######## block 1 ########
## config.mk

```make
export PLATFORM = sky130hd
export DESIGN_NAME = rom_port_arbiter_flat
export DESIGN_NICKNAME = d
export VERILOG_FILES = /design/src/rtl/rom_arb_pkg.sv /design/src/rtl/rom_port_arbiter_if.sv /design/src/rtl/rom_arb_pick.sv /design/src/rtl/rom_port_arbiter.sv /design/src/flat_wrapper.sv
export SDC_FILE = /design/constraint.sdc
export NUM_CORES = 1
export LEC_CHECK = 0
export ABC_AREA = 1
export CAP_MARGIN = 20
export CORE_MARGIN = 2
export CORE_UTILIZATION = 45
export DETAILED_ROUTE_END_ITERATION = 6
export HOLD_SLACK_MARGIN = 0.03
export PLACE_DENSITY = 0.81
export SYNTH_ARGS = -nofsm -noshare
export SYNTH_HDL_FRONTEND = slang
export SYNTH_SLANG_ARGS = --single-unit
```

## constraint.sdc

```tcl
create_clock -name clk -period 9.9 [get_ports clk]
set_input_delay 1.98 -clock clk [delete_from_list [all_inputs] [get_ports clk]]
set_output_delay 1.98 -clock clk [all_outputs]
set_load 0.01 [all_outputs]
```

## src/rtl/rom_arb_pkg.sv

```systemverilog
// Shared types for the ROM port arbiter: FSM state encoding, request owner, NOP fill value.
package rom_arb_pkg;

   typedef enum logic [1:0] {StIdle, StIssue, StWait, StResp} state_e;

   typedef enum logic {OwnF, OwnL} owner_e;

   // Returned on a timed-out read so a fetch stage executes harmless "addi x0,x0,0".
   localparam logic [31:0] NopInstr = 32'h00000013;

endpackage

```

## src/rtl/rom_port_arbiter_if.sv

```systemverilog
// Requester (fetch/load) and ROM-side signals of the arbiter.
// slave: arbiter view; master: requesters plus ROM view.
interface rom_port_arbiter_if #(
   parameter int unsigned AW = 32,
   parameter int unsigned DW = 32
);
   logic          f_req;
   logic [AW-1:0] f_addr;
   logic          f_gnt;
   logic          f_rsp_vld;
   logic [DW-1:0] f_rsp_data;
   logic          l_req;
   logic [AW-1:0] l_addr;
   logic          l_gnt;
   logic          l_rsp_vld;
   logic [DW-1:0] l_rsp_data;
   logic          rsp_err;
   logic [AW-1:0] rom_addr;
   logic [DW-1:0] rom_dout;
   logic          rom_valid;
   logic          busy;

   modport slave (
      input  f_req, f_addr, l_req, l_addr, rom_dout, rom_valid,
      output f_gnt, f_rsp_vld, f_rsp_data, l_gnt, l_rsp_vld, l_rsp_data, rsp_err, rom_addr, busy
   );

   modport master (
      output f_req, f_addr, l_req, l_addr, rom_dout, rom_valid,
      input  f_gnt, f_rsp_vld, f_rsp_data, l_gnt, l_rsp_vld, l_rsp_data, rsp_err, rom_addr, busy
   );

endinterface

```

## src/rtl/rom_arb_pick.sv

```systemverilog
// Owner select for the shared ROM port. ROM_ARB_RR_EN defined: round-robin on ties;
// otherwise fixed priority with F first. The last-owner register exists in both builds.
module rom_arb_pick
   import rom_arb_pkg::*;
(
   input  logic   clk,
   input  logic   reset,
   input  logic   f_req_i,
   input  logic   l_req_i,
   input  logic   upd_i,
   output owner_e owner_o
);

   owner_e last_q;

   always_ff @(posedge clk or posedge reset) begin
      if (reset) begin
         last_q <= OwnL;
      end else if (upd_i) begin
         last_q <= owner_o;
      end
   end

`ifdef ROM_ARB_RR_EN
   always_comb begin
      if (f_req_i && l_req_i) begin
         owner_o = (last_q == OwnF) ? OwnL : OwnF;
      end else if (f_req_i) begin
         owner_o = OwnF;
      end else begin
         owner_o = OwnL;
      end
   end
`else
   always_comb begin
      owner_o = (f_req_i || !l_req_i) ? OwnF : OwnL;
   end
`endif

   last_owner_tracks_grant: assert property (@(posedge clk) disable iff (reset)
      upd_i |=> (last_q == $past(owner_o)));

endmodule

```

## src/rtl/rom_port_arbiter.sv

```systemverilog
// Shares one synchronous ROM read port between fetch (F) and load (L) requesters.
// Arbitration policy is selected by ROM_ARB_RR_EN (see rom_arb_pick).
module rom_port_arbiter
   import rom_arb_pkg::*;
#(
   parameter int unsigned AW      = 32,
   parameter int unsigned DW      = 32,
   parameter int unsigned ROM_LAT = 1,
   parameter int unsigned TMO     = 15
) (
   input  logic                clk,
   input  logic                reset,
   rom_port_arbiter_if.slave   bus
);

   state_e        state_q, state_d;
   owner_e        owner_q, owner_d;
   owner_e        sel;
   logic [AW-1:0] rom_addr_q, rom_addr_d;
   logic [7:0]    cnt_q, cnt_d;
   logic [7:0]    tmo_q, tmo_d;
   logic          err_q, err_d;
   logic [DW-1:0] f_data_q, f_data_d;
   logic [DW-1:0] l_data_q, l_data_d;
   logic          accept;

   // RESP may accept directly so a held request sees a 3-cycle cadence.
   assign accept = (bus.f_req || bus.l_req) && (state_q == StIdle || state_q == StResp);

   rom_arb_pick u_pick (
      .clk     (clk),
      .reset   (reset),
      .f_req_i (bus.f_req),
      .l_req_i (bus.l_req),
      .upd_i   (accept),
      .owner_o (sel)
   );

   always_ff @(posedge clk or posedge reset) begin
      if (reset) begin
         state_q    <= StIdle;
         owner_q    <= OwnL;
         rom_addr_q <= '0;
         cnt_q      <= '0;
         tmo_q      <= '0;
         err_q      <= 1'b0;
         f_data_q   <= DW'(NopInstr);
         l_data_q   <= DW'(NopInstr);
      end else begin
         state_q    <= state_d;
         owner_q    <= owner_d;
         rom_addr_q <= rom_addr_d;
         cnt_q      <= cnt_d;
         tmo_q      <= tmo_d;
         err_q      <= err_d;
         f_data_q   <= f_data_d;
         l_data_q   <= l_data_d;
      end
   end

   always_comb begin
      state_d    = state_q;
      owner_d    = owner_q;
      rom_addr_d = rom_addr_q;
      cnt_d      = cnt_q;
      tmo_d      = tmo_q;
      err_d      = err_q;
      f_data_d   = f_data_q;
      l_data_d   = l_data_q;
      unique case (state_q)
         StIdle, StResp: begin
            if (accept) begin
               owner_d    = sel;
               rom_addr_d = (sel == OwnF) ? bus.f_addr : bus.l_addr;
               err_d      = 1'b0;
               tmo_d      = '0;
               state_d    = StIssue;
            end else begin
               state_d = StIdle;
            end
         end
         StIssue: begin
            cnt_d   = 8'(ROM_LAT - 1);
            state_d = StWait;
         end
         StWait: begin
            if (cnt_q != '0) begin
               cnt_d = cnt_q - 8'd1;
            end else if (bus.rom_valid || tmo_q == 8'(TMO)) begin
               if (!bus.rom_valid) begin
                  err_d = 1'b1;
               end
               if (owner_q == OwnF) begin
                  f_data_d = bus.rom_valid ? bus.rom_dout : DW'(NopInstr);
               end else begin
                  l_data_d = bus.rom_valid ? bus.rom_dout : DW'(NopInstr);
               end
               state_d = StResp;
            end else begin
               tmo_d = tmo_q + 8'd1;
            end
         end
         default: state_d = StIdle;
      endcase
   end

   always_comb begin
      bus.f_gnt      = (state_q == StIssue) && (owner_q == OwnF);
      bus.l_gnt      = (state_q == StIssue) && (owner_q == OwnL);
      bus.f_rsp_vld  = (state_q == StResp) && (owner_q == OwnF);
      bus.l_rsp_vld  = (state_q == StResp) && (owner_q == OwnL);
      bus.rsp_err    = (state_q == StResp) && err_q;
      bus.busy       = (state_q != StIdle);
      bus.rom_addr   = rom_addr_q;
      bus.f_rsp_data = f_data_q;
      bus.l_rsp_data = l_data_q;
   end

endmodule

```

## src/flat_wrapper.sv

```systemverilog
// flat-port wrapper written by rule: the top's interface ports become plain ports
module rom_port_arbiter_flat import rom_arb_pkg::*;
#(
   parameter int unsigned AW      = 32,
   parameter int unsigned DW      = 32,
   parameter int unsigned ROM_LAT = 1,
   parameter int unsigned TMO     = 15
)
  (clk, reset, bus_f_req, bus_f_addr, bus_l_req, bus_l_addr, bus_rom_dout, bus_rom_valid, bus_f_gnt, bus_f_rsp_vld, bus_f_rsp_data, bus_l_gnt, bus_l_rsp_vld, bus_l_rsp_data, bus_rsp_err, bus_rom_addr, bus_busy);
  rom_port_arbiter_if #(.AW(AW), .DW(DW)) bus_i ();
  input  logic clk;
  input  logic reset;
  input wire logic [$bits(bus_i.f_req)-1:0] bus_f_req;
  input wire logic [$bits(bus_i.f_addr)-1:0] bus_f_addr;
  input wire logic [$bits(bus_i.l_req)-1:0] bus_l_req;
  input wire logic [$bits(bus_i.l_addr)-1:0] bus_l_addr;
  input wire logic [$bits(bus_i.rom_dout)-1:0] bus_rom_dout;
  input wire logic [$bits(bus_i.rom_valid)-1:0] bus_rom_valid;
  output wire logic [$bits(bus_i.f_gnt)-1:0] bus_f_gnt;
  output wire logic [$bits(bus_i.f_rsp_vld)-1:0] bus_f_rsp_vld;
  output wire logic [$bits(bus_i.f_rsp_data)-1:0] bus_f_rsp_data;
  output wire logic [$bits(bus_i.l_gnt)-1:0] bus_l_gnt;
  output wire logic [$bits(bus_i.l_rsp_vld)-1:0] bus_l_rsp_vld;
  output wire logic [$bits(bus_i.l_rsp_data)-1:0] bus_l_rsp_data;
  output wire logic [$bits(bus_i.rsp_err)-1:0] bus_rsp_err;
  output wire logic [$bits(bus_i.rom_addr)-1:0] bus_rom_addr;
  output wire logic [$bits(bus_i.busy)-1:0] bus_busy;
  assign bus_i.f_req = bus_f_req;
  assign bus_i.f_addr = bus_f_addr;
  assign bus_i.l_req = bus_l_req;
  assign bus_i.l_addr = bus_l_addr;
  assign bus_i.rom_dout = bus_rom_dout;
  assign bus_i.rom_valid = bus_rom_valid;
  assign bus_f_gnt = bus_i.f_gnt;
  assign bus_f_rsp_vld = bus_i.f_rsp_vld;
  assign bus_f_rsp_data = bus_i.f_rsp_data;
  assign bus_l_gnt = bus_i.l_gnt;
  assign bus_l_rsp_vld = bus_i.l_rsp_vld;
  assign bus_l_rsp_data = bus_i.l_rsp_data;
  assign bus_rsp_err = bus_i.rsp_err;
  assign bus_rom_addr = bus_i.rom_addr;
  assign bus_busy = bus_i.busy;
  rom_port_arbiter #(.AW(AW), .DW(DW), .ROM_LAT(ROM_LAT), .TMO(TMO)) u_core (.clk(clk), .reset(reset), .bus(bus_i));
endmodule
```

**Block 1: cells colored by class**

Bar = 20 um.
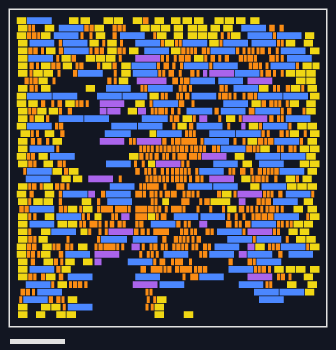
flops: drawn in blue, cells 116. other buffers and delay cells: drawn in yellow, cells 210. combinational and other logic: drawn in orange, cells 532. clock drivers and dummy loads: drawn in purple, cells 32.

==> qor.yml <==
taps: 147
edf_count: 0
seqPwrFrac: 0.321
r2r_end: "u_core.bus.l_rsp_data[11]"
syn-cell-area_um2: 5440
worstSkewPairLatency_ps: 410
vias_per_cell: 5.10
cts_hold_buffers: 0
startpoint: "bus_rom_valid"
yosysTopAreaCellShare: 0.501
min_from: "u_core.bus.f_rsp_data[1]"
violations: "design-rule violations"
route.detailed.drc: 7
dpl.hpwl_um: 10500
status: "finished with violations"
pwr-share-comb: 0.444
nNetsFinal: 986
**Block 1: placed standard cells**

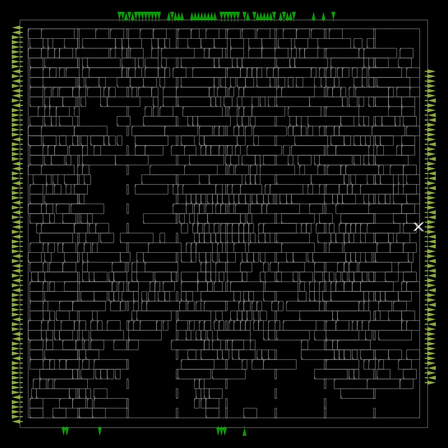
seq_cells: 116
Final Non-Filler Cells: 1037
# rows: 40
Seq/total area: 0.357

==> cells by family (layout without fill, tap and decap cells) <==
group	Yosys count	count (layout)	synth area share
fa+ha+maj	8	8	0.0184
simple gates	341	341	0.261
compound gates	112	112	0.105
xor+xnor	5	5	0.00804
flops	116	116	0.535
buf+inv	101	308	0.0722
==> through the flow <==
step           setup WS [ps]  std cells  utilization
2_1_floorplan           4860        683            -
3_3_place_gp            5020       1004        0.636
3_5_place_dp            5290       1005        0.637
4_1_cts                 5680       1037        0.685
5_1_grt                 5470       1037        0.685
6_report                5650       1037        0.685
==> flip-flops by register name (all words and copies together), names as in the netlist <==
signal,count
u_core.bus.rom_addr,32
u_core.cnt_q,8
u_core.tmo_q,8
u_core.err_q,1
u_core.bus.f_rsp_data,32
u_core.bus.l_rsp_data,32
u_core.owner_q,1
u_core.state_q,2
==> critical path: cells and delay by family <==
kind | cells | cell delay, ps
AOI/OAI and AO/OA | 2 | 450
and+or+nand+nor | 2 | 760
buffers and inverters | 4 | 1320
==> routing by layer <==
layer  global-route usage  wire length [um]  share of wire
met1                0.306              6280           0.41
met2                0.393              7320           0.48
met3               0.0887              1500          0.098
met4               0.0789               191          0.012
met5                    0                 0              0

######## block 2 ########
**src/rtl/dec_syndrome_gen.sv**
```systemverilog
// dec_syndrome_gen
//   Bit-serial syndrome generator for the shortened BCH(63,51) DEC code
//   (t=2, GF(2^6), primitive polynomial x^6+x+1). A received codeword is
//   accepted in IDLE. Its S1 = r(a) and S3 = r(a^3) are then evaluated by
//   Horner's rule, one coefficient per cycle, starting at the highest
//   coefficient. In DONE the word is classified as no / single / double error.
//
// Ports
//   clk        : single clock, all state on posedge
//   rst_n      : synchronous reset, active low
//   in_valid   : in_code carries a codeword
//   in_ready   : block is idle and can accept a codeword
//   in_code    : received word, bit i = coefficient of x^i
//   out_valid  : s1/s3/flags are valid and held until out_ready
//   out_ready  : downstream takes the result
//   s1, s3     : syndromes
//   no_err     : S1==0 and S3==0
//   single_err : S1!=0 and S1^3==S3
//   double_err : anything else (double or uncorrectable)
module dec_syndrome_gen #(
    parameter int N_BITS = 44,
    parameter int M      = 6
) (
    input  logic              clk,
    input  logic              rst_n,
    input  logic              in_valid,
    output logic              in_ready,
    input  logic [N_BITS-1:0] in_code,
    output logic              out_valid,
    input  logic              out_ready,
    output logic [M-1:0]      s1,
    output logic [M-1:0]      s3,
    output logic              no_err,
    output logic              single_err,
    output logic              double_err
);

    localparam int CW = $clog2(N_BITS);

    typedef enum logic [1:0] {
        ST_IDLE  = 2'd0,
        ST_SHIFT = 2'd1,
        ST_DONE  = 2'd2
    } state_t;

    // Multiply by alpha: shift left, and reduce x^6 = x + 1 when bit 5 falls out.
    function automatic logic [M-1:0] mul_a(input logic [M-1:0] x);
        logic [M-1:0] y;
        y = {x[M-2:0], 1'b0};
        if (x[M-1]) y = y ^ M'(3);
        return y;
    endfunction

    // General GF(2^6) product, Horner over the bits of b (MSB first).
    function automatic logic [M-1:0] gf_mul(input logic [M-1:0] a, input logic [M-1:0] b);
        logic [M-1:0] p;
        p = '0;
        for (int i = M - 1; i >= 0; i--) begin
            p = mul_a(p);
            if (b[i]) p = p ^ a;
        end
        return p;
    endfunction

    state_t            state_q, state_d;
    logic [N_BITS-1:0] code_q, code_d;
    logic [CW-1:0]     cnt_q, cnt_d;
    logic [M-1:0]      acc1_q, acc1_d;
    logic [M-1:0]      acc3_q, acc3_d;
    logic [M-1:0]      s1_q, s1_d;
    logic [M-1:0]      s3_q, s3_d;
    logic              out_valid_q, out_valid_d;
    logic              no_err_q, no_err_d;
    logic              single_err_q, single_err_d;
    logic              double_err_q, double_err_d;

    logic              r_bit;
    logic [M-1:0]      acc1_nxt, acc3_nxt;
    logic [M-1:0]      s1_cube;
    logic              f_no, f_single;

    // The code register is shifted left each SHIFT cycle, so the current
    // coefficient is always the top bit (highest power first).
    assign r_bit    = code_q[N_BITS-1];
    assign acc1_nxt = mul_a(acc1_q) ^ {{(M-1){1'b0}}, r_bit};
    assign acc3_nxt = mul_a(mul_a(mul_a(acc3_q))) ^ {{(M-1){1'b0}}, r_bit};

    // Classification from the finished accumulators, consumed on DONE entry.
    assign s1_cube  = gf_mul(gf_mul(acc1_q, acc1_q), acc1_q);
    assign f_no     = (acc1_q == '0) && (acc3_q == '0);
    assign f_single = (acc1_q != '0) && (s1_cube == acc3_q);

    always_comb begin
        state_d      = state_q;
        code_d       = code_q;
        cnt_d        = cnt_q;
        acc1_d       = acc1_q;
        acc3_d       = acc3_q;
        s1_d         = s1_q;
        s3_d         = s3_q;
        out_valid_d  = out_valid_q;
        no_err_d     = no_err_q;
        single_err_d = single_err_q;
        double_err_d = double_err_q;

        case (state_q)
            ST_IDLE: begin
                if (in_valid) begin
                    code_d  = in_code;
                    acc1_d  = '0;
                    acc3_d  = '0;
                    cnt_d   = CW'(N_BITS - 1);
                    state_d = ST_SHIFT;
                end
            end
            ST_SHIFT: begin
                acc1_d = acc1_nxt;
                acc3_d = acc3_nxt;
                code_d = {code_q[N_BITS-2:0], 1'b0};
                if (cnt_q == '0) state_d = ST_DONE;
                else             cnt_d   = cnt_q - 1'b1;
            end
            ST_DONE: begin
                if (!out_valid_q) begin
                    // First DONE cycle: publish the result.
                    s1_d         = acc1_q;
                    s3_d         = acc3_q;
                    no_err_d     = f_no;
                    single_err_d = !f_no && f_single;
                    double_err_d = !f_no && !f_single;
                    out_valid_d  = 1'b1;
                end else if (out_ready) begin
                    // Flags drop with out_valid; syndromes simply hold.
                    out_valid_d  = 1'b0;
                    no_err_d     = 1'b0;
                    single_err_d = 1'b0;
                    double_err_d = 1'b0;
                    state_d      = ST_IDLE;
                end
            end
            default: state_d = ST_IDLE;
        endcase
    end

    always_ff @(posedge clk) begin
        if (!rst_n) begin
            state_q      <= ST_IDLE;
            code_q       <= '0;
            cnt_q        <= '0;
            acc1_q       <= '0;
            acc3_q       <= '0;
            s1_q         <= '0;
            s3_q         <= '0;
            out_valid_q  <= 1'b0;
            no_err_q     <= 1'b0;
            single_err_q <= 1'b0;
            double_err_q <= 1'b0;
        end else begin
            state_q      <= state_d;
            code_q       <= code_d;
            cnt_q        <= cnt_d;
            acc1_q       <= acc1_d;
            acc3_q       <= acc3_d;
            s1_q         <= s1_d;
            s3_q         <= s3_d;
            out_valid_q  <= out_valid_d;
            no_err_q     <= no_err_d;
            single_err_q <= single_err_d;
            double_err_q <= double_err_d;
        end
    end

    assign in_ready   = (state_q == ST_IDLE);
    assign out_valid  = out_valid_q;
    assign s1         = s1_q;
    assign s3         = s3_q;
    assign no_err     = no_err_q;
    assign single_err = single_err_q;
    assign double_err = double_err_q;

endmodule

```
**config.mk**
```make
export PLATFORM = sky130hd
export DESIGN_NAME = dec_syndrome_gen
export DESIGN_NICKNAME = d
export VERILOG_FILES = /design/src/rtl/dec_syndrome_gen.sv
export SDC_FILE = /design/constraint.sdc
export NUM_CORES = 1
export LEC_CHECK = 0
export ABC_AREA = 1
export CELL_PAD_IN_SITES_DETAIL_PLACEMENT = 1
export CELL_PAD_IN_SITES_GLOBAL_PLACEMENT = 2
export CORE_UTILIZATION = 30
export CTS_BUF_LIST = sky130_fd_sc_hd__clkbuf_8
export DETAILED_ROUTE_END_ITERATION = 10
export GPL_ROUTABILITY_DRIVEN = 0
export PLACE_DENSITY = 0.84
export SLEW_MARGIN = 30
export SYNTH_ARGS = -nofsm -noshare
export SYNTH_HDL_FRONTEND = slang
export SYNTH_SLANG_ARGS = --single-unit
export TNS_END_PERCENT = 10
```
**constraint.sdc**
```tcl
create_clock -name clk -period 2.3 [get_ports clk]
set_input_delay 0.23 -clock clk [delete_from_list [all_inputs] [get_ports clk]]
set_output_delay 0.23 -clock clk [all_outputs]
set_load 0.01 [all_outputs]
```
**Block 2: cells colored by class**

Bar = 20 um.
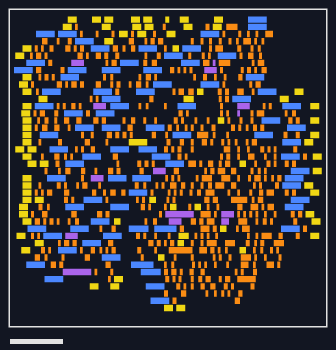
combinational and other logic: drawn in orange, cells 499. other buffers and delay cells: drawn in yellow, cells 79. flops: drawn in blue, cells 80. clock drivers and dummy loads: drawn in purple, cells 14.

**Block 2: selected gate families**

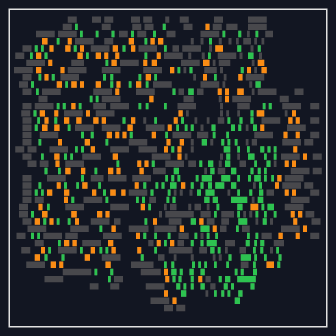
NAND gates: drawn in green, cells 261, most used nand2_1, where all over the die. inverting AOI/OAI gates: drawn in orange, cells 150, most used o21ai_0.

**Block 2: M2 wires**

Cells faint in the background.
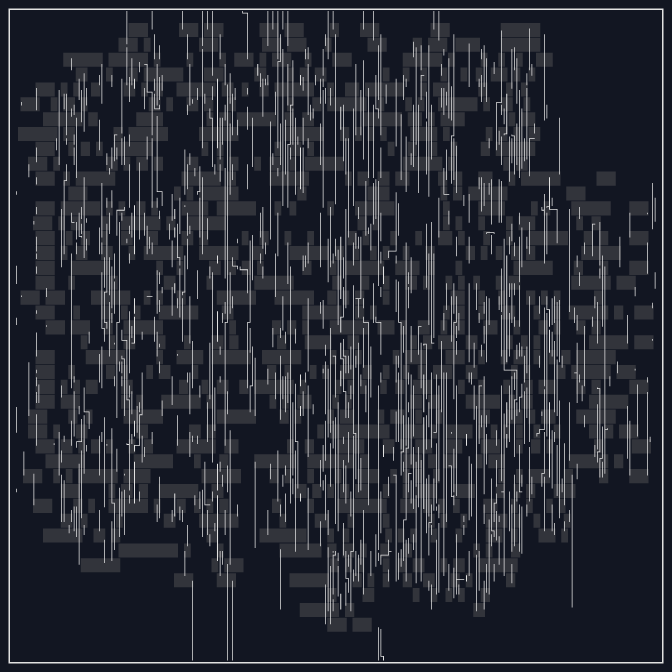
The layer carries 5710 um of wire. The wires run mostly vertical. 604 nets have wire on it. The longest straight run is 43.5 um. The layer holds 48% of the routed length.

==> qor.yml <==
status: "complete, no violations"
fin_area_um2: 5250
startpoint: "acc1_q[5]"
grt-ovfl-total: 0
min_from: "rst_n"
rows: 42
common_cells: "nand2_1 (207), dfxtp_1 (80), o21ai_0 (64)"
die_w_um: 119
hold_viol: 0
yosysCellCount: 616
clk_pin_slew_ps: 90
met1_usage: 0.217
power-per-cell-area_nw_per_um2: 712
yosysTopAreaCellShare: 0.388
netlist_top_cells_area: "dfxtp_1 (39%), nand2_1 (19%), o21ai_0 (7.8%), a31oi_1 (6.7%), a21oi_1 (4.2%)"
p_seq_w: 0.00173
pwr-share-comb: 0.243
finalPower_w: 0.00374
clock_sinks: 80
yosys.stat.seqShare: 0.388
htreeDepth: 3
ys_ff: 80
cp_common_cell: "nand2_1"
nNetsFinal: 721
[cells in the final DEF, fill, tap and decap left out, drive strengths merged, types with 4 or more instances in the layout]
cell and instances:
xor2 8, nand4 6, nand3b 5, nand3 29, buf 16, clkbuf 9
o21ai 65, dfxtp 80, a21oi 37, nand2 221, a31oi 44, clkdlybuf4s50 63
nor2 27, ha 4, inv 48
[worst paths after layout]
check	slack (ps)	end	cells past startpoint
hold reg to reg	470	cnt_q[0]	2
setup reg to reg	180	double_err	18
hold / removal	350	s3[0]	3
setup / recovery	180	double_err	18
[area by class of cell]
| class | count | area share |
|---|---|---|
| clock inverter | 5 | 0.0145 |
| multi-input combinational | 452 | 0.433 |
| timing repair buffer | 79 | 0.146 |
| tap | 176 | 0.0419 |
| sequential | 80 | 0.307 |
| inverter | 47 | 0.0336 |
| clock buffer | 9 | 0.0236 |
[cells by family (layout without fill, tap and decap cells)]
group / count (synthesis) / count (layout) / share of synthesized area
adders and majority gates: 4 / 4 / 0.0121
AOI/OAI and AO/OA: 150 / 150 / 0.201
and+or+nand+nor: 289 / 289 / 0.298
DFF: 80 / 80 / 0.388
buffers and inverters: 84 / 140 / 0.0819
xor gates and xnor gates: 9 / 9 / 0.0191

######## block 3 ########
**Block 3: placed standard cells**

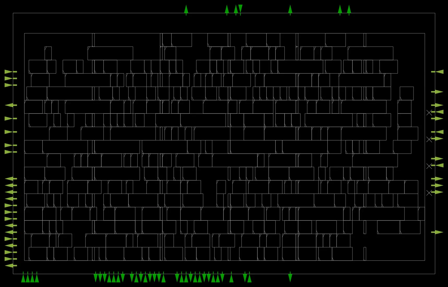
**Block 3: cells colored by class**

Bar = 20 um.
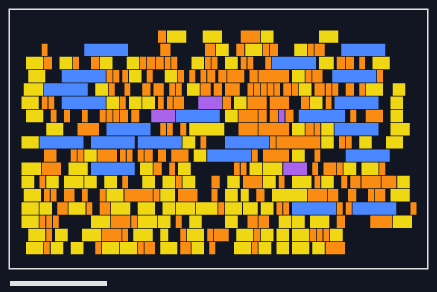
**Block 3: M2 wires**

Cells faint in the background.
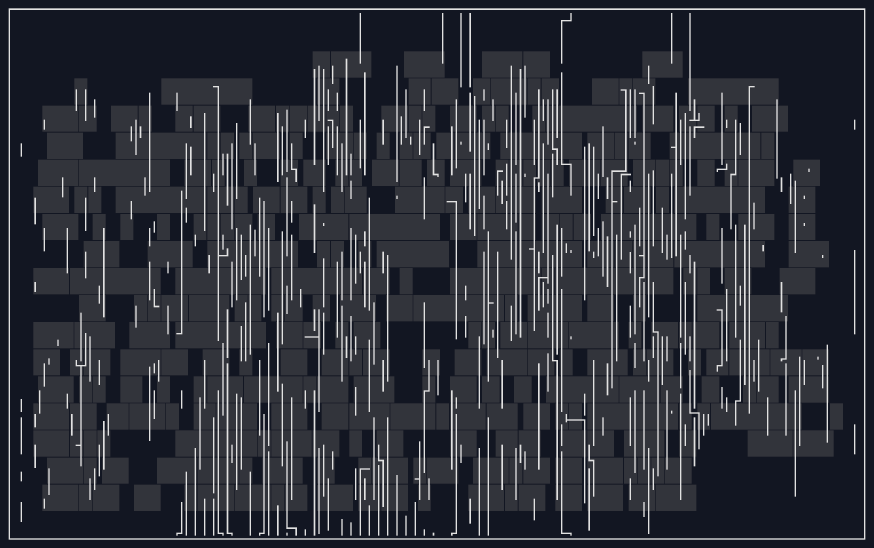
<file path="config.mk">
export PLATFORM = sky130hd
export DESIGN_NAME = cache_fill_fsm
export DESIGN_NICKNAME = d
export VERILOG_FILES = /design/src/rtl/wisc_pkg.sv /design/src/rtl/dff.sv /design/src/rtl/fill_counter.sv /design/src/rtl/cache_fill_fsm.sv
export SDC_FILE = /design/constraint.sdc
export NUM_CORES = 1
export LEC_CHECK = 0
export ABC_AREA = 1
export ABC_CLOCK_PERIOD_IN_PS = 1650
export CAP_MARGIN = 20
export CORE_ASPECT_RATIO = 0.6
export CORE_MARGIN = 2
export CORE_UTILIZATION = 35
export CTS_CLUSTER_DIAMETER = 40
export DETAILED_ROUTE_END_ITERATION = 16
export PLACE_DENSITY_LB_ADDON = 0.2
export RECOVER_POWER = 25
export SLEW_MARGIN = 15
export SYNTH_ARGS = -nofsm -noshare
export SYNTH_HDL_FRONTEND = slang
export SYNTH_SLANG_ARGS = --single-unit
</file>
<file path="constraint.sdc">
create_clock -name clk -period 1.65 [get_ports clk]
set_input_delay 0.4125 -clock clk [delete_from_list [all_inputs] [get_ports clk]]
set_output_delay 0.4125 -clock clk [all_outputs]
set_load 0.02 [all_outputs]
</file>
<file path="src/rtl/wisc_pkg.sv">
// Shared constants and state encoding for the cache block fill path.
package wisc_pkg;
   localparam int ADDR_W      = 16;
   localparam int BLOCK_WORDS = 8;
   localparam int MEM_LATENCY = 4;
   localparam int CNT_W       = 4;

   typedef enum logic [0:0] {
      IDLE = 1'b0,
      FILL = 1'b1
   } fill_state_e;
endpackage

</file>
<file path="src/rtl/dff.sv">
// Team register cell: async active-high reset, write enable.
module dff #(
   parameter int W = 1
) (
   input  logic         clk,
   input  logic         rst,
   input  logic         wen,
   input  logic [W-1:0] d,
   output logic [W-1:0] q
);
   logic [W-1:0] q_q;

   always_ff @(posedge clk or posedge rst) begin
      if (rst) q_q <= '0;
      else if (wen) q_q <= d;
   end

   assign q = q_q;
endmodule

</file>
<file path="src/rtl/fill_counter.sv">
// Small up-counter with synchronous clear and saturation at SAT.
module fill_counter #(
   parameter int           W   = 4,
   parameter logic [W-1:0] SAT = W'(8)
) (
   input  logic         clk,
   input  logic         rst,
   input  logic         clr,
   input  logic         en,
   output logic [W-1:0] cnt
);
   logic [W-1:0] cnt_q;
   logic [W-1:0] cnt_d;

   always_comb begin
      cnt_d = cnt_q;
      if (clr) cnt_d = '0;
      else if (en && (cnt_q < SAT)) cnt_d = cnt_q + 1'b1;
   end

   always_ff @(posedge clk or posedge rst) begin
      if (rst) cnt_q <= '0;
      else cnt_q <= cnt_d;
   end

   assign cnt = cnt_q;
endmodule

</file>
<file path="src/rtl/cache_fill_fsm.sv">
// Cache miss block fill: issues back-to-back word reads and
// forwards returned words into the data array, tag on the last.
module cache_fill_fsm #(
   parameter int ADDR_W      = 16,
   parameter int BLOCK_WORDS = 8
) (
   input  logic              clk,
   input  logic              rst,
   input  logic              miss_detected,
   input  logic [ADDR_W-1:0] miss_address,
   input  logic              memory_data_valid,
   input  logic [15:0]       memory_data,
   output logic              fsm_busy,
   output logic              memory_read,
   output logic [ADDR_W-1:0] memory_address,
   output logic              write_data_array,
   output logic [2:0]        fill_word,
   output logic [15:0]       fill_data,
   output logic              write_tag_array,
   output logic              fill_done
);
   import wisc_pkg::*;

   localparam logic [0:0] S_IDLE = 1'(IDLE);
   localparam logic [0:0] S_FILL = 1'(FILL);

   localparam logic [CNT_W-1:0] LIMIT = CNT_W'(BLOCK_WORDS);
   localparam logic [CNT_W-1:0] LAST  = CNT_W'(BLOCK_WORDS - 1);
   localparam logic [ADDR_W-1:0] OFF_MASK =
      ADDR_W'(2 * BLOCK_WORDS - 1);

   logic [0:0]        state_q;
   logic [0:0]        state_d;
   logic [ADDR_W-1:0] base_q;
   logic [ADDR_W-1:0] base_d;
   logic [CNT_W-1:0]  req_cnt_q;
   logic [CNT_W-1:0]  rcv_cnt_q;

   logic start;
   logic in_fill;
   logic req_en;
   logic rcv_en;
   logic last_word;

   assign in_fill   = (state_q == S_FILL);
   assign start     = (state_q == S_IDLE) && miss_detected;
   assign req_en    = in_fill && (req_cnt_q < LIMIT);
   assign rcv_en    = in_fill && memory_data_valid
                      && (rcv_cnt_q < LIMIT);
   assign last_word = rcv_en && (rcv_cnt_q == LAST);

   // Block-aligned base; offset bits of the missing address dropped.
   assign base_d = miss_address & ~OFF_MASK;

   always_comb begin
      state_d = state_q;
      unique case (1'b1)
         start:     state_d = S_FILL;
         last_word: state_d = S_IDLE;
         default:   state_d = state_q;
      endcase
   end

   dff #(.W(1)) u_state (
      .clk (clk),
      .rst (rst),
      .wen (1'b1),
      .d   (state_d),
      .q   (state_q)
   );

   dff #(.W(ADDR_W)) u_base (
      .clk (clk),
      .rst (rst),
      .wen (start),
      .d   (base_d),
      .q   (base_q)
   );

   fill_counter #(.W(CNT_W), .SAT(LIMIT)) u_req_cnt (
      .clk (clk),
      .rst (rst),
      .clr (start),
      .en  (req_en),
      .cnt (req_cnt_q)
   );

   fill_counter #(.W(CNT_W), .SAT(LIMIT)) u_rcv_cnt (
      .clk (clk),
      .rst (rst),
      .clr (start),
      .en  (rcv_en),
      .cnt (rcv_cnt_q)
   );

   // Outputs are forced low while rst is held, not just after the edge.
   always_comb begin
      fsm_busy         = 1'b0;
      memory_read      = 1'b0;
      memory_address   = '0;
      write_data_array = 1'b0;
      fill_word        = 3'd0;
      fill_data        = 16'd0;
      write_tag_array  = 1'b0;
      fill_done        = 1'b0;
      if (!rst) begin
         fsm_busy    = start || in_fill;
         memory_read = req_en;
         if (req_en) begin
            memory_address = base_q
                             + ADDR_W'({req_cnt_q, 1'b0});
         end
         write_data_array = rcv_en;
         if (rcv_en) begin
            fill_word = rcv_cnt_q[2:0];
            fill_data = memory_data;
         end
         write_tag_array = last_word;
         fill_done       = last_word;
      end
   end
endmodule

</file>
==> qor.yml <==
cp_num_buf_inv: 4
skew_ps: 5.68
ff2ff_path_depth: 8
layout_setup_ws_ps: -423
grt.met3_usage: 0.0515
logic_family: "simple AND/OR/NAND/NOR gates"
dpl.hpwl_um: 3410
min_to: "u_rcv_cnt.cnt[2]"
hold_viol: 0
final_common_cell: "buf_4"
slowest_delay_ps: 460
worstMarginPinSlew_ps: 546
cp_common_cell: "nor2_4"
die_area_um2: 4550
grt_pass1_wl_um: 7750
path_delay_family: "buffers and inverters"
cp_num_cells: 8
async_flop_share: 1.00
violations: "design-rule violations, negative setup slack"
crit_end: "memory_address[7]"
post_drt_wl_per_cell_um: 12.4
slew_violations: 0
route.detailed.drc: 4
cts_tree: "yes"
status: "finished with violations"
final-setup-viol-count: 36
syn_nets: 254
cts-resized-gates: 210
top_cell: "nor2_1"
## Picture notes: 'placed standard cells' of block 3
Seq/total area: 0.194
# rows: 17

## Picture notes: 'cells colored by class' of block 3
clock drivers and dummy loads: drawn in purple, cells 4. combinational and other logic: drawn in orange, cells 185. other buffers and delay cells: drawn in yellow, cells 120. flops: drawn in blue, cells 21.

## Picture notes: 'M2 wires' of block 3
The longest straight run is 32.8 um. The layer holds 45% of the routed length.

[power breakdown]
part / switching, W / internal, W
Sequential: 0 / 0.000514
Combinational: 0.0000397 / 0.0000707
Clock: 0.000167 / 0.000172
Total: 0.000207 / 0.000757
[per-stage QoR]
stage | cell area, um^2 | utilization | std cells | hold slack [ps] | setup slack (ps)
global route | 2720 | 0.722 | 377 | 573 | -492
global placement | 2470 | 0.657 | 363 | 508 | -832
detailed placement | 2470 | 0.657 | 363 | 510 | -832
floorplan | 1440 | - | 214 | 279 | -71.2
CTS | 2530 | 0.673 | 373 | 448 | -375
finish | 2720 | 0.722 | 377 | 515 | -423
[layout make-up]
| class | instances | share of cell area |
|---|---|---|
| Timing Repair Buffer | 120 | 0.394 |
| Multi-Input combinational cell | 146 | 0.319 |
| Sequential cell | 21 | 0.194 |
| Inverter | 39 | 0.0544 |
| Tap cell | 47 | 0.0216 |
| Clock buffer | 4 | 0.0166 |
[sequential cells by signal, summed over array words and instances (netlist names)]
register,flops
u_rcv_cnt.cnt,4
u_req_cnt.cnt,4
u_base.q,12
u_state.q,1

######## block 4 ########
===== src/rtl/axi_fifo_pkg.sv =====
// Shared constants and types for the axi_fifo elastic buffer.
// Imported by the interface, pointer counter and top.
package axi_fifo_pkg;

    localparam int DEF_DATA_W = 8;
    localparam int DEF_DEPTH  = 16;

    typedef logic [DEF_DATA_W-1:0] data_t;

endpackage


===== src/rtl/axi_fifo_if.sv =====
// Write and read stream handshakes of the FIFO.
// The master side is the producer/consumer pair, the slave side is the FIFO.
interface axi_fifo_if
    import axi_fifo_pkg::*;
#(
    parameter int DW = DEF_DATA_W
) ();

    logic [DW-1:0] wdata;
    logic          wvalid;
    logic          wready;
    logic          rvalid;
    logic [DW-1:0] rdata;
    logic          rready;

    modport master (
        output wdata,
        output wvalid,
        input  wready,
        input  rvalid,
        input  rdata,
        output rready
    );

    modport slave (
        input  wdata,
        input  wvalid,
        output wready,
        output rvalid,
        output rdata,
        input  rready
    );

endinterface


===== src/rtl/axi_fifo_ptr.sv =====
// Wrapping pointer counter with increment enable and async clear.
// Carries one extra MSB so full and empty can be told apart.
module axi_fifo_ptr
    import axi_fifo_pkg::*;
#(
    parameter int W = 5
) (
    input  logic         clk,
    input  logic         clr_n_i,
    input  logic         inc_i,
    output logic [W-1:0] ptr_o
);

    logic [W-1:0] ptr_q;
    logic [W-1:0] ptr_d;

    always_comb begin
        ptr_d = ptr_q;
        if (inc_i) begin
            ptr_d = ptr_q + W'(1);
        end
    end

    always_ff @(posedge clk or negedge clr_n_i) begin
        if (!clr_n_i) begin
            ptr_q <= '0;
        end else begin
            ptr_q <= ptr_d;
        end
    end

    assign ptr_o = ptr_q;

endmodule


===== src/rtl/axi_fifo.sv =====
// Single-clock first-word-fall-through FIFO with valid/ready on both sides.
// Storage, flags and handshake firing live here; pointers are sub-modules.
module axi_fifo
    import axi_fifo_pkg::*;
#(
    parameter int DATA_W = DEF_DATA_W,
    parameter int DEPTH  = DEF_DEPTH
) (
    input  logic       clk,
    input  logic       reset,
    axi_fifo_if.slave  bus
);

    localparam int ADDR_W = $clog2(DEPTH);

    logic [DATA_W-1:0] mem_q [DEPTH];
    logic [ADDR_W:0]   wptr;
    logic [ADDR_W:0]   rptr;
    logic [ADDR_W:0]   count;
    logic              full;
    logic              empty;
    logic              wr_fire;
    logic              rd_fire;
    logic              init_q;
    logic              init_d;

    axi_fifo_ptr #(.W(ADDR_W + 1)) u_wptr (
        .clk     (clk),
        .clr_n_i (reset),
        .inc_i   (wr_fire),
        .ptr_o   (wptr)
    );

    axi_fifo_ptr #(.W(ADDR_W + 1)) u_rptr (
        .clk     (clk),
        .clr_n_i (reset),
        .inc_i   (rd_fire),
        .ptr_o   (rptr)
    );

    assign count = wptr - rptr;
    assign empty = (wptr == rptr);
    assign full  = (wptr[ADDR_W-1:0] == rptr[ADDR_W-1:0])
                && (wptr[ADDR_W] != rptr[ADDR_W]);

    // Holds wready low through reset and until the first edge after release.
    assign init_d = 1'b1;

    always_ff @(posedge clk or negedge reset) begin
        if (!reset) begin
            init_q <= 1'b0;
        end else begin
            init_q <= init_d;
        end
    end

    assign bus.wready = init_q && !full;
    assign bus.rvalid = !empty;
    assign bus.rdata  = empty ? '0 : mem_q[rptr[ADDR_W-1:0]];

    assign wr_fire = bus.wvalid && bus.wready;
    assign rd_fire = bus.rvalid && bus.rready;

    always_ff @(posedge clk) begin
        if (wr_fire) begin
            mem_q[wptr[ADDR_W-1:0]] <= bus.wdata;
        end
    end

endmodule


===== src/flat_wrapper.sv =====
// flat-port wrapper written by rule: the top's interface ports become plain ports
module axi_fifo_flat import axi_fifo_pkg::*;
#(
    parameter int DATA_W = DEF_DATA_W,
    parameter int DEPTH  = DEF_DEPTH
)
  (clk, reset, bus_wdata, bus_wvalid, bus_wready, bus_rvalid, bus_rdata, bus_rready);
  axi_fifo_if #(.DW(8)) bus_i ();
  input  logic clk;
  input  logic reset;
  input wire logic [$bits(bus_i.wdata)-1:0] bus_wdata;
  input wire logic [$bits(bus_i.wvalid)-1:0] bus_wvalid;
  output wire logic [$bits(bus_i.wready)-1:0] bus_wready;
  output wire logic [$bits(bus_i.rvalid)-1:0] bus_rvalid;
  output wire logic [$bits(bus_i.rdata)-1:0] bus_rdata;
  input wire logic [$bits(bus_i.rready)-1:0] bus_rready;
  assign bus_i.wdata = bus_wdata;
  assign bus_i.wvalid = bus_wvalid;
  assign bus_wready = bus_i.wready;
  assign bus_rvalid = bus_i.rvalid;
  assign bus_rdata = bus_i.rdata;
  assign bus_i.rready = bus_rready;
  axi_fifo #(.DATA_W(DATA_W), .DEPTH(DEPTH)) u_core (.clk(clk), .reset(reset), .bus(bus_i));
endmodule

===== config.mk =====
export PLATFORM = sky130hd
export DESIGN_NAME = axi_fifo_flat
export DESIGN_NICKNAME = d
export VERILOG_FILES = /design/src/rtl/axi_fifo_pkg.sv /design/src/rtl/axi_fifo_if.sv /design/src/rtl/axi_fifo_ptr.sv /design/src/rtl/axi_fifo.sv /design/src/flat_wrapper.sv
export SDC_FILE = /design/constraint.sdc
export NUM_CORES = 1
export LEC_CHECK = 0
export CAP_MARGIN = 40
export CORE_MARGIN = 2
export CORE_UTILIZATION = 60
export DETAILED_ROUTE_END_ITERATION = 10
export HOLD_SLACK_MARGIN = 0.03
export PLACE_DENSITY = 0.77
export SLEW_MARGIN = 20
export SYNTH_ARGS = -nofsm -noshare
export SYNTH_HDL_FRONTEND = slang
export SYNTH_SLANG_ARGS = --single-unit

===== constraint.sdc =====
create_clock -name clk -period 2.8 [get_ports clk]
set_input_delay 0.42 -clock clk [delete_from_list [all_inputs] [get_ports clk]]
set_output_delay 0.42 -clock clk [all_outputs]
set_load 0.03 [all_outputs]

==> qor.yml <==
required_ps: 2380
avgSynthCellArea_um2: 18.6
top_power_group: "combinational logic"
drtIter0Drc: 226
layout_setup_ws_ps: -17.5
io-pin-count: 22
regArea_um2: 4120
n_all_inverters: 4
async_flop_share: 0.0791
cpMaxStageDelayCell: "mux4_2"
p_seq_w: 0.00260
yosysWarnings: 0
final-setup-viol-count: 2
netlist_top_cells_area: "edfxtp_1 (67%), mux4_2 (9.0%), dfrtp_1 (4.8%), mux2i_1 (3.5%), xor2_1 (1.8%)"
status: "finished with violations"
worst-r2r-setup-slack_ps: 230
endpoint_kind: "output port"
warnings: 31
ys_sh_xor: 0.0213
period_needed_ps: 2820
reg2reg_from: "u_core.u_rptr.ptr_o[0]"
antenna_found_initial: 0
cts_buffers: 17
violations: "negative setup slack"
yosys.area_share.simple: 0.0535
cts_tree: "yes"
largest_class: "sequential cells"
comb_area_um2: 1540
top_layer: "met4"
taps: 129
syn_to_final_growth_pct: 17.8
common_cells: "edfxtp_1 (128), mux4_2 (23), mux2i_1 (20)"
die_height_um: 102
dpl.hpwl_um: 6580
## layout by cell type, fill, tap and decap left out, types with 8 or more instances in the layout
master,netlist,final
clkdlybuf4s50_1,0,11
a21oi_1,8,8
and3_1,12,12
xor2_1,12,12
dfrtp_1,11,9
clkbuf_16,0,17
buf_4,3,11
mux4_2,23,23
mux2i_1,20,15
edfxtp_1,128,128
## state kept, by name, summed over array words and instances, names as in the netlist
name                 count
u_core.u_wptr.ptr_o      5
u_core.init_q            1
u_core.mem_q           128
u_core.u_rptr.ptr_o      5
## repair_timing
item                                    4_1_cts  5_1_grt
setup buffers                                 0        2
endpoints found under the setup margin       10        9
resized                                      28       23
pin swaps                                     0        2
cloned                                        1        1
## worst min-delay path by stage
stage | to | cells after the start | slack, ps
final | u_core.u_rptr.ptr_o[2] | 1 | 260
after detailed placement | u_core.u_wptr.ptr_o[4] | 1 | 520
after floorplan | u_core.init_q | 0 | 120
after global placement | u_core.u_rptr.ptr_o[2] | 1 | 500
after CTS | u_core.u_rptr.ptr_o[2] | 1 | 260
after global routing | u_core.u_rptr.ptr_o[2] | 1 | 300
**Block 4: clock distribution**

Bar = 20 um.
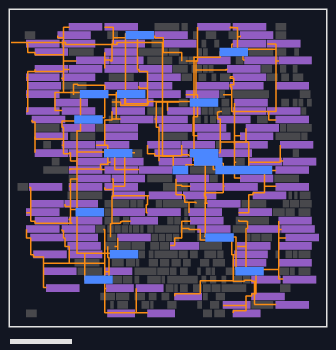
flip-flops: drawn in purple, count 139. clock wires: drawn in orange, length 1500 um. clock drivers: drawn in blue, count 17.
There are 18 routed clock nets.

**Block 4: M2 wires**

Cells faint in the background.
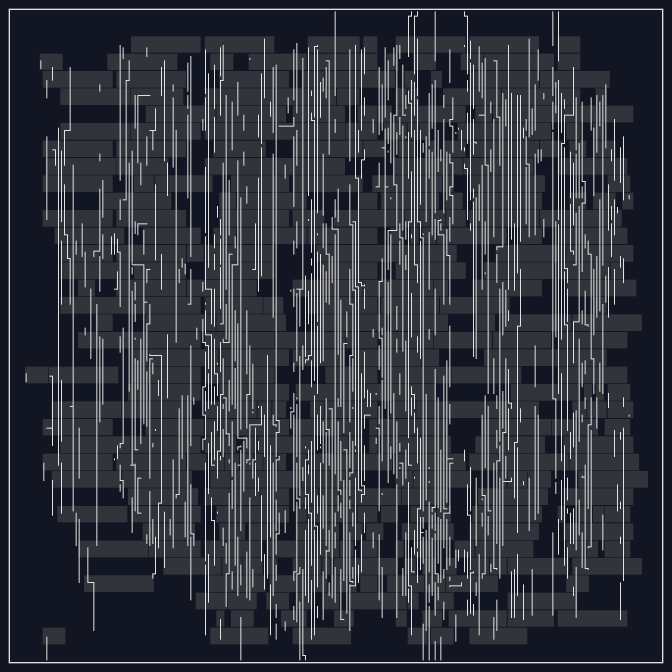
The longest straight run is 55.6 um. 329 nets have wire on it. The layer carries 6220 um of wire.

**Block 4: placed standard cells**

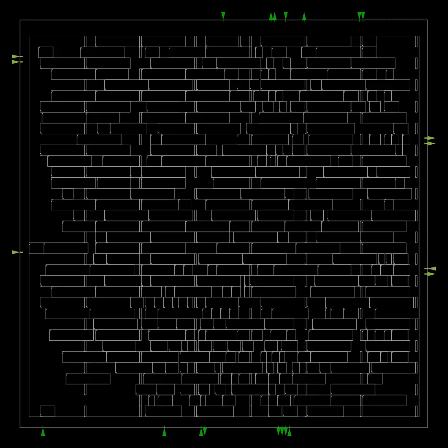
Seq/total area: 0.608
seq_cells: 139


######## block 5 ########
### config.mk
export PLATFORM = sky130hd
export DESIGN_NAME = mem_port_arbiter
export DESIGN_NICKNAME = d
export VERILOG_FILES = /design/src/rtl/mem_arb_pkg.sv /design/src/rtl/mem_arb_wait_cnt.sv /design/src/rtl/mem_port_arbiter.sv
export SDC_FILE = /design/constraint.sdc
export NUM_CORES = 1
export LEC_CHECK = 0
export ABC_AREA = 1
export ABC_CLOCK_PERIOD_IN_PS = 11800
export CAP_MARGIN = 20
export CORE_AREA = 2 2 134 136
export CTS_CLUSTER_DIAMETER = 150
export DETAILED_ROUTE_END_ITERATION = 8
export DIE_AREA = 0 0 136 138
export PLACE_DENSITY = 0.67
export SLEW_MARGIN = 25
export SYNTH_ARGS = -nofsm -noshare
export SYNTH_HDL_FRONTEND = slang
export SYNTH_HIERARCHICAL = 1
export SYNTH_SLANG_ARGS = --single-unit
### constraint.sdc
create_clock -name clk -period 11.8 [get_ports clk]
set_input_delay 1.77 -clock clk [delete_from_list [all_inputs] [get_ports clk]]
set_output_delay 1.77 -clock clk [all_outputs]
set_load 0.02 [all_outputs]
### src/rtl/mem_arb_pkg.sv
`default_nettype none
// ============================================================================
// Module   : mem_arb_pkg
// Purpose  : Shared types and constants for the IF/MEM SRAM port arbiter.
// Revision : 1.0  initial release
// ============================================================================
package mem_arb_pkg;

    localparam int DEFAULT_WAIT_CYCLES = 4;

    typedef enum logic [1:0] {
        IDLE   = 2'd0,
        ACCESS = 2'd1,
        DONE   = 2'd2
    } arb_state_t;

    typedef enum logic {
        OWN_IF  = 1'b0,
        OWN_MEM = 1'b1
    } arb_owner_t;

    // A counter for a single-cycle access still needs one bit.
    function automatic int cnt_width(input int n);
        return (n > 1) ? $clog2(n) : 1;
    endfunction

endpackage
`default_nettype wire

### src/rtl/mem_arb_wait_cnt.sv
`default_nettype none
// ============================================================================
// Module   : mem_arb_wait_cnt
// Purpose  : Loadable up-counter with a terminal-count flag for access timing.
// Revision : 1.0  initial release
// ============================================================================
module mem_arb_wait_cnt #(
    parameter int WIDTH    = 2,
    parameter int TERMINAL = 3
) (
    input  logic             clk,
    input  logic             rst,
    input  logic             load,
    input  logic             en,
    output logic [WIDTH-1:0] count,
    output logic             tc
);

    always_ff @(posedge clk or posedge rst) begin
        if (rst) begin
            count <= '0;
        end else if (load) begin
            count <= '0;
        end else if (en) begin
            count <= count + WIDTH'(1);
        end
    end

    assign tc = (count == WIDTH'(TERMINAL));

endmodule
`default_nettype wire

### src/rtl/mem_port_arbiter.sv
`default_nettype none
// ============================================================================
// Module   : mem_port_arbiter
// Purpose  : Shares one fixed-latency SRAM between instruction fetch and the
//            memory stage; MEM has priority. Optional counters via the
//            MEM_ARB_STATS_EN macro.
// Revision : 1.0  initial release
// ============================================================================
module mem_port_arbiter
    import mem_arb_pkg::*;
#(
    parameter int ADDR_W      = 18,
    parameter int DATA_W      = 32,
    parameter int WAIT_CYCLES = DEFAULT_WAIT_CYCLES
) (
    input  logic              clk,
    input  logic              rst,
    input  logic              if_req,
    input  logic [31:0]       if_addr,
    output logic [DATA_W-1:0] if_rdata,
    output logic              if_ready,
    input  logic              mem_rd,
    input  logic              mem_wr,
    input  logic [31:0]       mem_addr,
    input  logic [DATA_W-1:0] mem_wdata,
    output logic [DATA_W-1:0] mem_rdata,
    output logic              mem_ready,
    output logic              pipe_freeze,
    output logic              if_stall,
    output logic [ADDR_W-1:0] sram_addr,
    output logic [DATA_W-1:0] sram_wdata,
    output logic              sram_we,
    output logic              sram_oe,
    input  logic [DATA_W-1:0] sram_rdata
`ifdef MEM_ARB_STATS_EN
    ,
    output logic [31:0]       stat_freeze_cycles,
    output logic [31:0]       stat_if_grants
`endif
);

    localparam int CNT_W = cnt_width(WAIT_CYCLES);

    arb_state_t       r_state;
    arb_owner_t       r_owner;
    logic             r_wr;
    logic             w_mem_req;
    logic             w_cnt_tc;
    logic [CNT_W-1:0] w_cnt;
    logic             w_unused;

    assign w_mem_req   = mem_rd | mem_wr;
    assign pipe_freeze = w_mem_req & ~mem_ready;
    assign if_stall    = if_req & ~if_ready;

    // Byte-lane and out-of-range address bits are dropped deliberately.
    assign w_unused = ^{if_addr[31:ADDR_W+2], if_addr[1:0],
                        mem_addr[31:ADDR_W+2], mem_addr[1:0], w_cnt};

    mem_arb_wait_cnt #(
        .WIDTH    (CNT_W),
        .TERMINAL (WAIT_CYCLES - 1)
    ) u_wait_cnt (
        .clk   (clk),
        .rst   (rst),
        .load  (r_state == IDLE),
        .en    (r_state == ACCESS),
        .count (w_cnt),
        .tc    (w_cnt_tc)
    );

    always_ff @(posedge clk or posedge rst) begin
        if (rst) begin
            r_state    <= IDLE;
            r_owner    <= OWN_IF;
            r_wr       <= 1'b0;
            sram_addr  <= '0;
            sram_wdata <= '0;
            sram_we    <= 1'b0;
            sram_oe    <= 1'b0;
            if_ready   <= 1'b0;
            mem_ready  <= 1'b0;
            if_rdata   <= '0;
            mem_rdata  <= '0;
        end else begin
            if_ready  <= 1'b0;
            mem_ready <= 1'b0;
            case (r_state)
                IDLE: begin
                    if (w_mem_req) begin
                        // Write wins when both strobes are raised.
                        r_owner    <= OWN_MEM;
                        r_wr       <= mem_wr;
                        sram_addr  <= mem_addr[ADDR_W+1:2];
                        sram_wdata <= mem_wdata;
                        sram_we    <= mem_wr;
                        sram_oe    <= ~mem_wr;
                        r_state    <= ACCESS;
                    end else if (if_req) begin
                        r_owner   <= OWN_IF;
                        r_wr      <= 1'b0;
                        sram_addr <= if_addr[ADDR_W+1:2];
                        sram_we   <= 1'b0;
                        sram_oe   <= 1'b1;
                        r_state   <= ACCESS;
                    end
                end
                ACCESS: begin
                    if (w_cnt_tc) begin
                        if (!r_wr) begin
                            if (r_owner == OWN_MEM) begin
                                mem_rdata <= sram_rdata;
                            end else begin
                                if_rdata <= sram_rdata;
                            end
                        end
                        if_ready  <= (r_owner == OWN_IF);
                        mem_ready <= (r_owner == OWN_MEM);
                        sram_we   <= 1'b0;
                        sram_oe   <= 1'b0;
                        r_state   <= DONE;
                    end
                end
                DONE: begin
                    r_state <= IDLE;
                end
                default: begin
                    r_state <= IDLE;
                end
            endcase
        end
    end

`ifdef MEM_ARB_STATS_EN
    logic [31:0] r_freeze_cycles;
    logic [31:0] r_if_grants;
    logic        w_if_grant;

    assign w_if_grant = (r_state == IDLE) & ~w_mem_req & if_req;

    always_ff @(posedge clk or posedge rst) begin
        if (rst) begin
            r_freeze_cycles <= '0;
            r_if_grants     <= '0;
        end else begin
            if (pipe_freeze && (r_freeze_cycles != 32'hFFFF_FFFF)) begin
                r_freeze_cycles <= r_freeze_cycles + 32'd1;
            end
            if (w_if_grant && (r_if_grants != 32'hFFFF_FFFF)) begin
                r_if_grants <= r_if_grants + 32'd1;
            end
        end
    end

    assign stat_freeze_cycles = r_freeze_cycles;
    assign stat_if_grants     = r_if_grants;
`endif

endmodule
`default_nettype wire

==> qor.yml <==
syn_nets: 740
clock_path_buffers: 2
final-clk-cell-share: 0.0751
nClkBuffers: 17
logic_family: "simple AND/OR/NAND/NOR gates"
io-pin-count: 253
pg_comb_w: 0.00109
rows: 49
netlist_top_cells_area: "dfrtp_1 (61%), nand2_1 (26%), nand3_1 (6.6%), buf_2 (1.9%), inv_1 (0.96%)"
worst-r2r-setup-slack_ps: 9260
status: "complete, no violations"
max_freq_mhz: 201
seqPwrFrac: 0.318
yosysCellCount: 606
yosys.area_share.simple: 0.343
p_sw_frac: 0.389
placed_cell_area_um2: 7510
whs_path_depth: 2
path_delay_family: "buffers and inverters"
leakage_nw: 3.97
pwr-share-comb: 0.457
core-area_um2: 17500
path_max_fanout: 20
grt_pass1_vias: 4672
routed_wl_um: 15000
period_needed_ps: 4970
slew_headroom: 0.411
antenna_found_initial: 0
met3_length_um: 1280
cts_buffers: 17
yosysWarnings: 6
-- per-stage QoR --
stage	setup WS [ps]	instances	util	total power, W
final	6830	1067	0.463	0.00238
after global routing	6730	1067	0.463	0.00254
after CTS	6820	1067	0.463	0.00241
after detailed placement	6820	1035	0.428	0.00186
after global placement	6830	1035	0.428	0.00184
after floorplan	6790	606	-	0.00131
-- cell usage after synthesis (all sizes together) --
master,n
ha,1
inv,13
nor2,12
buf,23
o21ai,2
nand2,356
clkbuf,8
nand3,67
dfrtp,124
-- sequential cells by signal (all words and copies together), names as in the netlist --
| register | cells |
|---|---|
| mem_rdata | 32 |
| if_ready | 1 |
| if_rdata | 32 |
| r_owner | 1 |
| r_wr | 1 |
| u_wait_cnt/count | 2 |
| sram_addr | 18 |
| sram_wdata | 32 |
| sram_we | 1 |
| r_state | 2 |
| sram_oe | 1 |
| mem_ready | 1 |
-- placed cells by master, fill, tap and decap left out, drive strengths merged --
master and instances:
bufinv 3, inv 18, nor2 12, o21ai 2
nand2 356, dfrtp 124, ha 1, clkinv 4
nand3 67, clkinvlp 3, clkbuf 17, clkdlybuf4s50 224
buf 7
**Block 5: cells colored by class**

Bar = 50 um.
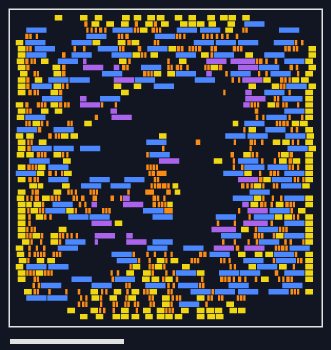
other buffers and delay cells: drawn in yellow, cells 231. clock drivers and dummy loads: drawn in purple, cells 32. flops: drawn in blue, cells 124. combinational and other logic: drawn in orange, cells 451.

**Block 5: selected gate families**

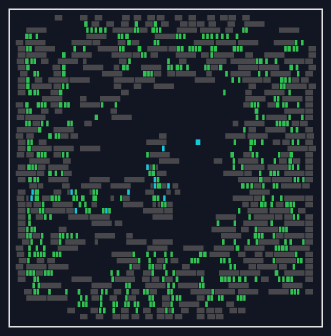
inverters: drawn in cyan, cells 13, most used inv_1. NAND gates: drawn in green, cells 423, most used nand2_1, where all over the die.


######## block 6 ########
**Block 6: placed standard cells**

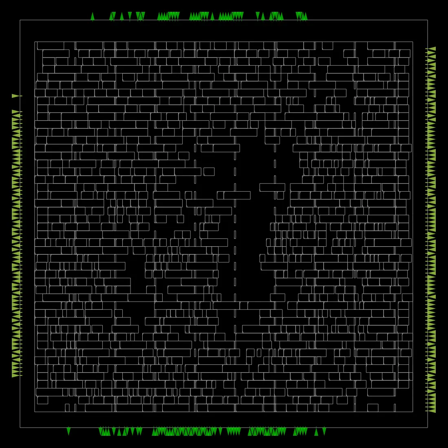
**Block 6: M2 wires**

Cells faint in the background.
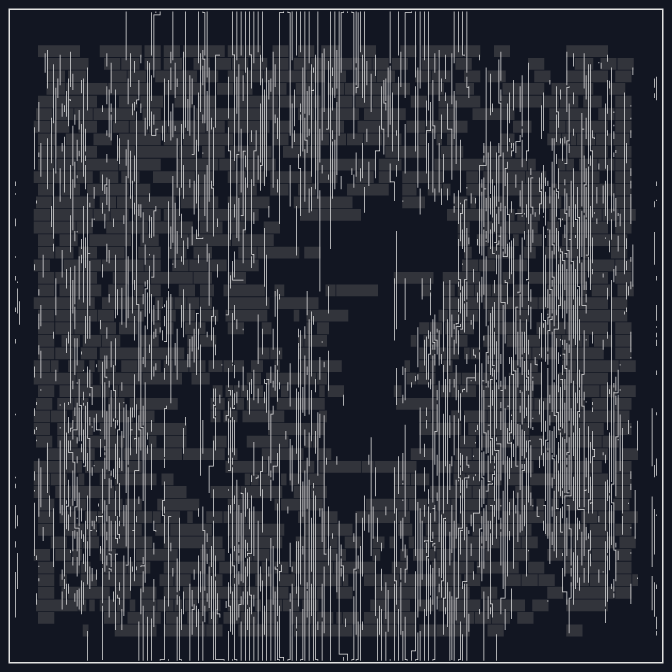
File: config.mk
export PLATFORM = sky130hd
export DESIGN_NAME = mem_access
export DESIGN_NICKNAME = d
export VERILOG_FILES = /design/src/rtl/mem_access.sv
export SDC_FILE = /design/constraint.sdc
export NUM_CORES = 1
export LEC_CHECK = 0
export CAP_MARGIN = 20
export CORE_MARGIN = 5
export CORE_UTILIZATION = 48
export CTS_BUF_LIST = sky130_fd_sc_hd__clkbuf_4 sky130_fd_sc_hd__clkbuf_8
export CTS_CLUSTER_SIZE = 25
export DETAILED_ROUTE_END_ITERATION = 16
export GPL_ROUTABILITY_DRIVEN = 1
export PLACE_DENSITY = 0.87
export RECOVER_POWER = 50
export SLEW_MARGIN = 40
export SYNTH_ARGS = -nofsm -noshare
export SYNTH_HDL_FRONTEND = slang
export SYNTH_SLANG_ARGS = --single-unit
File: constraint.sdc
create_clock -name CLK -period 7.04 [get_ports CLK]
set_input_delay 1.408 -clock CLK [delete_from_list [all_inputs] [get_ports CLK]]
set_output_delay 1.408 -clock CLK [all_outputs]
set_load 0.01 [all_outputs]
File: src/rtl/mem_access.sv
// mem_access: MIPS MEM stage driving a req/ack data-memory port, with an optional response timeout.
// Build option MEM_ALIGN_CHECK_EN: misaligned accesses fault with addr_err instead of being force-aligned.
module mem_access #(
  parameter int DMEM_TIMEOUT = 16
) (
  input  logic        CLK,
  input  logic        RST,
  input  logic        valid_in,
  input  logic [31:0] Ins,
  input  logic [31:0] Result,
  input  logic [31:0] Rdata2,
  output logic        stall,
  output logic        dmem_req,
  output logic        dmem_we,
  output logic [31:0] dmem_addr,
  output logic [3:0]  dmem_be,
  output logic [31:0] dmem_wdata,
  input  logic        dmem_ack,
  input  logic [31:0] dmem_rdata,
  output logic        valid_out,
  output logic [31:0] Ins_out,
  output logic [31:0] WBdata,
  output logic        addr_err
);
  localparam logic [5:0] OP_LB  = 6'h20;
  localparam logic [5:0] OP_LH  = 6'h21;
  localparam logic [5:0] OP_LW  = 6'h23;
  localparam logic [5:0] OP_LBU = 6'h24;
  localparam logic [5:0] OP_LHU = 6'h25;
  localparam logic [5:0] OP_SB  = 6'h28;
  localparam logic [5:0] OP_SH  = 6'h29;
  localparam logic [5:0] OP_SW  = 6'h2B;
  localparam logic [1:0] SZ_B = 2'd0;
  localparam logic [1:0] SZ_H = 2'd1;
  localparam logic [1:0] SZ_W = 2'd2;
  localparam int TW = (DMEM_TIMEOUT > 2) ? $clog2(DMEM_TIMEOUT) : 1;
  localparam logic [TW-1:0] TLIM = TW'((DMEM_TIMEOUT > 0) ? (DMEM_TIMEOUT - 1) : 0);

  typedef enum logic {S_IDLE = 1'b0, S_BUSY = 1'b1} state_t;

  function automatic logic f_is_mem(input logic [5:0] op);
    case (op)
      OP_LB, OP_LH, OP_LW, OP_LBU, OP_LHU, OP_SB, OP_SH, OP_SW: f_is_mem = 1'b1;
      default:                                                  f_is_mem = 1'b0;
    endcase
  endfunction

  function automatic logic f_is_store(input logic [5:0] op);
    case (op)
      OP_SB, OP_SH, OP_SW: f_is_store = 1'b1;
      default:             f_is_store = 1'b0;
    endcase
  endfunction

  function automatic logic [1:0] f_size(input logic [5:0] op);
    case (op)
      OP_LH, OP_LHU, OP_SH: f_size = SZ_H;
      OP_LW, OP_SW:         f_size = SZ_W;
      default:              f_size = SZ_B;
    endcase
  endfunction

  // Lane k selects the byte/half; LB/LH sign-extend, LBU/LHU zero-extend, stores return 0.
  function automatic logic [31:0] f_load_ext(input logic [5:0] op, input logic [1:0] k,
                                             input logic [31:0] word);
    logic [7:0]  b;
    logic [15:0] h;
    case (k)
      2'd0:    b = word[7:0];
      2'd1:    b = word[15:8];
      2'd2:    b = word[23:16];
      2'd3:    b = word[31:24];
      default: b = word[7:0];
    endcase
    h = k[1] ? word[31:16] : word[15:0];
    case (op)
      OP_LB:   f_load_ext = {{24{b[7]}}, b};
      OP_LBU:  f_load_ext = {24'h000000, b};
      OP_LH:   f_load_ext = {{16{h[15]}}, h};
      OP_LHU:  f_load_ext = {16'h0000, h};
      OP_LW:   f_load_ext = word;
      default: f_load_ext = 32'h00000000;
    endcase
  endfunction

  state_t          r_state;
  logic [TW-1:0]   r_cnt;
  logic [5:0]      r_op;
  logic [1:0]      r_k;
  logic [31:0]     r_ins;
  logic [5:0]      w_op;
  logic            w_is_mem;
  logic            w_is_store;
  logic [1:0]      w_size;
  logic [1:0]      w_k;
  logic            w_misalign;
  logic [3:0]      w_be;
  logic [31:0]     w_wdata;
  logic [31:0]     w_load_data;

  assign stall = (r_state == S_BUSY);

  // Decode the incoming op into lane, byte enables and lane-replicated store data.
  always_comb begin
    w_op       = Ins[31:26];
    w_is_mem   = f_is_mem(w_op);
    w_is_store = f_is_store(w_op);
    w_size     = f_size(w_op);
`ifdef MEM_ALIGN_CHECK_EN
    w_k = Result[1:0];
    if (w_size == SZ_H) begin
      w_misalign = Result[0];
    end else if (w_size == SZ_W) begin
      w_misalign = |Result[1:0];
    end else begin
      w_misalign = 1'b0;
    end
`else
    w_misalign = 1'b0;
    case (w_size)
      SZ_B:    w_k = Result[1:0];
      SZ_H:    w_k = {Result[1], 1'b0};
      default: w_k = 2'b00;
    endcase
`endif
    case (w_size)
      SZ_B:    w_be = 4'b0001 << w_k;
      SZ_H:    w_be = w_k[1] ? 4'b1100 : 4'b0011;
      default: w_be = 4'b1111;
    endcase
    if (!w_is_store) begin
      w_wdata = 32'h00000000;
    end else begin
      case (w_size)
        SZ_B:    w_wdata = {4{Rdata2[7:0]}};
        SZ_H:    w_wdata = {2{Rdata2[15:0]}};
        default: w_wdata = Rdata2;
      endcase
    end
    w_load_data = f_load_ext(r_op, r_k, dmem_rdata);
  end

  // Stage FSM: accept, issue the memory request, and retire to WB on ack or timeout.
  always_ff @(posedge CLK or posedge RST) begin
    if (RST) begin
      r_state    <= S_IDLE;
      r_cnt      <= '0;
      r_op       <= 6'h00;
      r_k        <= 2'b00;
      r_ins      <= 32'h00000000;
      dmem_req   <= 1'b0;
      dmem_we    <= 1'b0;
      dmem_addr  <= 32'h00000000;
      dmem_be    <= 4'b0000;
      dmem_wdata <= 32'h00000000;
      valid_out  <= 1'b0;
      addr_err   <= 1'b0;
      Ins_out    <= 32'h00000000;
      WBdata     <= 32'h00000000;
    end else begin
      valid_out <= 1'b0;
      addr_err  <= 1'b0;
      case (r_state)
        S_IDLE: begin
          if (valid_in) begin
            if (!w_is_mem) begin
              valid_out <= 1'b1;
              WBdata    <= Result;
              Ins_out   <= Ins;
            end else if (w_misalign) begin
              valid_out <= 1'b1;
              addr_err  <= 1'b1;
              WBdata    <= 32'h00000000;
              Ins_out   <= Ins;
            end else begin
              r_state    <= S_BUSY;
              r_cnt      <= '0;
              r_op       <= w_op;
              r_k        <= w_k;
              r_ins      <= Ins;
              dmem_req   <= 1'b1;
              dmem_we    <= w_is_store;
              dmem_addr  <= {Result[31:2], 2'b00};
              dmem_be    <= w_be;
              dmem_wdata <= w_wdata;
            end
          end else begin
            r_state <= S_IDLE;
          end
        end
        S_BUSY: begin
          if (dmem_ack) begin
            r_state   <= S_IDLE;
            dmem_req  <= 1'b0;
            dmem_we   <= 1'b0;
            valid_out <= 1'b1;
            WBdata    <= w_load_data;
            Ins_out   <= r_ins;
          end else if ((DMEM_TIMEOUT != 0) && (r_cnt == TLIM)) begin
            r_state   <= S_IDLE;
            dmem_req  <= 1'b0;
            dmem_we   <= 1'b0;
            valid_out <= 1'b1;
            addr_err  <= 1'b1;
            WBdata    <= 32'h00000000;
            Ins_out   <= r_ins;
          end else begin
            r_cnt <= r_cnt + TW'(1);
          end
        end
        default: begin
          r_state  <= S_IDLE;
          dmem_req <= 1'b0;
        end
      endcase
    end
  end
endmodule

==> qor.yml <==
worst-setup-path-type: "in2reg"
violations: "max-capacitance violations, max-slew violations"
yosysTopAreaCellShare: 0.527
postCtsSetupRepairBufs: 0
routed_wl_um: 24500
cts-resized-gates: 0
drive_gt1_frac: 0.202
slew_headroom: -1.14
ys_area_um2: 8210
cp_num_cells: 6
slew_violations: 125
min_to: "dmem_wdata[19]"
place_ws_ps: 3300
place_inst: 1129
die_height_um: 141
drtIter0Drc: 506
power-per-cell-area_nw_per_um2: 255
ys_sh_xor: 0.00213
slowest_delay_ps: 1830
mux_share: 0.224
netlist_top_cells_area: "dfrtp_1 (53%), mux2_2 (17%), mux2i_1 (3.3%), nand2_1 (3.3%), o221ai_1 (2.8%)"
path_max_fanout: 17
met3_length_um: 2250
maxCapViolations: 3
htreeDepth: 4
startpoint_type: "input port"
hold_viol: 0
status: "finished with violations"
yosysWarnings: 0
route.detailed.drc: 0
## Picture notes: 'placed standard cells' of block 6
Final Non-Filler Cells: 1162
post-layout util: 0.684
seq_cells: 173
# rows: 47

## Picture notes: 'M2 wires' of block 6
The layer carries 11500 um of wire. The wires run mostly vertical.

-- cell usage in the layout (no fill, tap or decap), drive strengths merged, types with 7 or more instances in the layout --
cell type | synthesis | routed
a21oi | 12 | 12
a22o | 9 | 9
a22oi | 23 | 23
buf | 31 | 10
clkbuf | 23 | 19
clkdlybuf4s50 | 0 | 199
dfrtp | 173 | 173
dlygate4sd3 | 0 | 67
inv | 2 | 7
mux2 | 124 | 124
mux2i | 28 | 28
mux4 | 7 | 7
nand2 | 73 | 73
nand3 | 42 | 42
nor2 | 14 | 14
o211ai | 9 | 9
o21ai | 25 | 25
o221ai | 26 | 26
o22ai | 8 | 8
o2bb2ai | 8 | 8
o31ai | 9 | 9
-- cell type report --
| type | count | area, um^2 | area share |
|---|---|---|---|
| Clock buffer | 18 | 248 | 0.0217 |
| Inverter | 2 | 8.76 | 0.000766 |
| Multi-Input combinational cell | 458 | 3660 | 0.320 |
| Tap cell | 220 | 275 | 0.0241 |
| Sequential cell | 173 | 4330 | 0.379 |
| Clock inverter | 14 | 156 | 0.0137 |
| Timing Repair Buffer | 277 | 2750 | 0.241 |

######## block 7 ########
**Block 7: clock distribution**

Bar = 50 um.
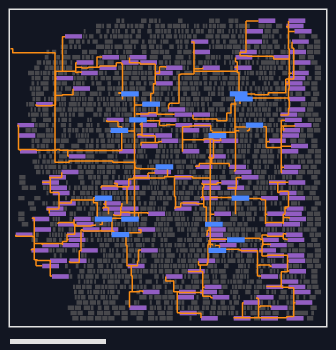
**Block 7: M2 wires**

Cells faint in the background.
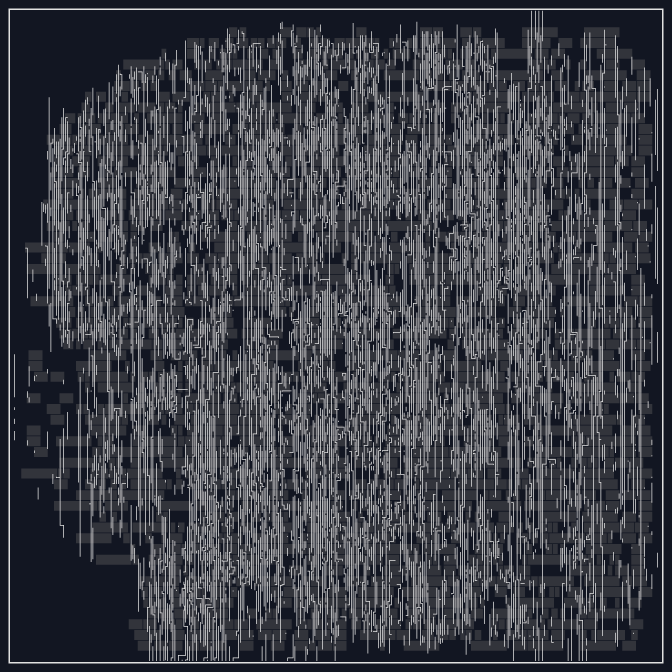
`src/rtl/muldiv_if.sv`:
```
// Operand/result bundle between the pipeline and muldiv_unit.
// The abort line exists only when MULDIV_ABORT_EN is defined.
interface muldiv_if #(parameter int WIDTH = 32);
  logic             start;
  logic [2:0]       op;
  logic [WIDTH-1:0] ALUin1;
  logic [WIDTH-1:0] ALUin2;
  logic [WIDTH-1:0] hi;
  logic [WIDTH-1:0] lo;
  logic             busy;
  logic             done;
`ifdef MULDIV_ABORT_EN
  logic             abort;
`endif

  modport master (
`ifdef MULDIV_ABORT_EN
    output abort,
`endif
    output start, op, ALUin1, ALUin2,
    input  hi, lo, busy, done
  );

  modport slave (
`ifdef MULDIV_ABORT_EN
    input  abort,
`endif
    input  start, op, ALUin1, ALUin2,
    output hi, lo, busy, done
  );
endinterface

```
`src/rtl/muldiv_unit.sv`:
```
// Iterative MIPS MULT/MULTU/DIV/DIVU unit with HI/LO registers and MTHI/MTLO writes.
// Optional MULDIV_ABORT_EN adds an abort input that cancels a running operation.
module muldiv_unit #(
  parameter int WIDTH = 32
) (
  input  logic     clk,
  input  logic     rst_n,
  muldiv_if.slave  bus
);

  localparam int              CW       = $clog2(WIDTH);
  localparam logic [CW-1:0]   CNT_LAST = CW'(WIDTH - 1);
  localparam logic [2:0]      OP_MTHI  = 3'b100;
  localparam logic [2:0]      OP_MTLO  = 3'b101;

  typedef enum logic [1:0] {IDLE = 2'b00, CALC = 2'b01, FIX = 2'b10} state_t;

  function automatic logic [WIDTH-1:0] neg_val(input logic [WIDTH-1:0] v);
    return (~v) + WIDTH'(1);
  endfunction

  function automatic logic [WIDTH-1:0] abs_val(input logic [WIDTH-1:0] v, input logic signed_op);
    if (signed_op && v[WIDTH-1]) begin
      return neg_val(v);
    end else begin
      return v;
    end
  endfunction

  state_t             state_r, state_s;
  logic [2*WIDTH-1:0] acc_r;
  logic [WIDTH-1:0]   opd_r;
  logic [CW-1:0]      cnt_r;
  logic               is_div_r, neg_lo_r, neg_hi_r;
  logic [WIDTH-1:0]   hi_r, lo_r;
  logic               busy_r, done_r;

  logic               abort_s, accept_s, signed_s, div0_s, sign_diff_s;
  logic [WIDTH-1:0]   a_abs_s, b_abs_s;
  logic [WIDTH:0]     mul_sum_s, div_t_s;
  logic [WIDTH-1:0]   div_diff_s;
  logic               div_ge_s;
  logic [2*WIDTH-1:0] step_s, prod_fix_s;
  logic [WIDTH-1:0]   fix_hi_s, fix_lo_s;

`ifdef MULDIV_ABORT_EN
  assign abort_s = bus.abort;
`else
  assign abort_s = 1'b0;
`endif

  // op[2]==0 selects the four mul/div opcodes; op[0]==0 marks the signed ones
  assign accept_s    = (state_r == IDLE) && bus.start && (bus.op[2] == 1'b0);
  assign signed_s    = ~bus.op[0];
  assign div0_s      = (bus.ALUin2 == {WIDTH{1'b0}});
  assign sign_diff_s = signed_s & (bus.ALUin1[WIDTH-1] ^ bus.ALUin2[WIDTH-1]);
  assign a_abs_s     = abs_val(bus.ALUin1, signed_s);
  assign b_abs_s     = abs_val(bus.ALUin2, signed_s);

  // One shift-add (multiply) or restoring shift-subtract (divide) step
  always_comb begin
    mul_sum_s  = {1'b0, acc_r[2*WIDTH-1:WIDTH]} +
                 (acc_r[0] ? {1'b0, opd_r} : {(WIDTH+1){1'b0}});
    div_t_s    = {acc_r[2*WIDTH-1:WIDTH], acc_r[WIDTH-1]};
    div_ge_s   = (div_t_s >= {1'b0, opd_r});
    div_diff_s = div_t_s[WIDTH-1:0] - opd_r;
    if (is_div_r) begin
      step_s = {(div_ge_s ? div_diff_s : div_t_s[WIDTH-1:0]), acc_r[WIDTH-2:0], div_ge_s};
    end else begin
      step_s = {mul_sum_s, acc_r[WIDTH-1:1]};
    end
  end

  // Sign correction applied in FIX; divide-by-zero flags were cleared at start
  always_comb begin
    prod_fix_s = neg_lo_r ? ((~acc_r) + (2*WIDTH)'(1)) : acc_r;
    if (is_div_r) begin
      fix_hi_s = neg_hi_r ? neg_val(acc_r[2*WIDTH-1:WIDTH]) : acc_r[2*WIDTH-1:WIDTH];
      fix_lo_s = neg_lo_r ? neg_val(acc_r[WIDTH-1:0]) : acc_r[WIDTH-1:0];
    end else begin
      fix_hi_s = prod_fix_s[2*WIDTH-1:WIDTH];
      fix_lo_s = prod_fix_s[WIDTH-1:0];
    end
  end

  // State register
  always_ff @(posedge clk or negedge rst_n) begin
    if (!rst_n) begin
      state_r <= IDLE;
    end else begin
      state_r <= state_s;
    end
  end

  // Next-state logic
  always_comb begin
    state_s = state_r;
    case (state_r)
      IDLE: begin
        if (accept_s) state_s = CALC;
        else          state_s = IDLE;
      end
      CALC: begin
        if (abort_s)                  state_s = IDLE;
        else if (cnt_r == {CW{1'b0}}) state_s = FIX;
        else                          state_s = CALC;
      end
      FIX:     state_s = IDLE;
      default: state_s = IDLE;
    endcase
  end

  // Operand latch, iteration datapath and architectural HI/LO
  always_ff @(posedge clk or negedge rst_n) begin
    if (!rst_n) begin
      acc_r    <= {(2*WIDTH){1'b0}};
      opd_r    <= {WIDTH{1'b0}};
      cnt_r    <= {CW{1'b0}};
      is_div_r <= 1'b0;
      neg_lo_r <= 1'b0;
      neg_hi_r <= 1'b0;
      hi_r     <= {WIDTH{1'b0}};
      lo_r     <= {WIDTH{1'b0}};
      busy_r   <= 1'b0;
      done_r   <= 1'b0;
    end else begin
      done_r <= 1'b0;
      case (state_r)
        IDLE: begin
          if (accept_s) begin
            busy_r   <= 1'b1;
            cnt_r    <= CNT_LAST;
            is_div_r <= bus.op[1];
            if (bus.op[1]) begin
              // Divide by zero keeps the raw dividend so it falls out as the remainder
              acc_r    <= {{WIDTH{1'b0}}, (div0_s ? bus.ALUin1 : a_abs_s)};
              opd_r    <= b_abs_s;
              neg_lo_r <= sign_diff_s & ~div0_s;
              neg_hi_r <= signed_s & bus.ALUin1[WIDTH-1] & ~div0_s;
            end else begin
              acc_r    <= {{WIDTH{1'b0}}, b_abs_s};
              opd_r    <= a_abs_s;
              neg_lo_r <= sign_diff_s;
              neg_hi_r <= 1'b0;
            end
          end else if (bus.start && (bus.op == OP_MTHI)) begin
            hi_r <= bus.ALUin1;
          end else if (bus.start && (bus.op == OP_MTLO)) begin
            lo_r <= bus.ALUin1;
          end
        end
        CALC: begin
          if (abort_s) begin
            busy_r <= 1'b0;
          end else begin
            acc_r <= step_s;
            if (cnt_r != {CW{1'b0}}) cnt_r <= cnt_r - CW'(1);
          end
        end
        FIX: begin
          busy_r <= 1'b0;
          if (!abort_s) begin
            hi_r   <= fix_hi_s;
            lo_r   <= fix_lo_s;
            done_r <= 1'b1;
          end
        end
        default: busy_r <= 1'b0;
      endcase
    end
  end

  assign bus.hi   = hi_r;
  assign bus.lo   = lo_r;
  assign bus.busy = busy_r;
  assign bus.done = done_r;

endmodule
```
`src/flat_wrapper.sv`:
```
// flat-port wrapper written by rule: the top's interface ports become plain ports
module muldiv_unit_flat 
#(
  parameter int WIDTH = 32
)
  (clk, rst_n, bus_start, bus_op, bus_ALUin1, bus_ALUin2, bus_hi, bus_lo, bus_busy, bus_done);
  muldiv_if #(.WIDTH(WIDTH)) bus_i ();
  input  logic clk;
  input  logic rst_n;
  input wire logic [$bits(bus_i.start)-1:0] bus_start;
  input wire logic [$bits(bus_i.op)-1:0] bus_op;
  input wire logic [$bits(bus_i.ALUin1)-1:0] bus_ALUin1;
  input wire logic [$bits(bus_i.ALUin2)-1:0] bus_ALUin2;
  output wire logic [$bits(bus_i.hi)-1:0] bus_hi;
  output wire logic [$bits(bus_i.lo)-1:0] bus_lo;
  output wire logic [$bits(bus_i.busy)-1:0] bus_busy;
  output wire logic [$bits(bus_i.done)-1:0] bus_done;
  assign bus_i.start = bus_start;
  assign bus_i.op = bus_op;
  assign bus_i.ALUin1 = bus_ALUin1;
  assign bus_i.ALUin2 = bus_ALUin2;
  assign bus_hi = bus_i.hi;
  assign bus_lo = bus_i.lo;
  assign bus_busy = bus_i.busy;
  assign bus_done = bus_i.done;
  muldiv_unit #(.WIDTH(WIDTH)) u_core (.clk(clk), .rst_n(rst_n), .bus(bus_i));
endmodule
```
`config.mk`:
```
export PLATFORM = sky130hd
export DESIGN_NAME = muldiv_unit_flat
export DESIGN_NICKNAME = d
export VERILOG_FILES = /design/src/rtl/muldiv_if.sv /design/src/rtl/muldiv_unit.sv /design/src/flat_wrapper.sv
export SDC_FILE = /design/constraint.sdc
export NUM_CORES = 1
export LEC_CHECK = 0
export CAP_MARGIN = 0
export CORE_MARGIN = 2
export CORE_UTILIZATION = 60
export CTS_CLUSTER_SIZE = 8
export DETAILED_ROUTE_END_ITERATION = 6
export GPL_ROUTABILITY_DRIVEN = 0
export PLACE_DENSITY = 0.82
export RECOVER_POWER = 50
export SLEW_MARGIN = 20
export SYNTH_ARGS = -nofsm -noshare
export SYNTH_HDL_FRONTEND = slang
export SYNTH_SLANG_ARGS = --single-unit
export TNS_END_PERCENT = 1
```
`constraint.sdc`:
```
create_clock -name clk -period 5.05 [get_ports clk]
set_input_delay 1.01 -clock clk [delete_from_list [all_inputs] [get_ports clk]]
set_output_delay 1.01 -clock clk [all_outputs]
set_load 0.005 [all_outputs]
```
==> qor.yml <==
largest_class: "multi-input combinational cells"
r2r_end: "u_core.acc_r[41]"
violations: "design-rule violations, max-capacitance violations, max-slew violations"
route.detailed.drc: 28
maxCapViolations: 2
top_layer: "met4"
worst-setup-path-type: "reg2reg"
rows: 58
slew_violations: 206
status: "finished with violations"
lay_top_cells: "nand2_1 (244), o21ai_0 (220), nor2_1 (200)"
syn-cell-area_um2: 15500
yosys.area_share.simple: 0.200
place_inst: 2388
buffers: 167
About 'clock distribution' of block 7:
clock drivers: drawn in blue, count 17. clock wires: drawn in orange, length 2300 um. flip-flops: drawn in purple, count 172.
Position of the flops: all over the die.

About 'M2 wires' of block 7:
1834 nets have wire on it. The wires run mostly vertical.

## state kept, by name, summed over array words and instances, names as in the netlist
signal           cells
u_core.bus.hi       32
u_core.bus.lo       32
u_core.opd_r        32
u_core.is_div_r      1
u_core.cnt_r         5
u_core.bus.done      1
u_core.bus.busy      1
u_core.acc_r        64
u_core.neg_hi_r      1
u_core.state_r       2
u_core.neg_lo_r      1
## routing by layer
metal	track usage	vias up
li1	-	7376
met1	0.545	7468
met2	0.590	1193
met3	0.0821	261
met4	0.218	0
met5	0	-
## metrics by stage
step | setup slack (ps) | util | total power [W] | cell area, um^2
floorplan | 1800 | - | 0.00871 | 15500
global placement | 932 | 0.675 | 0.0110 | 17000
detailed placement | 887 | 0.675 | 0.0112 | 17000
CTS | 1130 | 0.700 | 0.0127 | 17700
global route | 811 | 0.700 | 0.0138 | 17700
finish | 982 | 0.700 | 0.0129 | 17700
## worst max-delay path: stages (launching register included)
cell and delay (ps):
dfrtp_1 590, ha_1 490, and4_1 240, nand4_1 160
a21oi_1 210, o311ai_1 170, o21a_1 310, o21ai_4 880
buf_4 370, nor2_1 90, a311oi_1 280, o31ai_1 100

######## block 8 ########
$ cat src/rtl/filter_mode_sequencer_if.sv
// Filter-mode sequencer bus: frame timing and button requests in,
// filter select and transition control out.
interface filter_mode_sequencer_if;
    logic       v_sync;
    logic       btn_next;
    logic       btn_prev;
    logic       auto_en;
    logic [1:0] mode;
    logic       blank_frame;
    logic       filter_reset;
    logic [9:0] frame_cnt;

    // Side that drives timing and requests (display timing / UI logic).
    modport master (
        output v_sync, btn_next, btn_prev, auto_en,
        input  mode, blank_frame, filter_reset, frame_cnt
    );

    // Side that owns the mode state (the sequencer).
    modport slave (
        input  v_sync, btn_next, btn_prev, auto_en,
        output mode, blank_frame, filter_reset, frame_cnt
    );
endinterface

$ cat src/rtl/filter_mode_sequencer.sv
// Filter-mode sequencer: selects the camera filter mode from button and
// auto-cycle requests. A requested change waits for the next frame start,
// switches the mode there, blanks that whole frame, and pulses
// filter_reset once so the datapath restarts its effect from a clean state.
// NUM_MODES is legal in 2..4, AUTO_FRAMES in 2..1023.
module filter_mode_sequencer #(
    parameter int NUM_MODES   = 4,
    parameter int AUTO_FRAMES = 300
) (
    input logic                    clk,
    input logic                    reset_n,
    filter_mode_sequencer_if.slave bus
);

    typedef enum logic [1:0] {
        RUN,
        PEND,
        BLANK
    } state_t;

    localparam logic [9:0] CNT_MAX   = 10'd1023;
    localparam logic [9:0] AUTO_LAST = 10'(AUTO_FRAMES - 1);
    localparam logic [1:0] MODE_LAST = 2'(NUM_MODES - 1);

    state_t     state;
    logic       pend_dir;       // 1 = next, 0 = previous
    logic       v_sync_d;
    logic       next_d;
    logic       prev_d;
    logic [1:0] mode_q;
    logic       blank_q;
    logic       filter_reset_q;
    logic [9:0] frame_cnt_q;

    logic       frame_start;
    logic       next_edge;
    logic       prev_edge;
    logic       auto_req;
    logic       run_req;
    logic       req_dir;
    logic       pend_dir_now;

    // Step the mode one position forward or backward with wrap-around.
    function automatic logic [1:0] step_mode(input logic [1:0] m, input logic fwd);
        if (fwd)
            return (m == MODE_LAST) ? 2'd0 : m + 2'd1;
        else
            return (m == 2'd0) ? MODE_LAST : m - 2'd1;
    endfunction

    assign frame_start = bus.v_sync   & ~v_sync_d;
    assign next_edge   = bus.btn_next & ~next_d;
    assign prev_edge   = bus.btn_prev & ~prev_d;

    // Auto-cycle fires on the frame start that would have counted the last frame.
    assign auto_req = (state == RUN) & bus.auto_en & frame_start & (frame_cnt_q == AUTO_LAST);
    assign run_req  = next_edge | prev_edge | auto_req;

    // Any "next" source beats a lone prev edge.
    assign req_dir  = next_edge | auto_req | ~prev_edge;

    // In PEND the most recent button edge decides the direction, even on the
    // switching frame start itself.
    assign pend_dir_now = next_edge ? 1'b1 : (prev_edge ? 1'b0 : pend_dir);

    assign bus.mode         = mode_q;
    assign bus.blank_frame  = blank_q;
    assign bus.filter_reset = filter_reset_q;
    assign bus.frame_cnt    = frame_cnt_q;

    // Edge-detect delay registers, transition state machine and registered outputs.
    // NOTE: all state here uses non-blocking assignments so every register
    // samples the pre-edge values of the others, exactly like the hardware.
    always_ff @(posedge clk or negedge reset_n) begin
        if (!reset_n) begin
            // NOTE: delay registers reset high so inputs already high at
            // release are not mistaken for fresh rising edges.
            v_sync_d       <= 1'b1;
            next_d         <= 1'b1;
            prev_d         <= 1'b1;
            state          <= RUN;
            pend_dir       <= 1'b1;
            mode_q         <= 2'd0;
            blank_q        <= 1'b0;
            filter_reset_q <= 1'b0;
            frame_cnt_q    <= 10'd0;
        end else begin
            v_sync_d       <= bus.v_sync;
            next_d         <= bus.btn_next;
            prev_d         <= bus.btn_prev;
            filter_reset_q <= 1'b0;

            case (state)
                RUN: begin
                    if (frame_start) begin
                        if (auto_req)
                            frame_cnt_q <= 10'd0;
                        else if (frame_cnt_q != CNT_MAX)
                            frame_cnt_q <= frame_cnt_q + 10'd1;
                    end
                    if (run_req) begin
                        pend_dir <= req_dir;
                        state    <= PEND;
                    end
                end

                PEND: begin
                    if (frame_start) begin
                        mode_q         <= step_mode(mode_q, pend_dir_now);
                        blank_q        <= 1'b1;
                        filter_reset_q <= 1'b1;
                        frame_cnt_q    <= 10'd0;
                        state          <= BLANK;
                    end else if (next_edge | prev_edge) begin
                        pend_dir <= pend_dir_now;
                    end
                end

                BLANK: begin
                    if (frame_start) begin
                        blank_q <= 1'b0;
                        state   <= RUN;
                    end
                end

                default: state <= RUN;
            endcase
        end
    end

endmodule

$ cat src/flat_wrapper.sv
// flat-port wrapper written by rule: the top's interface ports become plain ports
module filter_mode_sequencer_flat 
#(
    parameter int NUM_MODES   = 4,
    parameter int AUTO_FRAMES = 300
)
  (clk, reset_n, bus_v_sync, bus_btn_next, bus_btn_prev, bus_auto_en, bus_mode, bus_blank_frame, bus_filter_reset, bus_frame_cnt);
  filter_mode_sequencer_if bus_i ();
  input logic clk;
  input logic reset_n;
  input wire logic [$bits(bus_i.v_sync)-1:0] bus_v_sync;
  input wire logic [$bits(bus_i.btn_next)-1:0] bus_btn_next;
  input wire logic [$bits(bus_i.btn_prev)-1:0] bus_btn_prev;
  input wire logic [$bits(bus_i.auto_en)-1:0] bus_auto_en;
  output wire logic [$bits(bus_i.mode)-1:0] bus_mode;
  output wire logic [$bits(bus_i.blank_frame)-1:0] bus_blank_frame;
  output wire logic [$bits(bus_i.filter_reset)-1:0] bus_filter_reset;
  output wire logic [$bits(bus_i.frame_cnt)-1:0] bus_frame_cnt;
  assign bus_i.v_sync = bus_v_sync;
  assign bus_i.btn_next = bus_btn_next;
  assign bus_i.btn_prev = bus_btn_prev;
  assign bus_i.auto_en = bus_auto_en;
  assign bus_mode = bus_i.mode;
  assign bus_blank_frame = bus_i.blank_frame;
  assign bus_filter_reset = bus_i.filter_reset;
  assign bus_frame_cnt = bus_i.frame_cnt;
  filter_mode_sequencer #(.NUM_MODES(NUM_MODES), .AUTO_FRAMES(AUTO_FRAMES)) u_core (.clk(clk), .reset_n(reset_n), .bus(bus_i));
endmodule
$ cat config.mk
export PLATFORM = sky130hd
export DESIGN_NAME = filter_mode_sequencer_flat
export DESIGN_NICKNAME = d
export VERILOG_FILES = /design/src/rtl/filter_mode_sequencer_if.sv /design/src/rtl/filter_mode_sequencer.sv /design/src/flat_wrapper.sv
export SDC_FILE = /design/constraint.sdc
export NUM_CORES = 1
export LEC_CHECK = 0
export CAP_MARGIN = 20
export CORE_MARGIN = 2
export CORE_UTILIZATION = 50
export DETAILED_ROUTE_END_ITERATION = 12
export PLACE_DENSITY = 0.81
export SYNTH_ARGS = -nofsm -noshare
export SYNTH_HDL_FRONTEND = slang
export SYNTH_SLANG_ARGS = --single-unit
export TNS_END_PERCENT = 30
$ cat constraint.sdc
create_clock -name clk -period 2.26 [get_ports clk]
set_input_delay 0.452 -clock clk [delete_from_list [all_inputs] [get_ports clk]]
set_output_delay 0.452 -clock clk [all_outputs]
set_load 0.01 [all_outputs]
==> qor.yml <==
grt_pass1_wl_um: 4560
gp_congestion: 0.868
fp_util: 0.541
io-pin-count: 20
core-area_um2: 2020
logic_family: "simple AND/OR/NAND/NOR gates"
path_max_fanout: 9
mux_share: 0.0103
required_ps: 2480
p_seq_w: 0.000604
rows: 16
flops: 20
grt_pass1_vias: 1005
final-clk-cell-share: 0.0192
buffers: 25
cts-resized-gates: 0
top_cell: "dfrtp_1"
ff2ff_path_depth: 5
worst-r2r-setup-slack_ps: 230
n_all_inverters: 10
routed_wl_um: 2480
reg2reg_from: "u_core.bus.frame_cnt[0]"
antenna_cells: 0
largest_class: "multi-input combinational cells"
p_int_w: 0.000842
async_flop_share: 1.00
yosys.area_share.simple: 0.224
crit_arrival_ps: 2250
clock_sinks: 20
comb_area_um2: 531
hold_viol: 0
cts_root_buffer: "clkbuf_4"
drtIter0Drc: 36
place_inst: 164
nClkBuffers: 4
r2r_end: "u_core.bus.frame_cnt[8]"
endpoint_kind: "flip-flop"
status: "complete, no violations"
[critical path: stages, from the launching register on]
cell	delay, ps
dfrtp_1	440
ha_1	270
nor4bb_1	160
nand4_1	170
or4b_1	650
o211ai_1	250
[metal layers]
metal / track usage / wire length (um)
met4: 0.108 / 42
met1: 0.311 / 1140
met5: 0 / 0
met3: 0.0417 / 124
met2: 0.382 / 1170
[flip-flops by register name, summed over array words and instances (netlist names)]
register and cells:
u_core.next_d 1, u_core.pend_dir 1, u_core.bus.mode 2, u_core.bus.filter_reset 1, u_core.state 2, u_core.prev_d 1
u_core.bus.frame_cnt 10, u_core.bus.blank_frame 1, u_core.v_sync_d 1
[metrics by stage]
step	power (W)	hold WS (ps)	setup slack [ps]	cell area (um^2)	TNS, ps
floorplan	0.000931	156	480	1090	0
global placement	0.00116	522	56.4	1340	0
detailed placement	0.00120	531	-52.6	1340	-52.6
CTS	0.00138	491	241	1370	0
global route	0.00149	517	35.7	1370	0
finish	0.00137	472	227	1370	0
**Block 8: cells colored by class**

Bar = 20 um.
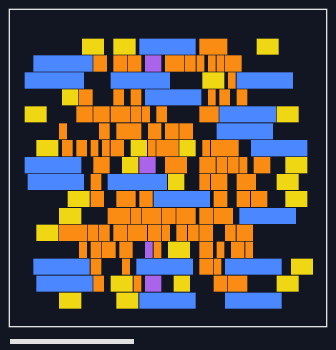
other buffers and delay cells: drawn in yellow, cells 25. clock drivers and dummy loads: drawn in purple, cells 4. combinational and other logic: drawn in orange, cells 92. flops: drawn in blue, cells 20.

**Block 8: clock distribution**

Bar = 20 um.
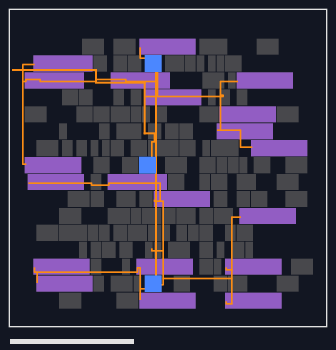
clock wires: drawn in orange, length 262 um. clock drivers: drawn in blue, count 3. flip-flops: drawn in purple, count 20.
There are 4 routed clock nets.


######## block 9 ########
**Block 9: cells colored by class**

Bar = 50 um.
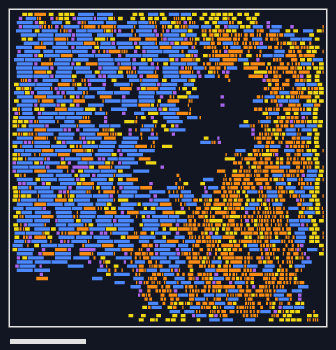
**Block 9: M2 wires**

Cells faint in the background.
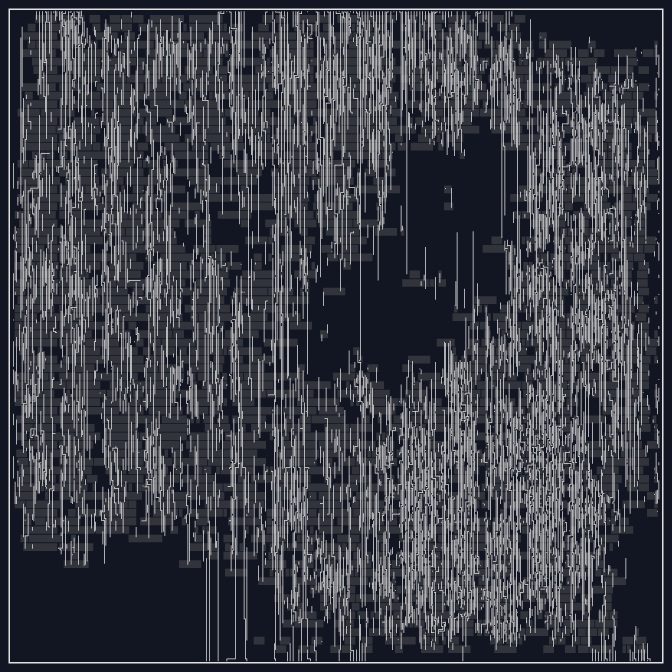
--- config.mk ---
export PLATFORM = sky130hd
export DESIGN_NAME = undo_log_writer
export DESIGN_NICKNAME = d
export VERILOG_FILES = /design/src/rtl/undo_log_writer_pkg.sv /design/src/rtl/undo_log_fifo.sv /design/src/rtl/undo_log_writer.sv
export SDC_FILE = /design/constraint.sdc
export NUM_CORES = 1
export LEC_CHECK = 0
export CORE_UTILIZATION = 50
export CTS_BUF_LIST = sky130_fd_sc_hd__clkbuf_4
export DETAILED_ROUTE_END_ITERATION = 10
export GPL_ROUTABILITY_DRIVEN = 0
export HOLD_SLACK_MARGIN = 0.08
export PLACE_DENSITY = 0.79
export SYNTH_ARGS = -nofsm -noshare
export SYNTH_HDL_FRONTEND = slang
export SYNTH_HIERARCHICAL = 1
export SYNTH_SLANG_ARGS = --single-unit
--- constraint.sdc ---
create_clock -name clk -period 4.33 [get_ports clk]
set_input_delay 0.866 -clock clk [delete_from_list [all_inputs] [get_ports clk]]
set_output_delay 0.866 -clock clk [all_outputs]
set_load 0.02 [all_outputs]
--- src/rtl/undo_log_writer_pkg.sv ---
// rtl/undo_log_writer_pkg.sv - shared types, constants and address helper for the undo-log writer
package undo_log_writer_pkg;

  localparam int CQ_SLOT_W        = 4;
  localparam int UNDO_LOG_ENTRIES = 8;

  typedef logic [CQ_SLOT_W-1:0] cq_slice_slot_t;

  typedef struct packed {
    cq_slice_slot_t slot;
    logic [31:0]    data;
    logic [31:0]    addr;
  } undo_log_entry_t;

  typedef enum logic [1:0] {
    ST_IDLE,
    ST_SEND,
    ST_WAIT_B
  } ulw_state_e;

  // Each slot owns a contiguous region of `entries` 8-byte records.
  function automatic logic [63:0] log_entry_addr(input logic [63:0]    base,
                                                 input cq_slice_slot_t slot,
                                                 input logic [63:0]    idx,
                                                 input logic [63:0]    entries);
    return base + (((64'(slot) * entries) + idx) << 3);
  endfunction

endpackage

--- src/rtl/undo_log_fifo.sv ---
// rtl/undo_log_fifo.sv - generic synchronous FIFO, power-of-two depth, push and pop in one cycle
module undo_log_fifo #(
  parameter int DEPTH = 4,
  parameter int WIDTH = 8
) (
  input  logic             clk,
  input  logic             rstn,
  input  logic             push_i,
  input  logic [WIDTH-1:0] push_data_i,
  input  logic             pop_i,
  output logic [WIDTH-1:0] pop_data_o,
  output logic             full_o,
  output logic             empty_o
);

  localparam int AW = $clog2(DEPTH);

  logic [WIDTH-1:0] mem_q [DEPTH];
  logic [AW-1:0]    wr_ptr_q;
  logic [AW-1:0]    rd_ptr_q;
  logic [AW:0]      cnt_q;
  logic             do_push;
  logic             do_pop;

  assign empty_o    = (cnt_q == '0);
  assign full_o     = (cnt_q == (AW+1)'(DEPTH));
  assign do_pop     = pop_i & ~empty_o;
  // A full FIFO still takes a push when the head leaves in the same cycle.
  assign do_push    = push_i & (~full_o | do_pop);
  assign pop_data_o = mem_q[rd_ptr_q];

  always_ff @(posedge clk) begin
    if (do_push) begin
      mem_q[wr_ptr_q] <= push_data_i;
    end
  end

  always_ff @(posedge clk) begin
    if (!rstn) begin
      wr_ptr_q <= '0;
      rd_ptr_q <= '0;
      cnt_q    <= '0;
    end else begin
      if (do_push) begin
        wr_ptr_q <= wr_ptr_q + AW'(1);
      end
      if (do_pop) begin
        rd_ptr_q <= rd_ptr_q + AW'(1);
      end
      case ({do_push, do_pop})
        2'b10:   cnt_q <= cnt_q + (AW+1)'(1);
        2'b01:   cnt_q <= cnt_q - (AW+1)'(1);
        default: cnt_q <= cnt_q;
      endcase
    end
  end

endmodule

--- src/rtl/undo_log_writer.sv ---
// rtl/undo_log_writer.sv - buffers undo records and writes them as 8-byte entries into per-slot log regions
module undo_log_writer
  import undo_log_writer_pkg::*;
#(
  parameter  int LOG_ENTRIES = UNDO_LOG_ENTRIES,
  parameter  int FIFO_DEPTH  = 4,
  localparam int CNT_W       = $clog2(LOG_ENTRIES) + 1
) (
  input  logic             clk,
  input  logic             rstn,
  input  logic             undo_log_valid,
  output logic             undo_log_ready,
  input  logic [31:0]      undo_log_addr,
  input  logic [31:0]      undo_log_data,
  input  cq_slice_slot_t   undo_log_slot,
  input  logic             clear_valid,
  input  cq_slice_slot_t   clear_slot,
  input  logic [63:0]      log_base,
  output logic             awvalid,
  input  logic             awready,
  output logic [63:0]      awaddr,
  output logic [7:0]       awlen,
  output logic [2:0]       awsize,
  output logic             wvalid,
  input  logic             wready,
  output logic [63:0]      wdata,
  output logic [7:0]       wstrb,
  output logic             wlast,
  input  logic             bvalid,
  output logic             bready,
  input  logic [1:0]       bresp,
  input  cq_slice_slot_t   count_slot,
  output logic [CNT_W-1:0] count_num,
  output logic             overflow,
  output cq_slice_slot_t   overflow_slot,
  output logic             error,
  output logic             idle
);

  localparam int NUM_SLOTS = 1 << CQ_SLOT_W;
  localparam int ENTRY_W   = $bits(undo_log_entry_t);

  ulw_state_e      state_q;
  logic            init_q;
  logic            awvalid_q, wvalid_q, bready_q;
  logic [63:0]     awaddr_q, wdata_q;
  logic            overflow_q, error_q;
  cq_slice_slot_t  overflow_slot_q;
  logic [CNT_W-1:0] count_q [NUM_SLOTS];
  logic [CNT_W-1:0] count_d [NUM_SLOTS];
  logic [CNT_W-1:0] count_num_q;

  logic               fifo_full, fifo_empty, push, pop;
  logic [ENTRY_W-1:0] fifo_rdata;
  undo_log_entry_t    in_entry, head;
  logic [CNT_W-1:0]   head_idx;
  logic               head_full, inc, aw_done, w_done;

  assign in_entry.slot = undo_log_slot;
  assign in_entry.data = undo_log_data;
  assign in_entry.addr = undo_log_addr;

  // init_q keeps ready low until the first cycle after reset is released.
  assign undo_log_ready = init_q & ~fifo_full;
  assign push           = undo_log_valid & undo_log_ready;
  assign pop            = (state_q == ST_IDLE) & ~fifo_empty;

  undo_log_fifo #(
    .DEPTH (FIFO_DEPTH),
    .WIDTH (ENTRY_W)
  ) u_fifo (
    .clk         (clk),
    .rstn        (rstn),
    .push_i      (push),
    .push_data_i (ENTRY_W'(in_entry)),
    .pop_i       (pop),
    .pop_data_o  (fifo_rdata),
    .full_o      (fifo_full),
    .empty_o     (fifo_empty)
  );

  assign head      = undo_log_entry_t'(fifo_rdata);
  assign head_idx  = count_q[head.slot];
  assign head_full = (head_idx == CNT_W'(LOG_ENTRIES));
  assign inc       = pop & ~head_full;
  assign aw_done   = ~awvalid_q | awready;
  assign w_done    = ~wvalid_q | wready;

  // Clear is applied after the increment so it wins on a same-slot collision.
  always_comb begin
    count_d = count_q;
    if (inc) begin
      count_d[head.slot] = head_idx + CNT_W'(1);
    end
    if (clear_valid) begin
      count_d[clear_slot] = '0;
    end
  end

  always_ff @(posedge clk) begin
    if (!rstn) begin
      init_q      <= 1'b0;
      count_num_q <= '0;
      for (int i = 0; i < NUM_SLOTS; i++) begin
        count_q[i] <= '0;
      end
    end else begin
      init_q      <= 1'b1;
      count_q     <= count_d;
      count_num_q <= count_d[count_slot];
    end
  end

  always_ff @(posedge clk) begin
    if (!rstn) begin
      state_q         <= ST_IDLE;
      awvalid_q       <= 1'b0;
      wvalid_q        <= 1'b0;
      bready_q        <= 1'b0;
      awaddr_q        <= '0;
      wdata_q         <= '0;
      overflow_q      <= 1'b0;
      overflow_slot_q <= '0;
      error_q         <= 1'b0;
    end else begin
      overflow_q <= 1'b0;
      unique case (state_q)
        ST_IDLE: begin
          if (pop) begin
            if (head_full) begin
              overflow_q      <= 1'b1;
              overflow_slot_q <= head.slot;
            end else begin
              awaddr_q  <= log_entry_addr(log_base, head.slot, 64'(head_idx), 64'(LOG_ENTRIES));
              wdata_q   <= {head.data, head.addr};
              awvalid_q <= 1'b1;
              wvalid_q  <= 1'b1;
              state_q   <= ST_SEND;
            end
          end
        end
        ST_SEND: begin
          if (awready) begin
            awvalid_q <= 1'b0;
          end
          if (wready) begin
            wvalid_q <= 1'b0;
          end
          if (aw_done && w_done) begin
            bready_q <= 1'b1;
            state_q  <= ST_WAIT_B;
          end
        end
        ST_WAIT_B: begin
          if (bvalid) begin
            bready_q <= 1'b0;
            state_q  <= ST_IDLE;
            if (bresp != 2'b00) begin
              error_q <= 1'b1;
            end
          end
        end
        default: state_q <= ST_IDLE;
      endcase
    end
  end

  assign awvalid       = awvalid_q;
  assign awaddr        = awaddr_q;
  assign awlen         = 8'd0;
  assign awsize        = 3'd3;
  assign wvalid        = wvalid_q;
  assign wdata         = wdata_q;
  assign wstrb         = 8'hFF;
  assign wlast         = 1'b1;
  assign bready        = bready_q;
  assign count_num     = count_num_q;
  assign overflow      = overflow_q;
  assign overflow_slot = overflow_slot_q;
  assign error         = error_q;
  assign idle          = fifo_empty & (state_q == ST_IDLE);

endmodule
==> qor.yml <==
status: "complete, no violations"
worst-r2r-setup-slack_ps: 110
p_int_w: 0.00751
ys_area_um2: 21300
die_w_um: 208
clock_path_buffers: 3
maxCapViolations: 0
crit_arrival_ps: 4950
clkPwrFrac: 0.391
final_cell_count_no_fill: 2826
placed_cell_area_um2: 25200
dr_wl_met2_um: 29000
fp_util: 0.507
worstSkewPairLatency_ps: 880
synth_cell_types: 78
grt_usage: 0.272
utilization: 0.655
cts_tree: "yes"
final-setup-viol-count: 0
grt_pass1_wl_um: 91400
ys_ff: 489
met3_length_um: 6680
top_layer: "met5"
sh_seq_area: 0.455
place_inst: 2593
largest_reg_flops: 272
rsz0062_at_grt: "yes"
yosysCellCount: 1779
fillers: 3054
power-per-cell-area_nw_per_um2: 362
largest_area_cell: "edfxtp_1"
pwr-share-comb: 0.101
finalPower_w: 0.00995
largest_class: "sequential cells"
grt_pass1_vias: 16728
cp_common_cell: "buf_4"
use_met2: 0.446
endpoint_kind: "flip-flop"
Notes on 'cells colored by class' of block 9 above:
other buffers and delay cells: drawn in yellow, cells 412. clock drivers and dummy loads: drawn in purple, cells 211. flops: drawn in blue, cells 489. combinational and other logic: drawn in orange, cells 1172.

Notes on 'M2 wires' of block 9 above:
The layer holds 48% of the routed length. The wires run mostly vertical. The longest straight run is 104 um.

-- cell families after synthesis --
logic type      count (synthesis)  synth area share
mux                           136             0.111
buf+inv                       170            0.0405
fa+ha+maj                      18            0.0113
compound gates                365             0.108
xor+xnor                       57            0.0235
flops                         489             0.588
other cells                     2          0.000353
simple gates                  542             0.117
-- final timing paths --
path / cells past startpoint / startpoint / endpoint
worst max-delay path: 20 / flip-flop / awaddr[35]
worst min-delay path: 2 / awaddr[5] / awaddr[5]
worst max register to register: 20 / flip-flop / awaddr[35]
worst min register to register: 2 / awaddr[5] / awaddr[5]
-- synthesized netlist by cell type, types with 13 or more instances --
| library cell | instances |
|---|---|
| and2_1 | 15 |
| and3_1 | 20 |
| a211oi_1 | 22 |
| o21ai_0 | 64 |
| dfxtp_1 | 217 |
| edfxtp_1 | 272 |
| ha_1 | 16 |
| mux2i_1 | 50 |
| buf_4 | 29 |
| nor3_1 | 23 |
| nor2b_1 | 13 |
| o2111ai_1 | 17 |
| xor2_1 | 20 |
| buf_2 | 29 |
| a21oi_1 | 160 |
| xnor2_1 | 37 |
| nand3_1 | 58 |
| nand2_1 | 243 |
| clkbuf_1 | 66 |
| nor2_1 | 102 |
| inv_1 | 32 |
| mux4_2 | 80 |

######## block 10 ########
**Block 10: M2 wires**

Cells faint in the background.
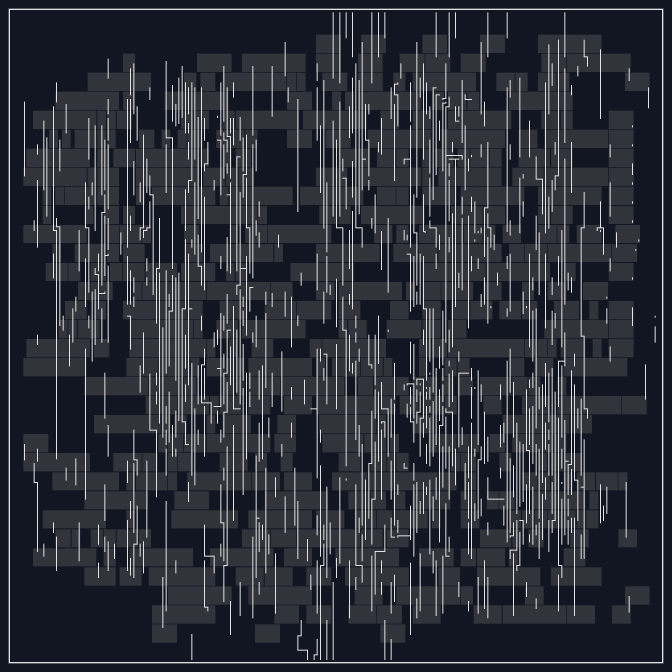
**Block 10: clock distribution**

Bar = 20 um.
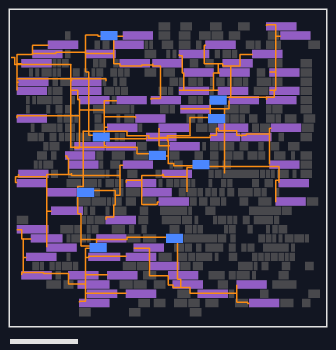
**Block 10: cells colored by class**

Bar = 20 um.
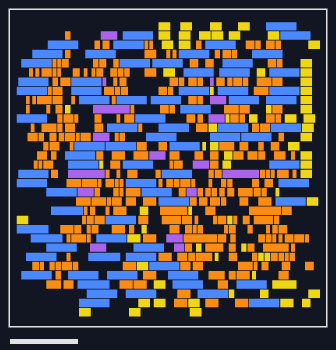
--- src/rtl/ps2_key_status_pkg.sv ---
// Shared definitions for the PS/2 letter-key front end: prefix codes, receiver
// states and the scan-code set 2 letter table with its lookup helper.
package ps2_key_status_pkg;

  localparam int KEY_W = 26;

  localparam logic [7:0] SC_E0 = 8'hE0;
  localparam logic [7:0] SC_F0 = 8'hF0;

  typedef enum logic [1:0] {
    ST_IDLE,
    ST_DATA,
    ST_PARITY,
    ST_STOP
  } rx_state_t;

  typedef struct packed {
    logic       hit;
    logic [4:0] idx;
  } letter_t;

  // Index 0 is A, index 25 is Z (listed Z..A because this is a packed concatenation).
  localparam logic [KEY_W-1:0][7:0] LETTER_CODES = {
    8'h1A, 8'h35, 8'h22, 8'h1D, 8'h2A, 8'h3C, 8'h2C, 8'h1B, 8'h2D,
    8'h15, 8'h4D, 8'h44, 8'h31, 8'h3A, 8'h4B, 8'h42, 8'h3B, 8'h43,
    8'h33, 8'h34, 8'h2B, 8'h24, 8'h23, 8'h21, 8'h32, 8'h1C
  };

  function automatic letter_t letter_lookup(input logic [7:0] code);
    letter_t r;
    r.hit = 1'b0;
    r.idx = 5'd0;
    for (int i = 0; i < KEY_W; i++) begin
      if (code == LETTER_CODES[i]) begin
        r.hit = 1'b1;
        r.idx = 5'(i);
      end
    end
    return r;
  endfunction

endpackage

--- src/rtl/ps2_key_status_if.sv ---
// PS/2 pins in, decoded key levels and byte/error strobes out.
interface ps2_key_status_if;
  import ps2_key_status_pkg::*;

  logic             ps2_clk;
  logic             ps2_data;
  logic [KEY_W-1:0] key_status;
  logic             scan_valid;
  logic [7:0]       scan_code;
  logic             frame_err;

  modport master (
    output ps2_clk, ps2_data,
    input  key_status, scan_valid, scan_code, frame_err
  );

  modport slave (
    input  ps2_clk, ps2_data,
    output key_status, scan_valid, scan_code, frame_err
  );
endinterface

--- src/rtl/ps2_key_status_rx.sv ---
// PS/2 device-to-host receiver: pin synchronisers, clock glitch filter, frame FSM
// and mid-frame timeout. Strobes are combinational for the cycle the stop bit lands.
module ps2_key_status_rx
  import ps2_key_status_pkg::*;
#(
  parameter int FILTER_LEN     = 8,
  parameter int TIMEOUT_CYCLES = 100000
) (
  input  logic       clk,
  input  logic       reset_n,
  input  logic       i_ps2_clk,
  input  logic       i_ps2_data,
  output logic       o_byte_valid,
  output logic [7:0] o_byte_data,
  output logic       o_frame_err
);
  localparam int FW = $clog2(FILTER_LEN + 1);
  localparam int TW = $clog2(TIMEOUT_CYCLES + 1);

  logic [1:0]    r_clk_sync, r_data_sync;
  logic          r_fclk;
  logic [FW-1:0] r_filt_cnt;
  rx_state_t     r_state, w_state_next;
  logic [2:0]    r_bit_cnt, w_bit_cnt_next;
  logic [7:0]    r_shift, w_shift_next;
  logic          r_parity, w_parity_next;
  logic [TW-1:0] r_to_cnt, w_to_cnt_next;
  logic          w_fall, w_bit, w_byte_valid, w_frame_err;

  // Falling edge is flagged in the same cycle the filter commits fclk to 0.
  assign w_fall = r_fclk & ~r_clk_sync[1] & (r_filt_cnt == FW'(FILTER_LEN - 1));
  assign w_bit  = r_data_sync[1];

  always_ff @(posedge clk or negedge reset_n) begin
    if (!reset_n) begin
      r_clk_sync  <= 2'b11;
      r_data_sync <= 2'b11;
      r_fclk      <= 1'b1;
      r_filt_cnt  <= '0;
      r_state     <= ST_IDLE;
      r_bit_cnt   <= '0;
      r_shift     <= '0;
      r_parity    <= 1'b0;
      r_to_cnt    <= '0;
    end else begin
      r_clk_sync  <= {r_clk_sync[0], i_ps2_clk};
      r_data_sync <= {r_data_sync[0], i_ps2_data};
      if (r_clk_sync[1] == r_fclk) begin
        r_filt_cnt <= '0;
      end else if (r_filt_cnt == FW'(FILTER_LEN - 1)) begin
        r_fclk     <= r_clk_sync[1];
        r_filt_cnt <= '0;
      end else begin
        r_filt_cnt <= r_filt_cnt + 1'b1;
      end
      r_state   <= w_state_next;
      r_bit_cnt <= w_bit_cnt_next;
      r_shift   <= w_shift_next;
      r_parity  <= w_parity_next;
      r_to_cnt  <= w_to_cnt_next;
    end
  end

  always_comb begin
    w_state_next   = r_state;
    w_bit_cnt_next = r_bit_cnt;
    w_shift_next   = r_shift;
    w_parity_next  = r_parity;
    w_to_cnt_next  = (r_state == ST_IDLE) ? '0 : r_to_cnt + 1'b1;
    w_byte_valid   = 1'b0;
    w_frame_err    = 1'b0;
    if (w_fall) begin
      w_to_cnt_next = '0;
      case (r_state)
        ST_IDLE: begin
          if (!w_bit) begin
            w_state_next   = ST_DATA;
            w_bit_cnt_next = '0;
          end
        end
        ST_DATA: begin
          w_shift_next = {w_bit, r_shift[7:1]};
          if (r_bit_cnt == 3'd7) w_state_next = ST_PARITY;
          else                   w_bit_cnt_next = r_bit_cnt + 1'b1;
        end
        ST_PARITY: begin
          w_parity_next = w_bit;
          w_state_next  = ST_STOP;
        end
        ST_STOP: begin
          if (w_bit && (^{r_shift, r_parity})) w_byte_valid = 1'b1;
          else                                 w_frame_err  = 1'b1;
          w_state_next = ST_IDLE;
        end
        default: w_state_next = ST_IDLE;
      endcase
    end else if ((r_state != ST_IDLE) && (r_to_cnt == TW'(TIMEOUT_CYCLES))) begin
      w_state_next  = ST_IDLE;
      w_to_cnt_next = '0;
      w_frame_err   = 1'b1;
    end
  end

  assign o_byte_valid = w_byte_valid;
  assign o_byte_data  = r_shift;
  assign o_frame_err  = w_frame_err;

endmodule

--- src/rtl/ps2_key_status.sv ---
// PS/2 keyboard front end: turns scan-code set 2 make/break traffic into a
// held-level vector for letters A..Z (bit 0 = A).
module ps2_key_status
  import ps2_key_status_pkg::*;
#(
  parameter int FILTER_LEN     = 8,
  parameter int TIMEOUT_CYCLES = 100000
) (
  input  logic               clk,
  input  logic               reset_n,
  ps2_key_status_if.slave    bus
);
  logic             w_byte_valid, w_frame_err;
  logic [7:0]       w_byte_data;
  letter_t          w_letter;
  logic [KEY_W-1:0] r_key_status;
  logic             r_scan_valid, r_frame_err, r_ext, r_brk;
  logic [7:0]       r_scan_code;

  ps2_key_status_rx #(
    .FILTER_LEN     (FILTER_LEN),
    .TIMEOUT_CYCLES (TIMEOUT_CYCLES)
  ) u_rx (
    .clk          (clk),
    .reset_n      (reset_n),
    .i_ps2_clk    (bus.ps2_clk),
    .i_ps2_data   (bus.ps2_data),
    .o_byte_valid (w_byte_valid),
    .o_byte_data  (w_byte_data),
    .o_frame_err  (w_frame_err)
  );

  assign w_letter = letter_lookup(w_byte_data);

  // Prefix flags survive frame errors; only a non-prefix byte consumes them.
  always_ff @(posedge clk or negedge reset_n) begin
    if (!reset_n) begin
      r_key_status <= '0;
      r_scan_valid <= 1'b0;
      r_frame_err  <= 1'b0;
      r_scan_code  <= '0;
      r_ext        <= 1'b0;
      r_brk        <= 1'b0;
    end else begin
      r_scan_valid <= w_byte_valid;
      r_frame_err  <= w_frame_err;
      if (w_byte_valid) begin
        r_scan_code <= w_byte_data;
        if (w_byte_data == SC_E0) begin
          r_ext <= 1'b1;
        end else if (w_byte_data == SC_F0) begin
          r_brk <= 1'b1;
        end else begin
          if (!r_ext && w_letter.hit) r_key_status[w_letter.idx] <= ~r_brk;
          r_ext <= 1'b0;
          r_brk <= 1'b0;
        end
      end
    end
  end

  assign bus.key_status = r_key_status;
  assign bus.scan_valid = r_scan_valid;
  assign bus.scan_code  = r_scan_code;
  assign bus.frame_err  = r_frame_err;

endmodule
--- src/flat_wrapper.sv ---
// flat-port wrapper written by rule: the top's interface ports become plain ports
module ps2_key_status_flat import ps2_key_status_pkg::*;
#(
  parameter int FILTER_LEN     = 8,
  parameter int TIMEOUT_CYCLES = 100000
)
  (clk, reset_n, bus_ps2_clk, bus_ps2_data, bus_key_status, bus_scan_valid, bus_scan_code, bus_frame_err);
  ps2_key_status_if bus_i ();
  input  logic clk;
  input  logic reset_n;
  input wire logic [$bits(bus_i.ps2_clk)-1:0] bus_ps2_clk;
  input wire logic [$bits(bus_i.ps2_data)-1:0] bus_ps2_data;
  output wire logic [$bits(bus_i.key_status)-1:0] bus_key_status;
  output wire logic [$bits(bus_i.scan_valid)-1:0] bus_scan_valid;
  output wire logic [$bits(bus_i.scan_code)-1:0] bus_scan_code;
  output wire logic [$bits(bus_i.frame_err)-1:0] bus_frame_err;
  assign bus_i.ps2_clk = bus_ps2_clk;
  assign bus_i.ps2_data = bus_ps2_data;
  assign bus_key_status = bus_i.key_status;
  assign bus_scan_valid = bus_i.scan_valid;
  assign bus_scan_code = bus_i.scan_code;
  assign bus_frame_err = bus_i.frame_err;
  ps2_key_status #(.FILTER_LEN(FILTER_LEN), .TIMEOUT_CYCLES(TIMEOUT_CYCLES)) u_core (.clk(clk), .reset_n(reset_n), .bus(bus_i));
endmodule
--- config.mk ---
export PLATFORM = sky130hd
export DESIGN_NAME = ps2_key_status_flat
export DESIGN_NICKNAME = d
export VERILOG_FILES = /design/src/rtl/ps2_key_status_pkg.sv /design/src/rtl/ps2_key_status_if.sv /design/src/rtl/ps2_key_status_rx.sv /design/src/rtl/ps2_key_status.sv /design/src/flat_wrapper.sv
export SDC_FILE = /design/constraint.sdc
export NUM_CORES = 1
export LEC_CHECK = 0
export ABC_AREA = 0
export CAP_MARGIN = 20
export CORE_MARGIN = 1.5
export CORE_UTILIZATION = 50
export DETAILED_ROUTE_END_ITERATION = 8
export GPL_TIMING_DRIVEN = 0
export PLACE_DENSITY = 0.71
export SYNTH_ARGS = -nofsm -noshare
export SYNTH_HDL_FRONTEND = slang
export SYNTH_SLANG_ARGS = --single-unit
--- constraint.sdc ---
create_clock -name clk -period 2.8 [get_ports clk]
set_clock_uncertainty 0.15 [all_clocks]
set_input_delay 0.42 -clock clk [delete_from_list [all_inputs] [get_ports clk]]
set_output_delay 0.42 -clock clk [all_outputs]
set_load 0.02 [all_outputs]
==> qor.yml <==
gp_congestion: 0.941
syn_inst: 392
place_ws_ps: -3.69
hp-class: "reg2reg"
status: "complete, no violations"
slew_headroom: 0.612
ff2ff_path_depth: 8
finalPower_w: 0.00225
routed_wl_um: 8540
core-area_um2: 7810
ant_nets: 0
yosysCellCount: 392
grt.met3_usage: 0.0398
die_area_um2: 8690
setup_tns_ps: 0
buffers: 68
vias: 3090
required_ps: 2870
cts_hold_buffers: 1
met1_usage: 0.286
startpoint_type: "flip-flop"
syn-cell-area_um2: 4070
bufAreaShareNonClock: 0.117
nNetsFinal: 460
period_needed_ps: 2720
drive_gt1_frac: 0.177
cts-resized-gates: 1
leakage_nw: 2.13
met3_length_um: 302
cts_buffers: 9
cp_num_buf_inv: 2
dr.pass1.iters: 4
cpMaxStageDelayCell: "or4b_4"
warnings: 30
fin_area_um2: 4940
dr_wl_met2_um: 4180
vias_per_cell: 5.59
post_drt_wl_per_cell_um: 15.4
cts_root_buffer: "clkbuf_8"
fp_util: 0.521
syn_nets: 406
edf_count: 0
lay_top_cells: "dfrtp_1 (73), clkdlybuf4s50_1 (38), nor2_1 (31)"
## Picture notes: 'M2 wires' of block 10
The longest straight run is 33.7 um. The wires run mostly vertical. 391 nets have wire on it.

## Picture notes: 'clock distribution' of block 10
clock drivers: drawn in blue, count 9. clock wires: drawn in orange, length 992 um. flip-flops: drawn in purple, count 78.
There are 10 routed clock nets.

## Picture notes: 'cells colored by class' of block 10
clock drivers and dummy loads: drawn in purple, cells 16. other buffers and delay cells: drawn in yellow, cells 68. combinational and other logic: drawn in orange, cells 289. flops: drawn in blue, cells 78.

-- synth_stat cells (4+ instances only) --
master    number  area [um^2]
inv_1         14         52.6
o21ai_0       32          160
a21oi_1       12         60.1
nor3b_1        6         45.0
nor2b_1        6         37.5
clkbuf_1      11         41.3
dfrtp_1       73         1830
nand3_1       15         75.1
buf_4          4         30.0
dfstp_2        5          131
ha_1          10          125
o31ai_2        5         62.6
xor2_1         7         61.3
nand2b_1       5         31.3
o31ai_1       18          135
mux2_2        17          191
nor3_1         5         25.0
mux2i_1        4         40.0
o21ai_2        4         35.0
or3_1          8         50.1
nor2_1        31          116
and3_1        10         62.6
nand3b_1       4         30.0
buf_2          5         25.0
nand2_1       20         75.1
a22o_1         7         61.3
xnor2_1       12          105
-- report_power, final --
group,switching (W),total (W),internal [W]
Clock,0.000420,0.00102,0.000598
Combinational,0.0000397,0.0000682,0.0000284
Sequential,0.0000136,0.00116,0.00115
-- cells by family after synthesis --
| logic type | synth area share |
|---|---|
| adders and majority gates | 0.0307 |
| DFF | 0.481 |
| buffers and inverters | 0.0449 |
| muxes | 0.0569 |
| and+or+nand+nor | 0.172 |
| AOI/OAI and AO/OA | 0.168 |
| xor gates and xnor gates | 0.0464 |

######## block 11 ########
**Block 11: selected gate families**

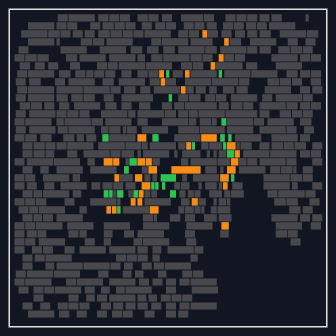
**Block 11: cells colored by class**

Bar = 20 um.
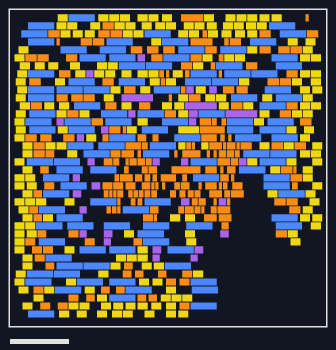
<file path="config.mk">
export PLATFORM = sky130hd
export DESIGN_NAME = u_lsu_flat
export DESIGN_NICKNAME = d
export VERILOG_FILES = /design/src/rtl/u_lsu_if.sv /design/src/rtl/u_lsu.sv /design/src/flat_wrapper.sv
export SDC_FILE = /design/constraint.sdc
export NUM_CORES = 1
export LEC_CHECK = 0
export CORE_UTILIZATION = 44
export CTS_BUF_LIST = sky130_fd_sc_hd__clkbuf_4
export DETAILED_ROUTE_END_ITERATION = 10
export PLACE_DENSITY = 0.89
export SKIP_CTS_REPAIR_TIMING = 1
export SYNTH_ARGS = -nofsm -noshare
export SYNTH_HDL_FRONTEND = slang
export SYNTH_SLANG_ARGS = --single-unit
</file>
<file path="constraint.sdc">
create_clock -name clk -period 4.6 [get_ports clk]
set_input_delay 0.46 -clock clk [delete_from_list [all_inputs] [get_ports clk]]
set_output_delay 0.46 -clock clk [all_outputs]
set_load 0.02 [all_outputs]
</file>
<file path="src/rtl/u_lsu_if.sv">
// Data-memory bus between the load/store unit (master) and memory (slave).
//   req/we/be/adr/wdat : request fields, driven by the master
//   gnt                : request accepted this cycle
//   rvld/rdat          : read data return
interface u_lsu_if;
    logic        req;
    logic        we;
    logic [3:0]  be;
    logic [31:0] adr;
    logic [31:0] wdat;
    logic        gnt;
    logic        rvld;
    logic [31:0] rdat;

    modport master (output req, we, be, adr, wdat, input gnt, rvld, rdat);
    modport slave  (input req, we, be, adr, wdat, output gnt, rvld, rdat);
endinterface

</file>
<file path="src/rtl/u_lsu.sv">
// Load/store unit: turns the execute stage's registered word request into one
// req/gnt bus transaction, returns load data and stalls execute until done.
// Misaligned accesses and bus timeouts are aborted locally and flagged.
//   clk, rst         : clock, async active-high reset
//   lsu_a/we/wd/re   : request from execute (we != 0 wins over re)
//   lsu_stall        : hold execute request registers (combinational)
//   lsu_vld/lsu_rd   : load data pulse / held load data
//   lsu_err          : abort pulse (misaligned or timeout)
//   dbus             : data-memory bus, master side
module u_lsu #(
    parameter int TO_CYC = 255
) (
    input  logic        clk,
    input  logic        rst,
    input  logic [31:0] lsu_a,
    input  logic [3:0]  lsu_we,
    input  logic [31:0] lsu_wd,
    input  logic [3:0]  lsu_re,
    output logic        lsu_stall,
    output logic        lsu_vld,
    output logic [31:0] lsu_rd,
    output logic        lsu_err,
    u_lsu_if.master     dbus
);
    typedef enum logic [1:0] {IDLE, REQ, WAIT, ABORT} state_t;

    localparam logic [9:0] TO_LAST = 10'(TO_CYC - 1);

    state_t     state;
    logic [9:0] cnt;

    logic is_st, is_req, mis, busy, timeout, st_done, ld_done;

    always_comb begin
        is_st   = |lsu_we;
        is_req  = is_st | (|lsu_re);
        mis     = |lsu_a[1:0];
        busy    = (state == REQ) || (state == WAIT);
        timeout = busy && (cnt == TO_LAST);
        st_done = (state == REQ) && dbus.gnt && dbus.we;
        ld_done = (state == WAIT) && dbus.rvld;
        // Stall drops in the completing cycle so execute can load its next
        // request on the same edge the current one retires.
        lsu_stall = !rst && (((state == IDLE) && is_req) ||
                             (busy && !timeout && !st_done && !ld_done));
    end

    always_ff @(posedge clk or posedge rst) begin
        if (rst) begin
            state     <= IDLE;
            cnt       <= '0;
            lsu_vld   <= 1'b0;
            lsu_err   <= 1'b0;
            lsu_rd    <= '0;
            dbus.req  <= 1'b0;
            dbus.we   <= 1'b0;
            dbus.be   <= '0;
            dbus.adr  <= '0;
            dbus.wdat <= '0;
        end else begin
            lsu_vld <= 1'b0;
            lsu_err <= 1'b0;
            case (state)
                IDLE: begin
                    if (is_req) begin
                        if (mis) begin
                            // No bus access; a load still retires with zero data.
                            state   <= ABORT;
                            lsu_err <= 1'b1;
                            if (!is_st) begin
                                lsu_vld <= 1'b1;
                                lsu_rd  <= '0;
                            end
                        end else begin
                            state     <= REQ;
                            cnt       <= '0;
                            dbus.req  <= 1'b1;
                            dbus.we   <= is_st;
                            dbus.be   <= is_st ? lsu_we : lsu_re;
                            dbus.adr  <= {lsu_a[31:2], 2'b00};
                            dbus.wdat <= lsu_wd;
                        end
                    end
                end
                REQ, WAIT: begin
                    cnt <= cnt + 10'd1;
                    // Timeout takes priority so the counter can never run past
                    // its terminal value while still busy.
                    if (timeout) begin
                        state    <= ABORT;
                        dbus.req <= 1'b0;
                        lsu_err  <= 1'b1;
                        if (!dbus.we) begin
                            lsu_vld <= 1'b1;
                            lsu_rd  <= '0;
                        end
                    end else if (state == REQ) begin
                        if (dbus.gnt) begin
                            dbus.req <= 1'b0;
                            state    <= dbus.we ? IDLE : WAIT;
                        end
                    end else if (dbus.rvld) begin
                        lsu_rd  <= dbus.rdat;
                        lsu_vld <= 1'b1;
                        state   <= IDLE;
                    end
                end
                ABORT: state <= IDLE;
                default: state <= IDLE;
            endcase
        end
    end
endmodule

</file>
<file path="src/flat_wrapper.sv">
// flat-port wrapper written by rule: the top's interface ports become plain ports
module u_lsu_flat 
#(
    parameter int TO_CYC = 255
)
  (clk, rst, lsu_a, lsu_we, lsu_wd, lsu_re, lsu_stall, lsu_vld, lsu_rd, lsu_err, dbus_req, dbus_we, dbus_be, dbus_adr, dbus_wdat, dbus_gnt, dbus_rvld, dbus_rdat);
  u_lsu_if dbus_i ();
  input  logic clk;
  input  logic rst;
  input  logic [31:0] lsu_a;
  input  logic [3:0] lsu_we;
  input  logic [31:0] lsu_wd;
  input  logic [3:0] lsu_re;
  output logic lsu_stall;
  output logic lsu_vld;
  output logic [31:0] lsu_rd;
  output logic lsu_err;
  output wire logic [$bits(dbus_i.req)-1:0] dbus_req;
  output wire logic [$bits(dbus_i.we)-1:0] dbus_we;
  output wire logic [$bits(dbus_i.be)-1:0] dbus_be;
  output wire logic [$bits(dbus_i.adr)-1:0] dbus_adr;
  output wire logic [$bits(dbus_i.wdat)-1:0] dbus_wdat;
  input wire logic [$bits(dbus_i.gnt)-1:0] dbus_gnt;
  input wire logic [$bits(dbus_i.rvld)-1:0] dbus_rvld;
  input wire logic [$bits(dbus_i.rdat)-1:0] dbus_rdat;
  assign dbus_req = dbus_i.req;
  assign dbus_we = dbus_i.we;
  assign dbus_be = dbus_i.be;
  assign dbus_adr = dbus_i.adr;
  assign dbus_wdat = dbus_i.wdat;
  assign dbus_i.gnt = dbus_gnt;
  assign dbus_i.rvld = dbus_rvld;
  assign dbus_i.rdat = dbus_rdat;
  u_lsu #(.TO_CYC(TO_CYC)) u_core (.clk(clk), .rst(rst), .lsu_a(lsu_a), .lsu_we(lsu_we), .lsu_wd(lsu_wd), .lsu_re(lsu_re), .lsu_stall(lsu_stall), .lsu_vld(lsu_vld), .lsu_rd(lsu_rd), .lsu_err(lsu_err), .dbus(dbus_i));
endmodule
</file>
==> qor.yml <==
yosys.stat.seqShare: 0.584
route.detailed.drc: 0
startpoint_type: "flip-flop"
netlist_top_cells_area: "dfrtp_1 (58%), mux2_2 (15%), a22o_2 (3.1%), a22o_1 (3.0%), buf_6 (2.5%)"
yosysWarnings: 0
top_power_group: "combinational logic"
path_delay_family: "buffers and inverters"
grt_usage: 0.219
regArea_um2: 2850
cts_root_buffer: "clkbuf_4"
clkPwrFrac: 0.154
grt-busiest-layer: "met2"
lay_top_cells: "clkdlybuf4s50_1 (210), dfrtp_1 (114), mux2_2 (64)"
cp_num_buf_inv: 2
clk_pin_slew_ps: 110
comb_area_um2: 1840
p_seq_w: 0.00171
largest_area_cell: "dfrtp_1"
ys.flop_type: "dfrtp_1"
dpl.hpwl_um: 8790
routed_wl_um: 12100
place_ws_ps: 1420
rows: 38
grt-ovfl-total: 0
crit_end: "lsu_stall"
status: "complete, no violations"
syn-cell-area_um2: 4890
yosysCellCount: 350
slew_violations: 0
gp_congestion: 0.788
## Picture notes: 'selected gate families' of block 11
NAND gates: drawn in green, cells 24, most used nand2_1, where center. inverting AOI/OAI gates: drawn in orange, cells 34, most used o21ai_0.

## Picture notes: 'cells colored by class' of block 11
flops: drawn in blue, cells 114. clock drivers and dummy loads: drawn in purple, cells 31. combinational and other logic: drawn in orange, cells 215. other buffers and delay cells: drawn in yellow, cells 213.

-- flip-flops by register name, indices dropped and copies added (netlist names) --
name / cells
u_core.dbus.we: 1
u_core.state: 2
u_core.lsu_rd: 32
u_core.cnt: 10
u_core.dbus.req: 1
u_core.lsu_vld: 1
u_core.dbus.be: 4
u_core.lsu_err: 1
u_core.dbus.wdat: 32
u_core.dbus.adr: 30
-- cell type report --
cell class              instances  share of cell area
clock buffers                  18              0.0184
clock inverters                13              0.0238
inverters                       8             0.00443
multi-input cells             207               0.251
flip-flops and latches        114               0.388
well taps                     140              0.0238
repair buffers                213               0.291
-- synth_stat cells (all sizes together), types with 2 or more instances --
master / count
nand3: 5
nand3b: 2
inv: 8
or2: 2
and2: 2
mux2i: 2
o31ai: 2
or3: 3
ha: 8
o22ai: 3
a32o: 4
mux2: 65
nand2: 13
nor3: 4
clkbuf: 3
o21ai: 11
dfrtp: 114
a21oi: 6
buf: 19
nor2b: 4
nor4: 4
nand2b: 3
o2bb2ai: 4
a22o: 32
nor2: 10
-- worst reg2reg max path: cells and delay by family (launching register included) --
kind	cells	cell delay [ps]
and+or+nand+nor	1	170
DFF	1	440
AOI/OAI and AO/OA	2	1340
buffers and inverters	1	110
adders and majority gates	1	710

######## block 12 ########
**Block 12: clock distribution**

Bar = 50 um.
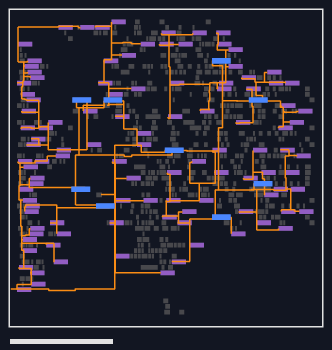
**Block 12: placed standard cells**

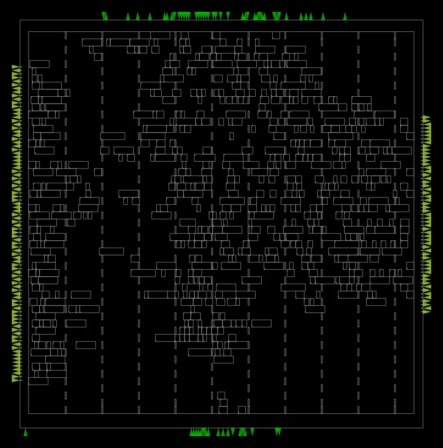
**Block 12: selected gate families**

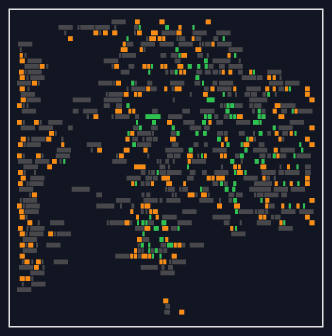
$ cat src/rtl/fetch_if_id_if.sv
// ============================================================================
// Module      : fetch_if_id_if
// Description : Hazard/redirect/fetch bundle between the ID-side control logic
//               and the fetch front end. Perf ports exist only when
//               FETCH_IF_ID_PERF_EN is defined.
// Revision    : 1.0 - initial release
// ============================================================================
`default_nettype none

interface fetch_if_id_if;
   logic        stall_i;
   logic [1:0]  flush_i;
   logic        pc_hazard_i;
   logic        jump_i;
   logic [31:0] jump_addr_i;
   logic        branch_i;
   logic [31:0] branch_addr_i;
   logic        imem_wait_i;
   logic [31:0] inst_i;
   logic [31:0] pc_o;
   logic [31:0] if_id_pc4_o;
   logic [31:0] if_id_inst_o;
   logic        if_id_valid_o;
   logic        stall_err_o;
`ifdef FETCH_IF_ID_PERF_EN
   logic [15:0] perf_hold_cnt_o;
   logic [15:0] perf_flush_cnt_o;
`endif

   modport master (
      output stall_i, flush_i, pc_hazard_i, jump_i, jump_addr_i,
      output branch_i, branch_addr_i, imem_wait_i, inst_i,
`ifdef FETCH_IF_ID_PERF_EN
      input  perf_hold_cnt_o, perf_flush_cnt_o,
`endif
      input  pc_o, if_id_pc4_o, if_id_inst_o, if_id_valid_o, stall_err_o
   );

   modport slave (
      input  stall_i, flush_i, pc_hazard_i, jump_i, jump_addr_i,
      input  branch_i, branch_addr_i, imem_wait_i, inst_i,
`ifdef FETCH_IF_ID_PERF_EN
      output perf_hold_cnt_o, perf_flush_cnt_o,
`endif
      output pc_o, if_id_pc4_o, if_id_inst_o, if_id_valid_o, stall_err_o
   );
endinterface

`default_nettype wire

$ cat src/rtl/fetch_if_id.sv
// ============================================================================
// Module      : fetch_if_id
// Description : Program counter and IF/ID register with hazard hold, redirect
//               flush, imem-wait freeze and a sticky stuck-stall watchdog.
//               Optional perf counters: FETCH_IF_ID_PERF_EN.
// Revision    : 1.0 - initial release
// ============================================================================
`default_nettype none

module fetch_if_id #(
   parameter logic [31:0] PC_RESET    = 32'h0000_0000,
   parameter logic [31:0] NOP_INST    = 32'h0000_0000,
   parameter int unsigned STALL_LIMIT = 15
) (
   input  wire logic     clk_i,
   input  wire logic     rst_i,
   fetch_if_id_if.slave  bus
);

   typedef enum logic [1:0] {
      RUN   = 2'd0,
      HOLD  = 2'd1,
      FLUSH = 2'd2
   } state_t;

   localparam logic [7:0]  c_STALL_LIMIT = 8'(STALL_LIMIT);
   localparam logic [7:0]  c_HOLD_MAX    = 8'hFF;
   localparam logic [31:0] c_PC_STEP     = 32'd4;

   state_t      r_state;
   state_t      w_state_nxt;
   logic [31:0] r_pc;
   logic [31:0] w_pc_nxt;
   logic [31:0] r_pc4;
   logic [31:0] w_pc4_nxt;
   logic [31:0] r_inst;
   logic [31:0] w_inst_nxt;
   logic        r_valid;
   logic        w_valid_nxt;
   logic [7:0]  r_hold_cnt;
   logic [7:0]  w_hold_cnt_nxt;
   logic        r_stall_err;
   logic        w_stall_err_nxt;
   logic [31:0] w_pc_plus4;
   logic [31:0] w_redirect;

   assign w_pc_plus4 = r_pc + c_PC_STEP;

   // Jump outranks branch; with neither, a flush simply steps past the slot.
   always_comb begin
      w_redirect = w_pc_plus4;
      if (bus.jump_i) begin
         w_redirect = bus.jump_addr_i;
      end else if (bus.branch_i) begin
         w_redirect = bus.branch_addr_i;
      end
   end

   // Next-state decision; stall_i is advisory only.
   always_comb begin
      w_state_nxt = r_state;
      if (!bus.imem_wait_i) begin
         if (bus.flush_i[0]) begin
            w_state_nxt = FLUSH;
         end else if ((bus.flush_i == 2'b00) || bus.pc_hazard_i) begin
            w_state_nxt = HOLD;
         end else begin
            w_state_nxt = RUN;
         end
      end
   end

   always_comb begin
      w_pc_nxt        = r_pc;
      w_pc4_nxt       = r_pc4;
      w_inst_nxt      = r_inst;
      w_valid_nxt     = r_valid;
      w_hold_cnt_nxt  = r_hold_cnt;
      w_stall_err_nxt = r_stall_err;
      if (!bus.imem_wait_i) begin
         case (w_state_nxt)
            FLUSH: begin
               w_pc_nxt       = w_redirect;
               w_pc4_nxt      = 32'h0000_0000;
               w_inst_nxt     = NOP_INST;
               w_valid_nxt    = 1'b0;
               w_hold_cnt_nxt = 8'h00;
            end
            HOLD: begin
               if (r_hold_cnt != c_HOLD_MAX) begin
                  w_hold_cnt_nxt = r_hold_cnt + 8'h01;
               end
               if (w_hold_cnt_nxt == c_STALL_LIMIT) begin
                  w_stall_err_nxt = 1'b1;
               end
            end
            RUN: begin
               w_pc_nxt       = w_pc_plus4;
               w_pc4_nxt      = w_pc_plus4;
               w_inst_nxt     = bus.inst_i;
               w_valid_nxt    = 1'b1;
               w_hold_cnt_nxt = 8'h00;
            end
            default: begin
               w_hold_cnt_nxt = r_hold_cnt;
            end
         endcase
      end
   end

   always_ff @(posedge clk_i) begin
      if (rst_i) begin
         r_state     <= RUN;
         r_pc        <= PC_RESET;
         r_pc4       <= 32'h0000_0000;
         r_inst      <= NOP_INST;
         r_valid     <= 1'b0;
         r_hold_cnt  <= 8'h00;
         r_stall_err <= 1'b0;
      end else begin
         r_state     <= w_state_nxt;
         r_pc        <= w_pc_nxt;
         r_pc4       <= w_pc4_nxt;
         r_inst      <= w_inst_nxt;
         r_valid     <= w_valid_nxt;
         r_hold_cnt  <= w_hold_cnt_nxt;
         r_stall_err <= w_stall_err_nxt;
      end
   end

   assign bus.pc_o          = r_pc;
   assign bus.if_id_pc4_o   = r_pc4;
   assign bus.if_id_inst_o  = r_inst;
   assign bus.if_id_valid_o = r_valid;
   assign bus.stall_err_o   = r_stall_err;

`ifdef FETCH_IF_ID_PERF_EN
   localparam logic [15:0] c_PERF_MAX = 16'hFFFF;

   logic [15:0] r_perf_hold;
   logic [15:0] r_perf_flush;

   // Wait cycles are frozen cycles, so they are attributed to neither counter.
   always_ff @(posedge clk_i) begin
      if (rst_i) begin
         r_perf_hold  <= 16'h0000;
         r_perf_flush <= 16'h0000;
      end else if (!bus.imem_wait_i) begin
         if ((w_state_nxt == HOLD) && (r_perf_hold != c_PERF_MAX)) begin
            r_perf_hold <= r_perf_hold + 16'h0001;
         end
         if ((w_state_nxt == FLUSH) && (r_perf_flush != c_PERF_MAX)) begin
            r_perf_flush <= r_perf_flush + 16'h0001;
         end
      end
   end

   assign bus.perf_hold_cnt_o  = r_perf_hold;
   assign bus.perf_flush_cnt_o = r_perf_flush;
`endif

endmodule

`default_nettype wire

$ cat src/flat_wrapper.sv
// flat-port wrapper written by rule: the top's interface ports become plain ports
module fetch_if_id_flat 
#(
   parameter logic [31:0] PC_RESET    = 32'h0000_0000,
   parameter logic [31:0] NOP_INST    = 32'h0000_0000,
   parameter int unsigned STALL_LIMIT = 15
)
  (clk_i, rst_i, bus_stall_i, bus_flush_i, bus_pc_hazard_i, bus_jump_i, bus_jump_addr_i, bus_branch_i, bus_branch_addr_i, bus_imem_wait_i, bus_inst_i, bus_pc_o, bus_if_id_pc4_o, bus_if_id_inst_o, bus_if_id_valid_o, bus_stall_err_o);
  fetch_if_id_if bus_i ();
  input  wire logic clk_i;
  input  wire logic rst_i;
  input wire logic [$bits(bus_i.stall_i)-1:0] bus_stall_i;
  input wire logic [$bits(bus_i.flush_i)-1:0] bus_flush_i;
  input wire logic [$bits(bus_i.pc_hazard_i)-1:0] bus_pc_hazard_i;
  input wire logic [$bits(bus_i.jump_i)-1:0] bus_jump_i;
  input wire logic [$bits(bus_i.jump_addr_i)-1:0] bus_jump_addr_i;
  input wire logic [$bits(bus_i.branch_i)-1:0] bus_branch_i;
  input wire logic [$bits(bus_i.branch_addr_i)-1:0] bus_branch_addr_i;
  input wire logic [$bits(bus_i.imem_wait_i)-1:0] bus_imem_wait_i;
  input wire logic [$bits(bus_i.inst_i)-1:0] bus_inst_i;
  output wire logic [$bits(bus_i.pc_o)-1:0] bus_pc_o;
  output wire logic [$bits(bus_i.if_id_pc4_o)-1:0] bus_if_id_pc4_o;
  output wire logic [$bits(bus_i.if_id_inst_o)-1:0] bus_if_id_inst_o;
  output wire logic [$bits(bus_i.if_id_valid_o)-1:0] bus_if_id_valid_o;
  output wire logic [$bits(bus_i.stall_err_o)-1:0] bus_stall_err_o;
  assign bus_i.stall_i = bus_stall_i;
  assign bus_i.flush_i = bus_flush_i;
  assign bus_i.pc_hazard_i = bus_pc_hazard_i;
  assign bus_i.jump_i = bus_jump_i;
  assign bus_i.jump_addr_i = bus_jump_addr_i;
  assign bus_i.branch_i = bus_branch_i;
  assign bus_i.branch_addr_i = bus_branch_addr_i;
  assign bus_i.imem_wait_i = bus_imem_wait_i;
  assign bus_i.inst_i = bus_inst_i;
  assign bus_pc_o = bus_i.pc_o;
  assign bus_if_id_pc4_o = bus_i.if_id_pc4_o;
  assign bus_if_id_inst_o = bus_i.if_id_inst_o;
  assign bus_if_id_valid_o = bus_i.if_id_valid_o;
  assign bus_stall_err_o = bus_i.stall_err_o;
  fetch_if_id #(.PC_RESET(PC_RESET), .NOP_INST(NOP_INST), .STALL_LIMIT(STALL_LIMIT)) u_core (.clk_i(clk_i), .rst_i(rst_i), .bus(bus_i));
endmodule
$ cat config.mk
export PLATFORM = sky130hd
export DESIGN_NAME = fetch_if_id_flat
export DESIGN_NICKNAME = d
export VERILOG_FILES = /design/src/rtl/fetch_if_id_if.sv /design/src/rtl/fetch_if_id.sv /design/src/flat_wrapper.sv
export SDC_FILE = /design/constraint.sdc
export NUM_CORES = 1
export LEC_CHECK = 0
export CAP_MARGIN = 30
export CORE_AREA = 3 3 149 151
export DETAILED_ROUTE_END_ITERATION = 16
export DIE_AREA = 0 0 152 154
export DONT_BUFFER_PORTS = 1
export GPL_ROUTABILITY_DRIVEN = 0
export PLACE_DENSITY = 0.49
export SLEW_MARGIN = 25
export SYNTH_ARGS = -nofsm -noshare
export SYNTH_HDL_FRONTEND = slang
export SYNTH_SLANG_ARGS = --single-unit
$ cat constraint.sdc
create_clock -name clk_i -period 5.6 [get_ports clk_i]
set_input_delay 1.4 -clock clk_i [delete_from_list [all_inputs] [get_ports clk_i]]
set_output_delay 1.4 -clock clk_i [all_outputs]
set_load 0.02 [all_outputs]
==> qor.yml <==
finalCritPeriodShare: 0.500
yosysTopAreaCellShare: 0.396
fp_util: 0.261
status: "complete, no violations"
edf_count: 0
max_freq_mhz: 357
route.detailed.drc: 0
port_buffers: 0
finalPower_w: 0.00166
ys_sh_aoi: 0.259
die_area_um2: 23400
logic_family: "AND-OR/OR-AND gates"
n_all_inverters: 7
ys.flop_type: "dfxtp_1"
rsz0062_at_grt: "no"
dpl.hpwl_um: 14300
## Picture notes: 'clock distribution' of block 12
flip-flops: drawn in purple, count 108. clock drivers: drawn in blue, count 9. clock wires: drawn in orange, length 1680 um.
Position of the flops: all over the die. There are 10 routed clock nets.

## Picture notes: 'placed standard cells' of block 12
TAP cells: 275
seq_cells: 108
Final Non-Filler Cells: 905
# rows: 53

## Picture notes: 'selected gate families' of block 12
NAND gates: drawn in green, cells 103, most used nand2_1. inverting AOI/OAI gates: drawn in orange, cells 183, most used a22oi_1, where all over the die.

==> worst max-delay path by stage <==
stage / start / to / slack, ps / cells past startpoint
after floorplan: bus_flush_i[0] / u_core.bus.pc_o[18] / 2830 / 6
after global placement: bus_flush_i[1] / u_core.bus.pc_o[18] / 2390 / 6
after detailed placement: bus_flush_i[1] / u_core.bus.pc_o[18] / 2420 / 6
after CTS: bus_flush_i[1] / u_core.bus.pc_o[18] / 2810 / 6
after global routing: bus_flush_i[1] / u_core.bus.if_id_pc4_o[30] / 2640 / 6
final: bus_flush_i[1] / u_core.bus.pc_o[18] / 2800 / 6
==> per-stage QoR <==
| step | hold WS, ps | utilization |
|---|---|---|
| global placement | 452 | 0.268 |
| global route | 521 | 0.283 |
| CTS | 463 | 0.283 |
| finish | 477 | 0.283 |
| detailed placement | 452 | 0.268 |
| floorplan | 436 | - |
==> metal layers <==
layer / track usage / part of all wire / up-vias
met5: 0 / 0 / -
met4: 0.0428 / 0.012 / 0
met3: 0.0726 / 0.11 / 12
met2: 0.266 / 0.47 / 257
met1: 0.208 / 0.41 / 2366
li1: - / - / 2405

######## block 13 ########
**Block 13: selected gate families**

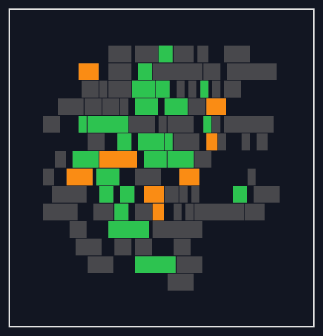
**Block 13: clock distribution**

Bar = 10 um.
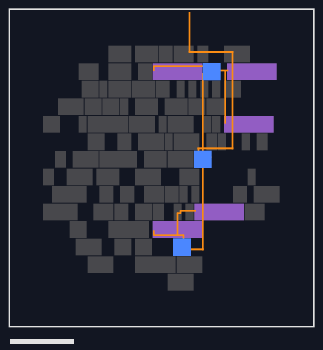
### src/rtl/mux_pkg.sv
// Shared definitions for the stream multiplexer: selection-mode encodings
// and the rule for sizing channel-index fields from the channel count.
package mux_pkg;

  localparam logic MODE_FIXED = 1'b0;
  localparam logic MODE_RR    = 1'b1;

  // Width of a channel index; never narrower than one bit so a two-channel
  // mux still has a usable select field.
  function automatic int calc_selw(input int n);
    return (n <= 2) ? 1 : $clog2(n);
  endfunction

endpackage

### src/rtl/rr_arbiter.sv
// Round-robin arbiter: picks the first requester at or after ptr, wrapping
// around.
// The request vector is doubled so the wrap-around search becomes a
// single lowest-set-bit search above the pointer.
module rr_arbiter
  import mux_pkg::*;
#(
  parameter int N    = 2,
  parameter int SELW = calc_selw(N)
) (
  input  logic [N-1:0]    req,
  input  logic [SELW-1:0] ptr,
  output logic [N-1:0]    gnt,
  output logic [SELW-1:0] gnt_idx,
  output logic            any_gnt
);

  logic [2*N-1:0] req_dbl;
  logic [2*N-1:0] mask;
  logic [2*N-1:0] masked;

  // Build the doubled request vector and drop everything below ptr in the
  // lower copy, so the upper copy supplies the wrapped-around requesters
  always_comb begin
    req_dbl = {req, req};
    mask    = '0;
    for (int i = 0; i < 2 * N; i++) begin
      mask[i] = (i >= int'(ptr));
    end
    masked = req_dbl & mask;
  end

  // Lowest surviving bit wins; fold its position back into 0..N-1
  always_comb begin
    gnt_idx = '0;
    any_gnt = 1'b0;
    gnt     = '0;
    for (int i = 2 * N - 1; i >= 0; i--) begin
      if (masked[i]) begin
        any_gnt = 1'b1;
        gnt_idx = SELW'(i % N);
      end
    end
    for (int i = 0; i < N; i++) begin
      gnt[i] = any_gnt && (gnt_idx == SELW'(i));
    end
  end

endmodule

### src/rtl/stream_mux_n.sv
// N-channel, W-bit stream multiplexer with a registered output stage.
// Channel choice is either a fixed select or round-robin arbitration.
// in_ready is the only combinational output; data always goes through
// the output register.
module stream_mux_n
  import mux_pkg::*;
#(
  parameter int W    = 2,
  parameter int N    = 2,
  parameter int SELW = calc_selw(N)
) (
  input  logic            clock,
  input  logic            reset,
  input  logic            mode,
  input  logic [SELW-1:0] sel,
  input  logic [N*W-1:0]  in_data,
  input  logic [N-1:0]    in_valid,
  output logic [N-1:0]    in_ready,
  output logic [W-1:0]    out_data,
  output logic [SELW-1:0] out_chan,
  output logic            out_valid,
  input  logic            out_ready
);

  logic [W-1:0]    out_data_q,  out_data_d;
  logic [SELW-1:0] out_chan_q,  out_chan_d;
  logic            out_valid_q, out_valid_d;
  logic [SELW-1:0] ptr_q,       ptr_d;

  logic            load;
  logic [N-1:0]    arb_gnt;
  logic [SELW-1:0] arb_idx;
  logic            arb_any;
  logic            fix_any;
  logic [N-1:0]    fix_gnt;
  logic            grant_any;
  logic [SELW-1:0] grant_idx;
  logic [N-1:0]    grant_vec;
  logic [W-1:0]    grant_data;

  rr_arbiter #(
    .N    (N),
    .SELW (SELW)
  ) u_arb (
    .req     (in_valid),
    .ptr     (ptr_q),
    .gnt     (arb_gnt),
    .gnt_idx (arb_idx),
    .any_gnt (arb_any)
  );

  // Fixed-select path: an out-of-range sel matches no channel and so never
  // grants
  always_comb begin
    fix_any = 1'b0;
    fix_gnt = '0;
    for (int i = 0; i < N; i++) begin
      if (sel == SELW'(i)) begin
        fix_any    = in_valid[i];
        fix_gnt[i] = in_valid[i];
      end
    end
  end

  // Pick the active grant source, steer the winning word, and raise
  // in_ready only when the output register can accept it
  always_comb begin
    load = ~out_valid_q | out_ready;
    if (mode == MODE_RR) begin
      grant_any = arb_any;
      grant_idx = arb_idx;
      grant_vec = arb_gnt;
    end else begin
      grant_any = fix_any;
      grant_idx = sel;
      grant_vec = fix_gnt;
    end
    grant_data = '0;
    for (int i = 0; i < N; i++) begin
      if (grant_idx == SELW'(i)) begin
        grant_data = in_data[i*W +: W];
      end
    end
    in_ready = (load && !reset) ? grant_vec : '0;
  end

  // Next state of the output register and the round-robin pointer; a stall
  // leaves everything untouched
  always_comb begin
    out_data_d  = out_data_q;
    out_chan_d  = out_chan_q;
    out_valid_d = out_valid_q;
    ptr_d       = ptr_q;
    if (load) begin
      if (grant_any) begin
        out_data_d  = grant_data;
        out_chan_d  = grant_idx;
        out_valid_d = 1'b1;
        if (mode == MODE_RR) begin
          ptr_d = (grant_idx == SELW'(N - 1)) ? '0 : grant_idx + SELW'(1);
        end
      end else begin
        out_valid_d = 1'b0;
      end
    end
  end

  // State registers with synchronous reset, which also discards any held word
  always_ff @(posedge clock) begin
    if (reset) begin
      out_data_q  <= '0;
      out_chan_q  <= '0;
      out_valid_q <= 1'b0;
      ptr_q       <= '0;
    end else begin
      out_data_q  <= out_data_d;
      out_chan_q  <= out_chan_d;
      out_valid_q <= out_valid_d;
      ptr_q       <= ptr_d;
    end
  end

  assign out_data  = out_data_q;
  assign out_chan  = out_chan_q;
  assign out_valid = out_valid_q;

endmodule

### config.mk
export PLATFORM = sky130hd
export DESIGN_NAME = stream_mux_n
export DESIGN_NICKNAME = d
export VERILOG_FILES = /design/src/rtl/mux_pkg.sv /design/src/rtl/rr_arbiter.sv /design/src/rtl/stream_mux_n.sv
export SDC_FILE = /design/constraint.sdc
export NUM_CORES = 1
export LEC_CHECK = 0
export ABC_AREA = 1
export CORE_AREA = 5 5 42 44
export DETAILED_ROUTE_END_ITERATION = 12
export DIE_AREA = 0 0 47 49
export SYNTH_ARGS = -nofsm -noshare
export SYNTH_HDL_FRONTEND = slang
export SYNTH_SLANG_ARGS = --single-unit
### constraint.sdc
create_clock -name clock -period 0.9 [get_ports clock]
set_input_delay 0.27 -clock clock [delete_from_list [all_inputs] [get_ports clock]]
set_output_delay 0.27 -clock clock [all_outputs]
set_load 0.005 [all_outputs]
==> qor.yml <==
status: "finished with violations"
nNetsFinal: 101
clock_sinks: 5
die_area_um2: 2300
htreeDepth: 1
antenna_found_initial: 0
drive_gt1_frac: 0.730
cts-resized-gates: 70
worstMarginPinSlew_ps: 177
ys_sh_xor: 0
grt.met3_usage: 0.0332
r2r_end: "out_data[1]"
vias_per_cell: 4.42
maxCapViolations: 0
violations: "negative setup slack"
cp_num_buf_inv: 2
endpoint_kind: "output port"
startpoint: "out_valid"
layout_setup_ws_ps: -462
leakage_nw: 0.404
fin_area_um2: 805
hp-class: "reg2reg"
avgSynthCellArea_um2: 5.95
reg2reg_from: "ptr_q"
period_needed_ps: 1360
final-setup-viol-count: 10
top_layer: "met4"
min_from: "ptr_q"
vdd_drop_max_mv: 0.491
## Picture notes: 'selected gate families' of block 13
inverting AOI/OAI gates: drawn in orange, cells 8, where center. NAND gates: drawn in green, cells 23, most used nand2_2.

## Picture notes: 'clock distribution' of block 13
clock wires: drawn in orange, length 100 um. clock drivers: drawn in blue, count 3. flip-flops: drawn in purple, count 5.
There are 4 routed clock nets.

[layout make-up]
class                           instances  area [um^2]  share of cell area
Multi-Input combinational cell         36          313               0.389
Timing Repair Buffer                   32          292               0.362
Sequential cell                         5          106               0.132
Inverter                               12         47.5              0.0591
Clock buffer                            4         26.3              0.0327
Tap cell                               16         20.0              0.0249
[power by group through the flow]
| stage | sequential (W) | clock (W) | combinational (W) |
|---|---|---|---|
| after global placement | 0.000259 | 0 | 0.000248 |
| after detailed placement | 0.000260 | 0 | 0.000248 |
| after global routing | 0.000264 | 0.000282 | 0.000404 |
| final | 0.000261 | 0.000265 | 0.000371 |
| after CTS | 0.000258 | 0.000271 | 0.000292 |
| after floorplan | 0.000261 | 0 | 0.000103 |
[registers in the layout, indices dropped and copies added (netlist names)]
name	count
ptr_q	1
out_chan	1
out_valid	1
out_data	2
[cell usage after synthesis (all sizes together)]
cell type,instances,area [um^2]
a21boi,1,7.51
a21oi,4,20.0
dfxtp,5,100
inv,12,45.0
nand2,15,61.3
nand3,8,45.0
nor2,4,15.0
o21ai,3,15.0
or2,1,6.26

######## block 14 ########
**Block 14: clock distribution**

Bar = 20 um.
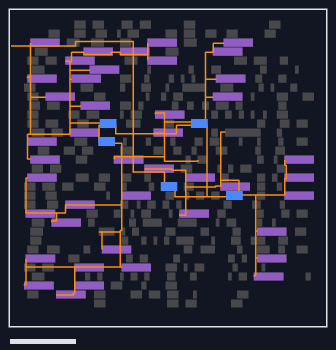
**config.mk**
```make
export PLATFORM = sky130hd
export DESIGN_NAME = sram_burst_ctrl
export DESIGN_NICKNAME = d
export VERILOG_FILES = /design/src/rtl/sram_burst_ctrl.sv
export SDC_FILE = /design/constraint.sdc
export NUM_CORES = 1
export LEC_CHECK = 0
export CELL_PAD_IN_SITES_DETAIL_PLACEMENT = 2
export CELL_PAD_IN_SITES_GLOBAL_PLACEMENT = 2
export CORE_MARGIN = 3
export CORE_UTILIZATION = 29
export DETAILED_ROUTE_END_ITERATION = 6
export HOLD_SLACK_MARGIN = 0.1
export PLACE_DENSITY_LB_ADDON = 0.1
export SLEW_MARGIN = 40
export SYNTH_ARGS = -nofsm -noshare
export SYNTH_HDL_FRONTEND = slang
export SYNTH_SLANG_ARGS = --single-unit
```
**constraint.sdc**
```tcl
create_clock -name clk -period 2.6 [get_ports clk]
set_input_delay 0.52 -clock clk [delete_from_list [all_inputs] [get_ports clk]]
set_output_delay 0.52 -clock clk [all_outputs]
set_load 0.01 [all_outputs]
```
**src/rtl/sram_burst_ctrl.sv**
```systemverilog
// Request front-end for a 256x8 single-port SRAM macro: accepts single/burst
// read and write commands and sequences registered macro strobes.
module sram_burst_ctrl #(
    parameter int ADDR_W = 8,
    parameter int DATA_W = 8,
    parameter int LEN_W  = 4
) (
    input  logic              clk,
    input  logic              rst_n,
    input  logic              req_valid,
    output logic              req_ready,
    input  logic              req_we,
    input  logic [ADDR_W-1:0] req_addr,
    input  logic [LEN_W-1:0]  req_len,
    input  logic              wdata_valid,
    output logic              wdata_ready,
    input  logic [DATA_W-1:0] wdata,
    output logic              rdata_valid,
    input  logic              rdata_ready,
    output logic [DATA_W-1:0] rdata,
    output logic              rdata_last,
    output logic              busy,
    output logic              sram_men,
    output logic              sram_wen,
    output logic              sram_ren,
    output logic [ADDR_W-1:0] sram_addr,
    output logic [DATA_W-1:0] sram_din,
    input  logic [DATA_W-1:0] sram_dout
);

    localparam logic [2:0] IDLE     = 3'd0;
    localparam logic [2:0] WR_WAIT  = 3'd1;
    localparam logic [2:0] WR_ISSUE = 3'd2;
    localparam logic [2:0] RD_ISSUE = 3'd3;
    localparam logic [2:0] RD_WAIT  = 3'd4;
    localparam logic [2:0] RD_OUT   = 3'd5;

    logic [2:0]        state_q, state_d;
    logic [ADDR_W-1:0] addr_q, addr_d;
    logic [LEN_W-1:0]  cnt_q, cnt_d;
    logic              sram_wen_q, sram_wen_d;
    logic              sram_ren_q, sram_ren_d;
    logic [ADDR_W-1:0] sram_addr_q, sram_addr_d;
    logic [DATA_W-1:0] sram_din_q, sram_din_d;
    logic [DATA_W-1:0] rdata_q, rdata_d;
    logic              rdata_valid_q, rdata_valid_d;
    logic              rdata_last_q, rdata_last_d;
    logic [ADDR_W-1:0] addr_inc;
    logic              last_beat;

    assign addr_inc  = addr_q + ADDR_W'(1);
    assign last_beat = (cnt_q == '0);

    always_comb begin
        state_d       = state_q;
        addr_d        = addr_q;
        cnt_d         = cnt_q;
        // Strobes default low so each one lasts exactly a single cycle.
        sram_wen_d    = 1'b0;
        sram_ren_d    = 1'b0;
        sram_addr_d   = sram_addr_q;
        sram_din_d    = sram_din_q;
        rdata_d       = rdata_q;
        rdata_valid_d = rdata_valid_q;
        rdata_last_d  = rdata_last_q;
        case (state_q)
            IDLE: begin
                if (req_valid) begin
                    addr_d = req_addr;
                    cnt_d  = req_len;
                    if (req_we) begin
                        state_d = WR_WAIT;
                    end else begin
                        state_d     = RD_ISSUE;
                        sram_ren_d  = 1'b1;
                        sram_addr_d = req_addr;
                    end
                end
            end
            WR_WAIT: begin
                if (wdata_valid) begin
                    sram_wen_d  = 1'b1;
                    sram_din_d  = wdata;
                    sram_addr_d = addr_q;
                    state_d     = WR_ISSUE;
                end
            end
            WR_ISSUE: begin
                if (last_beat) begin
                    state_d = IDLE;
                end else begin
                    cnt_d   = cnt_q - LEN_W'(1);
                    addr_d  = addr_inc;
                    state_d = WR_WAIT;
                end
            end
            RD_ISSUE: state_d = RD_WAIT;
            RD_WAIT: begin
                // Macro output is valid now: one cycle after the sampled strobe.
                rdata_d       = sram_dout;
                rdata_valid_d = 1'b1;
                rdata_last_d  = last_beat;
                state_d       = RD_OUT;
            end
            RD_OUT: begin
                if (rdata_ready) begin
                    rdata_valid_d = 1'b0;
                    rdata_last_d  = 1'b0;
                    if (last_beat) begin
                        state_d = IDLE;
                    end else begin
                        cnt_d       = cnt_q - LEN_W'(1);
                        addr_d      = addr_inc;
                        sram_ren_d  = 1'b1;
                        sram_addr_d = addr_inc;
                        state_d     = RD_ISSUE;
                    end
                end
            end
            default: state_d = IDLE;
        endcase
    end

    always_ff @(posedge clk or negedge rst_n) begin
        if (!rst_n) begin
            state_q       <= IDLE;
            addr_q        <= '0;
            cnt_q         <= '0;
            sram_wen_q    <= 1'b0;
            sram_ren_q    <= 1'b0;
            sram_addr_q   <= '0;
            sram_din_q    <= '0;
            rdata_q       <= '0;
            rdata_valid_q <= 1'b0;
            rdata_last_q  <= 1'b0;
        end else begin
            state_q       <= state_d;
            addr_q        <= addr_d;
            cnt_q         <= cnt_d;
            sram_wen_q    <= sram_wen_d;
            sram_ren_q    <= sram_ren_d;
            sram_addr_q   <= sram_addr_d;
            sram_din_q    <= sram_din_d;
            rdata_q       <= rdata_d;
            rdata_valid_q <= rdata_valid_d;
            rdata_last_q  <= rdata_last_d;
        end
    end

    assign req_ready   = (state_q == IDLE);
    assign wdata_ready = (state_q == WR_WAIT);
    assign busy        = (state_q != IDLE);
    assign sram_wen    = sram_wen_q;
    assign sram_ren    = sram_ren_q;
    assign sram_men    = sram_wen_q | sram_ren_q;
    assign sram_addr   = sram_addr_q;
    assign sram_din    = sram_din_q;
    assign rdata       = rdata_q;
    assign rdata_valid = rdata_valid_q;
    assign rdata_last  = rdata_last_q;

endmodule

```
==> qor.yml <==
slowest_delay_ps: 530
async_flop_share: 1.00
status: "complete, no violations"
sh_seq_area: 0.333
place_inst: 384
fa_ha_area_frac: 0.0108
ys_ff: 43
p_sw_frac: 0.385
p_clk_w: 0.000567
reg2reg_from: "cnt_q[0]"
common_cells: "dfrtp_1 (43), mux2_2 (22), o21ai_0 (19)"
cp_num_buf_inv: 2
fillers: 848
syn-cell-area_um2: 2320
clk_pin_slew_ps: 90
post_drt_wl_per_cell_um: 17.2
regArea_um2: 1080
netlist_top_cells_area: "dfrtp_1 (46%), mux2_2 (11%), o21ai_0 (4.1%), mux2i_1 (2.6%), nand2_1 (2.1%)"
period_needed_ps: 2360
switching_power_w: 0.00155
vias: 2003
clock_path_buffers: 2
required_ps: 2080
die_w_um: 95.5
logic_family: "AND-OR/OR-AND gates"
dr.pass1.iters: 4
vdd_drop_max_mv: 0.417
routed_wl_um: 6740
gp_congestion: 0.769
nNetsFinal: 325
hold_slack_ps: 236
clock_sinks: 43
power-per-cell-area_nw_per_um2: 1250
top_cell: "dfrtp_1"
path_delay_family: "buffers and inverters"
hp-class: "in2async"
antenna_cells: 0
antenna_found_initial: 0
worstSkewPairLatency_ps: 300
route.detailed.drc: 0
drive_gt1_frac: 0.172
Notes on 'clock distribution' of block 14 above:
flip-flops: drawn in purple, count 43. clock wires: drawn in orange, length 674 um. clock drivers: drawn in blue, count 5.
Position of the flops: all over the die. There are 6 routed clock nets.

[worst max-delay path by stage]
stage	start	endpoint	slack [ps]	depth (start not counted)
floorplan	cnt_q[0]	sram_addr[0]	570	7
CTS	state_q[1]	req_ready	220	3
detailed placement	cnt_q[0]	sram_addr[5]	340	6
finish	state_q[1]	req_ready	240	3
global route	state_q[1]	req_ready	120	3
global placement	req_valid	cnt_q[1]	370	5
[metal layers]
metal / track usage / vias up / wire length [um] / part of all wire
li1: - / 940 / - / -
met1: 0.190 / 1013 / 2890 / 0.43
met2: 0.274 / 46 / 3350 / 0.50
met3: 0.0592 / 4 / 438 / 0.065
met4: 0.0379 / 0 / 53 / 0.0079
met5: 0 / - / 0 / 0
[layout by cell type (no fill, tap or decap), drive strengths merged, types with 4 or more instances in the layout]
| cell type | n |
|---|---|
| o22ai | 4 |
| o21ai | 20 |
| buf | 12 |
| clkbuf | 6 |
| nand3 | 8 |
| inv | 12 |
| nand4 | 4 |
| o211ai | 4 |
| nand2 | 13 |
| clkdlybuf4s50 | 64 |
| a22oi | 6 |
| mux2i | 6 |
| mux2 | 25 |
| dfrtp | 43 |
| nor2 | 10 |

######## block 15 ########
**Block 15: clock distribution**

Bar = 20 um.
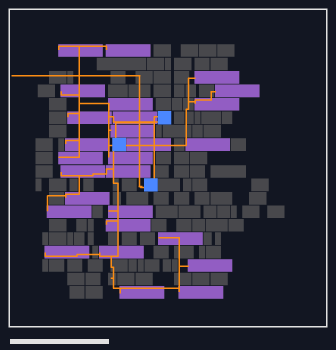
--- src/rtl/fifo_wr_frontend.sv ---
// fifo_wr_frontend
// Write-domain front end of an asynchronous FIFO. It accepts producer data
// over a valid/ready handshake and drives the write port of the dual-port
// memory. It keeps the binary and Gray write pointers. The read-domain Gray
// pointer is brought into wr_clk through a two-flop synchronizer. From these
// pointers the block derives full, almost-full, the fill level and a
// saturating stall counter.
//
// Ports
//   wr_clk, wr_rst   write clock; asynchronous active-high reset
//   in_valid/ready   producer handshake (in_ready = !fifo_full)
//   in_data          producer data, DW bits
//   rd_ptr_gray      Gray read pointer from the rd_clk domain, AW+1 bits
//   mem_we/waddr/    memory write port, combinational from the handshake
//   mem_wdata
//   wr_ptr_gray      registered Gray write pointer sent to the read domain
//   fifo_full        FIFO holds 2^AW entries
//   almost_full      wr_level >= AF_THRESH
//   wr_level         occupancy seen from the write side (pessimistic)
//   wr_stall_cnt     cycles with in_valid while full, saturating at 255
module fifo_wr_frontend #(
  parameter int DW        = 8,
  parameter int AW        = 4,
  parameter int AF_THRESH = 12
) (
  input  logic          wr_clk,
  input  logic          wr_rst,
  input  logic          in_valid,
  output logic          in_ready,
  input  logic [DW-1:0] in_data,
  input  logic [AW:0]   rd_ptr_gray,
  output logic          mem_we,
  output logic [AW-1:0] mem_waddr,
  output logic [DW-1:0] mem_wdata,
  output logic [AW:0]   wr_ptr_gray,
  output logic          fifo_full,
  output logic          almost_full,
  output logic [AW:0]   wr_level,
  output logic [7:0]    wr_stall_cnt
);

  localparam logic [AW:0] PTR_ONE = {{AW{1'b0}}, 1'b1};
  localparam logic [AW:0] AF_LVL  = (AW+1)'(AF_THRESH);

  logic [AW:0] wbin_q, wbin_d;
  logic [AW:0] wgray_q, wgray_d;
  logic [AW:0] rsync1_q, rsync1_d;
  logic [AW:0] rsync2_q, rsync2_d;
  logic [7:0]  stall_q, stall_d;

  logic [AW:0] rbin;
  logic [AW:0] wbin_inc;
  logic        full;
  logic        acc;

  // Read pointer back to binary: each bit is the XOR of itself and every
  // more significant Gray bit.
  always_comb begin
    rbin = '0;
    for (int i = 0; i <= AW; i++) begin
      rbin[i] = ^(rsync2_q >> i);
    end
  end

  // Full when the write pointer has lapped the read pointer by one whole
  // depth. In Gray code this means the top two bits are inverted and the
  // rest are equal. Only registered values are used, so in_ready never
  // depends on in_valid.
  always_comb begin
    full        = (wgray_q == {~rsync2_q[AW:AW-1], rsync2_q[AW-2:0]});
    acc         = in_valid & ~full;
    wr_level    = wbin_q - rbin;
    almost_full = (wr_level >= AF_LVL);
  end

  // Next-state logic. The Gray pointer is computed from the incremented
  // binary pointer and then registered. The value sent across domains comes
  // straight from a flop, so only one bit changes per write.
  always_comb begin
    wbin_inc = wbin_q + PTR_ONE;
    wbin_d   = wbin_q;
    wgray_d  = wgray_q;
    rsync1_d = rd_ptr_gray;
    rsync2_d = rsync1_q;
    stall_d  = stall_q;
    if (acc) begin
      wbin_d  = wbin_inc;
      wgray_d = wbin_inc ^ (wbin_inc >> 1);
    end
    if (in_valid && full && (stall_q != 8'hFF)) begin
      stall_d = stall_q + 8'd1;
    end
  end

  // State registers. The asynchronous reset clears the pointers, the
  // synchronizer and the counter at once.
  always_ff @(posedge wr_clk or posedge wr_rst) begin
    if (wr_rst) begin
      wbin_q   <= '0;
      wgray_q  <= '0;
      rsync1_q <= '0;
      rsync2_q <= '0;
      stall_q  <= '0;
    end else begin
      wbin_q   <= wbin_d;
      wgray_q  <= wgray_d;
      rsync1_q <= rsync1_d;
      rsync2_q <= rsync2_d;
      stall_q  <= stall_d;
    end
  end

  assign in_ready     = ~full;
  assign fifo_full    = full;
  assign mem_we       = acc;
  assign mem_waddr    = wbin_q[AW-1:0];
  assign mem_wdata    = in_data;
  assign wr_ptr_gray  = wgray_q;
  assign wr_stall_cnt = stall_q;

endmodule

--- config.mk ---
export PLATFORM = sky130hd
export DESIGN_NAME = fifo_wr_frontend
export DESIGN_NICKNAME = d
export VERILOG_FILES = /design/src/rtl/fifo_wr_frontend.sv
export SDC_FILE = /design/constraint.sdc
export NUM_CORES = 1
export LEC_CHECK = 0
export CAP_MARGIN = 20
export CORE_MARGIN = 5
export CORE_UTILIZATION = 48
export CTS_CLUSTER_SIZE = 20
export DETAILED_ROUTE_END_ITERATION = 8
export GPL_ROUTABILITY_DRIVEN = 0
export PLACE_DENSITY = 0.95
export SYNTH_ARGS = -nofsm -noshare
export SYNTH_HDL_FRONTEND = slang
export SYNTH_SLANG_ARGS = --single-unit
--- constraint.sdc ---
create_clock -name wr_clk -period 7.4 [get_ports wr_clk]
set_input_delay 1.48 -clock wr_clk [delete_from_list [all_inputs] [get_ports wr_clk]]
set_output_delay 1.48 -clock wr_clk [all_outputs]
set_load 0.01 [all_outputs]
==> qor.yml <==
routed_wl_um: 2830
maxCapViolations: 0
logic_family: "XOR/XNOR gates"
yosysCellCount: 122
drtIter0Drc: 17
vias: 954
max_freq_mhz: 198
slew_violations: 0
mux_share: 0.0242
io-pin-count: 50
status: "complete, no violations"
top_layer: "met4"
syn_nets: 145
clkPwrFrac: 0.085
cts_buffers: 3
startpoint_type: "flip-flop"
largest_area_cell: "dfrtp_1"
fin_area_um2: 1750
period_needed_ps: 5040
die_height_um: 64.0
syn_to_final_growth_pct: 25.0
htreeDepth: 1
post_drt_wl_per_cell_um: 15.6
yosysTopAreaCellShare: 0.483
dr_wl_met2_um: 1510
worst-r2r-setup-slack_ps: 5520
grt_max_degree: 28
grt-ovfl-total: 0
worstMarginPinSlew_ps: 608
rsz0062_at_grt: "no"
antenna_found_initial: 0
crit_chain: "xnor2_1, xor2_1, xor2_1, xnor2_1, ha_1, inv_1, fa_1, a21o_1, a21oi_1, xnor2_1, a21o_1, clkdlybuf4s50_1"
grt_usage: 0.150
p_clk_w: 0.0000634
clock_path_buffers: 2
dr.pass1.iters: 4
hold_viol: 0
met1_usage: 0.173
antenna_cells: 0
final-setup-viol-count: 0
fa_ha_area_frac: 0.0680
syn-cell-area_um2: 1400
port_buffers: 33
ant_nets: 0
Notes on 'clock distribution' of block 15 above:
flip-flops: drawn in purple, count 27. clock drivers: drawn in blue, count 3. clock wires: drawn in orange, length 303 um.
There are 4 routed clock nets.

==> layout make-up <==
type	count	area [um^2]	area share
Timing Repair Buffer	34	358	0.205
Sequential cell	27	676	0.387
Clock buffer	3	22.5	0.0129
Inverter	9	33.8	0.0193
Tap cell	31	38.8	0.0222
Multi-Input combinational cell	76	613	0.351
Clock inverter	1	5.00	0.00287
==> registers in the layout (all words and copies together) (netlist names) <==
signal and cells:
wr_ptr_gray 5, rsync2_q 5, rsync1_q 5, wbin_q 4, wr_stall_cnt 8
==> cells in the final DEF, fill, tap and decap left out <==
cell type,netlist,routed
nand2b_1,3,3
clkbuf_4,0,3
nor2_2,1,1
xor2_1,10,10
a21oi_1,2,2
dfrtp_1,27,27
nand2_1,7,7
ha_1,6,6
fa_1,1,1
o21ai_0,4,4
nand4_1,4,4
a21o_1,3,3
nor3_4,1,1
inv_1,9,9
nand3_1,1,1
o21ai_2,1,1
and4_1,1,1
a41o_1,1,1
and3_1,2,2
buf_16,0,1
clkinv_2,0,1
xnor2_1,18,18
and2_1,1,1
nor2_1,2,2
mux2_2,3,3
o22ai_1,1,1
nor3_2,1,1
nand4_2,1,1
clkdlybuf4s50_1,0,33
a31oi_1,1,1

######## block 16 ########
**Block 16: clock distribution**

Bar = 10 um.
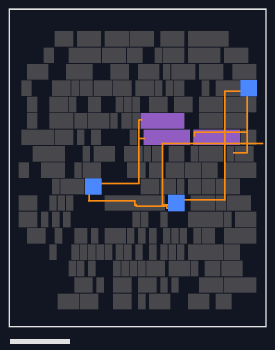
### src/rtl/hazard_unit.sv
// rtl/hazard_unit.sv - pipeline stall/flush and operand forwarding controller
// Vector memory ops hold the whole pipe; branch and load-use are resolved only when it is free.
module hazard_unit #(
  parameter int M    = 4,
  parameter int VLAT = 4
) (
  input  logic         clk,
  input  logic         rst,
  input  logic [M-1:0] regAD,
  input  logic [M-1:0] regBD,
  input  logic [M-1:0] regAE,
  input  logic [M-1:0] regBE,
  input  logic [M-1:0] regScr_E,
  input  logic         regw_E,
  input  logic         regmem_E,
  input  logic         branch_E,
  input  logic         taken_E,
  input  logic [M-1:0] regScr_M,
  input  logic         regw_M,
  input  logic         vect_M,
  input  logic         memop_M,
  input  logic [M-1:0] regScr_W,
  input  logic         regw_W,
  output logic         stall_F,
  output logic         stall_D,
  output logic         stall_E,
  output logic         stall_M,
  output logic         flush_D,
  output logic         flush_E,
  output logic         flush_W,
  output logic [1:0]   fwdA_E,
  output logic [1:0]   fwdB_E
);

  localparam int            CW       = (VLAT > 1) ? $clog2(VLAT) : 1;
  localparam logic [CW-1:0] CNT_INIT = CW'((VLAT > 1) ? VLAT - 2 : 0);
  localparam logic          VEN      = (VLAT > 1);

  typedef enum logic {IDLE, BUSY} state_t;

  state_t        state_q, state_d;
  logic [CW-1:0] cnt_q, cnt_d;
  logic          vstart, vstall, load_use, br_taken;

  assign vstart   = (state_q == IDLE) && vect_M && memop_M && VEN;
  assign vstall   = vstart || ((state_q == BUSY) && (cnt_q != '0));
  assign load_use = regmem_E && regw_E && ((regScr_E == regAD) || (regScr_E == regBD));
  assign br_taken = branch_E && taken_E;

  always_comb begin
    state_d = state_q;
    cnt_d   = cnt_q;
    if (vstart) begin
      state_d = BUSY;
      cnt_d   = CNT_INIT;
    end else if (state_q == BUSY) begin
      if (cnt_q != '0) cnt_d = cnt_q - 1'b1;
      else             state_d = IDLE;
    end
  end

  always_ff @(posedge clk) begin
    if (!rst) begin
      state_q <= IDLE;
      cnt_q   <= '0;
    end else begin
      state_q <= state_d;
      cnt_q   <= cnt_d;
    end
  end

  // Priority: reset, vector memory hold, taken branch, load-use bubble.
  always_comb begin
    stall_F = 1'b0;
    stall_D = 1'b0;
    stall_E = 1'b0;
    stall_M = 1'b0;
    flush_D = 1'b0;
    flush_E = 1'b0;
    flush_W = 1'b0;
    if (!rst) begin
      flush_D = 1'b1;
      flush_E = 1'b1;
      flush_W = 1'b1;
    end else if (vstall) begin
      stall_F = 1'b1;
      stall_D = 1'b1;
      stall_E = 1'b1;
      stall_M = 1'b1;
      flush_W = 1'b1;
    end else if (br_taken) begin
      flush_D = 1'b1;
      flush_E = 1'b1;
    end else if (load_use) begin
      stall_F = 1'b1;
      stall_D = 1'b1;
      flush_E = 1'b1;
    end
  end

  always_comb begin
    fwdA_E = 2'b00;
    fwdB_E = 2'b00;
    if (rst) begin
      if (regw_M && (regScr_M == regAE))      fwdA_E = 2'b10;
      else if (regw_W && (regScr_W == regAE)) fwdA_E = 2'b01;
      if (regw_M && (regScr_M == regBE))      fwdB_E = 2'b10;
      else if (regw_W && (regScr_W == regBE)) fwdB_E = 2'b01;
    end
  end

endmodule

### config.mk
export PLATFORM = sky130hd
export DESIGN_NAME = hazard_unit
export DESIGN_NICKNAME = d
export VERILOG_FILES = /design/src/rtl/hazard_unit.sv
export SDC_FILE = /design/constraint.sdc
export NUM_CORES = 1
export LEC_CHECK = 0
export ABC_AREA = 1
export CAP_MARGIN = 15
export CORE_ASPECT_RATIO = 1.25
export CORE_UTILIZATION = 29
export DETAILED_ROUTE_END_ITERATION = 6
export GPL_TIMING_DRIVEN = 0
export HOLD_SLACK_MARGIN = 0.08
export PLACE_DENSITY = 0.85
export SLEW_MARGIN = 20
export SYNTH_ARGS = -nofsm -noshare
export SYNTH_HDL_FRONTEND = slang
export SYNTH_SLANG_ARGS = --single-unit
### constraint.sdc
create_clock -name clk -period 1.05 [get_ports clk]
set_input_delay 0.21 -clock clk [delete_from_list [all_inputs] [get_ports clk]]
set_output_delay 0.21 -clock clk [all_outputs]
set_load 0.05 [all_outputs]
==> qor.yml <==
comb_area_um2: 534
regArea_um2: 62.6
ys.flop_type: "dfxtp_1"
finalCritPeriodShare: 1.51
violations: "negative setup slack"
flops: 3
status: "finished with violations"
yosysCellCount: 110
top_cell: "nand2_1"
rows: 17
clock_path_buffers: 2
ys_ff: 3
yosysTopAreaCellShare: 0.229
port_buffers: 48
largest_area_cell: "nand2_1"
die_area_um2: 2220
syn-cell-area_um2: 589
min_from: "rst"
die_height_um: 52.4
final-setup-viol-count: 11
post_drt_wl_per_cell_um: 10.1
syn_inst: 110
layout_setup_ws_ps: -536
About 'clock distribution' of block 16:
flip-flops: drawn in purple, count 3. clock wires: drawn in orange, length 116 um. clock drivers: drawn in blue, count 3.
There are 4 routed clock nets.

## flip-flops by register name, summed over array words and instances (netlist names)
| name | cells |
|---|---|
| state_q | 1 |
| cnt_q | 2 |
## worst paths after layout
kind              end  cells past startpoint  slack (ps)
max           stall_F                      6        -540
min          cnt_q[0]                      2         380
max reg2reg  cnt_q[1]                      3          30
min reg2reg  cnt_q[1]                      2         480
## worst max-delay path, stage by stage, from the launching register on
cell and delay [ps]:
dfxtp_2 320, nand3b_1 190, nand2_2 160, o21ai_4 80
a21oi_4 130, buf_6 110, buf_8 130
## cell usage in the layout, fill, tap and decap left out, types with 4 or more instances in the layout
cell type	n
clkdlybuf4s15_1	5
buf_8	8
clkdlybuf4s50_1	4
xnor2_1	6
buf_4	7
nand2_1	33
nor2_1	9
buf_2	7
inv_1	19
buf_6	12
dlygate4sd2_1	12
xor2_1	4
## report_power, final
group | switching (W) | internal [W]
sequential | 0.00000426 | 0.000121
clock | 0.0000739 | 0.000143
combinational | 0.000253 | 0.000255
total | 0.000332 | 0.000520
## layer usage
layer	global-route usage	vias up	routed length, um
li1	-	452	-
met1	0.189	370	739
met2	0.364	35	1030
met3	0.0655	2	126
met4	0.0781	0	10
met5	0	-	0

######## block 17 ########
**Block 17: cells colored by class**

Bar = 10 um.
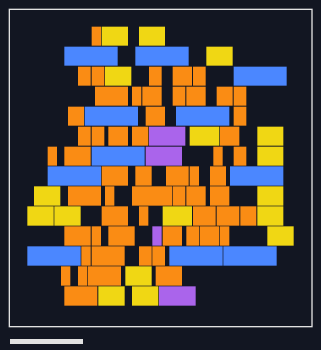
$ cat config.mk
export PLATFORM = sky130hd
export DESIGN_NAME = seq_detect_fsm
export DESIGN_NICKNAME = d
export VERILOG_FILES = /design/src/rtl/seq_detect_fsm.sv
export SDC_FILE = /design/constraint.sdc
export NUM_CORES = 1
export LEC_CHECK = 0
export CORE_AREA = 2 2 39 41
export CTS_BUF_LIST = sky130_fd_sc_hd__clkbuf_8
export DETAILED_ROUTE_END_ITERATION = 16
export DIE_AREA = 0 0 41 43
export GPL_TIMING_DRIVEN = 0
export PLACE_DENSITY = 0.77
export SETUP_SLACK_MARGIN = 0.5
export SLEW_MARGIN = 20
export SYNTH_ARGS = -nofsm -noshare
export SYNTH_HDL_FRONTEND = slang
export SYNTH_SLANG_ARGS = --single-unit
$ cat constraint.sdc
create_clock -name clk -period 4 [get_ports clk]
set_clock_uncertainty 0.15 [all_clocks]
set_input_delay 0.6 -clock clk [delete_from_list [all_inputs] [get_ports clk]]
set_output_delay 0.6 -clock clk [all_outputs]
set_load 0.005 [all_outputs]
$ cat src/rtl/seq_detect_fsm.sv
// -----------------------------------------------------------------------------
// seq_detect_fsm
//   Moore sequence detector for a fixed serial pattern of PAT_LEN bits.
//   The state is the number of pattern bits currently matched (0..PAT_LEN).
//   State PAT_LEN is MATCH. On a mismatch the FSM falls back to the longest
//   pattern prefix that is still a suffix of the received stream (KMP fallback).
//   The transition table is built from PATTERN at elaboration time.
//   A saturating counter records how many matches were seen.
//
// Parameters
//   PAT_LEN  pattern length in bits (2..16)
//   PATTERN  pattern; bit PAT_LEN-1 is the first bit received
//   OVERLAP  1 = overlapping matches allowed, 0 = restart search after a match
//   CNT_W    width of the match counter
//
// Ports
//   clk     in   rising-edge clock
//   resetn  in   synchronous active-low reset (overrides en)
//   en      in   1 = sample 'in' this cycle, 0 = hold all state
//   in      in   serial data bit
//   out     out  1 iff state == MATCH (decoded from the state register only)
//   state   out  current state = number of pattern bits matched
//   count   out  saturating match count
// -----------------------------------------------------------------------------
module seq_detect_fsm #(
  parameter int                 PAT_LEN = 4,
  parameter logic [PAT_LEN-1:0] PATTERN = 4'b1101,
  parameter bit                 OVERLAP = 1'b1,
  parameter int                 CNT_W   = 8
) (
  input  logic                         clk,
  input  logic                         resetn,
  input  logic                         en,
  input  logic                         in,
  output logic                         out,
  output logic [$clog2(PAT_LEN+1)-1:0] state,
  output logic [CNT_W-1:0]             count
);

  localparam int SW = $clog2(PAT_LEN + 1);
  localparam int NS = 2 ** SW;

  typedef enum logic [SW-1:0] {
    ST_IDLE  = SW'(0),
    ST_MATCH = SW'(PAT_LEN)
  } state_t;

  localparam logic [CNT_W-1:0] CNT_MAX = {CNT_W{1'b1}};

  // i-th pattern bit in order of reception
  function automatic logic pbit(input int i);
    return PATTERN[PAT_LEN-1-i];
  endfunction

  // Longest proper border of PATTERN (prefix that is also a suffix)
  function automatic int calc_border();
    int  res;
    bit  ok;
    res = 0;
    for (int k = 1; k < PAT_LEN; k++) begin
      ok = 1'b1;
      for (int j = 0; j < PAT_LEN; j++) begin
        if (j < k) begin
          if (pbit(j) != pbit(PAT_LEN - k + j)) begin
            ok = 1'b0;
          end
        end
      end
      if (ok) begin
        res = k;
      end
    end
    return res;
  endfunction

  localparam int BORDER = calc_border();

  // Next state from state s on input b. The received tail is modelled as the
  // first 'eff' pattern bits followed by b; the result is the longest pattern
  // prefix that ends that string. A match naturally yields eff+1.
  function automatic int kmp_next(input int s, input logic b);
    int   eff;
    int   res;
    int   idx;
    bit   ok;
    logic c;
    if (s >= PAT_LEN) begin
      eff = OVERLAP ? BORDER : 0;
    end else begin
      eff = s;
    end
    res = 0;
    for (int k = 1; k <= PAT_LEN; k++) begin
      if (k <= eff + 1) begin
        ok = 1'b1;
        for (int j = 0; j < PAT_LEN; j++) begin
          if (j < k) begin
            idx = eff + 1 - k + j;
            if (idx == eff) begin
              c = b;
            end else begin
              c = pbit(idx);
            end
            if (c != pbit(j)) begin
              ok = 1'b0;
            end
          end
        end
        if (ok) begin
          res = k;
        end
      end
    end
    return res;
  endfunction

  // Constant transition tables; unreachable encodings go to idle.
  logic [SW-1:0] w_nxt0 [0:NS-1];
  logic [SW-1:0] w_nxt1 [0:NS-1];

  for (genvar gs = 0; gs < NS; gs++) begin : g_tbl
    if (gs <= PAT_LEN) begin : g_live
      localparam int N0 = kmp_next(gs, 1'b0);
      localparam int N1 = kmp_next(gs, 1'b1);
      assign w_nxt0[gs] = SW'(N0);
      assign w_nxt1[gs] = SW'(N1);
    end else begin : g_dead
      assign w_nxt0[gs] = SW'(0);
      assign w_nxt1[gs] = SW'(0);
    end
  end

  state_t           r_state;
  logic [CNT_W-1:0] r_count;
  state_t           w_state_nxt;
  logic [CNT_W-1:0] w_count_nxt;

  // Next-state and next-count logic
  always_comb begin
    w_state_nxt = r_state;
    w_count_nxt = r_count;
    if (en) begin
      if (in) begin
        w_state_nxt = state_t'(w_nxt1[r_state]);
      end else begin
        w_state_nxt = state_t'(w_nxt0[r_state]);
      end
      if ((w_state_nxt == ST_MATCH) && (r_count != CNT_MAX)) begin
        w_count_nxt = r_count + CNT_W'(1);
      end else begin
        w_count_nxt = r_count;
      end
    end else begin
      w_state_nxt = r_state;
      w_count_nxt = r_count;
    end
  end

  // State and counter registers with synchronous active-low reset
  always_ff @(posedge clk) begin
    if (!resetn) begin
      r_state <= ST_IDLE;
      r_count <= '0;
    end else begin
      r_state <= w_state_nxt;
      r_count <= w_count_nxt;
    end
  end

  assign out   = (r_state == ST_MATCH);
  assign state = r_state;
  assign count = r_count;

endmodule
==> qor.yml <==
r2r_end: "count[4]"
final-setup-viol-count: 0
hold_viol: 0
route.detailed.drc: 0
clock_path_buffers: 2
async_flop_share: 0
ys_sh_xor: 0
vias_per_cell: 5.60
edf_count: 0
period_needed_ps: 2290
finalCritPeriodShare: 0.574
gp_congestion: 0.722
fp_util: 0.458
placed_cell_area_um2: 805
crit_arrival_ps: 2300
min_from: "count[5]"
clk_pin_slew_ps: 50
ys_ff: 11
top_cell: "dfxtp_1"
clock_sinks: 11
place_ws_ps: 1450
cts_root_buffer: "clkbuf_8"
place_inst: 101
syn_inst: 70
io-pin-count: 16
worstSkewPairLatency_ps: 240
status: "complete, no violations"
cts-resized-gates: 0
routed_wl_um: 1330
grt_pass1_vias: 526
die_w_um: 41
mux_share: 0.0789
max_freq_mhz: 436
worst-r2r-setup-slack_ps: 1930
cts_hold_buffers: 0
port_buffers: 15
dr.pass1.iters: 3
synth_cell_types: 26
die_height_um: 43
yosysTopAreaCellShare: 0.347
min_to: "count[5]"
startpoint: "in"
## Picture notes: 'cells colored by class' of block 17
combinational and other logic: drawn in orange, cells 57. flops: drawn in blue, cells 11. other buffers and delay cells: drawn in yellow, cells 17. clock drivers and dummy loads: drawn in purple, cells 4.

power by group:
group	switching, W	internal (W)
registers	0.00000122	0.000111
logic	0.0000107	0.0000104
clock network	0.0000432	0.0000675
cells in the final DEF, fill, tap and decap left out, drive strengths merged:
cell	instances
nand3	3
and4	1
clkbuf	3
o311ai	1
and3	1
a21oi	7
ha	5
dfxtp	11
nand2b	1
nand4	1
and2	1
clkdlybuf4s50	15
buf	2
nor2	4
or3	3
o2111ai	1
nand2	2
or4	4
inv	6
clkinv	1
o31ai	4
o211ai	1
mux2i	5
o41ai	1
and3b	1
o21ai	4
area by class of cell:
type / instances / area [um^2] / share of cell area
well taps: 16 / 20.0 / 0.0236
plain buffers: 2 / 22.5 / 0.0265
clock buffers: 3 / 41.3 / 0.0486
clock inverters: 1 / 3.75 / 0.00442
repair buffers: 15 / 150 / 0.177
inverters: 6 / 22.5 / 0.0265
flip-flops and latches: 11 / 220 / 0.259
multi-input cells: 51 / 369 / 0.434
routing by layer:
layer	wire length [um]	vias up
met5	0	-
met4	26	0
met3	49	4
met2	643	11
met1	615	274
li1	-	299
flip-flops by register name (all words and copies together), names as in the netlist:
register	flops
count	8
state	3

######## block 18 ########
**src/rtl/conv_window_ctrl.sv**
```systemverilog
// conv_window_ctrl: frame sequencer for the 3x3 convolution core.
// It walks a stride-1, no-padding 3x3 window over an IMG_H x IMG_W map held
// in a single-port pixel memory. The window goes to the core, and one
// rectified result per window is streamed out over a valid/ready port.
//
// Ports:
//   i_clk, i_rst          clock; synchronous active-high reset
//   i_start               frame start pulse (ignored while busy)
//   o_busy, o_done        frame in progress / one-cycle end-of-frame pulse
//   o_rdEn, o_rdAddr      pixel read strobe and address (y*IMG_W + x)
//   i_rdData              pixel data, valid one cycle after o_rdEn
//   o_window              9 x 10-bit window, slot 3*r+c at bits [10k+9:10k]
//   i_convData            core result, combinational from o_window
//   o_outData, o_outAddr  registered result and its index oy*(IMG_W-2)+ox
//   o_outValid, i_outReady  result handshake
module conv_window_ctrl #(
  parameter int unsigned IMG_W  = 8,
  parameter int unsigned IMG_H  = 8,
  parameter int unsigned ADDR_W = 16
) (
  input  logic              i_clk,
  input  logic              i_rst,
  input  logic              i_start,
  output logic              o_busy,
  output logic              o_done,
  output logic              o_rdEn,
  output logic [ADDR_W-1:0] o_rdAddr,
  input  logic [9:0]        i_rdData,
  output logic [89:0]       o_window,
  input  logic [9:0]        i_convData,
  output logic [9:0]        o_outData,
  output logic [ADDR_W-1:0] o_outAddr,
  output logic              o_outValid,
  input  logic              i_outReady
);

  localparam int unsigned PIX_W = 10;
  localparam int unsigned WIN_W = 9 * PIX_W;
  localparam logic [ADDR_W-1:0] ROW_W  = ADDR_W'(IMG_W);
  localparam logic [ADDR_W-1:0] LAST_X = ADDR_W'(IMG_W - 3);
  localparam logic [ADDR_W-1:0] LAST_Y = ADDR_W'(IMG_H - 3);

  typedef enum logic [2:0] {IDLE, FETCH, CALC, OUT, DONE} state_t;

  state_t            state;
  logic [ADDR_W-1:0] ox;
  logic [ADDR_W-1:0] oy;
  logic [ADDR_W-1:0] idx;         // running result index
  logic              shift_mode;  // current fetch reloads only column 2
  logic [3:0]        fcnt;        // cycles spent in FETCH
  logic [1:0]        cur_r;       // window coordinates of the read on the bus
  logic [1:0]        cur_c;
  logic              pend;        // a read issued last cycle returns data now
  logic [3:0]        pend_slot;
  logic [1:0]        nxt_r;
  logic [1:0]        nxt_c;
  logic [3:0]        nreads;
  logic              col_step;

  // Full fetches walk column-major; shift fetches walk rows of column 2 only.
  assign nreads   = shift_mode ? 4'd3 : 4'd9;
  assign col_step = !shift_mode && (cur_r == 2'd2);
  assign nxt_r    = col_step ? 2'd0 : cur_r + 2'd1;
  assign nxt_c    = col_step ? cur_c + 2'd1 : cur_c;

  function automatic logic [ADDR_W-1:0] pix_addr(input logic [ADDR_W-1:0] y,
                                                 input logic [ADDR_W-1:0] x);
    return y * ROW_W + x;
  endfunction

  // Move columns 1,2 into columns 0,1; column 2 is refilled by the fetch.
  function automatic logic [WIN_W-1:0] shift_left(input logic [WIN_W-1:0] w);
    logic [WIN_W-1:0] s;
    s = w;
    for (int r = 0; r < 3; r++) begin
      s[30*r      +: PIX_W] = w[30*r + 10 +: PIX_W];
      s[30*r + 10 +: PIX_W] = w[30*r + 20 +: PIX_W];
    end
    return s;
  endfunction

  // Sequencer: state, counters, read issue, window capture and result port.
  always_ff @(posedge i_clk) begin
    if (i_rst) begin
      state      <= IDLE;
      o_busy     <= 1'b0;
      o_done     <= 1'b0;
      o_rdEn     <= 1'b0;
      o_rdAddr   <= '0;
      o_window   <= '0;
      o_outData  <= '0;
      o_outAddr  <= '0;
      o_outValid <= 1'b0;
      ox         <= '0;
      oy         <= '0;
      idx        <= '0;
      shift_mode <= 1'b0;
      fcnt       <= '0;
      cur_r      <= '0;
      cur_c      <= '0;
      pend       <= 1'b0;
      pend_slot  <= '0;
    end else begin
      o_done    <= 1'b0;
      pend      <= o_rdEn;
      pend_slot <= 4'(3 * cur_r + cur_c);
      if (pend) begin
        o_window[PIX_W*pend_slot +: PIX_W] <= i_rdData;
      end

      case (state)
        IDLE: begin
          if (i_start) begin
            state      <= FETCH;
            o_busy     <= 1'b1;
            ox         <= '0;
            oy         <= '0;
            idx        <= '0;
            shift_mode <= 1'b0;
            fcnt       <= '0;
            cur_r      <= '0;
            cur_c      <= '0;
            o_rdEn     <= 1'b1;
            o_rdAddr   <= '0;
          end
        end

        FETCH: begin
          fcnt <= fcnt + 4'd1;
          if (fcnt == nreads) begin
            // last datum captured this cycle
            state <= CALC;
          end else if ((fcnt + 4'd1) < nreads) begin
            o_rdEn   <= 1'b1;
            cur_r    <= nxt_r;
            cur_c    <= nxt_c;
            o_rdAddr <= pix_addr(oy + ADDR_W'(nxt_r), ox + ADDR_W'(nxt_c));
          end else begin
            o_rdEn <= 1'b0;
          end
        end

        CALC: begin
          o_outData  <= i_convData;
          o_outAddr  <= idx;
          o_outValid <= 1'b1;
          state      <= OUT;
        end

        OUT: begin
          if (i_outReady) begin
            o_outValid <= 1'b0;
            idx        <= idx + ADDR_W'(1);
            fcnt       <= '0;
            if (ox < LAST_X) begin
              ox         <= ox + ADDR_W'(1);
              shift_mode <= 1'b1;
              cur_r      <= 2'd0;
              cur_c      <= 2'd2;
              o_rdEn     <= 1'b1;
              o_rdAddr   <= pix_addr(oy, ox + ADDR_W'(3));
              o_window   <= shift_left(o_window);
              state      <= FETCH;
            end else if (oy < LAST_Y) begin
              ox         <= '0;
              oy         <= oy + ADDR_W'(1);
              shift_mode <= 1'b0;
              cur_r      <= 2'd0;
              cur_c      <= 2'd0;
              o_rdEn     <= 1'b1;
              o_rdAddr   <= pix_addr(oy + ADDR_W'(1), '0);
              state      <= FETCH;
            end else begin
              o_busy <= 1'b0;
              o_done <= 1'b1;
              state  <= DONE;
            end
          end
        end

        DONE: begin
          state <= IDLE;
        end

        default: begin
          state <= IDLE;
        end
      endcase
    end
  end

endmodule

```
**config.mk**
```make
export PLATFORM = sky130hd
export DESIGN_NAME = conv_window_ctrl
export DESIGN_NICKNAME = d
export VERILOG_FILES = /design/src/rtl/conv_window_ctrl.sv
export SDC_FILE = /design/constraint.sdc
export NUM_CORES = 1
export LEC_CHECK = 0
export ABC_AREA = 1
export CAP_MARGIN = 40
export CORE_UTILIZATION = 35
export DETAILED_ROUTE_END_ITERATION = 10
export RECOVER_POWER = 50
export SLEW_MARGIN = 20
export SYNTH_ARGS = -nofsm -noshare
export SYNTH_HDL_FRONTEND = slang
export SYNTH_SLANG_ARGS = --single-unit
```
**constraint.sdc**
```tcl
create_clock -name i_clk -period 3.4 [get_ports i_clk]
set_input_delay 1.02 -clock i_clk [delete_from_list [all_inputs] [get_ports i_clk]]
set_output_delay 1.02 -clock i_clk [all_outputs]
set_load 0.02 [all_outputs]
```
==> qor.yml <==
largest_area_cell: "dfxtp_1"
cpMaxStageDelayCell: "ha_1"
largest_class: "multi-input combinational cells"
largest_reg_flops: 90
htreeDepth: 1
antenna_found_initial: 0
endpoint_kind: "flip-flop"
clkPwrFrac: 0.180
warnings: 30
placed_cell_area_um2: 15300
netlist_top_cells_area: "dfxtp_1 (31%), nand2_1 (13%), a21oi_1 (7.8%), nand3_1 (7.2%), o21ai_0 (6.1%)"
path_delay_family: "simple AND/OR/NAND/NOR gates"
n_all_inverters: 225
fp_util: 0.355
top_layer: "met4"
worst-setup-path-type: "reg2reg"
status: "complete, no violations"
drtIter0Drc: 1292
nNetsFinal: 2267
slew_violations: 0
place_ws_ps: -120
met1_length_um: 22100
hp-class: "reg2reg"
top_cell: "nand2_1"
post_drt_wl_per_cell_um: 18.0
rsz0062_at_grt: "yes"
==> placed cells by master (no fill, tap or decap), drive strengths merged, types with 7 or more instances in the layout <==
master / instances
a21boi: 9
a21oi: 204
a31oi: 7
buf: 87
clkbuf: 41
clkdlybuf4s50: 157
dfxtp: 201
ha: 46
inv: 226
nand2: 452
nand3: 191
nand3b: 7
nand4: 38
nor2: 231
nor3: 46
o21ai: 175
o21bai: 7
o22ai: 7
or2: 8
xor2: 24
==> timing repair <==
action	4_1_cts	5_1_grt
pin swaps	1	20
setup endpoints to repair	6	66
gates cloned	0	1
buffers inserted	0	7
resized	6	53
==> layer usage <==
| layer | vias to the layer above | track usage |
|---|---|---|
| li1 | 7000 | - |
| met1 | 6518 | 0.348 |
| met2 | 554 | 0.384 |
| met3 | 77 | 0.0472 |
| met4 | 0 | 0.0717 |
| met5 | - | 0 |
==> logic make-up (layout without fill, tap and decap cells) <==
kind of cell,Yosys count,count (layout)
buffers and inverters,319,518
xor gates and xnor gates,28,28
adders and majority gates,51,51
and+or+nand+nor,976,977
AOI/OAI and AO/OA,433,433
DFF,201,201
**Block 18: placed standard cells**

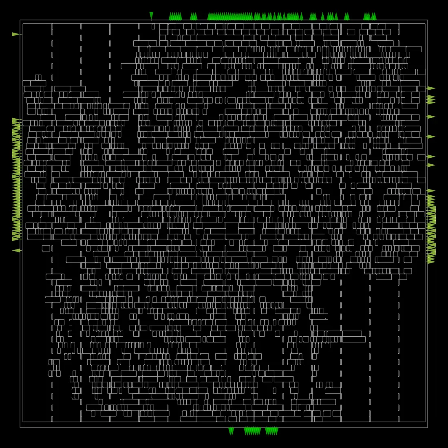
Seq/total area: 0.244
fill cell count: 3843
Core Area: 36600 um^2
Final Non-Filler Cells: 2676
seq_cells: 201

**Block 18: clock distribution**

Bar = 50 um.
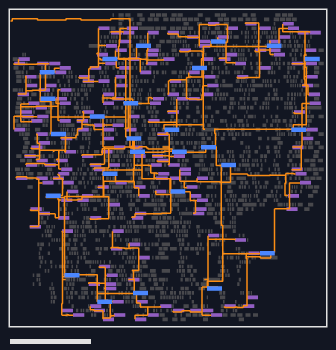
clock drivers: drawn in blue, count 26. clock wires: drawn in orange, length 3230 um. flip-flops: drawn in purple, count 201.
There are 27 routed clock nets.

**Block 18: cells colored by class**

Bar = 50 um.
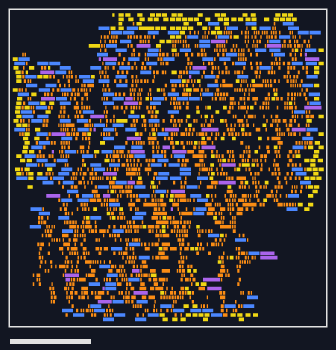
other buffers and delay cells: drawn in yellow, cells 249. clock drivers and dummy loads: drawn in purple, cells 44. combinational and other logic: drawn in orange, cells 1714. flops: drawn in blue, cells 201.


######## block 19 ########
**Block 19: M2 wires**

Cells faint in the background.
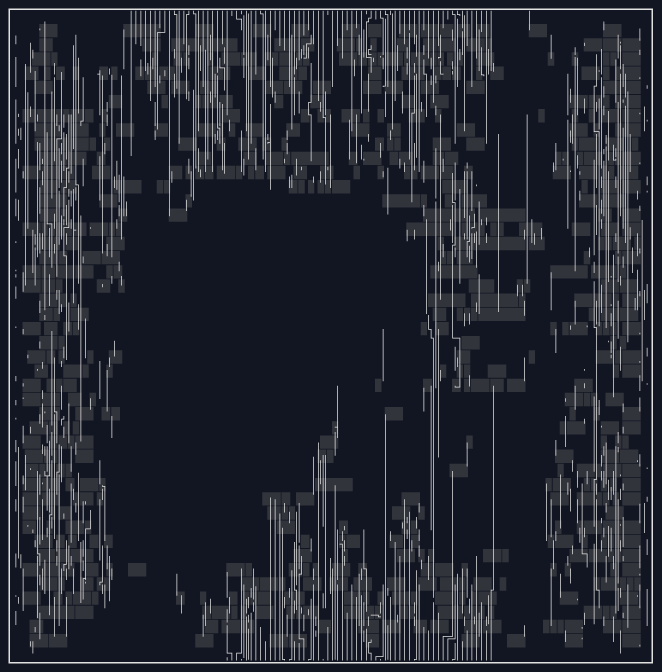
**Block 19: placed standard cells**

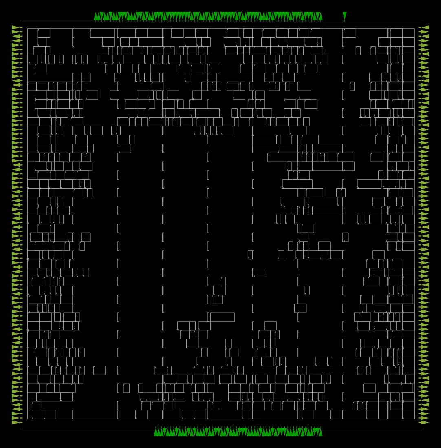
**Block 19: clock distribution**

Bar = 20 um.
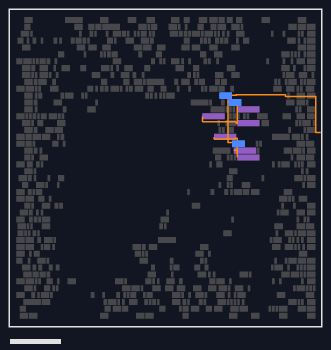
File: config.mk
export PLATFORM = sky130hd
export DESIGN_NAME = dmem_arbiter
export DESIGN_NICKNAME = d
export VERILOG_FILES = /design/src/rtl/dmem_arbiter.sv
export SDC_FILE = /design/constraint.sdc
export NUM_CORES = 1
export LEC_CHECK = 0
export ABC_AREA = 1
export CAP_MARGIN = 20
export CORE_AREA = 2 2 121 123
export CTS_BUF_LIST = sky130_fd_sc_hd__clkbuf_8
export DETAILED_ROUTE_END_ITERATION = 7
export DIE_AREA = 0 0 123 125
export PLACE_DENSITY = 0.49
export SKIP_CTS_REPAIR_TIMING = 1
export SYNTH_ARGS = -nofsm -noshare
export SYNTH_HDL_FRONTEND = slang
export SYNTH_SLANG_ARGS = --single-unit
File: constraint.sdc
create_clock -name clk -period 4.86 [get_ports clk]
set_input_delay 1.458 -clock clk [delete_from_list [all_inputs] [get_ports clk]]
set_output_delay 1.458 -clock clk [all_outputs]
set_load 0.03 [all_outputs]
File: src/rtl/dmem_arbiter.sv
// dmem_arbiter: shares the single-port data memory between the core
// load/store port and a DMA/debug port, routing read data back by owner.
//
// Ports:
//   clk, rst_n                      clock, async active-low reset
//   core_req/we/addr/wdata/mask     core request bundle (held until core_gnt)
//   core_gnt, core_stall            core issued / core waiting this cycle
//   core_rvalid, core_rdata         core load return (cycle after grant)
//   dma_req/we/addr/wdata/mask      DMA request bundle (same rules as core)
//   dma_gnt, dma_rvalid, dma_rdata  DMA grant and load return
//   mem_addr/wdata/memread/memwrite/sign_mask  strobes to data_mem
//   mem_rdata                       data_mem read data (cycle after memread)
module dmem_arbiter #(
    parameter int STARVE_LIMIT = 4
) (
    input  logic        clk,
    input  logic        rst_n,
    input  logic        core_req,
    input  logic        core_we,
    input  logic [31:0] core_addr,
    input  logic [31:0] core_wdata,
    input  logic [3:0]  core_mask,
    output logic        core_gnt,
    output logic        core_stall,
    output logic        core_rvalid,
    output logic [31:0] core_rdata,
    input  logic        dma_req,
    input  logic        dma_we,
    input  logic [31:0] dma_addr,
    input  logic [31:0] dma_wdata,
    input  logic [3:0]  dma_mask,
    output logic        dma_gnt,
    output logic        dma_rvalid,
    output logic [31:0] dma_rdata,
    output logic [31:0] mem_addr,
    output logic [31:0] mem_wdata,
    output logic        mem_memread,
    output logic        mem_memwrite,
    output logic [3:0]  mem_sign_mask,
    input  logic [31:0] mem_rdata
);

    typedef enum logic [1:0] {
        RD_NONE,
        RD_CORE,
        RD_DMA
    } rd_owner_e;

    localparam logic [3:0] LIMIT = 4'(STARVE_LIMIT);

    logic       dma_win;
    logic       core_win;
    logic [3:0] starve_cnt;
    rd_owner_e  rd_owner;
    rd_owner_e  rd_owner_nxt;

    // Core has priority unless DMA has waited LIMIT contested grants.
    assign dma_win  = dma_req & (~core_req | (starve_cnt == LIMIT));
    assign core_win = core_req & ~dma_win;

    assign core_gnt   = core_win;
    assign dma_gnt    = dma_win;
    assign core_stall = core_req & ~core_win;

    always_comb begin
        mem_addr      = '0;
        mem_wdata     = '0;
        mem_memread   = 1'b0;
        mem_memwrite  = 1'b0;
        mem_sign_mask = '0;
        unique case (1'b1)
            core_win: begin
                mem_addr      = core_addr;
                mem_wdata     = core_wdata;
                mem_memread   = ~core_we;
                mem_memwrite  = core_we;
                mem_sign_mask = core_mask;
            end
            dma_win: begin
                mem_addr      = dma_addr;
                mem_wdata     = dma_wdata;
                mem_memread   = ~dma_we;
                mem_memwrite  = dma_we;
                mem_sign_mask = dma_mask;
            end
            default: ;
        endcase
    end

    always_ff @(posedge clk or negedge rst_n) begin
        if (!rst_n) begin
            starve_cnt <= '0;
        end else if (dma_win | ~dma_req) begin
            starve_cnt <= '0;
        end else if (core_win && starve_cnt != LIMIT) begin
            starve_cnt <= starve_cnt + 4'd1;
        end
    end

    always_ff @(posedge clk or negedge rst_n) begin
        if (!rst_n) begin
            rd_owner <= RD_NONE;
        end else begin
            rd_owner <= rd_owner_nxt;
        end
    end

    always_comb begin
        rd_owner_nxt = RD_NONE;
        unique case (1'b1)
            core_win & ~core_we: rd_owner_nxt = RD_CORE;
            dma_win & ~dma_we:   rd_owner_nxt = RD_DMA;
            default:             rd_owner_nxt = RD_NONE;
        endcase
    end

    // Return data is gated so a port never sees the other port's read.
    assign core_rvalid = (rd_owner == RD_CORE);
    assign dma_rvalid  = (rd_owner == RD_DMA);
    assign core_rdata  = core_rvalid ? mem_rdata : '0;
    assign dma_rdata   = dma_rvalid ? mem_rdata : '0;

endmodule

==> qor.yml <==
worstSkewPairLatency_ps: 220
slew_violations: 0
yosys.area_share.simple: 0.700
period_needed_ps: 4360
clock_path_buffers: 2
crit_arrival_ps: 2900
top_cell: "nand2_1"
logic_gates: 293
hp-class: "reg2reg"
post_drt_wl_per_cell_um: 12.6
finalCritPeriodShare: 0.896
grt_usage: 0.124
port_buffers: 312
grt-busiest-layer: "met2"
vdd_drop_max_mv: 0.0539
maxCapViolations: 0
final_common_cell: "clkdlybuf4s50_1"
fa_ha_area_frac: 0.0149
slew_headroom: 0.300
sh_seq_area: 0.0306
syn_to_final_growth_pct: 192
grt_max_degree: 73
finalPower_w: 0.000621
comb_area_um2: 1240
status: "complete, no violations"
yosysTopAreaCellShare: 0.324
endpoint_kind: "output port"
grt_pass1_wl_um: 15300
required_ps: 3400
largest_area_cell: "nand2_1"
Notes on 'M2 wires' of block 19 above:
The layer holds 54% of the routed length. The wires run mostly vertical. 669 nets have wire on it. The layer carries 5780 um of wire.

Notes on 'placed standard cells' of block 19 above:
# rows: 44
fill cell count: 1553
post-layout util: 0.345
TAP cells: 184
Final Non-Filler Cells: 848

Notes on 'clock distribution' of block 19 above:
clock drivers: drawn in blue, count 3. flip-flops: drawn in purple, count 6. clock wires: drawn in orange, length 123 um.
There are 4 routed clock nets.

## final timing paths
kind | start | to | slack [ps] | cells past startpoint
max in group asynchronous | rst_n | rd_owner[0] | 3150 | 1
min reg2reg | starve_cnt[0] | starve_cnt[0] | 490 | 1
min in group asynchronous | rst_n | starve_cnt[3] | 1490 | 1
max | core_req | mem_addr[31] | 500 | 7
max reg2reg | starve_cnt[0] | rd_owner[1] | 3440 | 7
min | starve_cnt[0] | starve_cnt[0] | 490 | 1
## routing by layer
layer  vias up  share of wire  routed length [um]
met4         2         0.0093                 100
met3        10           0.10                1080
li1       1704              -                   -
met5         -         0.0015                  16
met2       193           0.54                5780
met1      1410           0.35                3730
## through the flow
stage | setup slack [ps] | hold slack (ps) | std cells
2_1_floorplan | 1000 | 453 | 372
3_3_place_gp | 514 | 473 | 845
3_5_place_dp | 490 | 479 | 845
4_1_cts | 477 | 484 | 848
5_1_grt | 385 | 523 | 848
6_report | 504 | 485 | 848
## worst max-delay path, stage by stage
cell	delay (ps)
clkdlybuf4s50_1	560
inv_1	90
a21oi_4	160
buf_12	250
nand2_1	80
nand2_1	130
buf_12	130
## registers in the layout (all words and copies together), names as in the netlist
register,flops
rd_owner,2
starve_cnt,4

######## block 20 ########
**Block 20: cells colored by class**

Bar = 20 um.
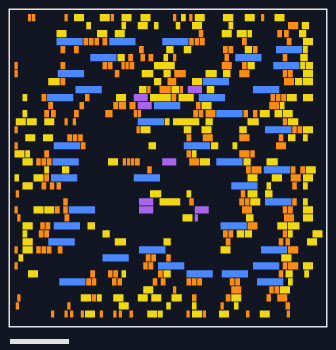
**Block 20: selected gate families**

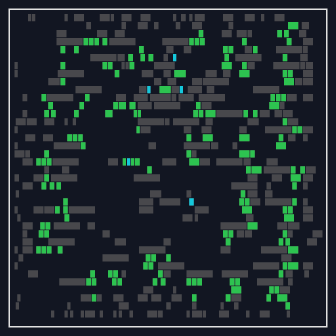
<file path="config.mk">
export PLATFORM = sky130hd
export DESIGN_NAME = wb_arbiter
export DESIGN_NICKNAME = d
export VERILOG_FILES = /design/src/rtl/wb_arb_pkg.sv /design/src/rtl/wb_scoreboard.sv /design/src/rtl/wb_arbiter.sv
export SDC_FILE = /design/constraint.sdc
export NUM_CORES = 1
export LEC_CHECK = 0
export ABC_AREA = 1
export CELL_PAD_IN_SITES_DETAIL_PLACEMENT = 0
export CELL_PAD_IN_SITES_GLOBAL_PLACEMENT = 1
export CORE_UTILIZATION = 21
export DETAILED_ROUTE_END_ITERATION = 12
export PLACE_DENSITY_LB_ADDON = 0.1
export RECOVER_POWER = 25
export SLEW_MARGIN = 20
export SYNTH_ARGS = -nofsm -noshare
export SYNTH_HDL_FRONTEND = slang
export SYNTH_SLANG_ARGS = --single-unit
</file>
<file path="constraint.sdc">
create_clock -name clk_i -period 1.05 [get_ports clk_i]
set_input_delay 0.21 -clock clk_i [delete_from_list [all_inputs] [get_ports clk_i]]
set_output_delay 0.21 -clock clk_i [all_outputs]
set_load 0.01 [all_outputs]
</file>
<file path="src/rtl/wb_arb_pkg.sv">
// Shared defaults and types for the register-file write-port arbiter.
package wb_arb_pkg;

    localparam int DEF_NUM_REGS = 32;
    localparam int DEF_ADDR_W   = 5;
    localparam int DEF_DATA_W   = 32;

    // Round-robin priority pointer: which requester wins the next tie.
    typedef enum logic {
        REQ_A = 1'b0,
        REQ_B = 1'b1
    } req_id_e;

endpackage

</file>
<file path="src/rtl/wb_scoreboard.sv">
// Pending-write scoreboard: one busy bit per architectural register.
// A reservation from the issue stage sets a bit, the register file write
// clears it, and a source operand whose bit is set stalls issue.
module wb_scoreboard #(
    parameter int NUM_REGS = 32,
    parameter int ADDR_W   = 5
) (
    input  logic                clk_i,
    input  logic                rst_i,
    input  logic                we_i,
    input  logic [ADDR_W-1:0]   wr_addr_i,
    input  logic                alloc_valid_i,
    input  logic [ADDR_W-1:0]   alloc_addr_i,
    input  logic [ADDR_W-1:0]   chk_rs_i,
    input  logic [ADDR_W-1:0]   chk_rt_i,
    output logic [NUM_REGS-1:0] busy_o,
    output logic                stall_o
);

    logic [NUM_REGS-1:0] busy_q;
    logic [NUM_REGS-1:0] busy_d;

    // Next busy mask: clear first so a same-edge reservation of the same register wins.
    always_comb begin
        busy_d = busy_q;
        if (we_i) begin
            busy_d[wr_addr_i] = 1'b0;
        end
        if (alloc_valid_i && (alloc_addr_i != '0)) begin
            busy_d[alloc_addr_i] = 1'b1;
        end
        busy_d[0] = 1'b0;
    end

    // Busy register; reset drops every reservation.
    always_ff @(posedge clk_i or posedge rst_i) begin
        if (rst_i) begin
            busy_q <= '0;
        end else begin
            busy_q <= busy_d;
        end
    end

    assign busy_o  = busy_q;
    assign stall_o = busy_q[chk_rs_i] | busy_q[chk_rt_i];

endmodule

</file>
<file path="src/rtl/wb_arbiter.sv">
// Register-file write-port arbiter between the pipeline writeback (A) and a
// multi-cycle unit (B). Round-robin on ties, registered write outputs.
// Optional scoreboard enabled by defining WB_ARB_SCOREBOARD_EN; without it
// busy_o/stall_o are tied low and the alloc/check inputs are ignored.
module wb_arbiter
    import wb_arb_pkg::*;
#(
    parameter int NUM_REGS = DEF_NUM_REGS,
    parameter int ADDR_W   = DEF_ADDR_W,
    parameter int DATA_W   = DEF_DATA_W
) (
    input  logic                clk_i,
    input  logic                rst_i,
    input  logic                a_valid_i,
    output logic                a_ready_o,
    input  logic [ADDR_W-1:0]   a_addr_i,
    input  logic [DATA_W-1:0]   a_data_i,
    input  logic                b_valid_i,
    output logic                b_ready_o,
    input  logic [ADDR_W-1:0]   b_addr_i,
    input  logic [DATA_W-1:0]   b_data_i,
    output logic                RegWrite_o,
    output logic [ADDR_W-1:0]   RDaddr_o,
    output logic [DATA_W-1:0]   RDdata_o,
    input  logic                alloc_valid_i,
    input  logic [ADDR_W-1:0]   alloc_addr_i,
    input  logic [ADDR_W-1:0]   chk_rs_i,
    input  logic [ADDR_W-1:0]   chk_rt_i,
    output logic                stall_o,
    output logic [NUM_REGS-1:0] busy_o
);

    req_id_e             ptr_q, ptr_d;
    logic                we_q, we_d;
    logic [ADDR_W-1:0]   addr_q, addr_d;
    logic [DATA_W-1:0]   data_q, data_d;
    logic                grant_a, grant_b;

    // Grant selection and next output-stage values; the grantee loses priority.
    always_comb begin
        grant_a = a_valid_i && (!b_valid_i || (ptr_q == REQ_A));
        grant_b = b_valid_i && !grant_a;
        ptr_d   = ptr_q;
        we_d    = 1'b0;
        addr_d  = addr_q;
        data_d  = data_q;
        if (grant_a) begin
            ptr_d  = REQ_B;
            addr_d = a_addr_i;
            data_d = a_data_i;
            we_d   = (a_addr_i != '0);
        end else if (grant_b) begin
            ptr_d  = REQ_A;
            addr_d = b_addr_i;
            data_d = b_data_i;
            we_d   = (b_addr_i != '0);
        end
    end

    // Priority pointer and registered write port; reset kills any in-flight write.
    always_ff @(posedge clk_i or posedge rst_i) begin
        if (rst_i) begin
            ptr_q  <= REQ_A;
            we_q   <= 1'b0;
            addr_q <= '0;
            data_q <= '0;
        end else begin
            ptr_q  <= ptr_d;
            we_q   <= we_d;
            addr_q <= addr_d;
            data_q <= data_d;
        end
    end

    assign a_ready_o  = grant_a;
    assign b_ready_o  = grant_b;
    assign RegWrite_o = we_q;
    assign RDaddr_o   = addr_q;
    assign RDdata_o   = data_q;

`ifdef WB_ARB_SCOREBOARD_EN
    wb_scoreboard #(
        .NUM_REGS (NUM_REGS),
        .ADDR_W   (ADDR_W)
    ) u_scoreboard (
        .clk_i         (clk_i),
        .rst_i         (rst_i),
        .we_i          (we_q),
        .wr_addr_i     (addr_q),
        .alloc_valid_i (alloc_valid_i),
        .alloc_addr_i  (alloc_addr_i),
        .chk_rs_i      (chk_rs_i),
        .chk_rt_i      (chk_rt_i),
        .busy_o        (busy_o),
        .stall_o       (stall_o)
    );
`else
    logic unused_sb;
    assign unused_sb = ^{alloc_valid_i, alloc_addr_i, chk_rs_i, chk_rt_i};
    assign busy_o    = '0;
    assign stall_o   = 1'b0;
`endif

endmodule

</file>
==> qor.yml <==
status: "finished with violations"
violations: "negative setup slack"
antenna_cells: 0
die_w_um: 107
fin_area_um2: 3690
netlist_top_cells_area: "dfrtp_1 (42%), nand3_1 (27%), buf_4 (11%), nand3_2 (8.6%), buf_2 (2.4%)"
cts_root_buffer: "clkbuf_8"
grt_pass1_vias: 2341
slowest_delay_ps: 410
grt_pass1_wl_um: 12200
synth_cell_types: 19
routed_wl_um: 8050
comb_area_um2: 1050
grt.met3_usage: 0.0315
cp_common_cell: "nand2_4"
cp_num_buf_inv: 2
layout_setup_ws_ps: -241
postCtsSetupRepairBufs: 7
period_needed_ps: 1290
slew_headroom: 0.647
final-setup-viol-count: 35
met1_length_um: 3610
use_met2: 0.240
yosysCellCount: 263
utilization: 0.340
## Picture notes: 'cells colored by class' of block 20
flops: drawn in blue, cells 39. combinational and other logic: drawn in orange, cells 200. other buffers and delay cells: drawn in yellow, cells 157. clock drivers and dummy loads: drawn in purple, cells 8.

## Picture notes: 'selected gate families' of block 20
inverters: drawn in cyan, cells 5, most used inv_2. NAND gates: drawn in green, cells 156, most used nand3_1, where all over the die.

[state kept, by name, indices dropped and copies added, names as in the netlist]
register	flops
ptr_q	1
RDdata_o	32
RegWrite_o	1
RDaddr_o	5
[cell families (layout without fill, tap and decap cells)]
logic type | after synthesis | after routing | synth area share
AND/OR/NAND/NOR | 160 | 160 | 0.389
buffers and inverters | 61 | 170 | 0.186
flip-flops | 39 | 39 | 0.419
AND-OR/OR-AND | 2 | 2 | 0.00429
other | 1 | 33 | 0.00161
[layout by cell type, fill, tap and decap left out, types with 2 or more instances in the layout]
cell type / n
buf_2: 34
buf_12: 3
dfrtp_1: 39
nand2_4: 2
clkdlybuf4s50_1: 74
nand3_1: 126
clkbuf_8: 7
nor2_1: 4
buf_4: 34
nand2_1: 5
nand3b_1: 2
conb_1: 33
buf_6: 8
inv_2: 3
nand3_2: 20
[worst paths after layout]
check                              from  slack (ps)  cells past startpoint            to
min reg2reg                RDdata_o[16]         520                      2  RDdata_o[16]
min                           b_valid_i         180                      2         ptr_q
max in group asynchronous         rst_i         110                      3   RDaddr_o[0]
max reg2reg                       ptr_q         -80                      5  RDdata_o[10]
max                               ptr_q        -240                      4     a_ready_o
min in group asynchronous         rst_i         280                      2  RDdata_o[22]

######## block 21 ########
--- config.mk ---
export PLATFORM = sky130hd
export DESIGN_NAME = smol_boi_flat
export DESIGN_NICKNAME = d
export VERILOG_FILES = /design/src/rtl/smol_boi_if.sv /design/src/rtl/smol_boi.sv /design/src/flat_wrapper.sv
export SDC_FILE = /design/constraint.sdc
export NUM_CORES = 1
export LEC_CHECK = 0
export CELL_PAD_IN_SITES_DETAIL_PLACEMENT = 0
export CELL_PAD_IN_SITES_GLOBAL_PLACEMENT = 1
export CORE_MARGIN = 10
export CORE_UTILIZATION = 35
export DETAILED_ROUTE_END_ITERATION = 8
export DONT_BUFFER_PORTS = 1
export GPL_ROUTABILITY_DRIVEN = 0
export PLACE_DENSITY = 0.57
export SYNTH_ARGS = -nofsm -noshare
export SYNTH_HDL_FRONTEND = slang
export SYNTH_SLANG_ARGS = --single-unit
--- constraint.sdc ---
create_clock -name CLK -period 3.9 [get_ports CLK]
set_input_delay 0.585 -clock CLK [delete_from_list [all_inputs] [get_ports CLK]]
set_output_delay 0.585 -clock CLK [all_outputs]
set_load 0.05 [all_outputs]
--- src/rtl/smol_boi_if.sv ---
// SPI pin bundle between an external master and the smol_boi register-file slave.
`timescale 1ns/1ps
interface smol_boi_if;
    logic CS;
    logic SCLK;
    logic MOSI;
    logic MISO;

    modport master (output CS, output SCLK, output MOSI, input MISO);
    modport slave  (input CS, input SCLK, input MOSI, output MISO);
endinterface

--- src/rtl/smol_boi.sv ---
// SPI mode-0 slave in front of a flop-based register file; pins are oversampled on CLK.
// Optional SMOL_BOI_FRAME_CNT_EN turns the top address into a read-only completed-frame counter.
`timescale 1ns/1ps
module smol_boi #(
    parameter int ADDR_W      = 4,
    parameter int DATA_W      = 8,
    parameter int SYNC_STAGES = 2
) (
    input  logic      CLK,
    input  logic      RST,
    smol_boi_if.slave spi
);

    localparam int NREG = 2 ** ADDR_W;
    localparam int BC_W = (DATA_W > 8) ? $clog2(DATA_W) : 3;
    localparam logic [BC_W-1:0] HDR_LAST  = BC_W'(7);
    localparam logic [BC_W-1:0] DATA_LAST = BC_W'(DATA_W - 1);
`ifdef SMOL_BOI_FRAME_CNT_EN
    localparam logic [ADDR_W-1:0] TOP_ADDR = '1;
`endif

    typedef enum logic [1:0] {IDLE, HDR, DATA, DONE} state_t;

    logic [SYNC_STAGES-1:0] cs_sync_q, sclk_sync_q, mosi_sync_q;
    logic                   cs_prev_q, sclk_prev_q;
    logic                   cs_s, sclk_s, mosi_s;
    logic                   cs_rise, cs_fall, sclk_rise, sclk_fall;

    state_t              state_q, state_d;
    logic [BC_W-1:0]     bitcnt_q, bitcnt_d;
    logic [6:0]          hdr_q, hdr_d;
    logic [DATA_W-1:0]   rx_q, rx_d;
    logic [DATA_W-1:0]   tx_q, tx_d;
    logic [ADDR_W-1:0]   addr_q, addr_d;
    logic                rw_q, rw_d;
    logic                miso_q, miso_d;
    logic                wr_en;
    logic [7:0]          hdr_shift;
    logic [DATA_W-1:0]   rx_shift;
    logic [DATA_W-1:0]   regs_q [NREG];

    // Synchronizers reset to 0 so a CS held low through reset never looks like a fresh fall.
    always_ff @(posedge CLK) begin
        if (RST) begin
            cs_sync_q   <= '0;
            sclk_sync_q <= '0;
            mosi_sync_q <= '0;
            cs_prev_q   <= 1'b0;
            sclk_prev_q <= 1'b0;
        end else begin
            cs_sync_q   <= {cs_sync_q[SYNC_STAGES-2:0], spi.CS};
            sclk_sync_q <= {sclk_sync_q[SYNC_STAGES-2:0], spi.SCLK};
            mosi_sync_q <= {mosi_sync_q[SYNC_STAGES-2:0], spi.MOSI};
            cs_prev_q   <= cs_s;
            sclk_prev_q <= sclk_s;
        end
    end

    assign cs_s      = cs_sync_q[SYNC_STAGES-1];
    assign sclk_s    = sclk_sync_q[SYNC_STAGES-1];
    assign mosi_s    = mosi_sync_q[SYNC_STAGES-1];
    assign cs_rise   = cs_s & ~cs_prev_q;
    assign cs_fall   = ~cs_s & cs_prev_q;
    assign sclk_rise = sclk_s & ~sclk_prev_q;
    assign sclk_fall = ~sclk_s & sclk_prev_q;

    assign hdr_shift = {hdr_q, mosi_s};
    assign rx_shift  = DATA_W'({rx_q, mosi_s});

    always_ff @(posedge CLK) begin
        if (RST) begin
            state_q  <= IDLE;
            bitcnt_q <= '0;
            hdr_q    <= '0;
            rx_q     <= '0;
            tx_q     <= '0;
            addr_q   <= '0;
            rw_q     <= 1'b0;
            miso_q   <= 1'b0;
        end else begin
            state_q  <= state_d;
            bitcnt_q <= bitcnt_d;
            hdr_q    <= hdr_d;
            rx_q     <= rx_d;
            tx_q     <= tx_d;
            addr_q   <= addr_d;
            rw_q     <= rw_d;
            miso_q   <= miso_d;
        end
    end

    // A CS edge outranks any SCLK edge seen in the same cycle.
    always_comb begin
        state_d  = state_q;
        bitcnt_d = bitcnt_q;
        hdr_d    = hdr_q;
        rx_d     = rx_q;
        tx_d     = tx_q;
        addr_d   = addr_q;
        rw_d     = rw_q;
        miso_d   = miso_q;
        wr_en    = 1'b0;
        if (cs_rise) begin
            state_d  = IDLE;
            bitcnt_d = '0;
            miso_d   = 1'b0;
        end else begin
            unique case (state_q)
                IDLE: begin
                    miso_d   = 1'b0;
                    bitcnt_d = '0;
                    if (cs_fall) state_d = HDR;
                end
                HDR: begin
                    if (sclk_rise) begin
                        hdr_d    = hdr_shift[6:0];
                        bitcnt_d = bitcnt_q + 1'b1;
                        if (bitcnt_q == HDR_LAST) begin
                            addr_d   = ADDR_W'(hdr_shift);
                            rw_d     = hdr_shift[7];
                            tx_d     = regs_q[ADDR_W'(hdr_shift)];
                            bitcnt_d = '0;
                            state_d  = DATA;
                        end
                    end
                end
                DATA: begin
                    if (sclk_rise) begin
                        rx_d     = rx_shift;
                        bitcnt_d = bitcnt_q + 1'b1;
                        if (bitcnt_q == DATA_LAST) begin
                            bitcnt_d = '0;
                            state_d  = DONE;
                            wr_en    = ~rw_q;
                        end
                    end else if (sclk_fall) begin
                        if (rw_q) begin
                            miso_d = tx_q[DATA_W-1];
                            tx_d   = tx_q << 1;
                        end else begin
                            miso_d = 1'b0;
                        end
                    end
                end
                DONE: begin
                    if (sclk_fall) miso_d = 1'b0;
                end
            endcase
        end
    end

    // The last data bit is held until the next fall so MISO only moves on falls.
    always_ff @(posedge CLK) begin
        if (RST) begin
            for (int i = 0; i < NREG; i++) regs_q[i] <= '0;
        end else begin
`ifdef SMOL_BOI_FRAME_CNT_EN
            if (wr_en && (addr_q != TOP_ADDR)) regs_q[addr_q] <= rx_shift;
            if ((state_q == DATA) && (state_d == DONE))
                regs_q[TOP_ADDR] <= regs_q[TOP_ADDR] + DATA_W'(1);
`else
            if (wr_en) regs_q[addr_q] <= rx_shift;
`endif
        end
    end

    assign spi.MISO = miso_q;

endmodule

--- src/flat_wrapper.sv ---
// flat-port wrapper written by rule: the top's interface ports become plain ports
module smol_boi_flat 
#(
    parameter int ADDR_W      = 4,
    parameter int DATA_W      = 8,
    parameter int SYNC_STAGES = 2
)
  (CLK, RST, spi_CS, spi_SCLK, spi_MOSI, spi_MISO);
  smol_boi_if spi_i ();
  input  logic CLK;
  input  logic RST;
  input wire logic [$bits(spi_i.CS)-1:0] spi_CS;
  input wire logic [$bits(spi_i.SCLK)-1:0] spi_SCLK;
  input wire logic [$bits(spi_i.MOSI)-1:0] spi_MOSI;
  output wire logic [$bits(spi_i.MISO)-1:0] spi_MISO;
  assign spi_i.CS = spi_CS;
  assign spi_i.SCLK = spi_SCLK;
  assign spi_i.MOSI = spi_MOSI;
  assign spi_MISO = spi_i.MISO;
  smol_boi #(.ADDR_W(ADDR_W), .DATA_W(DATA_W), .SYNC_STAGES(SYNC_STAGES)) u_core (.CLK(CLK), .RST(RST), .spi(spi_i));
endmodule
**Block 21: selected gate families**

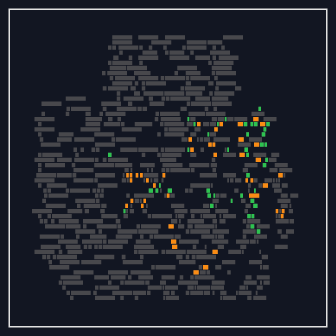
inverting AOI/OAI gates: drawn in orange, cells 42, most used o21ai_0. NAND gates: drawn in green, cells 41.

**Block 21: M2 wires**

Cells faint in the background.
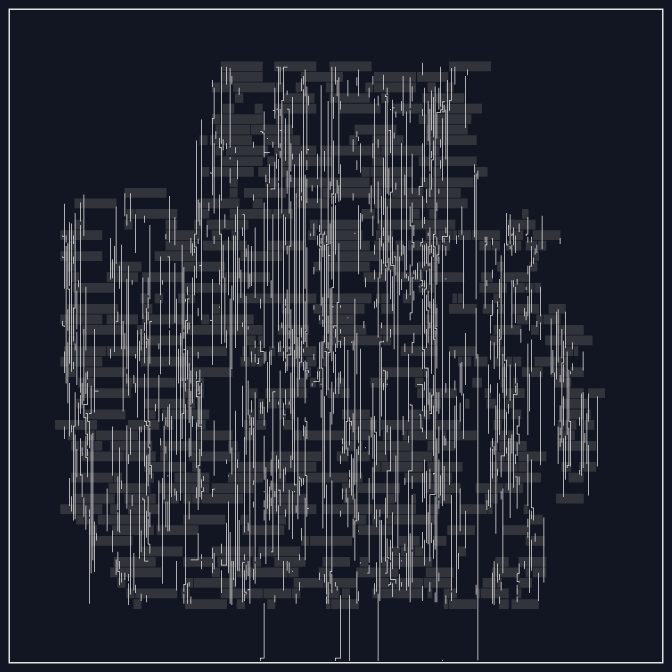
The wires run mostly vertical. 478 nets have wire on it.

**Block 21: placed standard cells**

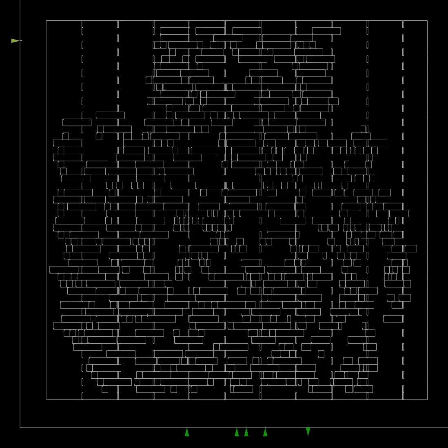
post-layout util: 0.396
fill cell count: 2016
Final Non-Filler Cells: 868
seq_cells: 169
Core Area: 21700 um^2

==> routing by layer <==
layer	GRT usage	up-vias
li1	-	2088
met1	0.174	2253
met2	0.214	76
met3	0.0265	21
met4	0.0424	0
met5	0	-
==> cells in the final DEF (no fill, tap or decap), types with 10 or more instances in the layout <==
cell and count:
nor2_1 44, dfxtp_1 40, edfxtp_1 128, nand3_1 10
mux4_2 22, nand2b_1 12, buf_4 15, clkbuf_16 17
and2_1 130, nand2_1 12, nor2b_1 15, mux2i_1 35
o21ai_0 13
==> final timing paths <==
path,start,end,slack (ps),depth (start not counted)
min,RST,u_core.mosi_sync_q[1],210,1
max reg2reg,u_core.state_q[0],u_core.regs_q[12][6],1200,6
min reg2reg,u_core.mosi_sync_q[0],u_core.mosi_sync_q[1],430,1
max,u_core.state_q[0],u_core.regs_q[12][6],1200,6
==> sequential cells by signal, indices dropped and copies added, names as in the netlist, 2 cells and up <==
register and count:
u_core.tx_q 8, u_core.bitcnt_q 3, u_core.sclk_sync_q 2, u_core.mosi_sync_q 2, u_core.rx_q 7, u_core.regs_q 128, u_core.hdr_q 7, u_core.state_q 2
u_core.cs_sync_q 2, u_core.addr_q 4
==> qor.yml <==
fin_area_um2: 8580
vias: 4438
cts_tree: "yes"
ys_sh_aoi: 0.0473
yosysTopAreaCellShare: 0.500
switching_power_w: 0.000889
yosys.stat.seqShare: 0.607
clock_path_buffers: 2
cpMaxStageDelayCell: "o21ai_0"
place_ws_ps: 1190
ys_area_um2: 7690
final-setup-viol-count: 0
ys_ff: 169
vdd_drop_max_mv: 0.266
antenna_found_initial: 0
cts-resized-gates: 0
place_inst: 836
avgSynthCellArea_um2: 13.4
status: "complete, no violations"
ys.flop_type: "edfxtp_1"
slowest_delay_ps: 840
die_height_um: 168
mux_share: 0.128
ys_sh_xor: 0
largest_area_cell: "edfxtp_1"
setup_tns_ps: 0

######## block 22 ########
`src/rtl/bpred_pc_if.sv`:
```
`default_nettype none
// ============================================================================
// Module      : bpred_pc_if
// Description : Fetch-stage bundle between the pipeline and the branch
//               predictor / PC generator (redirects, BHT update, fetch PC).
// Revision    : 1.0 - initial release
// ============================================================================
interface bpred_pc_if #(
  parameter int PC_SIZE = 32
);

  // Fetch control and the fetched instruction
  logic                stall;
  logic [31:0]         instr;

  // Decode-stage JALR redirect
  logic                id_jalr;
  logic [PC_SIZE-1:0]  id_reg_value;

  // Execute-stage corrective redirect
  logic                predict_fail;
  logic [PC_SIZE-1:0]  bxx_fail_pc;
  logic [PC_SIZE-1:0]  bxx_fail_imm;

  // Resolved-branch training port
  logic                upd_valid;
  logic [PC_SIZE-1:0]  upd_pc;
  logic                upd_taken;

  // Predictor outputs
  logic [PC_SIZE-1:0]  pc;
  logic [PC_SIZE-1:0]  pc_next;
  logic                take;
  logic                instr_nop_sel;
  logic [15:0]         mispred_cnt;

  // Pipeline side: drives fetch/redirect/training, observes the PC
  modport master (
    output stall, instr, id_jalr, id_reg_value,
           predict_fail, bxx_fail_pc, bxx_fail_imm,
           upd_valid, upd_pc, upd_taken,
    input  pc, pc_next, take, instr_nop_sel, mispred_cnt
  );

  // Predictor side
  modport slave (
    input  stall, instr, id_jalr, id_reg_value,
           predict_fail, bxx_fail_pc, bxx_fail_imm,
           upd_valid, upd_pc, upd_taken,
    output pc, pc_next, take, instr_nop_sel, mispred_cnt
  );

endinterface
`default_nettype wire

```
`src/rtl/bpred_pc.sv`:
```
`default_nettype none
// ============================================================================
// Module      : bpred_pc
// Description : Fetch PC generator with a 2-bit saturating-counter branch
//               history table (or a static backward-taken predictor),
//               JAL/B-type immediate decode, redirect priority and a
//               saturating misprediction counter.
// Revision    : 1.0 - initial release
// ============================================================================
module bpred_pc #(
  parameter int                 PC_SIZE     = 32,
  parameter int                 BHT_DEPTH   = 64,     // power of two, 4..1024
  parameter logic [PC_SIZE-1:0] RESET_PC    = '0,
  parameter logic [1:0]         CNT_INIT    = 2'b01,  // weakly not-taken
  parameter bit                 STATIC_MODE = 1'b0
) (
  input  wire          clk,
  input  wire          rst,
  bpred_pc_if.slave    bus
);

  // Word-aligned index width; the BHT is addressed by pc[c_idx_w+1:2]
  localparam int                 c_idx_w   = $clog2(BHT_DEPTH);
  localparam logic [6:0]         c_op_jal  = 7'b1101111;
  localparam logic [6:0]         c_op_bxx  = 7'b1100011;
  localparam logic [PC_SIZE-1:0] c_pc_step = PC_SIZE'(4);
  localparam logic [1:0]         c_cnt_max = 2'b11;
  localparam logic [1:0]         c_cnt_min = 2'b00;
  localparam logic [15:0]        c_mis_max = 16'hFFFF;

  // State
  logic [PC_SIZE-1:0] r_pc;
  logic [1:0]         r_bht [BHT_DEPTH];
  logic [15:0]        r_mispred_cnt;

  // Decode / lookup
  logic [c_idx_w-1:0] w_idx;
  logic [c_idx_w-1:0] w_uidx;
  logic               w_jal;
  logic               w_bxx;
  logic [PC_SIZE-1:0] w_jimm;
  logic [PC_SIZE-1:0] w_bimm;
  logic [1:0]         w_cnt_cur;
  logic               w_take;

  // Next-state
  logic [PC_SIZE-1:0] w_pc_next;
  logic               w_redirect;
  logic               w_pc_load;
  logic [1:0]         w_cnt_old;
  logic [1:0]         w_cnt_new;

  // Only the index bits of the update PC select a counter
  logic               w_unused_upd_bits;

  assign w_idx  = r_pc[c_idx_w+1:2];
  assign w_uidx = bus.upd_pc[c_idx_w+1:2];
  assign w_unused_upd_bits = ^{bus.upd_pc[PC_SIZE-1:c_idx_w+2], bus.upd_pc[1:0]};

  // Opcode decode and sign-extended J/B immediates of the fetched instruction
  always_comb begin
    w_jal  = (bus.instr[6:0] == c_op_jal);
    w_bxx  = (bus.instr[6:0] == c_op_bxx);
    w_jimm = {{(PC_SIZE-21){bus.instr[31]}}, bus.instr[31], bus.instr[19:12],
              bus.instr[20], bus.instr[30:21], 1'b0};
    w_bimm = {{(PC_SIZE-13){bus.instr[31]}}, bus.instr[31], bus.instr[7],
              bus.instr[30:25], bus.instr[11:8], 1'b0};
  end

  // Direction prediction: BHT MSB, or sign of the branch offset in static mode.
  // The lookup reads the registered counter, so a same-cycle update of the
  // same entry only becomes visible on the following cycle.
  always_comb begin
    w_cnt_cur = r_bht[w_idx];
    if (STATIC_MODE) begin
      w_take = w_bxx & bus.instr[31];
    end else begin
      w_take = w_bxx & w_cnt_cur[1];
    end
  end

  // Next-PC selection; execute-stage correction outranks decode JALR,
  // which outranks the fetch-stage prediction. Sums wrap silently.
  always_comb begin
    w_pc_next = r_pc + c_pc_step;
    if (bus.predict_fail) begin
      w_pc_next = bus.bxx_fail_pc + bus.bxx_fail_imm;
    end else if (bus.id_jalr) begin
      w_pc_next = r_pc + bus.id_reg_value;
    end else if (w_take) begin
      w_pc_next = r_pc + w_bimm;
    end else if (w_jal) begin
      w_pc_next = r_pc + w_jimm;
    end
  end

  // A redirect must not be lost behind fetch back-pressure
  assign w_redirect = bus.predict_fail | bus.id_jalr;
  assign w_pc_load  = ~bus.stall | w_redirect;

  // Fetch PC register
  always_ff @(posedge clk or posedge rst) begin
    if (rst) begin
      r_pc <= RESET_PC;
    end else if (w_pc_load) begin
      r_pc <= w_pc_next;
    end
  end

  // Saturating increment/decrement of the counter being trained
  always_comb begin
    w_cnt_old = r_bht[w_uidx];
    w_cnt_new = w_cnt_old;
    if (bus.upd_taken) begin
      if (w_cnt_old != c_cnt_max) begin
        w_cnt_new = w_cnt_old + 2'b01;
      end
    end else begin
      if (w_cnt_old != c_cnt_min) begin
        w_cnt_new = w_cnt_old - 2'b01;
      end
    end
  end

  // BHT training; runs through stalls and in static mode alike
  always_ff @(posedge clk or posedge rst) begin
    if (rst) begin
      for (int i = 0; i < BHT_DEPTH; i++) begin
        r_bht[i] <= CNT_INIT;
      end
    end else if (bus.upd_valid) begin
      r_bht[w_uidx] <= w_cnt_new;
    end
  end

  // Misprediction counter, one per cycle of predict_fail, sticks at all-ones
  always_ff @(posedge clk or posedge rst) begin
    if (rst) begin
      r_mispred_cnt <= '0;
    end else if (bus.predict_fail && (r_mispred_cnt != c_mis_max)) begin
      r_mispred_cnt <= r_mispred_cnt + 16'd1;
    end
  end

  assign bus.pc            = r_pc;
  assign bus.pc_next       = w_pc_next;
  assign bus.take          = w_take;
  assign bus.instr_nop_sel = w_redirect;
  assign bus.mispred_cnt   = r_mispred_cnt;

endmodule
`default_nettype wire

```
`src/flat_wrapper.sv`:
```
// flat-port wrapper written by rule: the top's interface ports become plain ports
module bpred_pc_flat 
#(
  parameter int                 PC_SIZE     = 32,
  parameter int                 BHT_DEPTH   = 64,                             
  parameter logic [PC_SIZE-1:0] RESET_PC    = '0,
  parameter logic [1:0]         CNT_INIT    = 2'b01,                     
  parameter bit                 STATIC_MODE = 1'b0
)
  (clk, rst, bus_stall, bus_instr, bus_id_jalr, bus_id_reg_value, bus_predict_fail, bus_bxx_fail_pc, bus_bxx_fail_imm, bus_upd_valid, bus_upd_pc, bus_upd_taken, bus_pc, bus_pc_next, bus_take, bus_instr_nop_sel, bus_mispred_cnt);
  bpred_pc_if #(.PC_SIZE(PC_SIZE)) bus_i ();
  input  wire clk;
  input  wire rst;
  input wire logic [$bits(bus_i.stall)-1:0] bus_stall;
  input wire logic [$bits(bus_i.instr)-1:0] bus_instr;
  input wire logic [$bits(bus_i.id_jalr)-1:0] bus_id_jalr;
  input wire logic [$bits(bus_i.id_reg_value)-1:0] bus_id_reg_value;
  input wire logic [$bits(bus_i.predict_fail)-1:0] bus_predict_fail;
  input wire logic [$bits(bus_i.bxx_fail_pc)-1:0] bus_bxx_fail_pc;
  input wire logic [$bits(bus_i.bxx_fail_imm)-1:0] bus_bxx_fail_imm;
  input wire logic [$bits(bus_i.upd_valid)-1:0] bus_upd_valid;
  input wire logic [$bits(bus_i.upd_pc)-1:0] bus_upd_pc;
  input wire logic [$bits(bus_i.upd_taken)-1:0] bus_upd_taken;
  output wire logic [$bits(bus_i.pc)-1:0] bus_pc;
  output wire logic [$bits(bus_i.pc_next)-1:0] bus_pc_next;
  output wire logic [$bits(bus_i.take)-1:0] bus_take;
  output wire logic [$bits(bus_i.instr_nop_sel)-1:0] bus_instr_nop_sel;
  output wire logic [$bits(bus_i.mispred_cnt)-1:0] bus_mispred_cnt;
  assign bus_i.stall = bus_stall;
  assign bus_i.instr = bus_instr;
  assign bus_i.id_jalr = bus_id_jalr;
  assign bus_i.id_reg_value = bus_id_reg_value;
  assign bus_i.predict_fail = bus_predict_fail;
  assign bus_i.bxx_fail_pc = bus_bxx_fail_pc;
  assign bus_i.bxx_fail_imm = bus_bxx_fail_imm;
  assign bus_i.upd_valid = bus_upd_valid;
  assign bus_i.upd_pc = bus_upd_pc;
  assign bus_i.upd_taken = bus_upd_taken;
  assign bus_pc = bus_i.pc;
  assign bus_pc_next = bus_i.pc_next;
  assign bus_take = bus_i.take;
  assign bus_instr_nop_sel = bus_i.instr_nop_sel;
  assign bus_mispred_cnt = bus_i.mispred_cnt;
  bpred_pc #(.PC_SIZE(PC_SIZE), .BHT_DEPTH(BHT_DEPTH), .RESET_PC(RESET_PC), .CNT_INIT(CNT_INIT), .STATIC_MODE(STATIC_MODE)) u_core (.clk(clk), .rst(rst), .bus(bus_i));
endmodule
```
`config.mk`:
```
export PLATFORM = sky130hd
export DESIGN_NAME = bpred_pc_flat
export DESIGN_NICKNAME = d
export VERILOG_FILES = /design/src/rtl/bpred_pc_if.sv /design/src/rtl/bpred_pc.sv /design/src/flat_wrapper.sv
export SDC_FILE = /design/constraint.sdc
export NUM_CORES = 1
export LEC_CHECK = 0
export CAP_MARGIN = 25
export CORE_MARGIN = 8
export CORE_UTILIZATION = 56
export DETAILED_ROUTE_END_ITERATION = 12
export PLACE_DENSITY = 0.84
export SYNTH_ARGS = -nofsm -noshare
export SYNTH_HDL_FRONTEND = slang
export SYNTH_SLANG_ARGS = --single-unit
```
`constraint.sdc`:
```
create_clock -name clk -period 6.62 [get_ports clk]
set_input_delay 1.324 -clock clk [delete_from_list [all_inputs] [get_ports clk]]
set_output_delay 1.324 -clock clk [all_outputs]
set_load 0.01 [all_outputs]
```
**Block 22: cells colored by class**

Bar = 50 um.
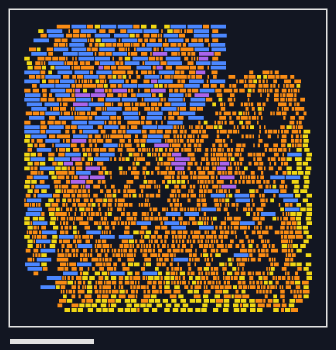
clock drivers and dummy loads: drawn in purple, cells 32. other buffers and delay cells: drawn in yellow, cells 314. flops: drawn in blue, cells 176. combinational and other logic: drawn in orange, cells 1639.

-- cell type report --
| class | instances | area (um^2) | area share |
|---|---|---|---|
| Multi-Input combinational cell | 1588 | 11600 | 0.571 |
| Sequential cell | 176 | 4480 | 0.220 |
| Timing Repair Buffer | 314 | 2920 | 0.143 |
| Tap cell | 390 | 488 | 0.0240 |
| Clock buffer | 17 | 425 | 0.0209 |
| Clock inverter | 15 | 211 | 0.0104 |
| Inverter | 51 | 199 | 0.00978 |
-- stage by stage --
stage | TNS (ps) | hold WS, ps | area, um^2 | total power [W] | setup WS, ps
2_1_floorplan | 0 | 495 | 16600 | 0.00348 | 628
3_3_place_gp | -118 | 487 | 19600 | 0.00455 | -108
3_5_place_dp | -457 | 490 | 19600 | 0.00462 | -133
4_1_cts | 0 | 510 | 20200 | 0.00574 | 0.836
5_1_grt | -23.7 | 528 | 20300 | 0.00616 | -18.3
6_report | 0 | 503 | 20300 | 0.00585 | 162
-- where the power goes --
part	total (W)	switching, W	internal, W
sequential	0.00154	0.000278	0.00126
clock	0.00111	0.000581	0.000530
combinational	0.00320	0.00177	0.00143
==> qor.yml <==
status: "complete, no violations"
grt_usage: 0.325
leakage_nw: 8.50
startpoint_type: "input port"
common_cells: "nand2_1 (175), nor2_1 (157), mux2_2 (138)"
slowest_delay_ps: 610
cts_root_buffer: "clkbuf_16"
vias_per_cell: 6.80
grt-busiest-layer: "met2"
logic_family: "AND-OR/OR-AND gates"
ant_nets: 0
syn-cell-area_um2: 16600
yosysWarnings: 0
met1_usage: 0.405
route.detailed.drc: 0
whs_path_depth: 1
yosys.stat.seqShare: 0.271
worstSkewPairLatency_ps: 460
grt-ovfl-total: 0
clock_path_buffers: 2
met1_length_um: 23600
die_height_um: 188
cts-resized-gates: 4
worst-r2r-setup-slack_ps: 2550
skew_ps: 29.5
ys.flop_type: "dfrtp_1"
largest_reg_flops: 128
place_inst: 2518
avgSynthCellArea_um2: 8.66
reg2reg_from: "u_core.bus.pc[3]"
worstMarginPinSlew_ps: 1020
slew_headroom: 0.315
antenna_found_initial: 0
ys_sh_xor: 0.0618

######## block 23 ########
### config.mk
export PLATFORM = sky130hd
export DESIGN_NAME = redirect_hazard_unit
export DESIGN_NICKNAME = d
export VERILOG_FILES = /design/src/rtl/redirect_hazard_unit.sv
export SDC_FILE = /design/constraint.sdc
export NUM_CORES = 1
export LEC_CHECK = 0
export CAP_MARGIN = 15
export CORE_MARGIN = 3
export CORE_UTILIZATION = 45
export CTS_CLUSTER_SIZE = 16
export DETAILED_ROUTE_END_ITERATION = 6
export PLACE_DENSITY_LB_ADDON = 0.15
export RECOVER_POWER = 25
export SYNTH_ARGS = -nofsm -noshare
export SYNTH_HDL_FRONTEND = slang
export SYNTH_SLANG_ARGS = --single-unit
### constraint.sdc
create_clock -name clk -period 4.59 [get_ports clk]
set_input_delay 0.918 -clock clk [delete_from_list [all_inputs] [get_ports clk]]
set_output_delay 0.918 -clock clk [all_outputs]
set_load 0.01 [all_outputs]
### src/rtl/redirect_hazard_unit.sv
// ---------------------------------------------------------------------------
// redirect_hazard_unit
//
// Purpose:
//   EX-stage redirect and hazard unit for the 5-stage DLX core.
//   - Resolves JR / Jump / taken Branch in EX and redirects the PC.
//     Priority among them is JR > Jump > Branch.
//   - Raises one of the strobes branchCheck / JumpCheck / JRCheck for exactly
//     one cycle. The ID-stage control decoder turns that strobe into its
//     IF/ID/EX flushes.
//   - Detects load-use hazards and stalls the front end for one cycle.
//   - Keeps saturating counters of redirects and stall cycles.
//
// Redirect sequence: IDLE (taken instruction in EX) -> FLUSH (strobe,
// redirect_valid, PC loads target) -> RECOVER (inputs ignored) -> IDLE.
//
// Ports:
//   clk, rst_n                 clock, asynchronous active-low reset
//   ex_valid                   EX holds a real instruction
//   ex_branch/ex_jump/ex_jr    decoded control bits in EX
//   ex_opcode                  EX opcode (0x04 BEQ, 0x05 BNEZ)
//   ex_rs_val, ex_rt_val       forwarded operand values
//   ex_pc_plus4                PC+4 of the EX instruction
//   ex_imm                     sign-extended branch immediate
//   ex_joff                    J-type byte offset field
//   ex_memread, ex_rd          EX load and its destination register
//   id_rs, id_rt, id_uses_rt   source registers of the ID instruction
//   branchCheck/JumpCheck/JRCheck  registered one-cycle redirect strobes
//   redirect_valid, redirect_pc    PC redirect request and target
//   pc_write_en, ifid_write_en     PC and IF/ID register enables
//   idex_bubble                    insert a bubble into ID/EX
//   redirect_count, stall_count    saturating event counters
// ---------------------------------------------------------------------------
module redirect_hazard_unit #(
  parameter int PC_W  = 32,
  parameter int CNT_W = 16
) (
  input  logic             clk,
  input  logic             rst_n,
  input  logic             ex_valid,
  input  logic             ex_branch,
  input  logic             ex_jump,
  input  logic             ex_jr,
  input  logic [5:0]       ex_opcode,
  input  logic [31:0]      ex_rs_val,
  input  logic [31:0]      ex_rt_val,
  input  logic [PC_W-1:0]  ex_pc_plus4,
  input  logic [31:0]      ex_imm,
  input  logic [25:0]      ex_joff,
  input  logic             ex_memread,
  input  logic [4:0]       ex_rd,
  input  logic [4:0]       id_rs,
  input  logic [4:0]       id_rt,
  input  logic             id_uses_rt,
  output logic             branchCheck,
  output logic             JumpCheck,
  output logic             JRCheck,
  output logic             redirect_valid,
  output logic [PC_W-1:0]  redirect_pc,
  output logic             pc_write_en,
  output logic             ifid_write_en,
  output logic             idex_bubble,
  output logic [CNT_W-1:0] redirect_count,
  output logic [CNT_W-1:0] stall_count
);

  localparam logic [5:0] OP_BEQ  = 6'h04;
  localparam logic [5:0] OP_BNEZ = 6'h05;

  typedef enum logic [1:0] {
    IDLE,
    FLUSH,
    RECOVER
  } state_t;

  state_t          state;
  state_t          state_next;
  logic            branch_taken;
  logic            redirect_req;
  logic            stall;
  logic [2:0]      strobe_next;
  logic [PC_W-1:0] target;
  logic [31:0]     joff_sext;

  // Branch resolution and target selection.
  // Only BEQ and BNEZ can be taken; any other opcode carrying the branch bit
  // falls through. When several control bits are set at once, JR wins, then
  // Jump, then Branch. strobe_next stays one-hot as {branch, jump, jr}.
  // The targets are built at 32 bits and truncated to PC_W, so every add
  // wraps modulo 2^PC_W.
  always_comb begin
    branch_taken = 1'b0;
    strobe_next  = 3'b000;
    target       = '0;
    joff_sext    = {{6{ex_joff[25]}}, ex_joff};

    if (ex_branch) begin
      if (ex_opcode == OP_BEQ) begin
        branch_taken = (ex_rs_val == ex_rt_val);
      end else if (ex_opcode == OP_BNEZ) begin
        branch_taken = (ex_rs_val != 32'd0);
      end
    end

    if (ex_jr) begin
      strobe_next = 3'b001;
      target      = ex_rs_val[PC_W-1:0];
    end else if (ex_jump) begin
      strobe_next = 3'b010;
      target      = ex_pc_plus4 + joff_sext[PC_W-1:0];
    end else if (branch_taken) begin
      strobe_next = 3'b100;
      target      = ex_pc_plus4 + ex_imm[PC_W-1:0];
    end
  end

  // Redirect and load-use detection.
  // Both are evaluated only in IDLE, so anything presented during FLUSH or
  // RECOVER is ignored. A redirect in the same cycle suppresses the stall,
  // because the stalled ID instruction is about to be flushed anyway.
  always_comb begin
    redirect_req = (state == IDLE) && ex_valid && (strobe_next != 3'b000);
    stall        = (state == IDLE) && !redirect_req && ex_valid && ex_memread &&
                   (ex_rd != 5'd0) &&
                   ((id_rs == ex_rd) || (id_uses_rt && (id_rt == ex_rd)));
  end

  // State register.
  // The asynchronous reset returns the unit to IDLE immediately.
  always_ff @(posedge clk or negedge rst_n) begin
    if (!rst_n) begin
      state <= IDLE;
    end else begin
      state <= state_next;
    end
  end

  // Next-state logic.
  // A redirect always takes exactly the path IDLE -> FLUSH -> RECOVER -> IDLE.
  // That fixed path keeps back-to-back redirects at least two cycles apart.
  always_comb begin
    state_next = state;
    case (state)
      IDLE:    if (redirect_req) state_next = FLUSH;
      FLUSH:   state_next = RECOVER;
      RECOVER: state_next = IDLE;
      default: state_next = IDLE;
    endcase
  end

  // Strobes and redirect target.
  // The strobes are loaded on the IDLE->FLUSH edge and cleared on every
  // other edge, so each strobe is high for exactly the FLUSH cycle. The
  // asynchronous reset drops them at once, even in the middle of FLUSH.
  // redirect_pc holds the last target until the next redirect.
  always_ff @(posedge clk or negedge rst_n) begin
    if (!rst_n) begin
      branchCheck <= 1'b0;
      JumpCheck   <= 1'b0;
      JRCheck     <= 1'b0;
      redirect_pc <= '0;
    end else begin
      branchCheck <= redirect_req && strobe_next[2];
      JumpCheck   <= redirect_req && strobe_next[1];
      JRCheck     <= redirect_req && strobe_next[0];
      if (redirect_req) begin
        redirect_pc <= target;
      end
    end
  end

  // Performance counters.
  // Each counter sticks at all-ones rather than wrapping, so a large count
  // can never read back as a small one.
  always_ff @(posedge clk or negedge rst_n) begin
    if (!rst_n) begin
      redirect_count <= '0;
      stall_count    <= '0;
    end else begin
      if (redirect_req && (redirect_count != {CNT_W{1'b1}})) begin
        redirect_count <= redirect_count + 1'b1;
      end
      if (stall && (stall_count != {CNT_W{1'b1}})) begin
        stall_count <= stall_count + 1'b1;
      end
    end
  end

  // Pipeline control outputs.
  // While reset is held, the PC and IF/ID are frozen and ID/EX gets a
  // bubble. FLUSH lets the PC load the target and bubbles the wrong-path
  // instruction. A load-use stall in IDLE freezes the front end for one
  // cycle. Otherwise the pipeline flows freely.
  always_comb begin
    pc_write_en    = 1'b1;
    ifid_write_en  = 1'b1;
    idex_bubble    = 1'b0;
    redirect_valid = (state == FLUSH);
    if (!rst_n) begin
      pc_write_en    = 1'b0;
      ifid_write_en  = 1'b0;
      idex_bubble    = 1'b1;
      redirect_valid = 1'b0;
    end else if (state == FLUSH) begin
      idex_bubble = 1'b1;
    end else if (stall) begin
      pc_write_en   = 1'b0;
      ifid_write_en = 1'b0;
      idex_bubble   = 1'b1;
    end
  end

endmodule
**Block 23: M2 wires**

Cells faint in the background.
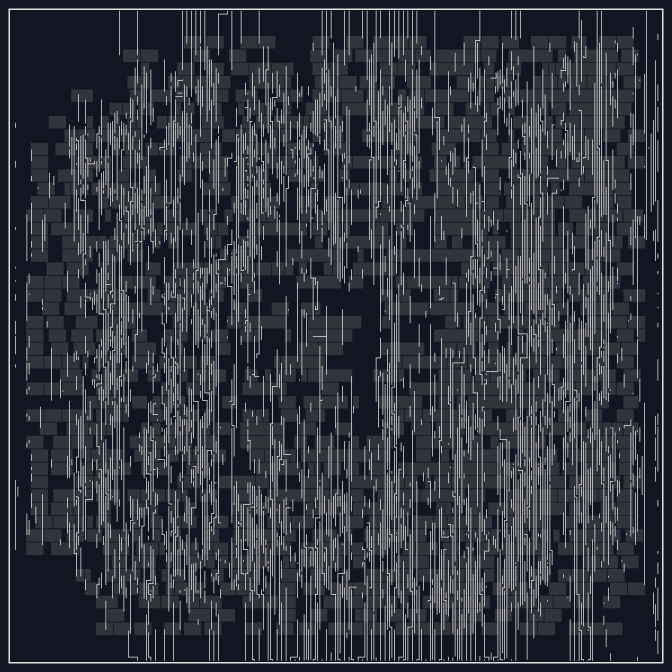
The longest straight run is 50.8 um. The wires run mostly vertical.

**Block 23: selected gate families**

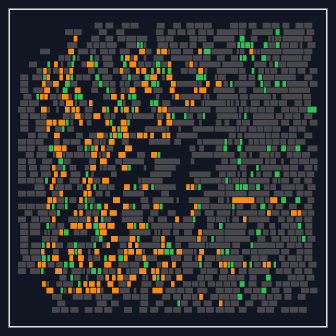
NAND gates: drawn in green, cells 163, most used nand2_1, where all over the die. inverting AOI/OAI gates: drawn in orange, cells 219, most used a21oi_1.

**Block 23: cells colored by class**

Bar = 50 um.
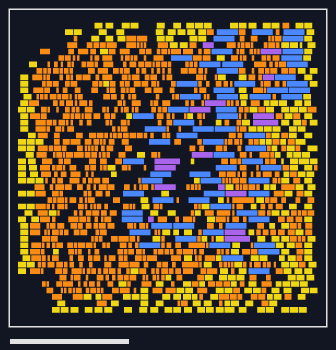
combinational and other logic: drawn in orange, cells 791. flops: drawn in blue, cells 69. other buffers and delay cells: drawn in yellow, cells 291. clock drivers and dummy loads: drawn in purple, cells 16.

==> qor.yml <==
status: "complete, no violations"
largest_area_cell: "dfrtp_1"
synth_cell_types: 70
avgSynthCellArea_um2: 8.14
setup_tns_ps: 0
top_register: "redirect_pc"
slew_headroom: 0.0416
grt_usage: 0.292
grt_max_degree: 52
cp_num_cells: 12
worst-setup-path-type: "in2out"
clkPwrFrac: 0.285
yosys.stat.seqShare: 0.238
vdd_drop_max_mv: 0.193
grt_pass1_wl_um: 41300
startpoint: "ex_rs_val[8]"
clk_pin_slew_ps: 60
warnings: 27
vias: 8092
dr.pass1.iters: 5
syn_inst: 893
finalCritPeriodShare: 0.925
ys_area_um2: 7270
p_clk_w: 0.000818
rows: 45
fa_ha_area_frac: 0.116
ys_sh_xor: 0.141
nNetsFinal: 1411
leakage_nw: 4.47
slowest_delay_ps: 510
final_common_cell: "clkdlybuf4s50_1"
port_buffers: 253
-- cell families (layout without fill, tap and decap cells) --
group | Yosys count | in the layout
simple gates | 307 | 307
mux | 12 | 12
xor+xnor | 117 | 117
flops | 69 | 69
fa+ha+maj | 66 | 66
compound gates | 269 | 269
buf+inv | 53 | 327
-- stage by stage --
| step | hold WS, ps | instance area (um^2) | instances |
|---|---|---|---|
| 6_report | 472 | 10600 | 1378 |
| 5_1_grt | 496 | 10600 | 1378 |
| 4_1_cts | 472 | 10600 | 1378 |
| 3_5_place_dp | 465 | 10200 | 1362 |
| 3_3_place_gp | 458 | 10200 | 1362 |
| 2_1_floorplan | 418 | 7270 | 893 |
-- per-layer routing --
| metal | wire, um | share of wire | track usage |
|---|---|---|---|
| met1 | 11700 | 0.43 | 0.395 |
| met2 | 12300 | 0.46 | 0.469 |
| met3 | 2150 | 0.080 | 0.0586 |
| met4 | 804 | 0.030 | 0.0953 |
| met5 | 0 | 0 | 0 |
-- cell type report --
cell class                      count  area (um^2)
Tap cell                          211          264
Fill cell                        1294         4880
Timing Repair Buffer              291         2810
Sequential cell                    69         1730
Multi-Input combinational cell    771         5370
Inverter                           20         75.1
Clock inverter                      5          106
Clock buffer                       11          253

######## block 24 ########
--- config.mk ---
export PLATFORM = sky130hd
export DESIGN_NAME = stream_demux_1to2
export DESIGN_NICKNAME = d
export VERILOG_FILES = /design/src/rtl/stream_demux_1to2.sv
export SDC_FILE = /design/constraint.sdc
export NUM_CORES = 1
export LEC_CHECK = 0
export CORE_MARGIN = 10
export CORE_UTILIZATION = 50
export CTS_CLUSTER_SIZE = 12
export DETAILED_ROUTE_END_ITERATION = 7
export DONT_BUFFER_PORTS = 1
export HOLD_SLACK_MARGIN = 0.03
export PLACE_DENSITY = 0.76
export SYNTH_ARGS = -nofsm -noshare
export SYNTH_HDL_FRONTEND = slang
export SYNTH_SLANG_ARGS = --single-unit
--- constraint.sdc ---
create_clock -name clk -period 8.6 [get_ports clk]
set_input_delay 1.29 -clock clk [delete_from_list [all_inputs] [get_ports clk]]
set_output_delay 1.29 -clock clk [all_outputs]
set_load 0.02 [all_outputs]
--- src/rtl/stream_demux_1to2.sv ---
// stream_demux_1to2: routes one valid/ready stream to one of two FWFT-buffered outputs chosen per word by in_sel
//   clk, rst_n                      clock, asynchronous active-low reset
//   in_valid/in_ready/in_data/in_sel  producer side; in_sel 0 -> out0, 1 -> out1
//   outN_valid/outN_ready/outN_data   consumer N side, head of its DEPTH-entry FIFO (data 0 when empty)
//   outN_count                        words held in FIFO N (0..DEPTH)
//   statN_words                       pushes into channel N since reset; live only with STREAM_DEMUX_STATS_EN, else 0
module stream_demux_1to2 #(
   parameter int WIDTH = 32,
   parameter int DEPTH = 8
) (
   input  logic                     clk,
   input  logic                     rst_n,
   input  logic                     in_valid,
   output logic                     in_ready,
   input  logic [WIDTH-1:0]         in_data,
   input  logic                     in_sel,
   output logic                     out0_valid,
   input  logic                     out0_ready,
   output logic [WIDTH-1:0]         out0_data,
   output logic [$clog2(DEPTH):0]   out0_count,
   output logic                     out1_valid,
   input  logic                     out1_ready,
   output logic [WIDTH-1:0]         out1_data,
   output logic [$clog2(DEPTH):0]   out1_count,
   output logic [31:0]              stat0_words,
   output logic [31:0]              stat1_words
);
   localparam int AW = $clog2(DEPTH);
   localparam int CW = AW + 1;
   localparam logic [CW-1:0] FULL = CW'(DEPTH);
   logic [1:0] rdy, push, pop, full, nonempty;
   logic [1:0][CW-1:0] cnt;
   logic [1:0][WIDTH-1:0] head;
   assign rdy = {out1_ready, out0_ready};
   // readiness depends only on registered fill level, so a pop never frees a slot in the same cycle
   assign in_ready = ~full[in_sel];
   for (genvar c = 0; c < 2; c++) begin : g_ch
      logic [WIDTH-1:0] mem [DEPTH];
      logic [AW-1:0] wr_ptr, rd_ptr;
      logic [CW-1:0] n;
      assign full[c] = n == FULL;
      assign nonempty[c] = n != '0;
      assign push[c] = in_valid & in_ready & (in_sel == 1'(c));
      assign pop[c] = nonempty[c] & rdy[c];
      assign cnt[c] = n;
      assign head[c] = nonempty[c] ? mem[rd_ptr] : '0;
      always_ff @(posedge clk)
         if (push[c]) mem[wr_ptr] <= in_data;
      always_ff @(posedge clk or negedge rst_n)
         if (!rst_n) begin
            wr_ptr <= '0;
            rd_ptr <= '0;
            n <= '0;
         end else begin
            wr_ptr <= wr_ptr + AW'(push[c]);
            rd_ptr <= rd_ptr + AW'(pop[c]);
            n <= n + CW'(push[c]) - CW'(pop[c]);
         end
   end
   assign out0_valid = nonempty[0];
   assign out0_data = head[0];
   assign out0_count = cnt[0];
   assign out1_valid = nonempty[1];
   assign out1_data = head[1];
   assign out1_count = cnt[1];
`ifdef STREAM_DEMUX_STATS_EN
   logic [31:0] s0, s1;
   always_ff @(posedge clk or negedge rst_n)
      if (!rst_n) begin
         s0 <= '0;
         s1 <= '0;
      end else begin
         s0 <= s0 + 32'(push[0]);
         s1 <= s1 + 32'(push[1]);
      end
   assign stat0_words = s0;
   assign stat1_words = s1;
`else
   assign stat0_words = 32'd0;
   assign stat1_words = 32'd0;
`endif
endmodule

**Block 24: cells colored by class**

Bar = 50 um.
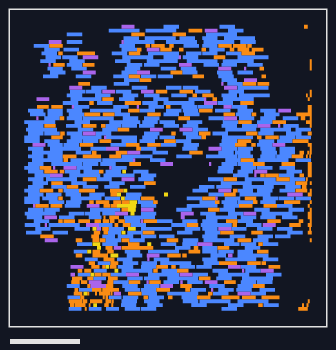
clock drivers and dummy loads: drawn in purple, cells 90. other buffers and delay cells: drawn in yellow, cells 31. combinational and other logic: drawn in orange, cells 346. flops: drawn in blue, cells 532.

==> qor.yml <==
comb_area_um2: 4690
yosysTopAreaCellShare: 0.728
worst-r2r-setup-slack_ps: 5490
port_buffers: 0
leakage_nw: 7.68
cp_num_cells: 5
yosys.stat.seqShare: 0.752
nNetsFinal: 1023
status: "complete, no violations"
buffers: 31
final-setup-viol-count: 0
antenna_found_initial: 0
route.detailed.drc: 0
crit_end: "out0_data[10]"
skew_ps: 21.4
maxCapViolations: 0
clock_sinks: 532
warnings: 26
syn_inst: 926
yosysCellCount: 926
rows: 75
pwr-share-comb: 0.288
hold_viol: 0
crit_chain: "inv_1, ha_1, nor3b_1, nor2b_4, a22o_1"
mux_share: 0.147
grt-ovfl-total: 0
netlist_top_cells_area: "edfxtp_1 (73%), mux4_2 (7.7%), mux4_1 (7.0%), a22o_1 (2.7%), dfrtp_1 (2.4%)"
worst-setup-path-type: "reg2out"
p_sw_frac: 0.320
core-area_um2: 41900
ant_nets: 0
per-layer routing:
layer	vias to the layer above	routed length, um	track usage
met5	-	0	0
met4	0	921	0.0471
met3	66	2860	0.0483
met2	253	20900	0.272
met1	4953	17000	0.213
li1	3874	-	-
power by group through the flow:
stage / registers [W] / clock network (W) / logic [W]
floorplan: 0.00326 / 0 / 0.00190
global placement: 0.00335 / 0 / 0.00223
detailed placement: 0.00336 / 0 / 0.00226
CTS: 0.00331 / 0.00219 / 0.00226
global route: 0.00333 / 0.00229 / 0.00236
finish: 0.00330 / 0.00214 / 0.00220
synth_stat cells:
master and instances:
edfxtp_1 512, xnor2_1 1, nor2b_1 5, or3_1 2, nor4_1 8, nor3b_1 2, nand4b_1 2, buf_2 18
nor4b_4 1, nand3b_1 2, fa_1 2, nand4_1 1, clkbuf_2 2, buf_6 6, clkbuf_1 9, a21o_1 2
mux4_1 56, conb_1 1, ha_1 18, nand2b_1 2, and4_1 1, nand3_1 1, or2_2 1, nand2_1 1
nor4b_1 8, buf_4 64, buf_12 8, xor2_1 7, mux4_2 72, dfrtp_1 20, nor2_1 7, a21oi_1 2
buf_1 4, inv_1 14, a22o_1 64


==> layout pictures side by side <==
Clock distribution.
picture 1
Bar = 50 um.
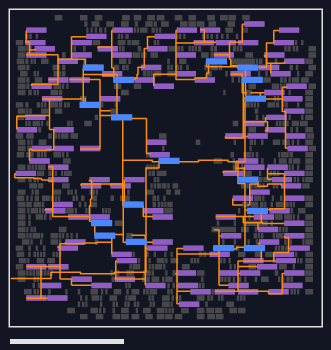
picture 2
Bar = 10 um.
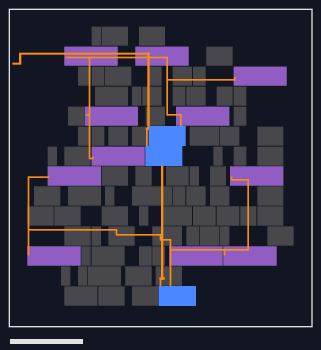
picture 3
Bar = 50 um.
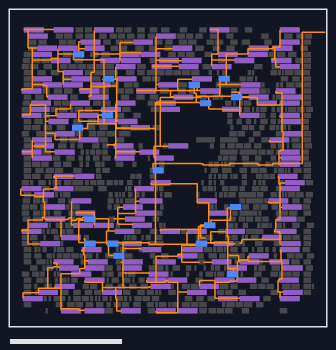
picture 4
Bar = 50 um.
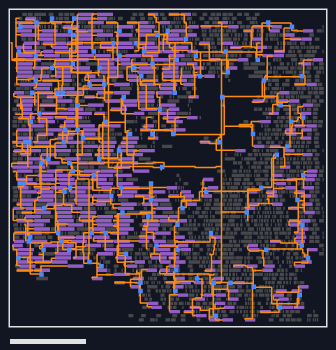
picture 5
Bar = 50 um.
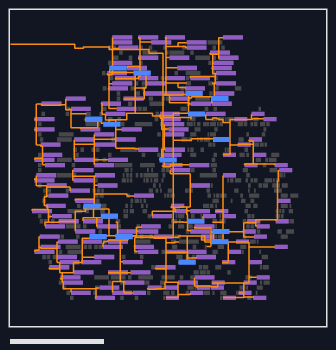
picture 6
Bar = 20 um.
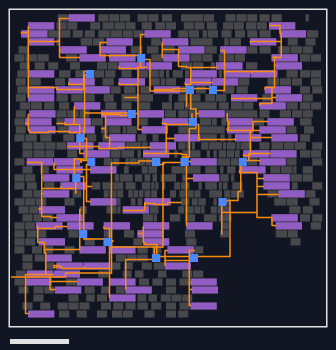
For block 9, see picture 4.
For block 21, see picture 5.
For block 17, see picture 2.
For block 5, see picture 1.
For block 6, see picture 3.
For block 11, see picture 6.

Key to picture 2:
flip-flops: drawn in purple, count 11. clock wires: drawn in orange, length 177 um. clock drivers: drawn in blue, count 3.
Position of the flops: all over the die.


## Gallery

Cells colored by class.
(a)
Bar = 20 um.
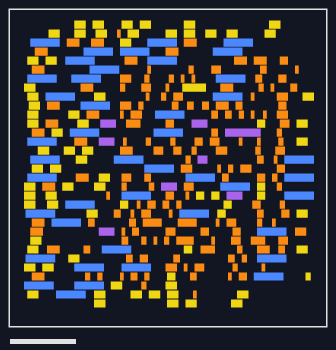
(b)
Bar = 10 um.
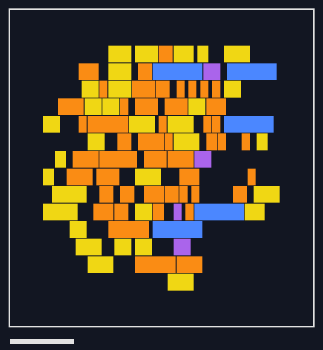
(c)
Bar = 50 um.
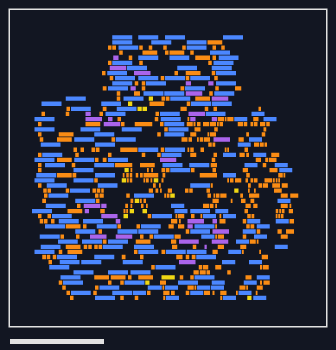
(d)
Bar = 20 um.
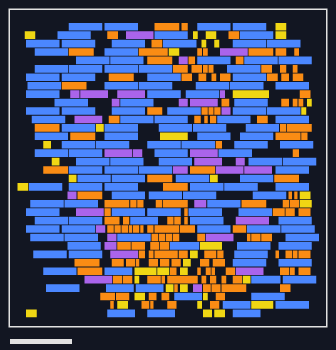
(e)
Bar = 50 um.
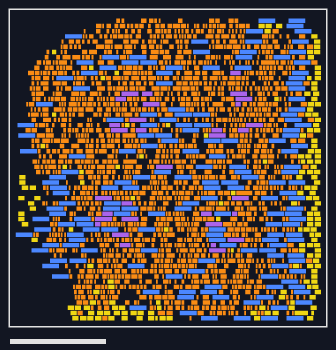
(f)
Bar = 20 um.
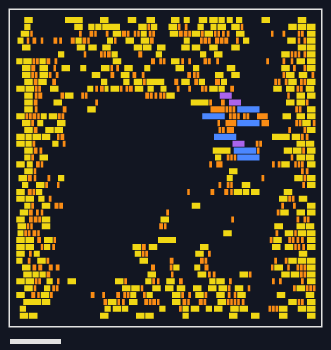
- most cells: (e)
- fewest cells: (b)
block 14 -> (a)
block 13 -> (b)
block 4 -> (d)
block 7 -> (e)
block 19 -> (f)
block 21 -> (c)

Key to (d):
other buffers and delay cells: drawn in yellow, cells 38. clock drivers and dummy loads: drawn in purple, cells 32. flops: drawn in blue, cells 139. combinational and other logic: drawn in orange, cells 153.

Power and IR drop assume default switching activity.
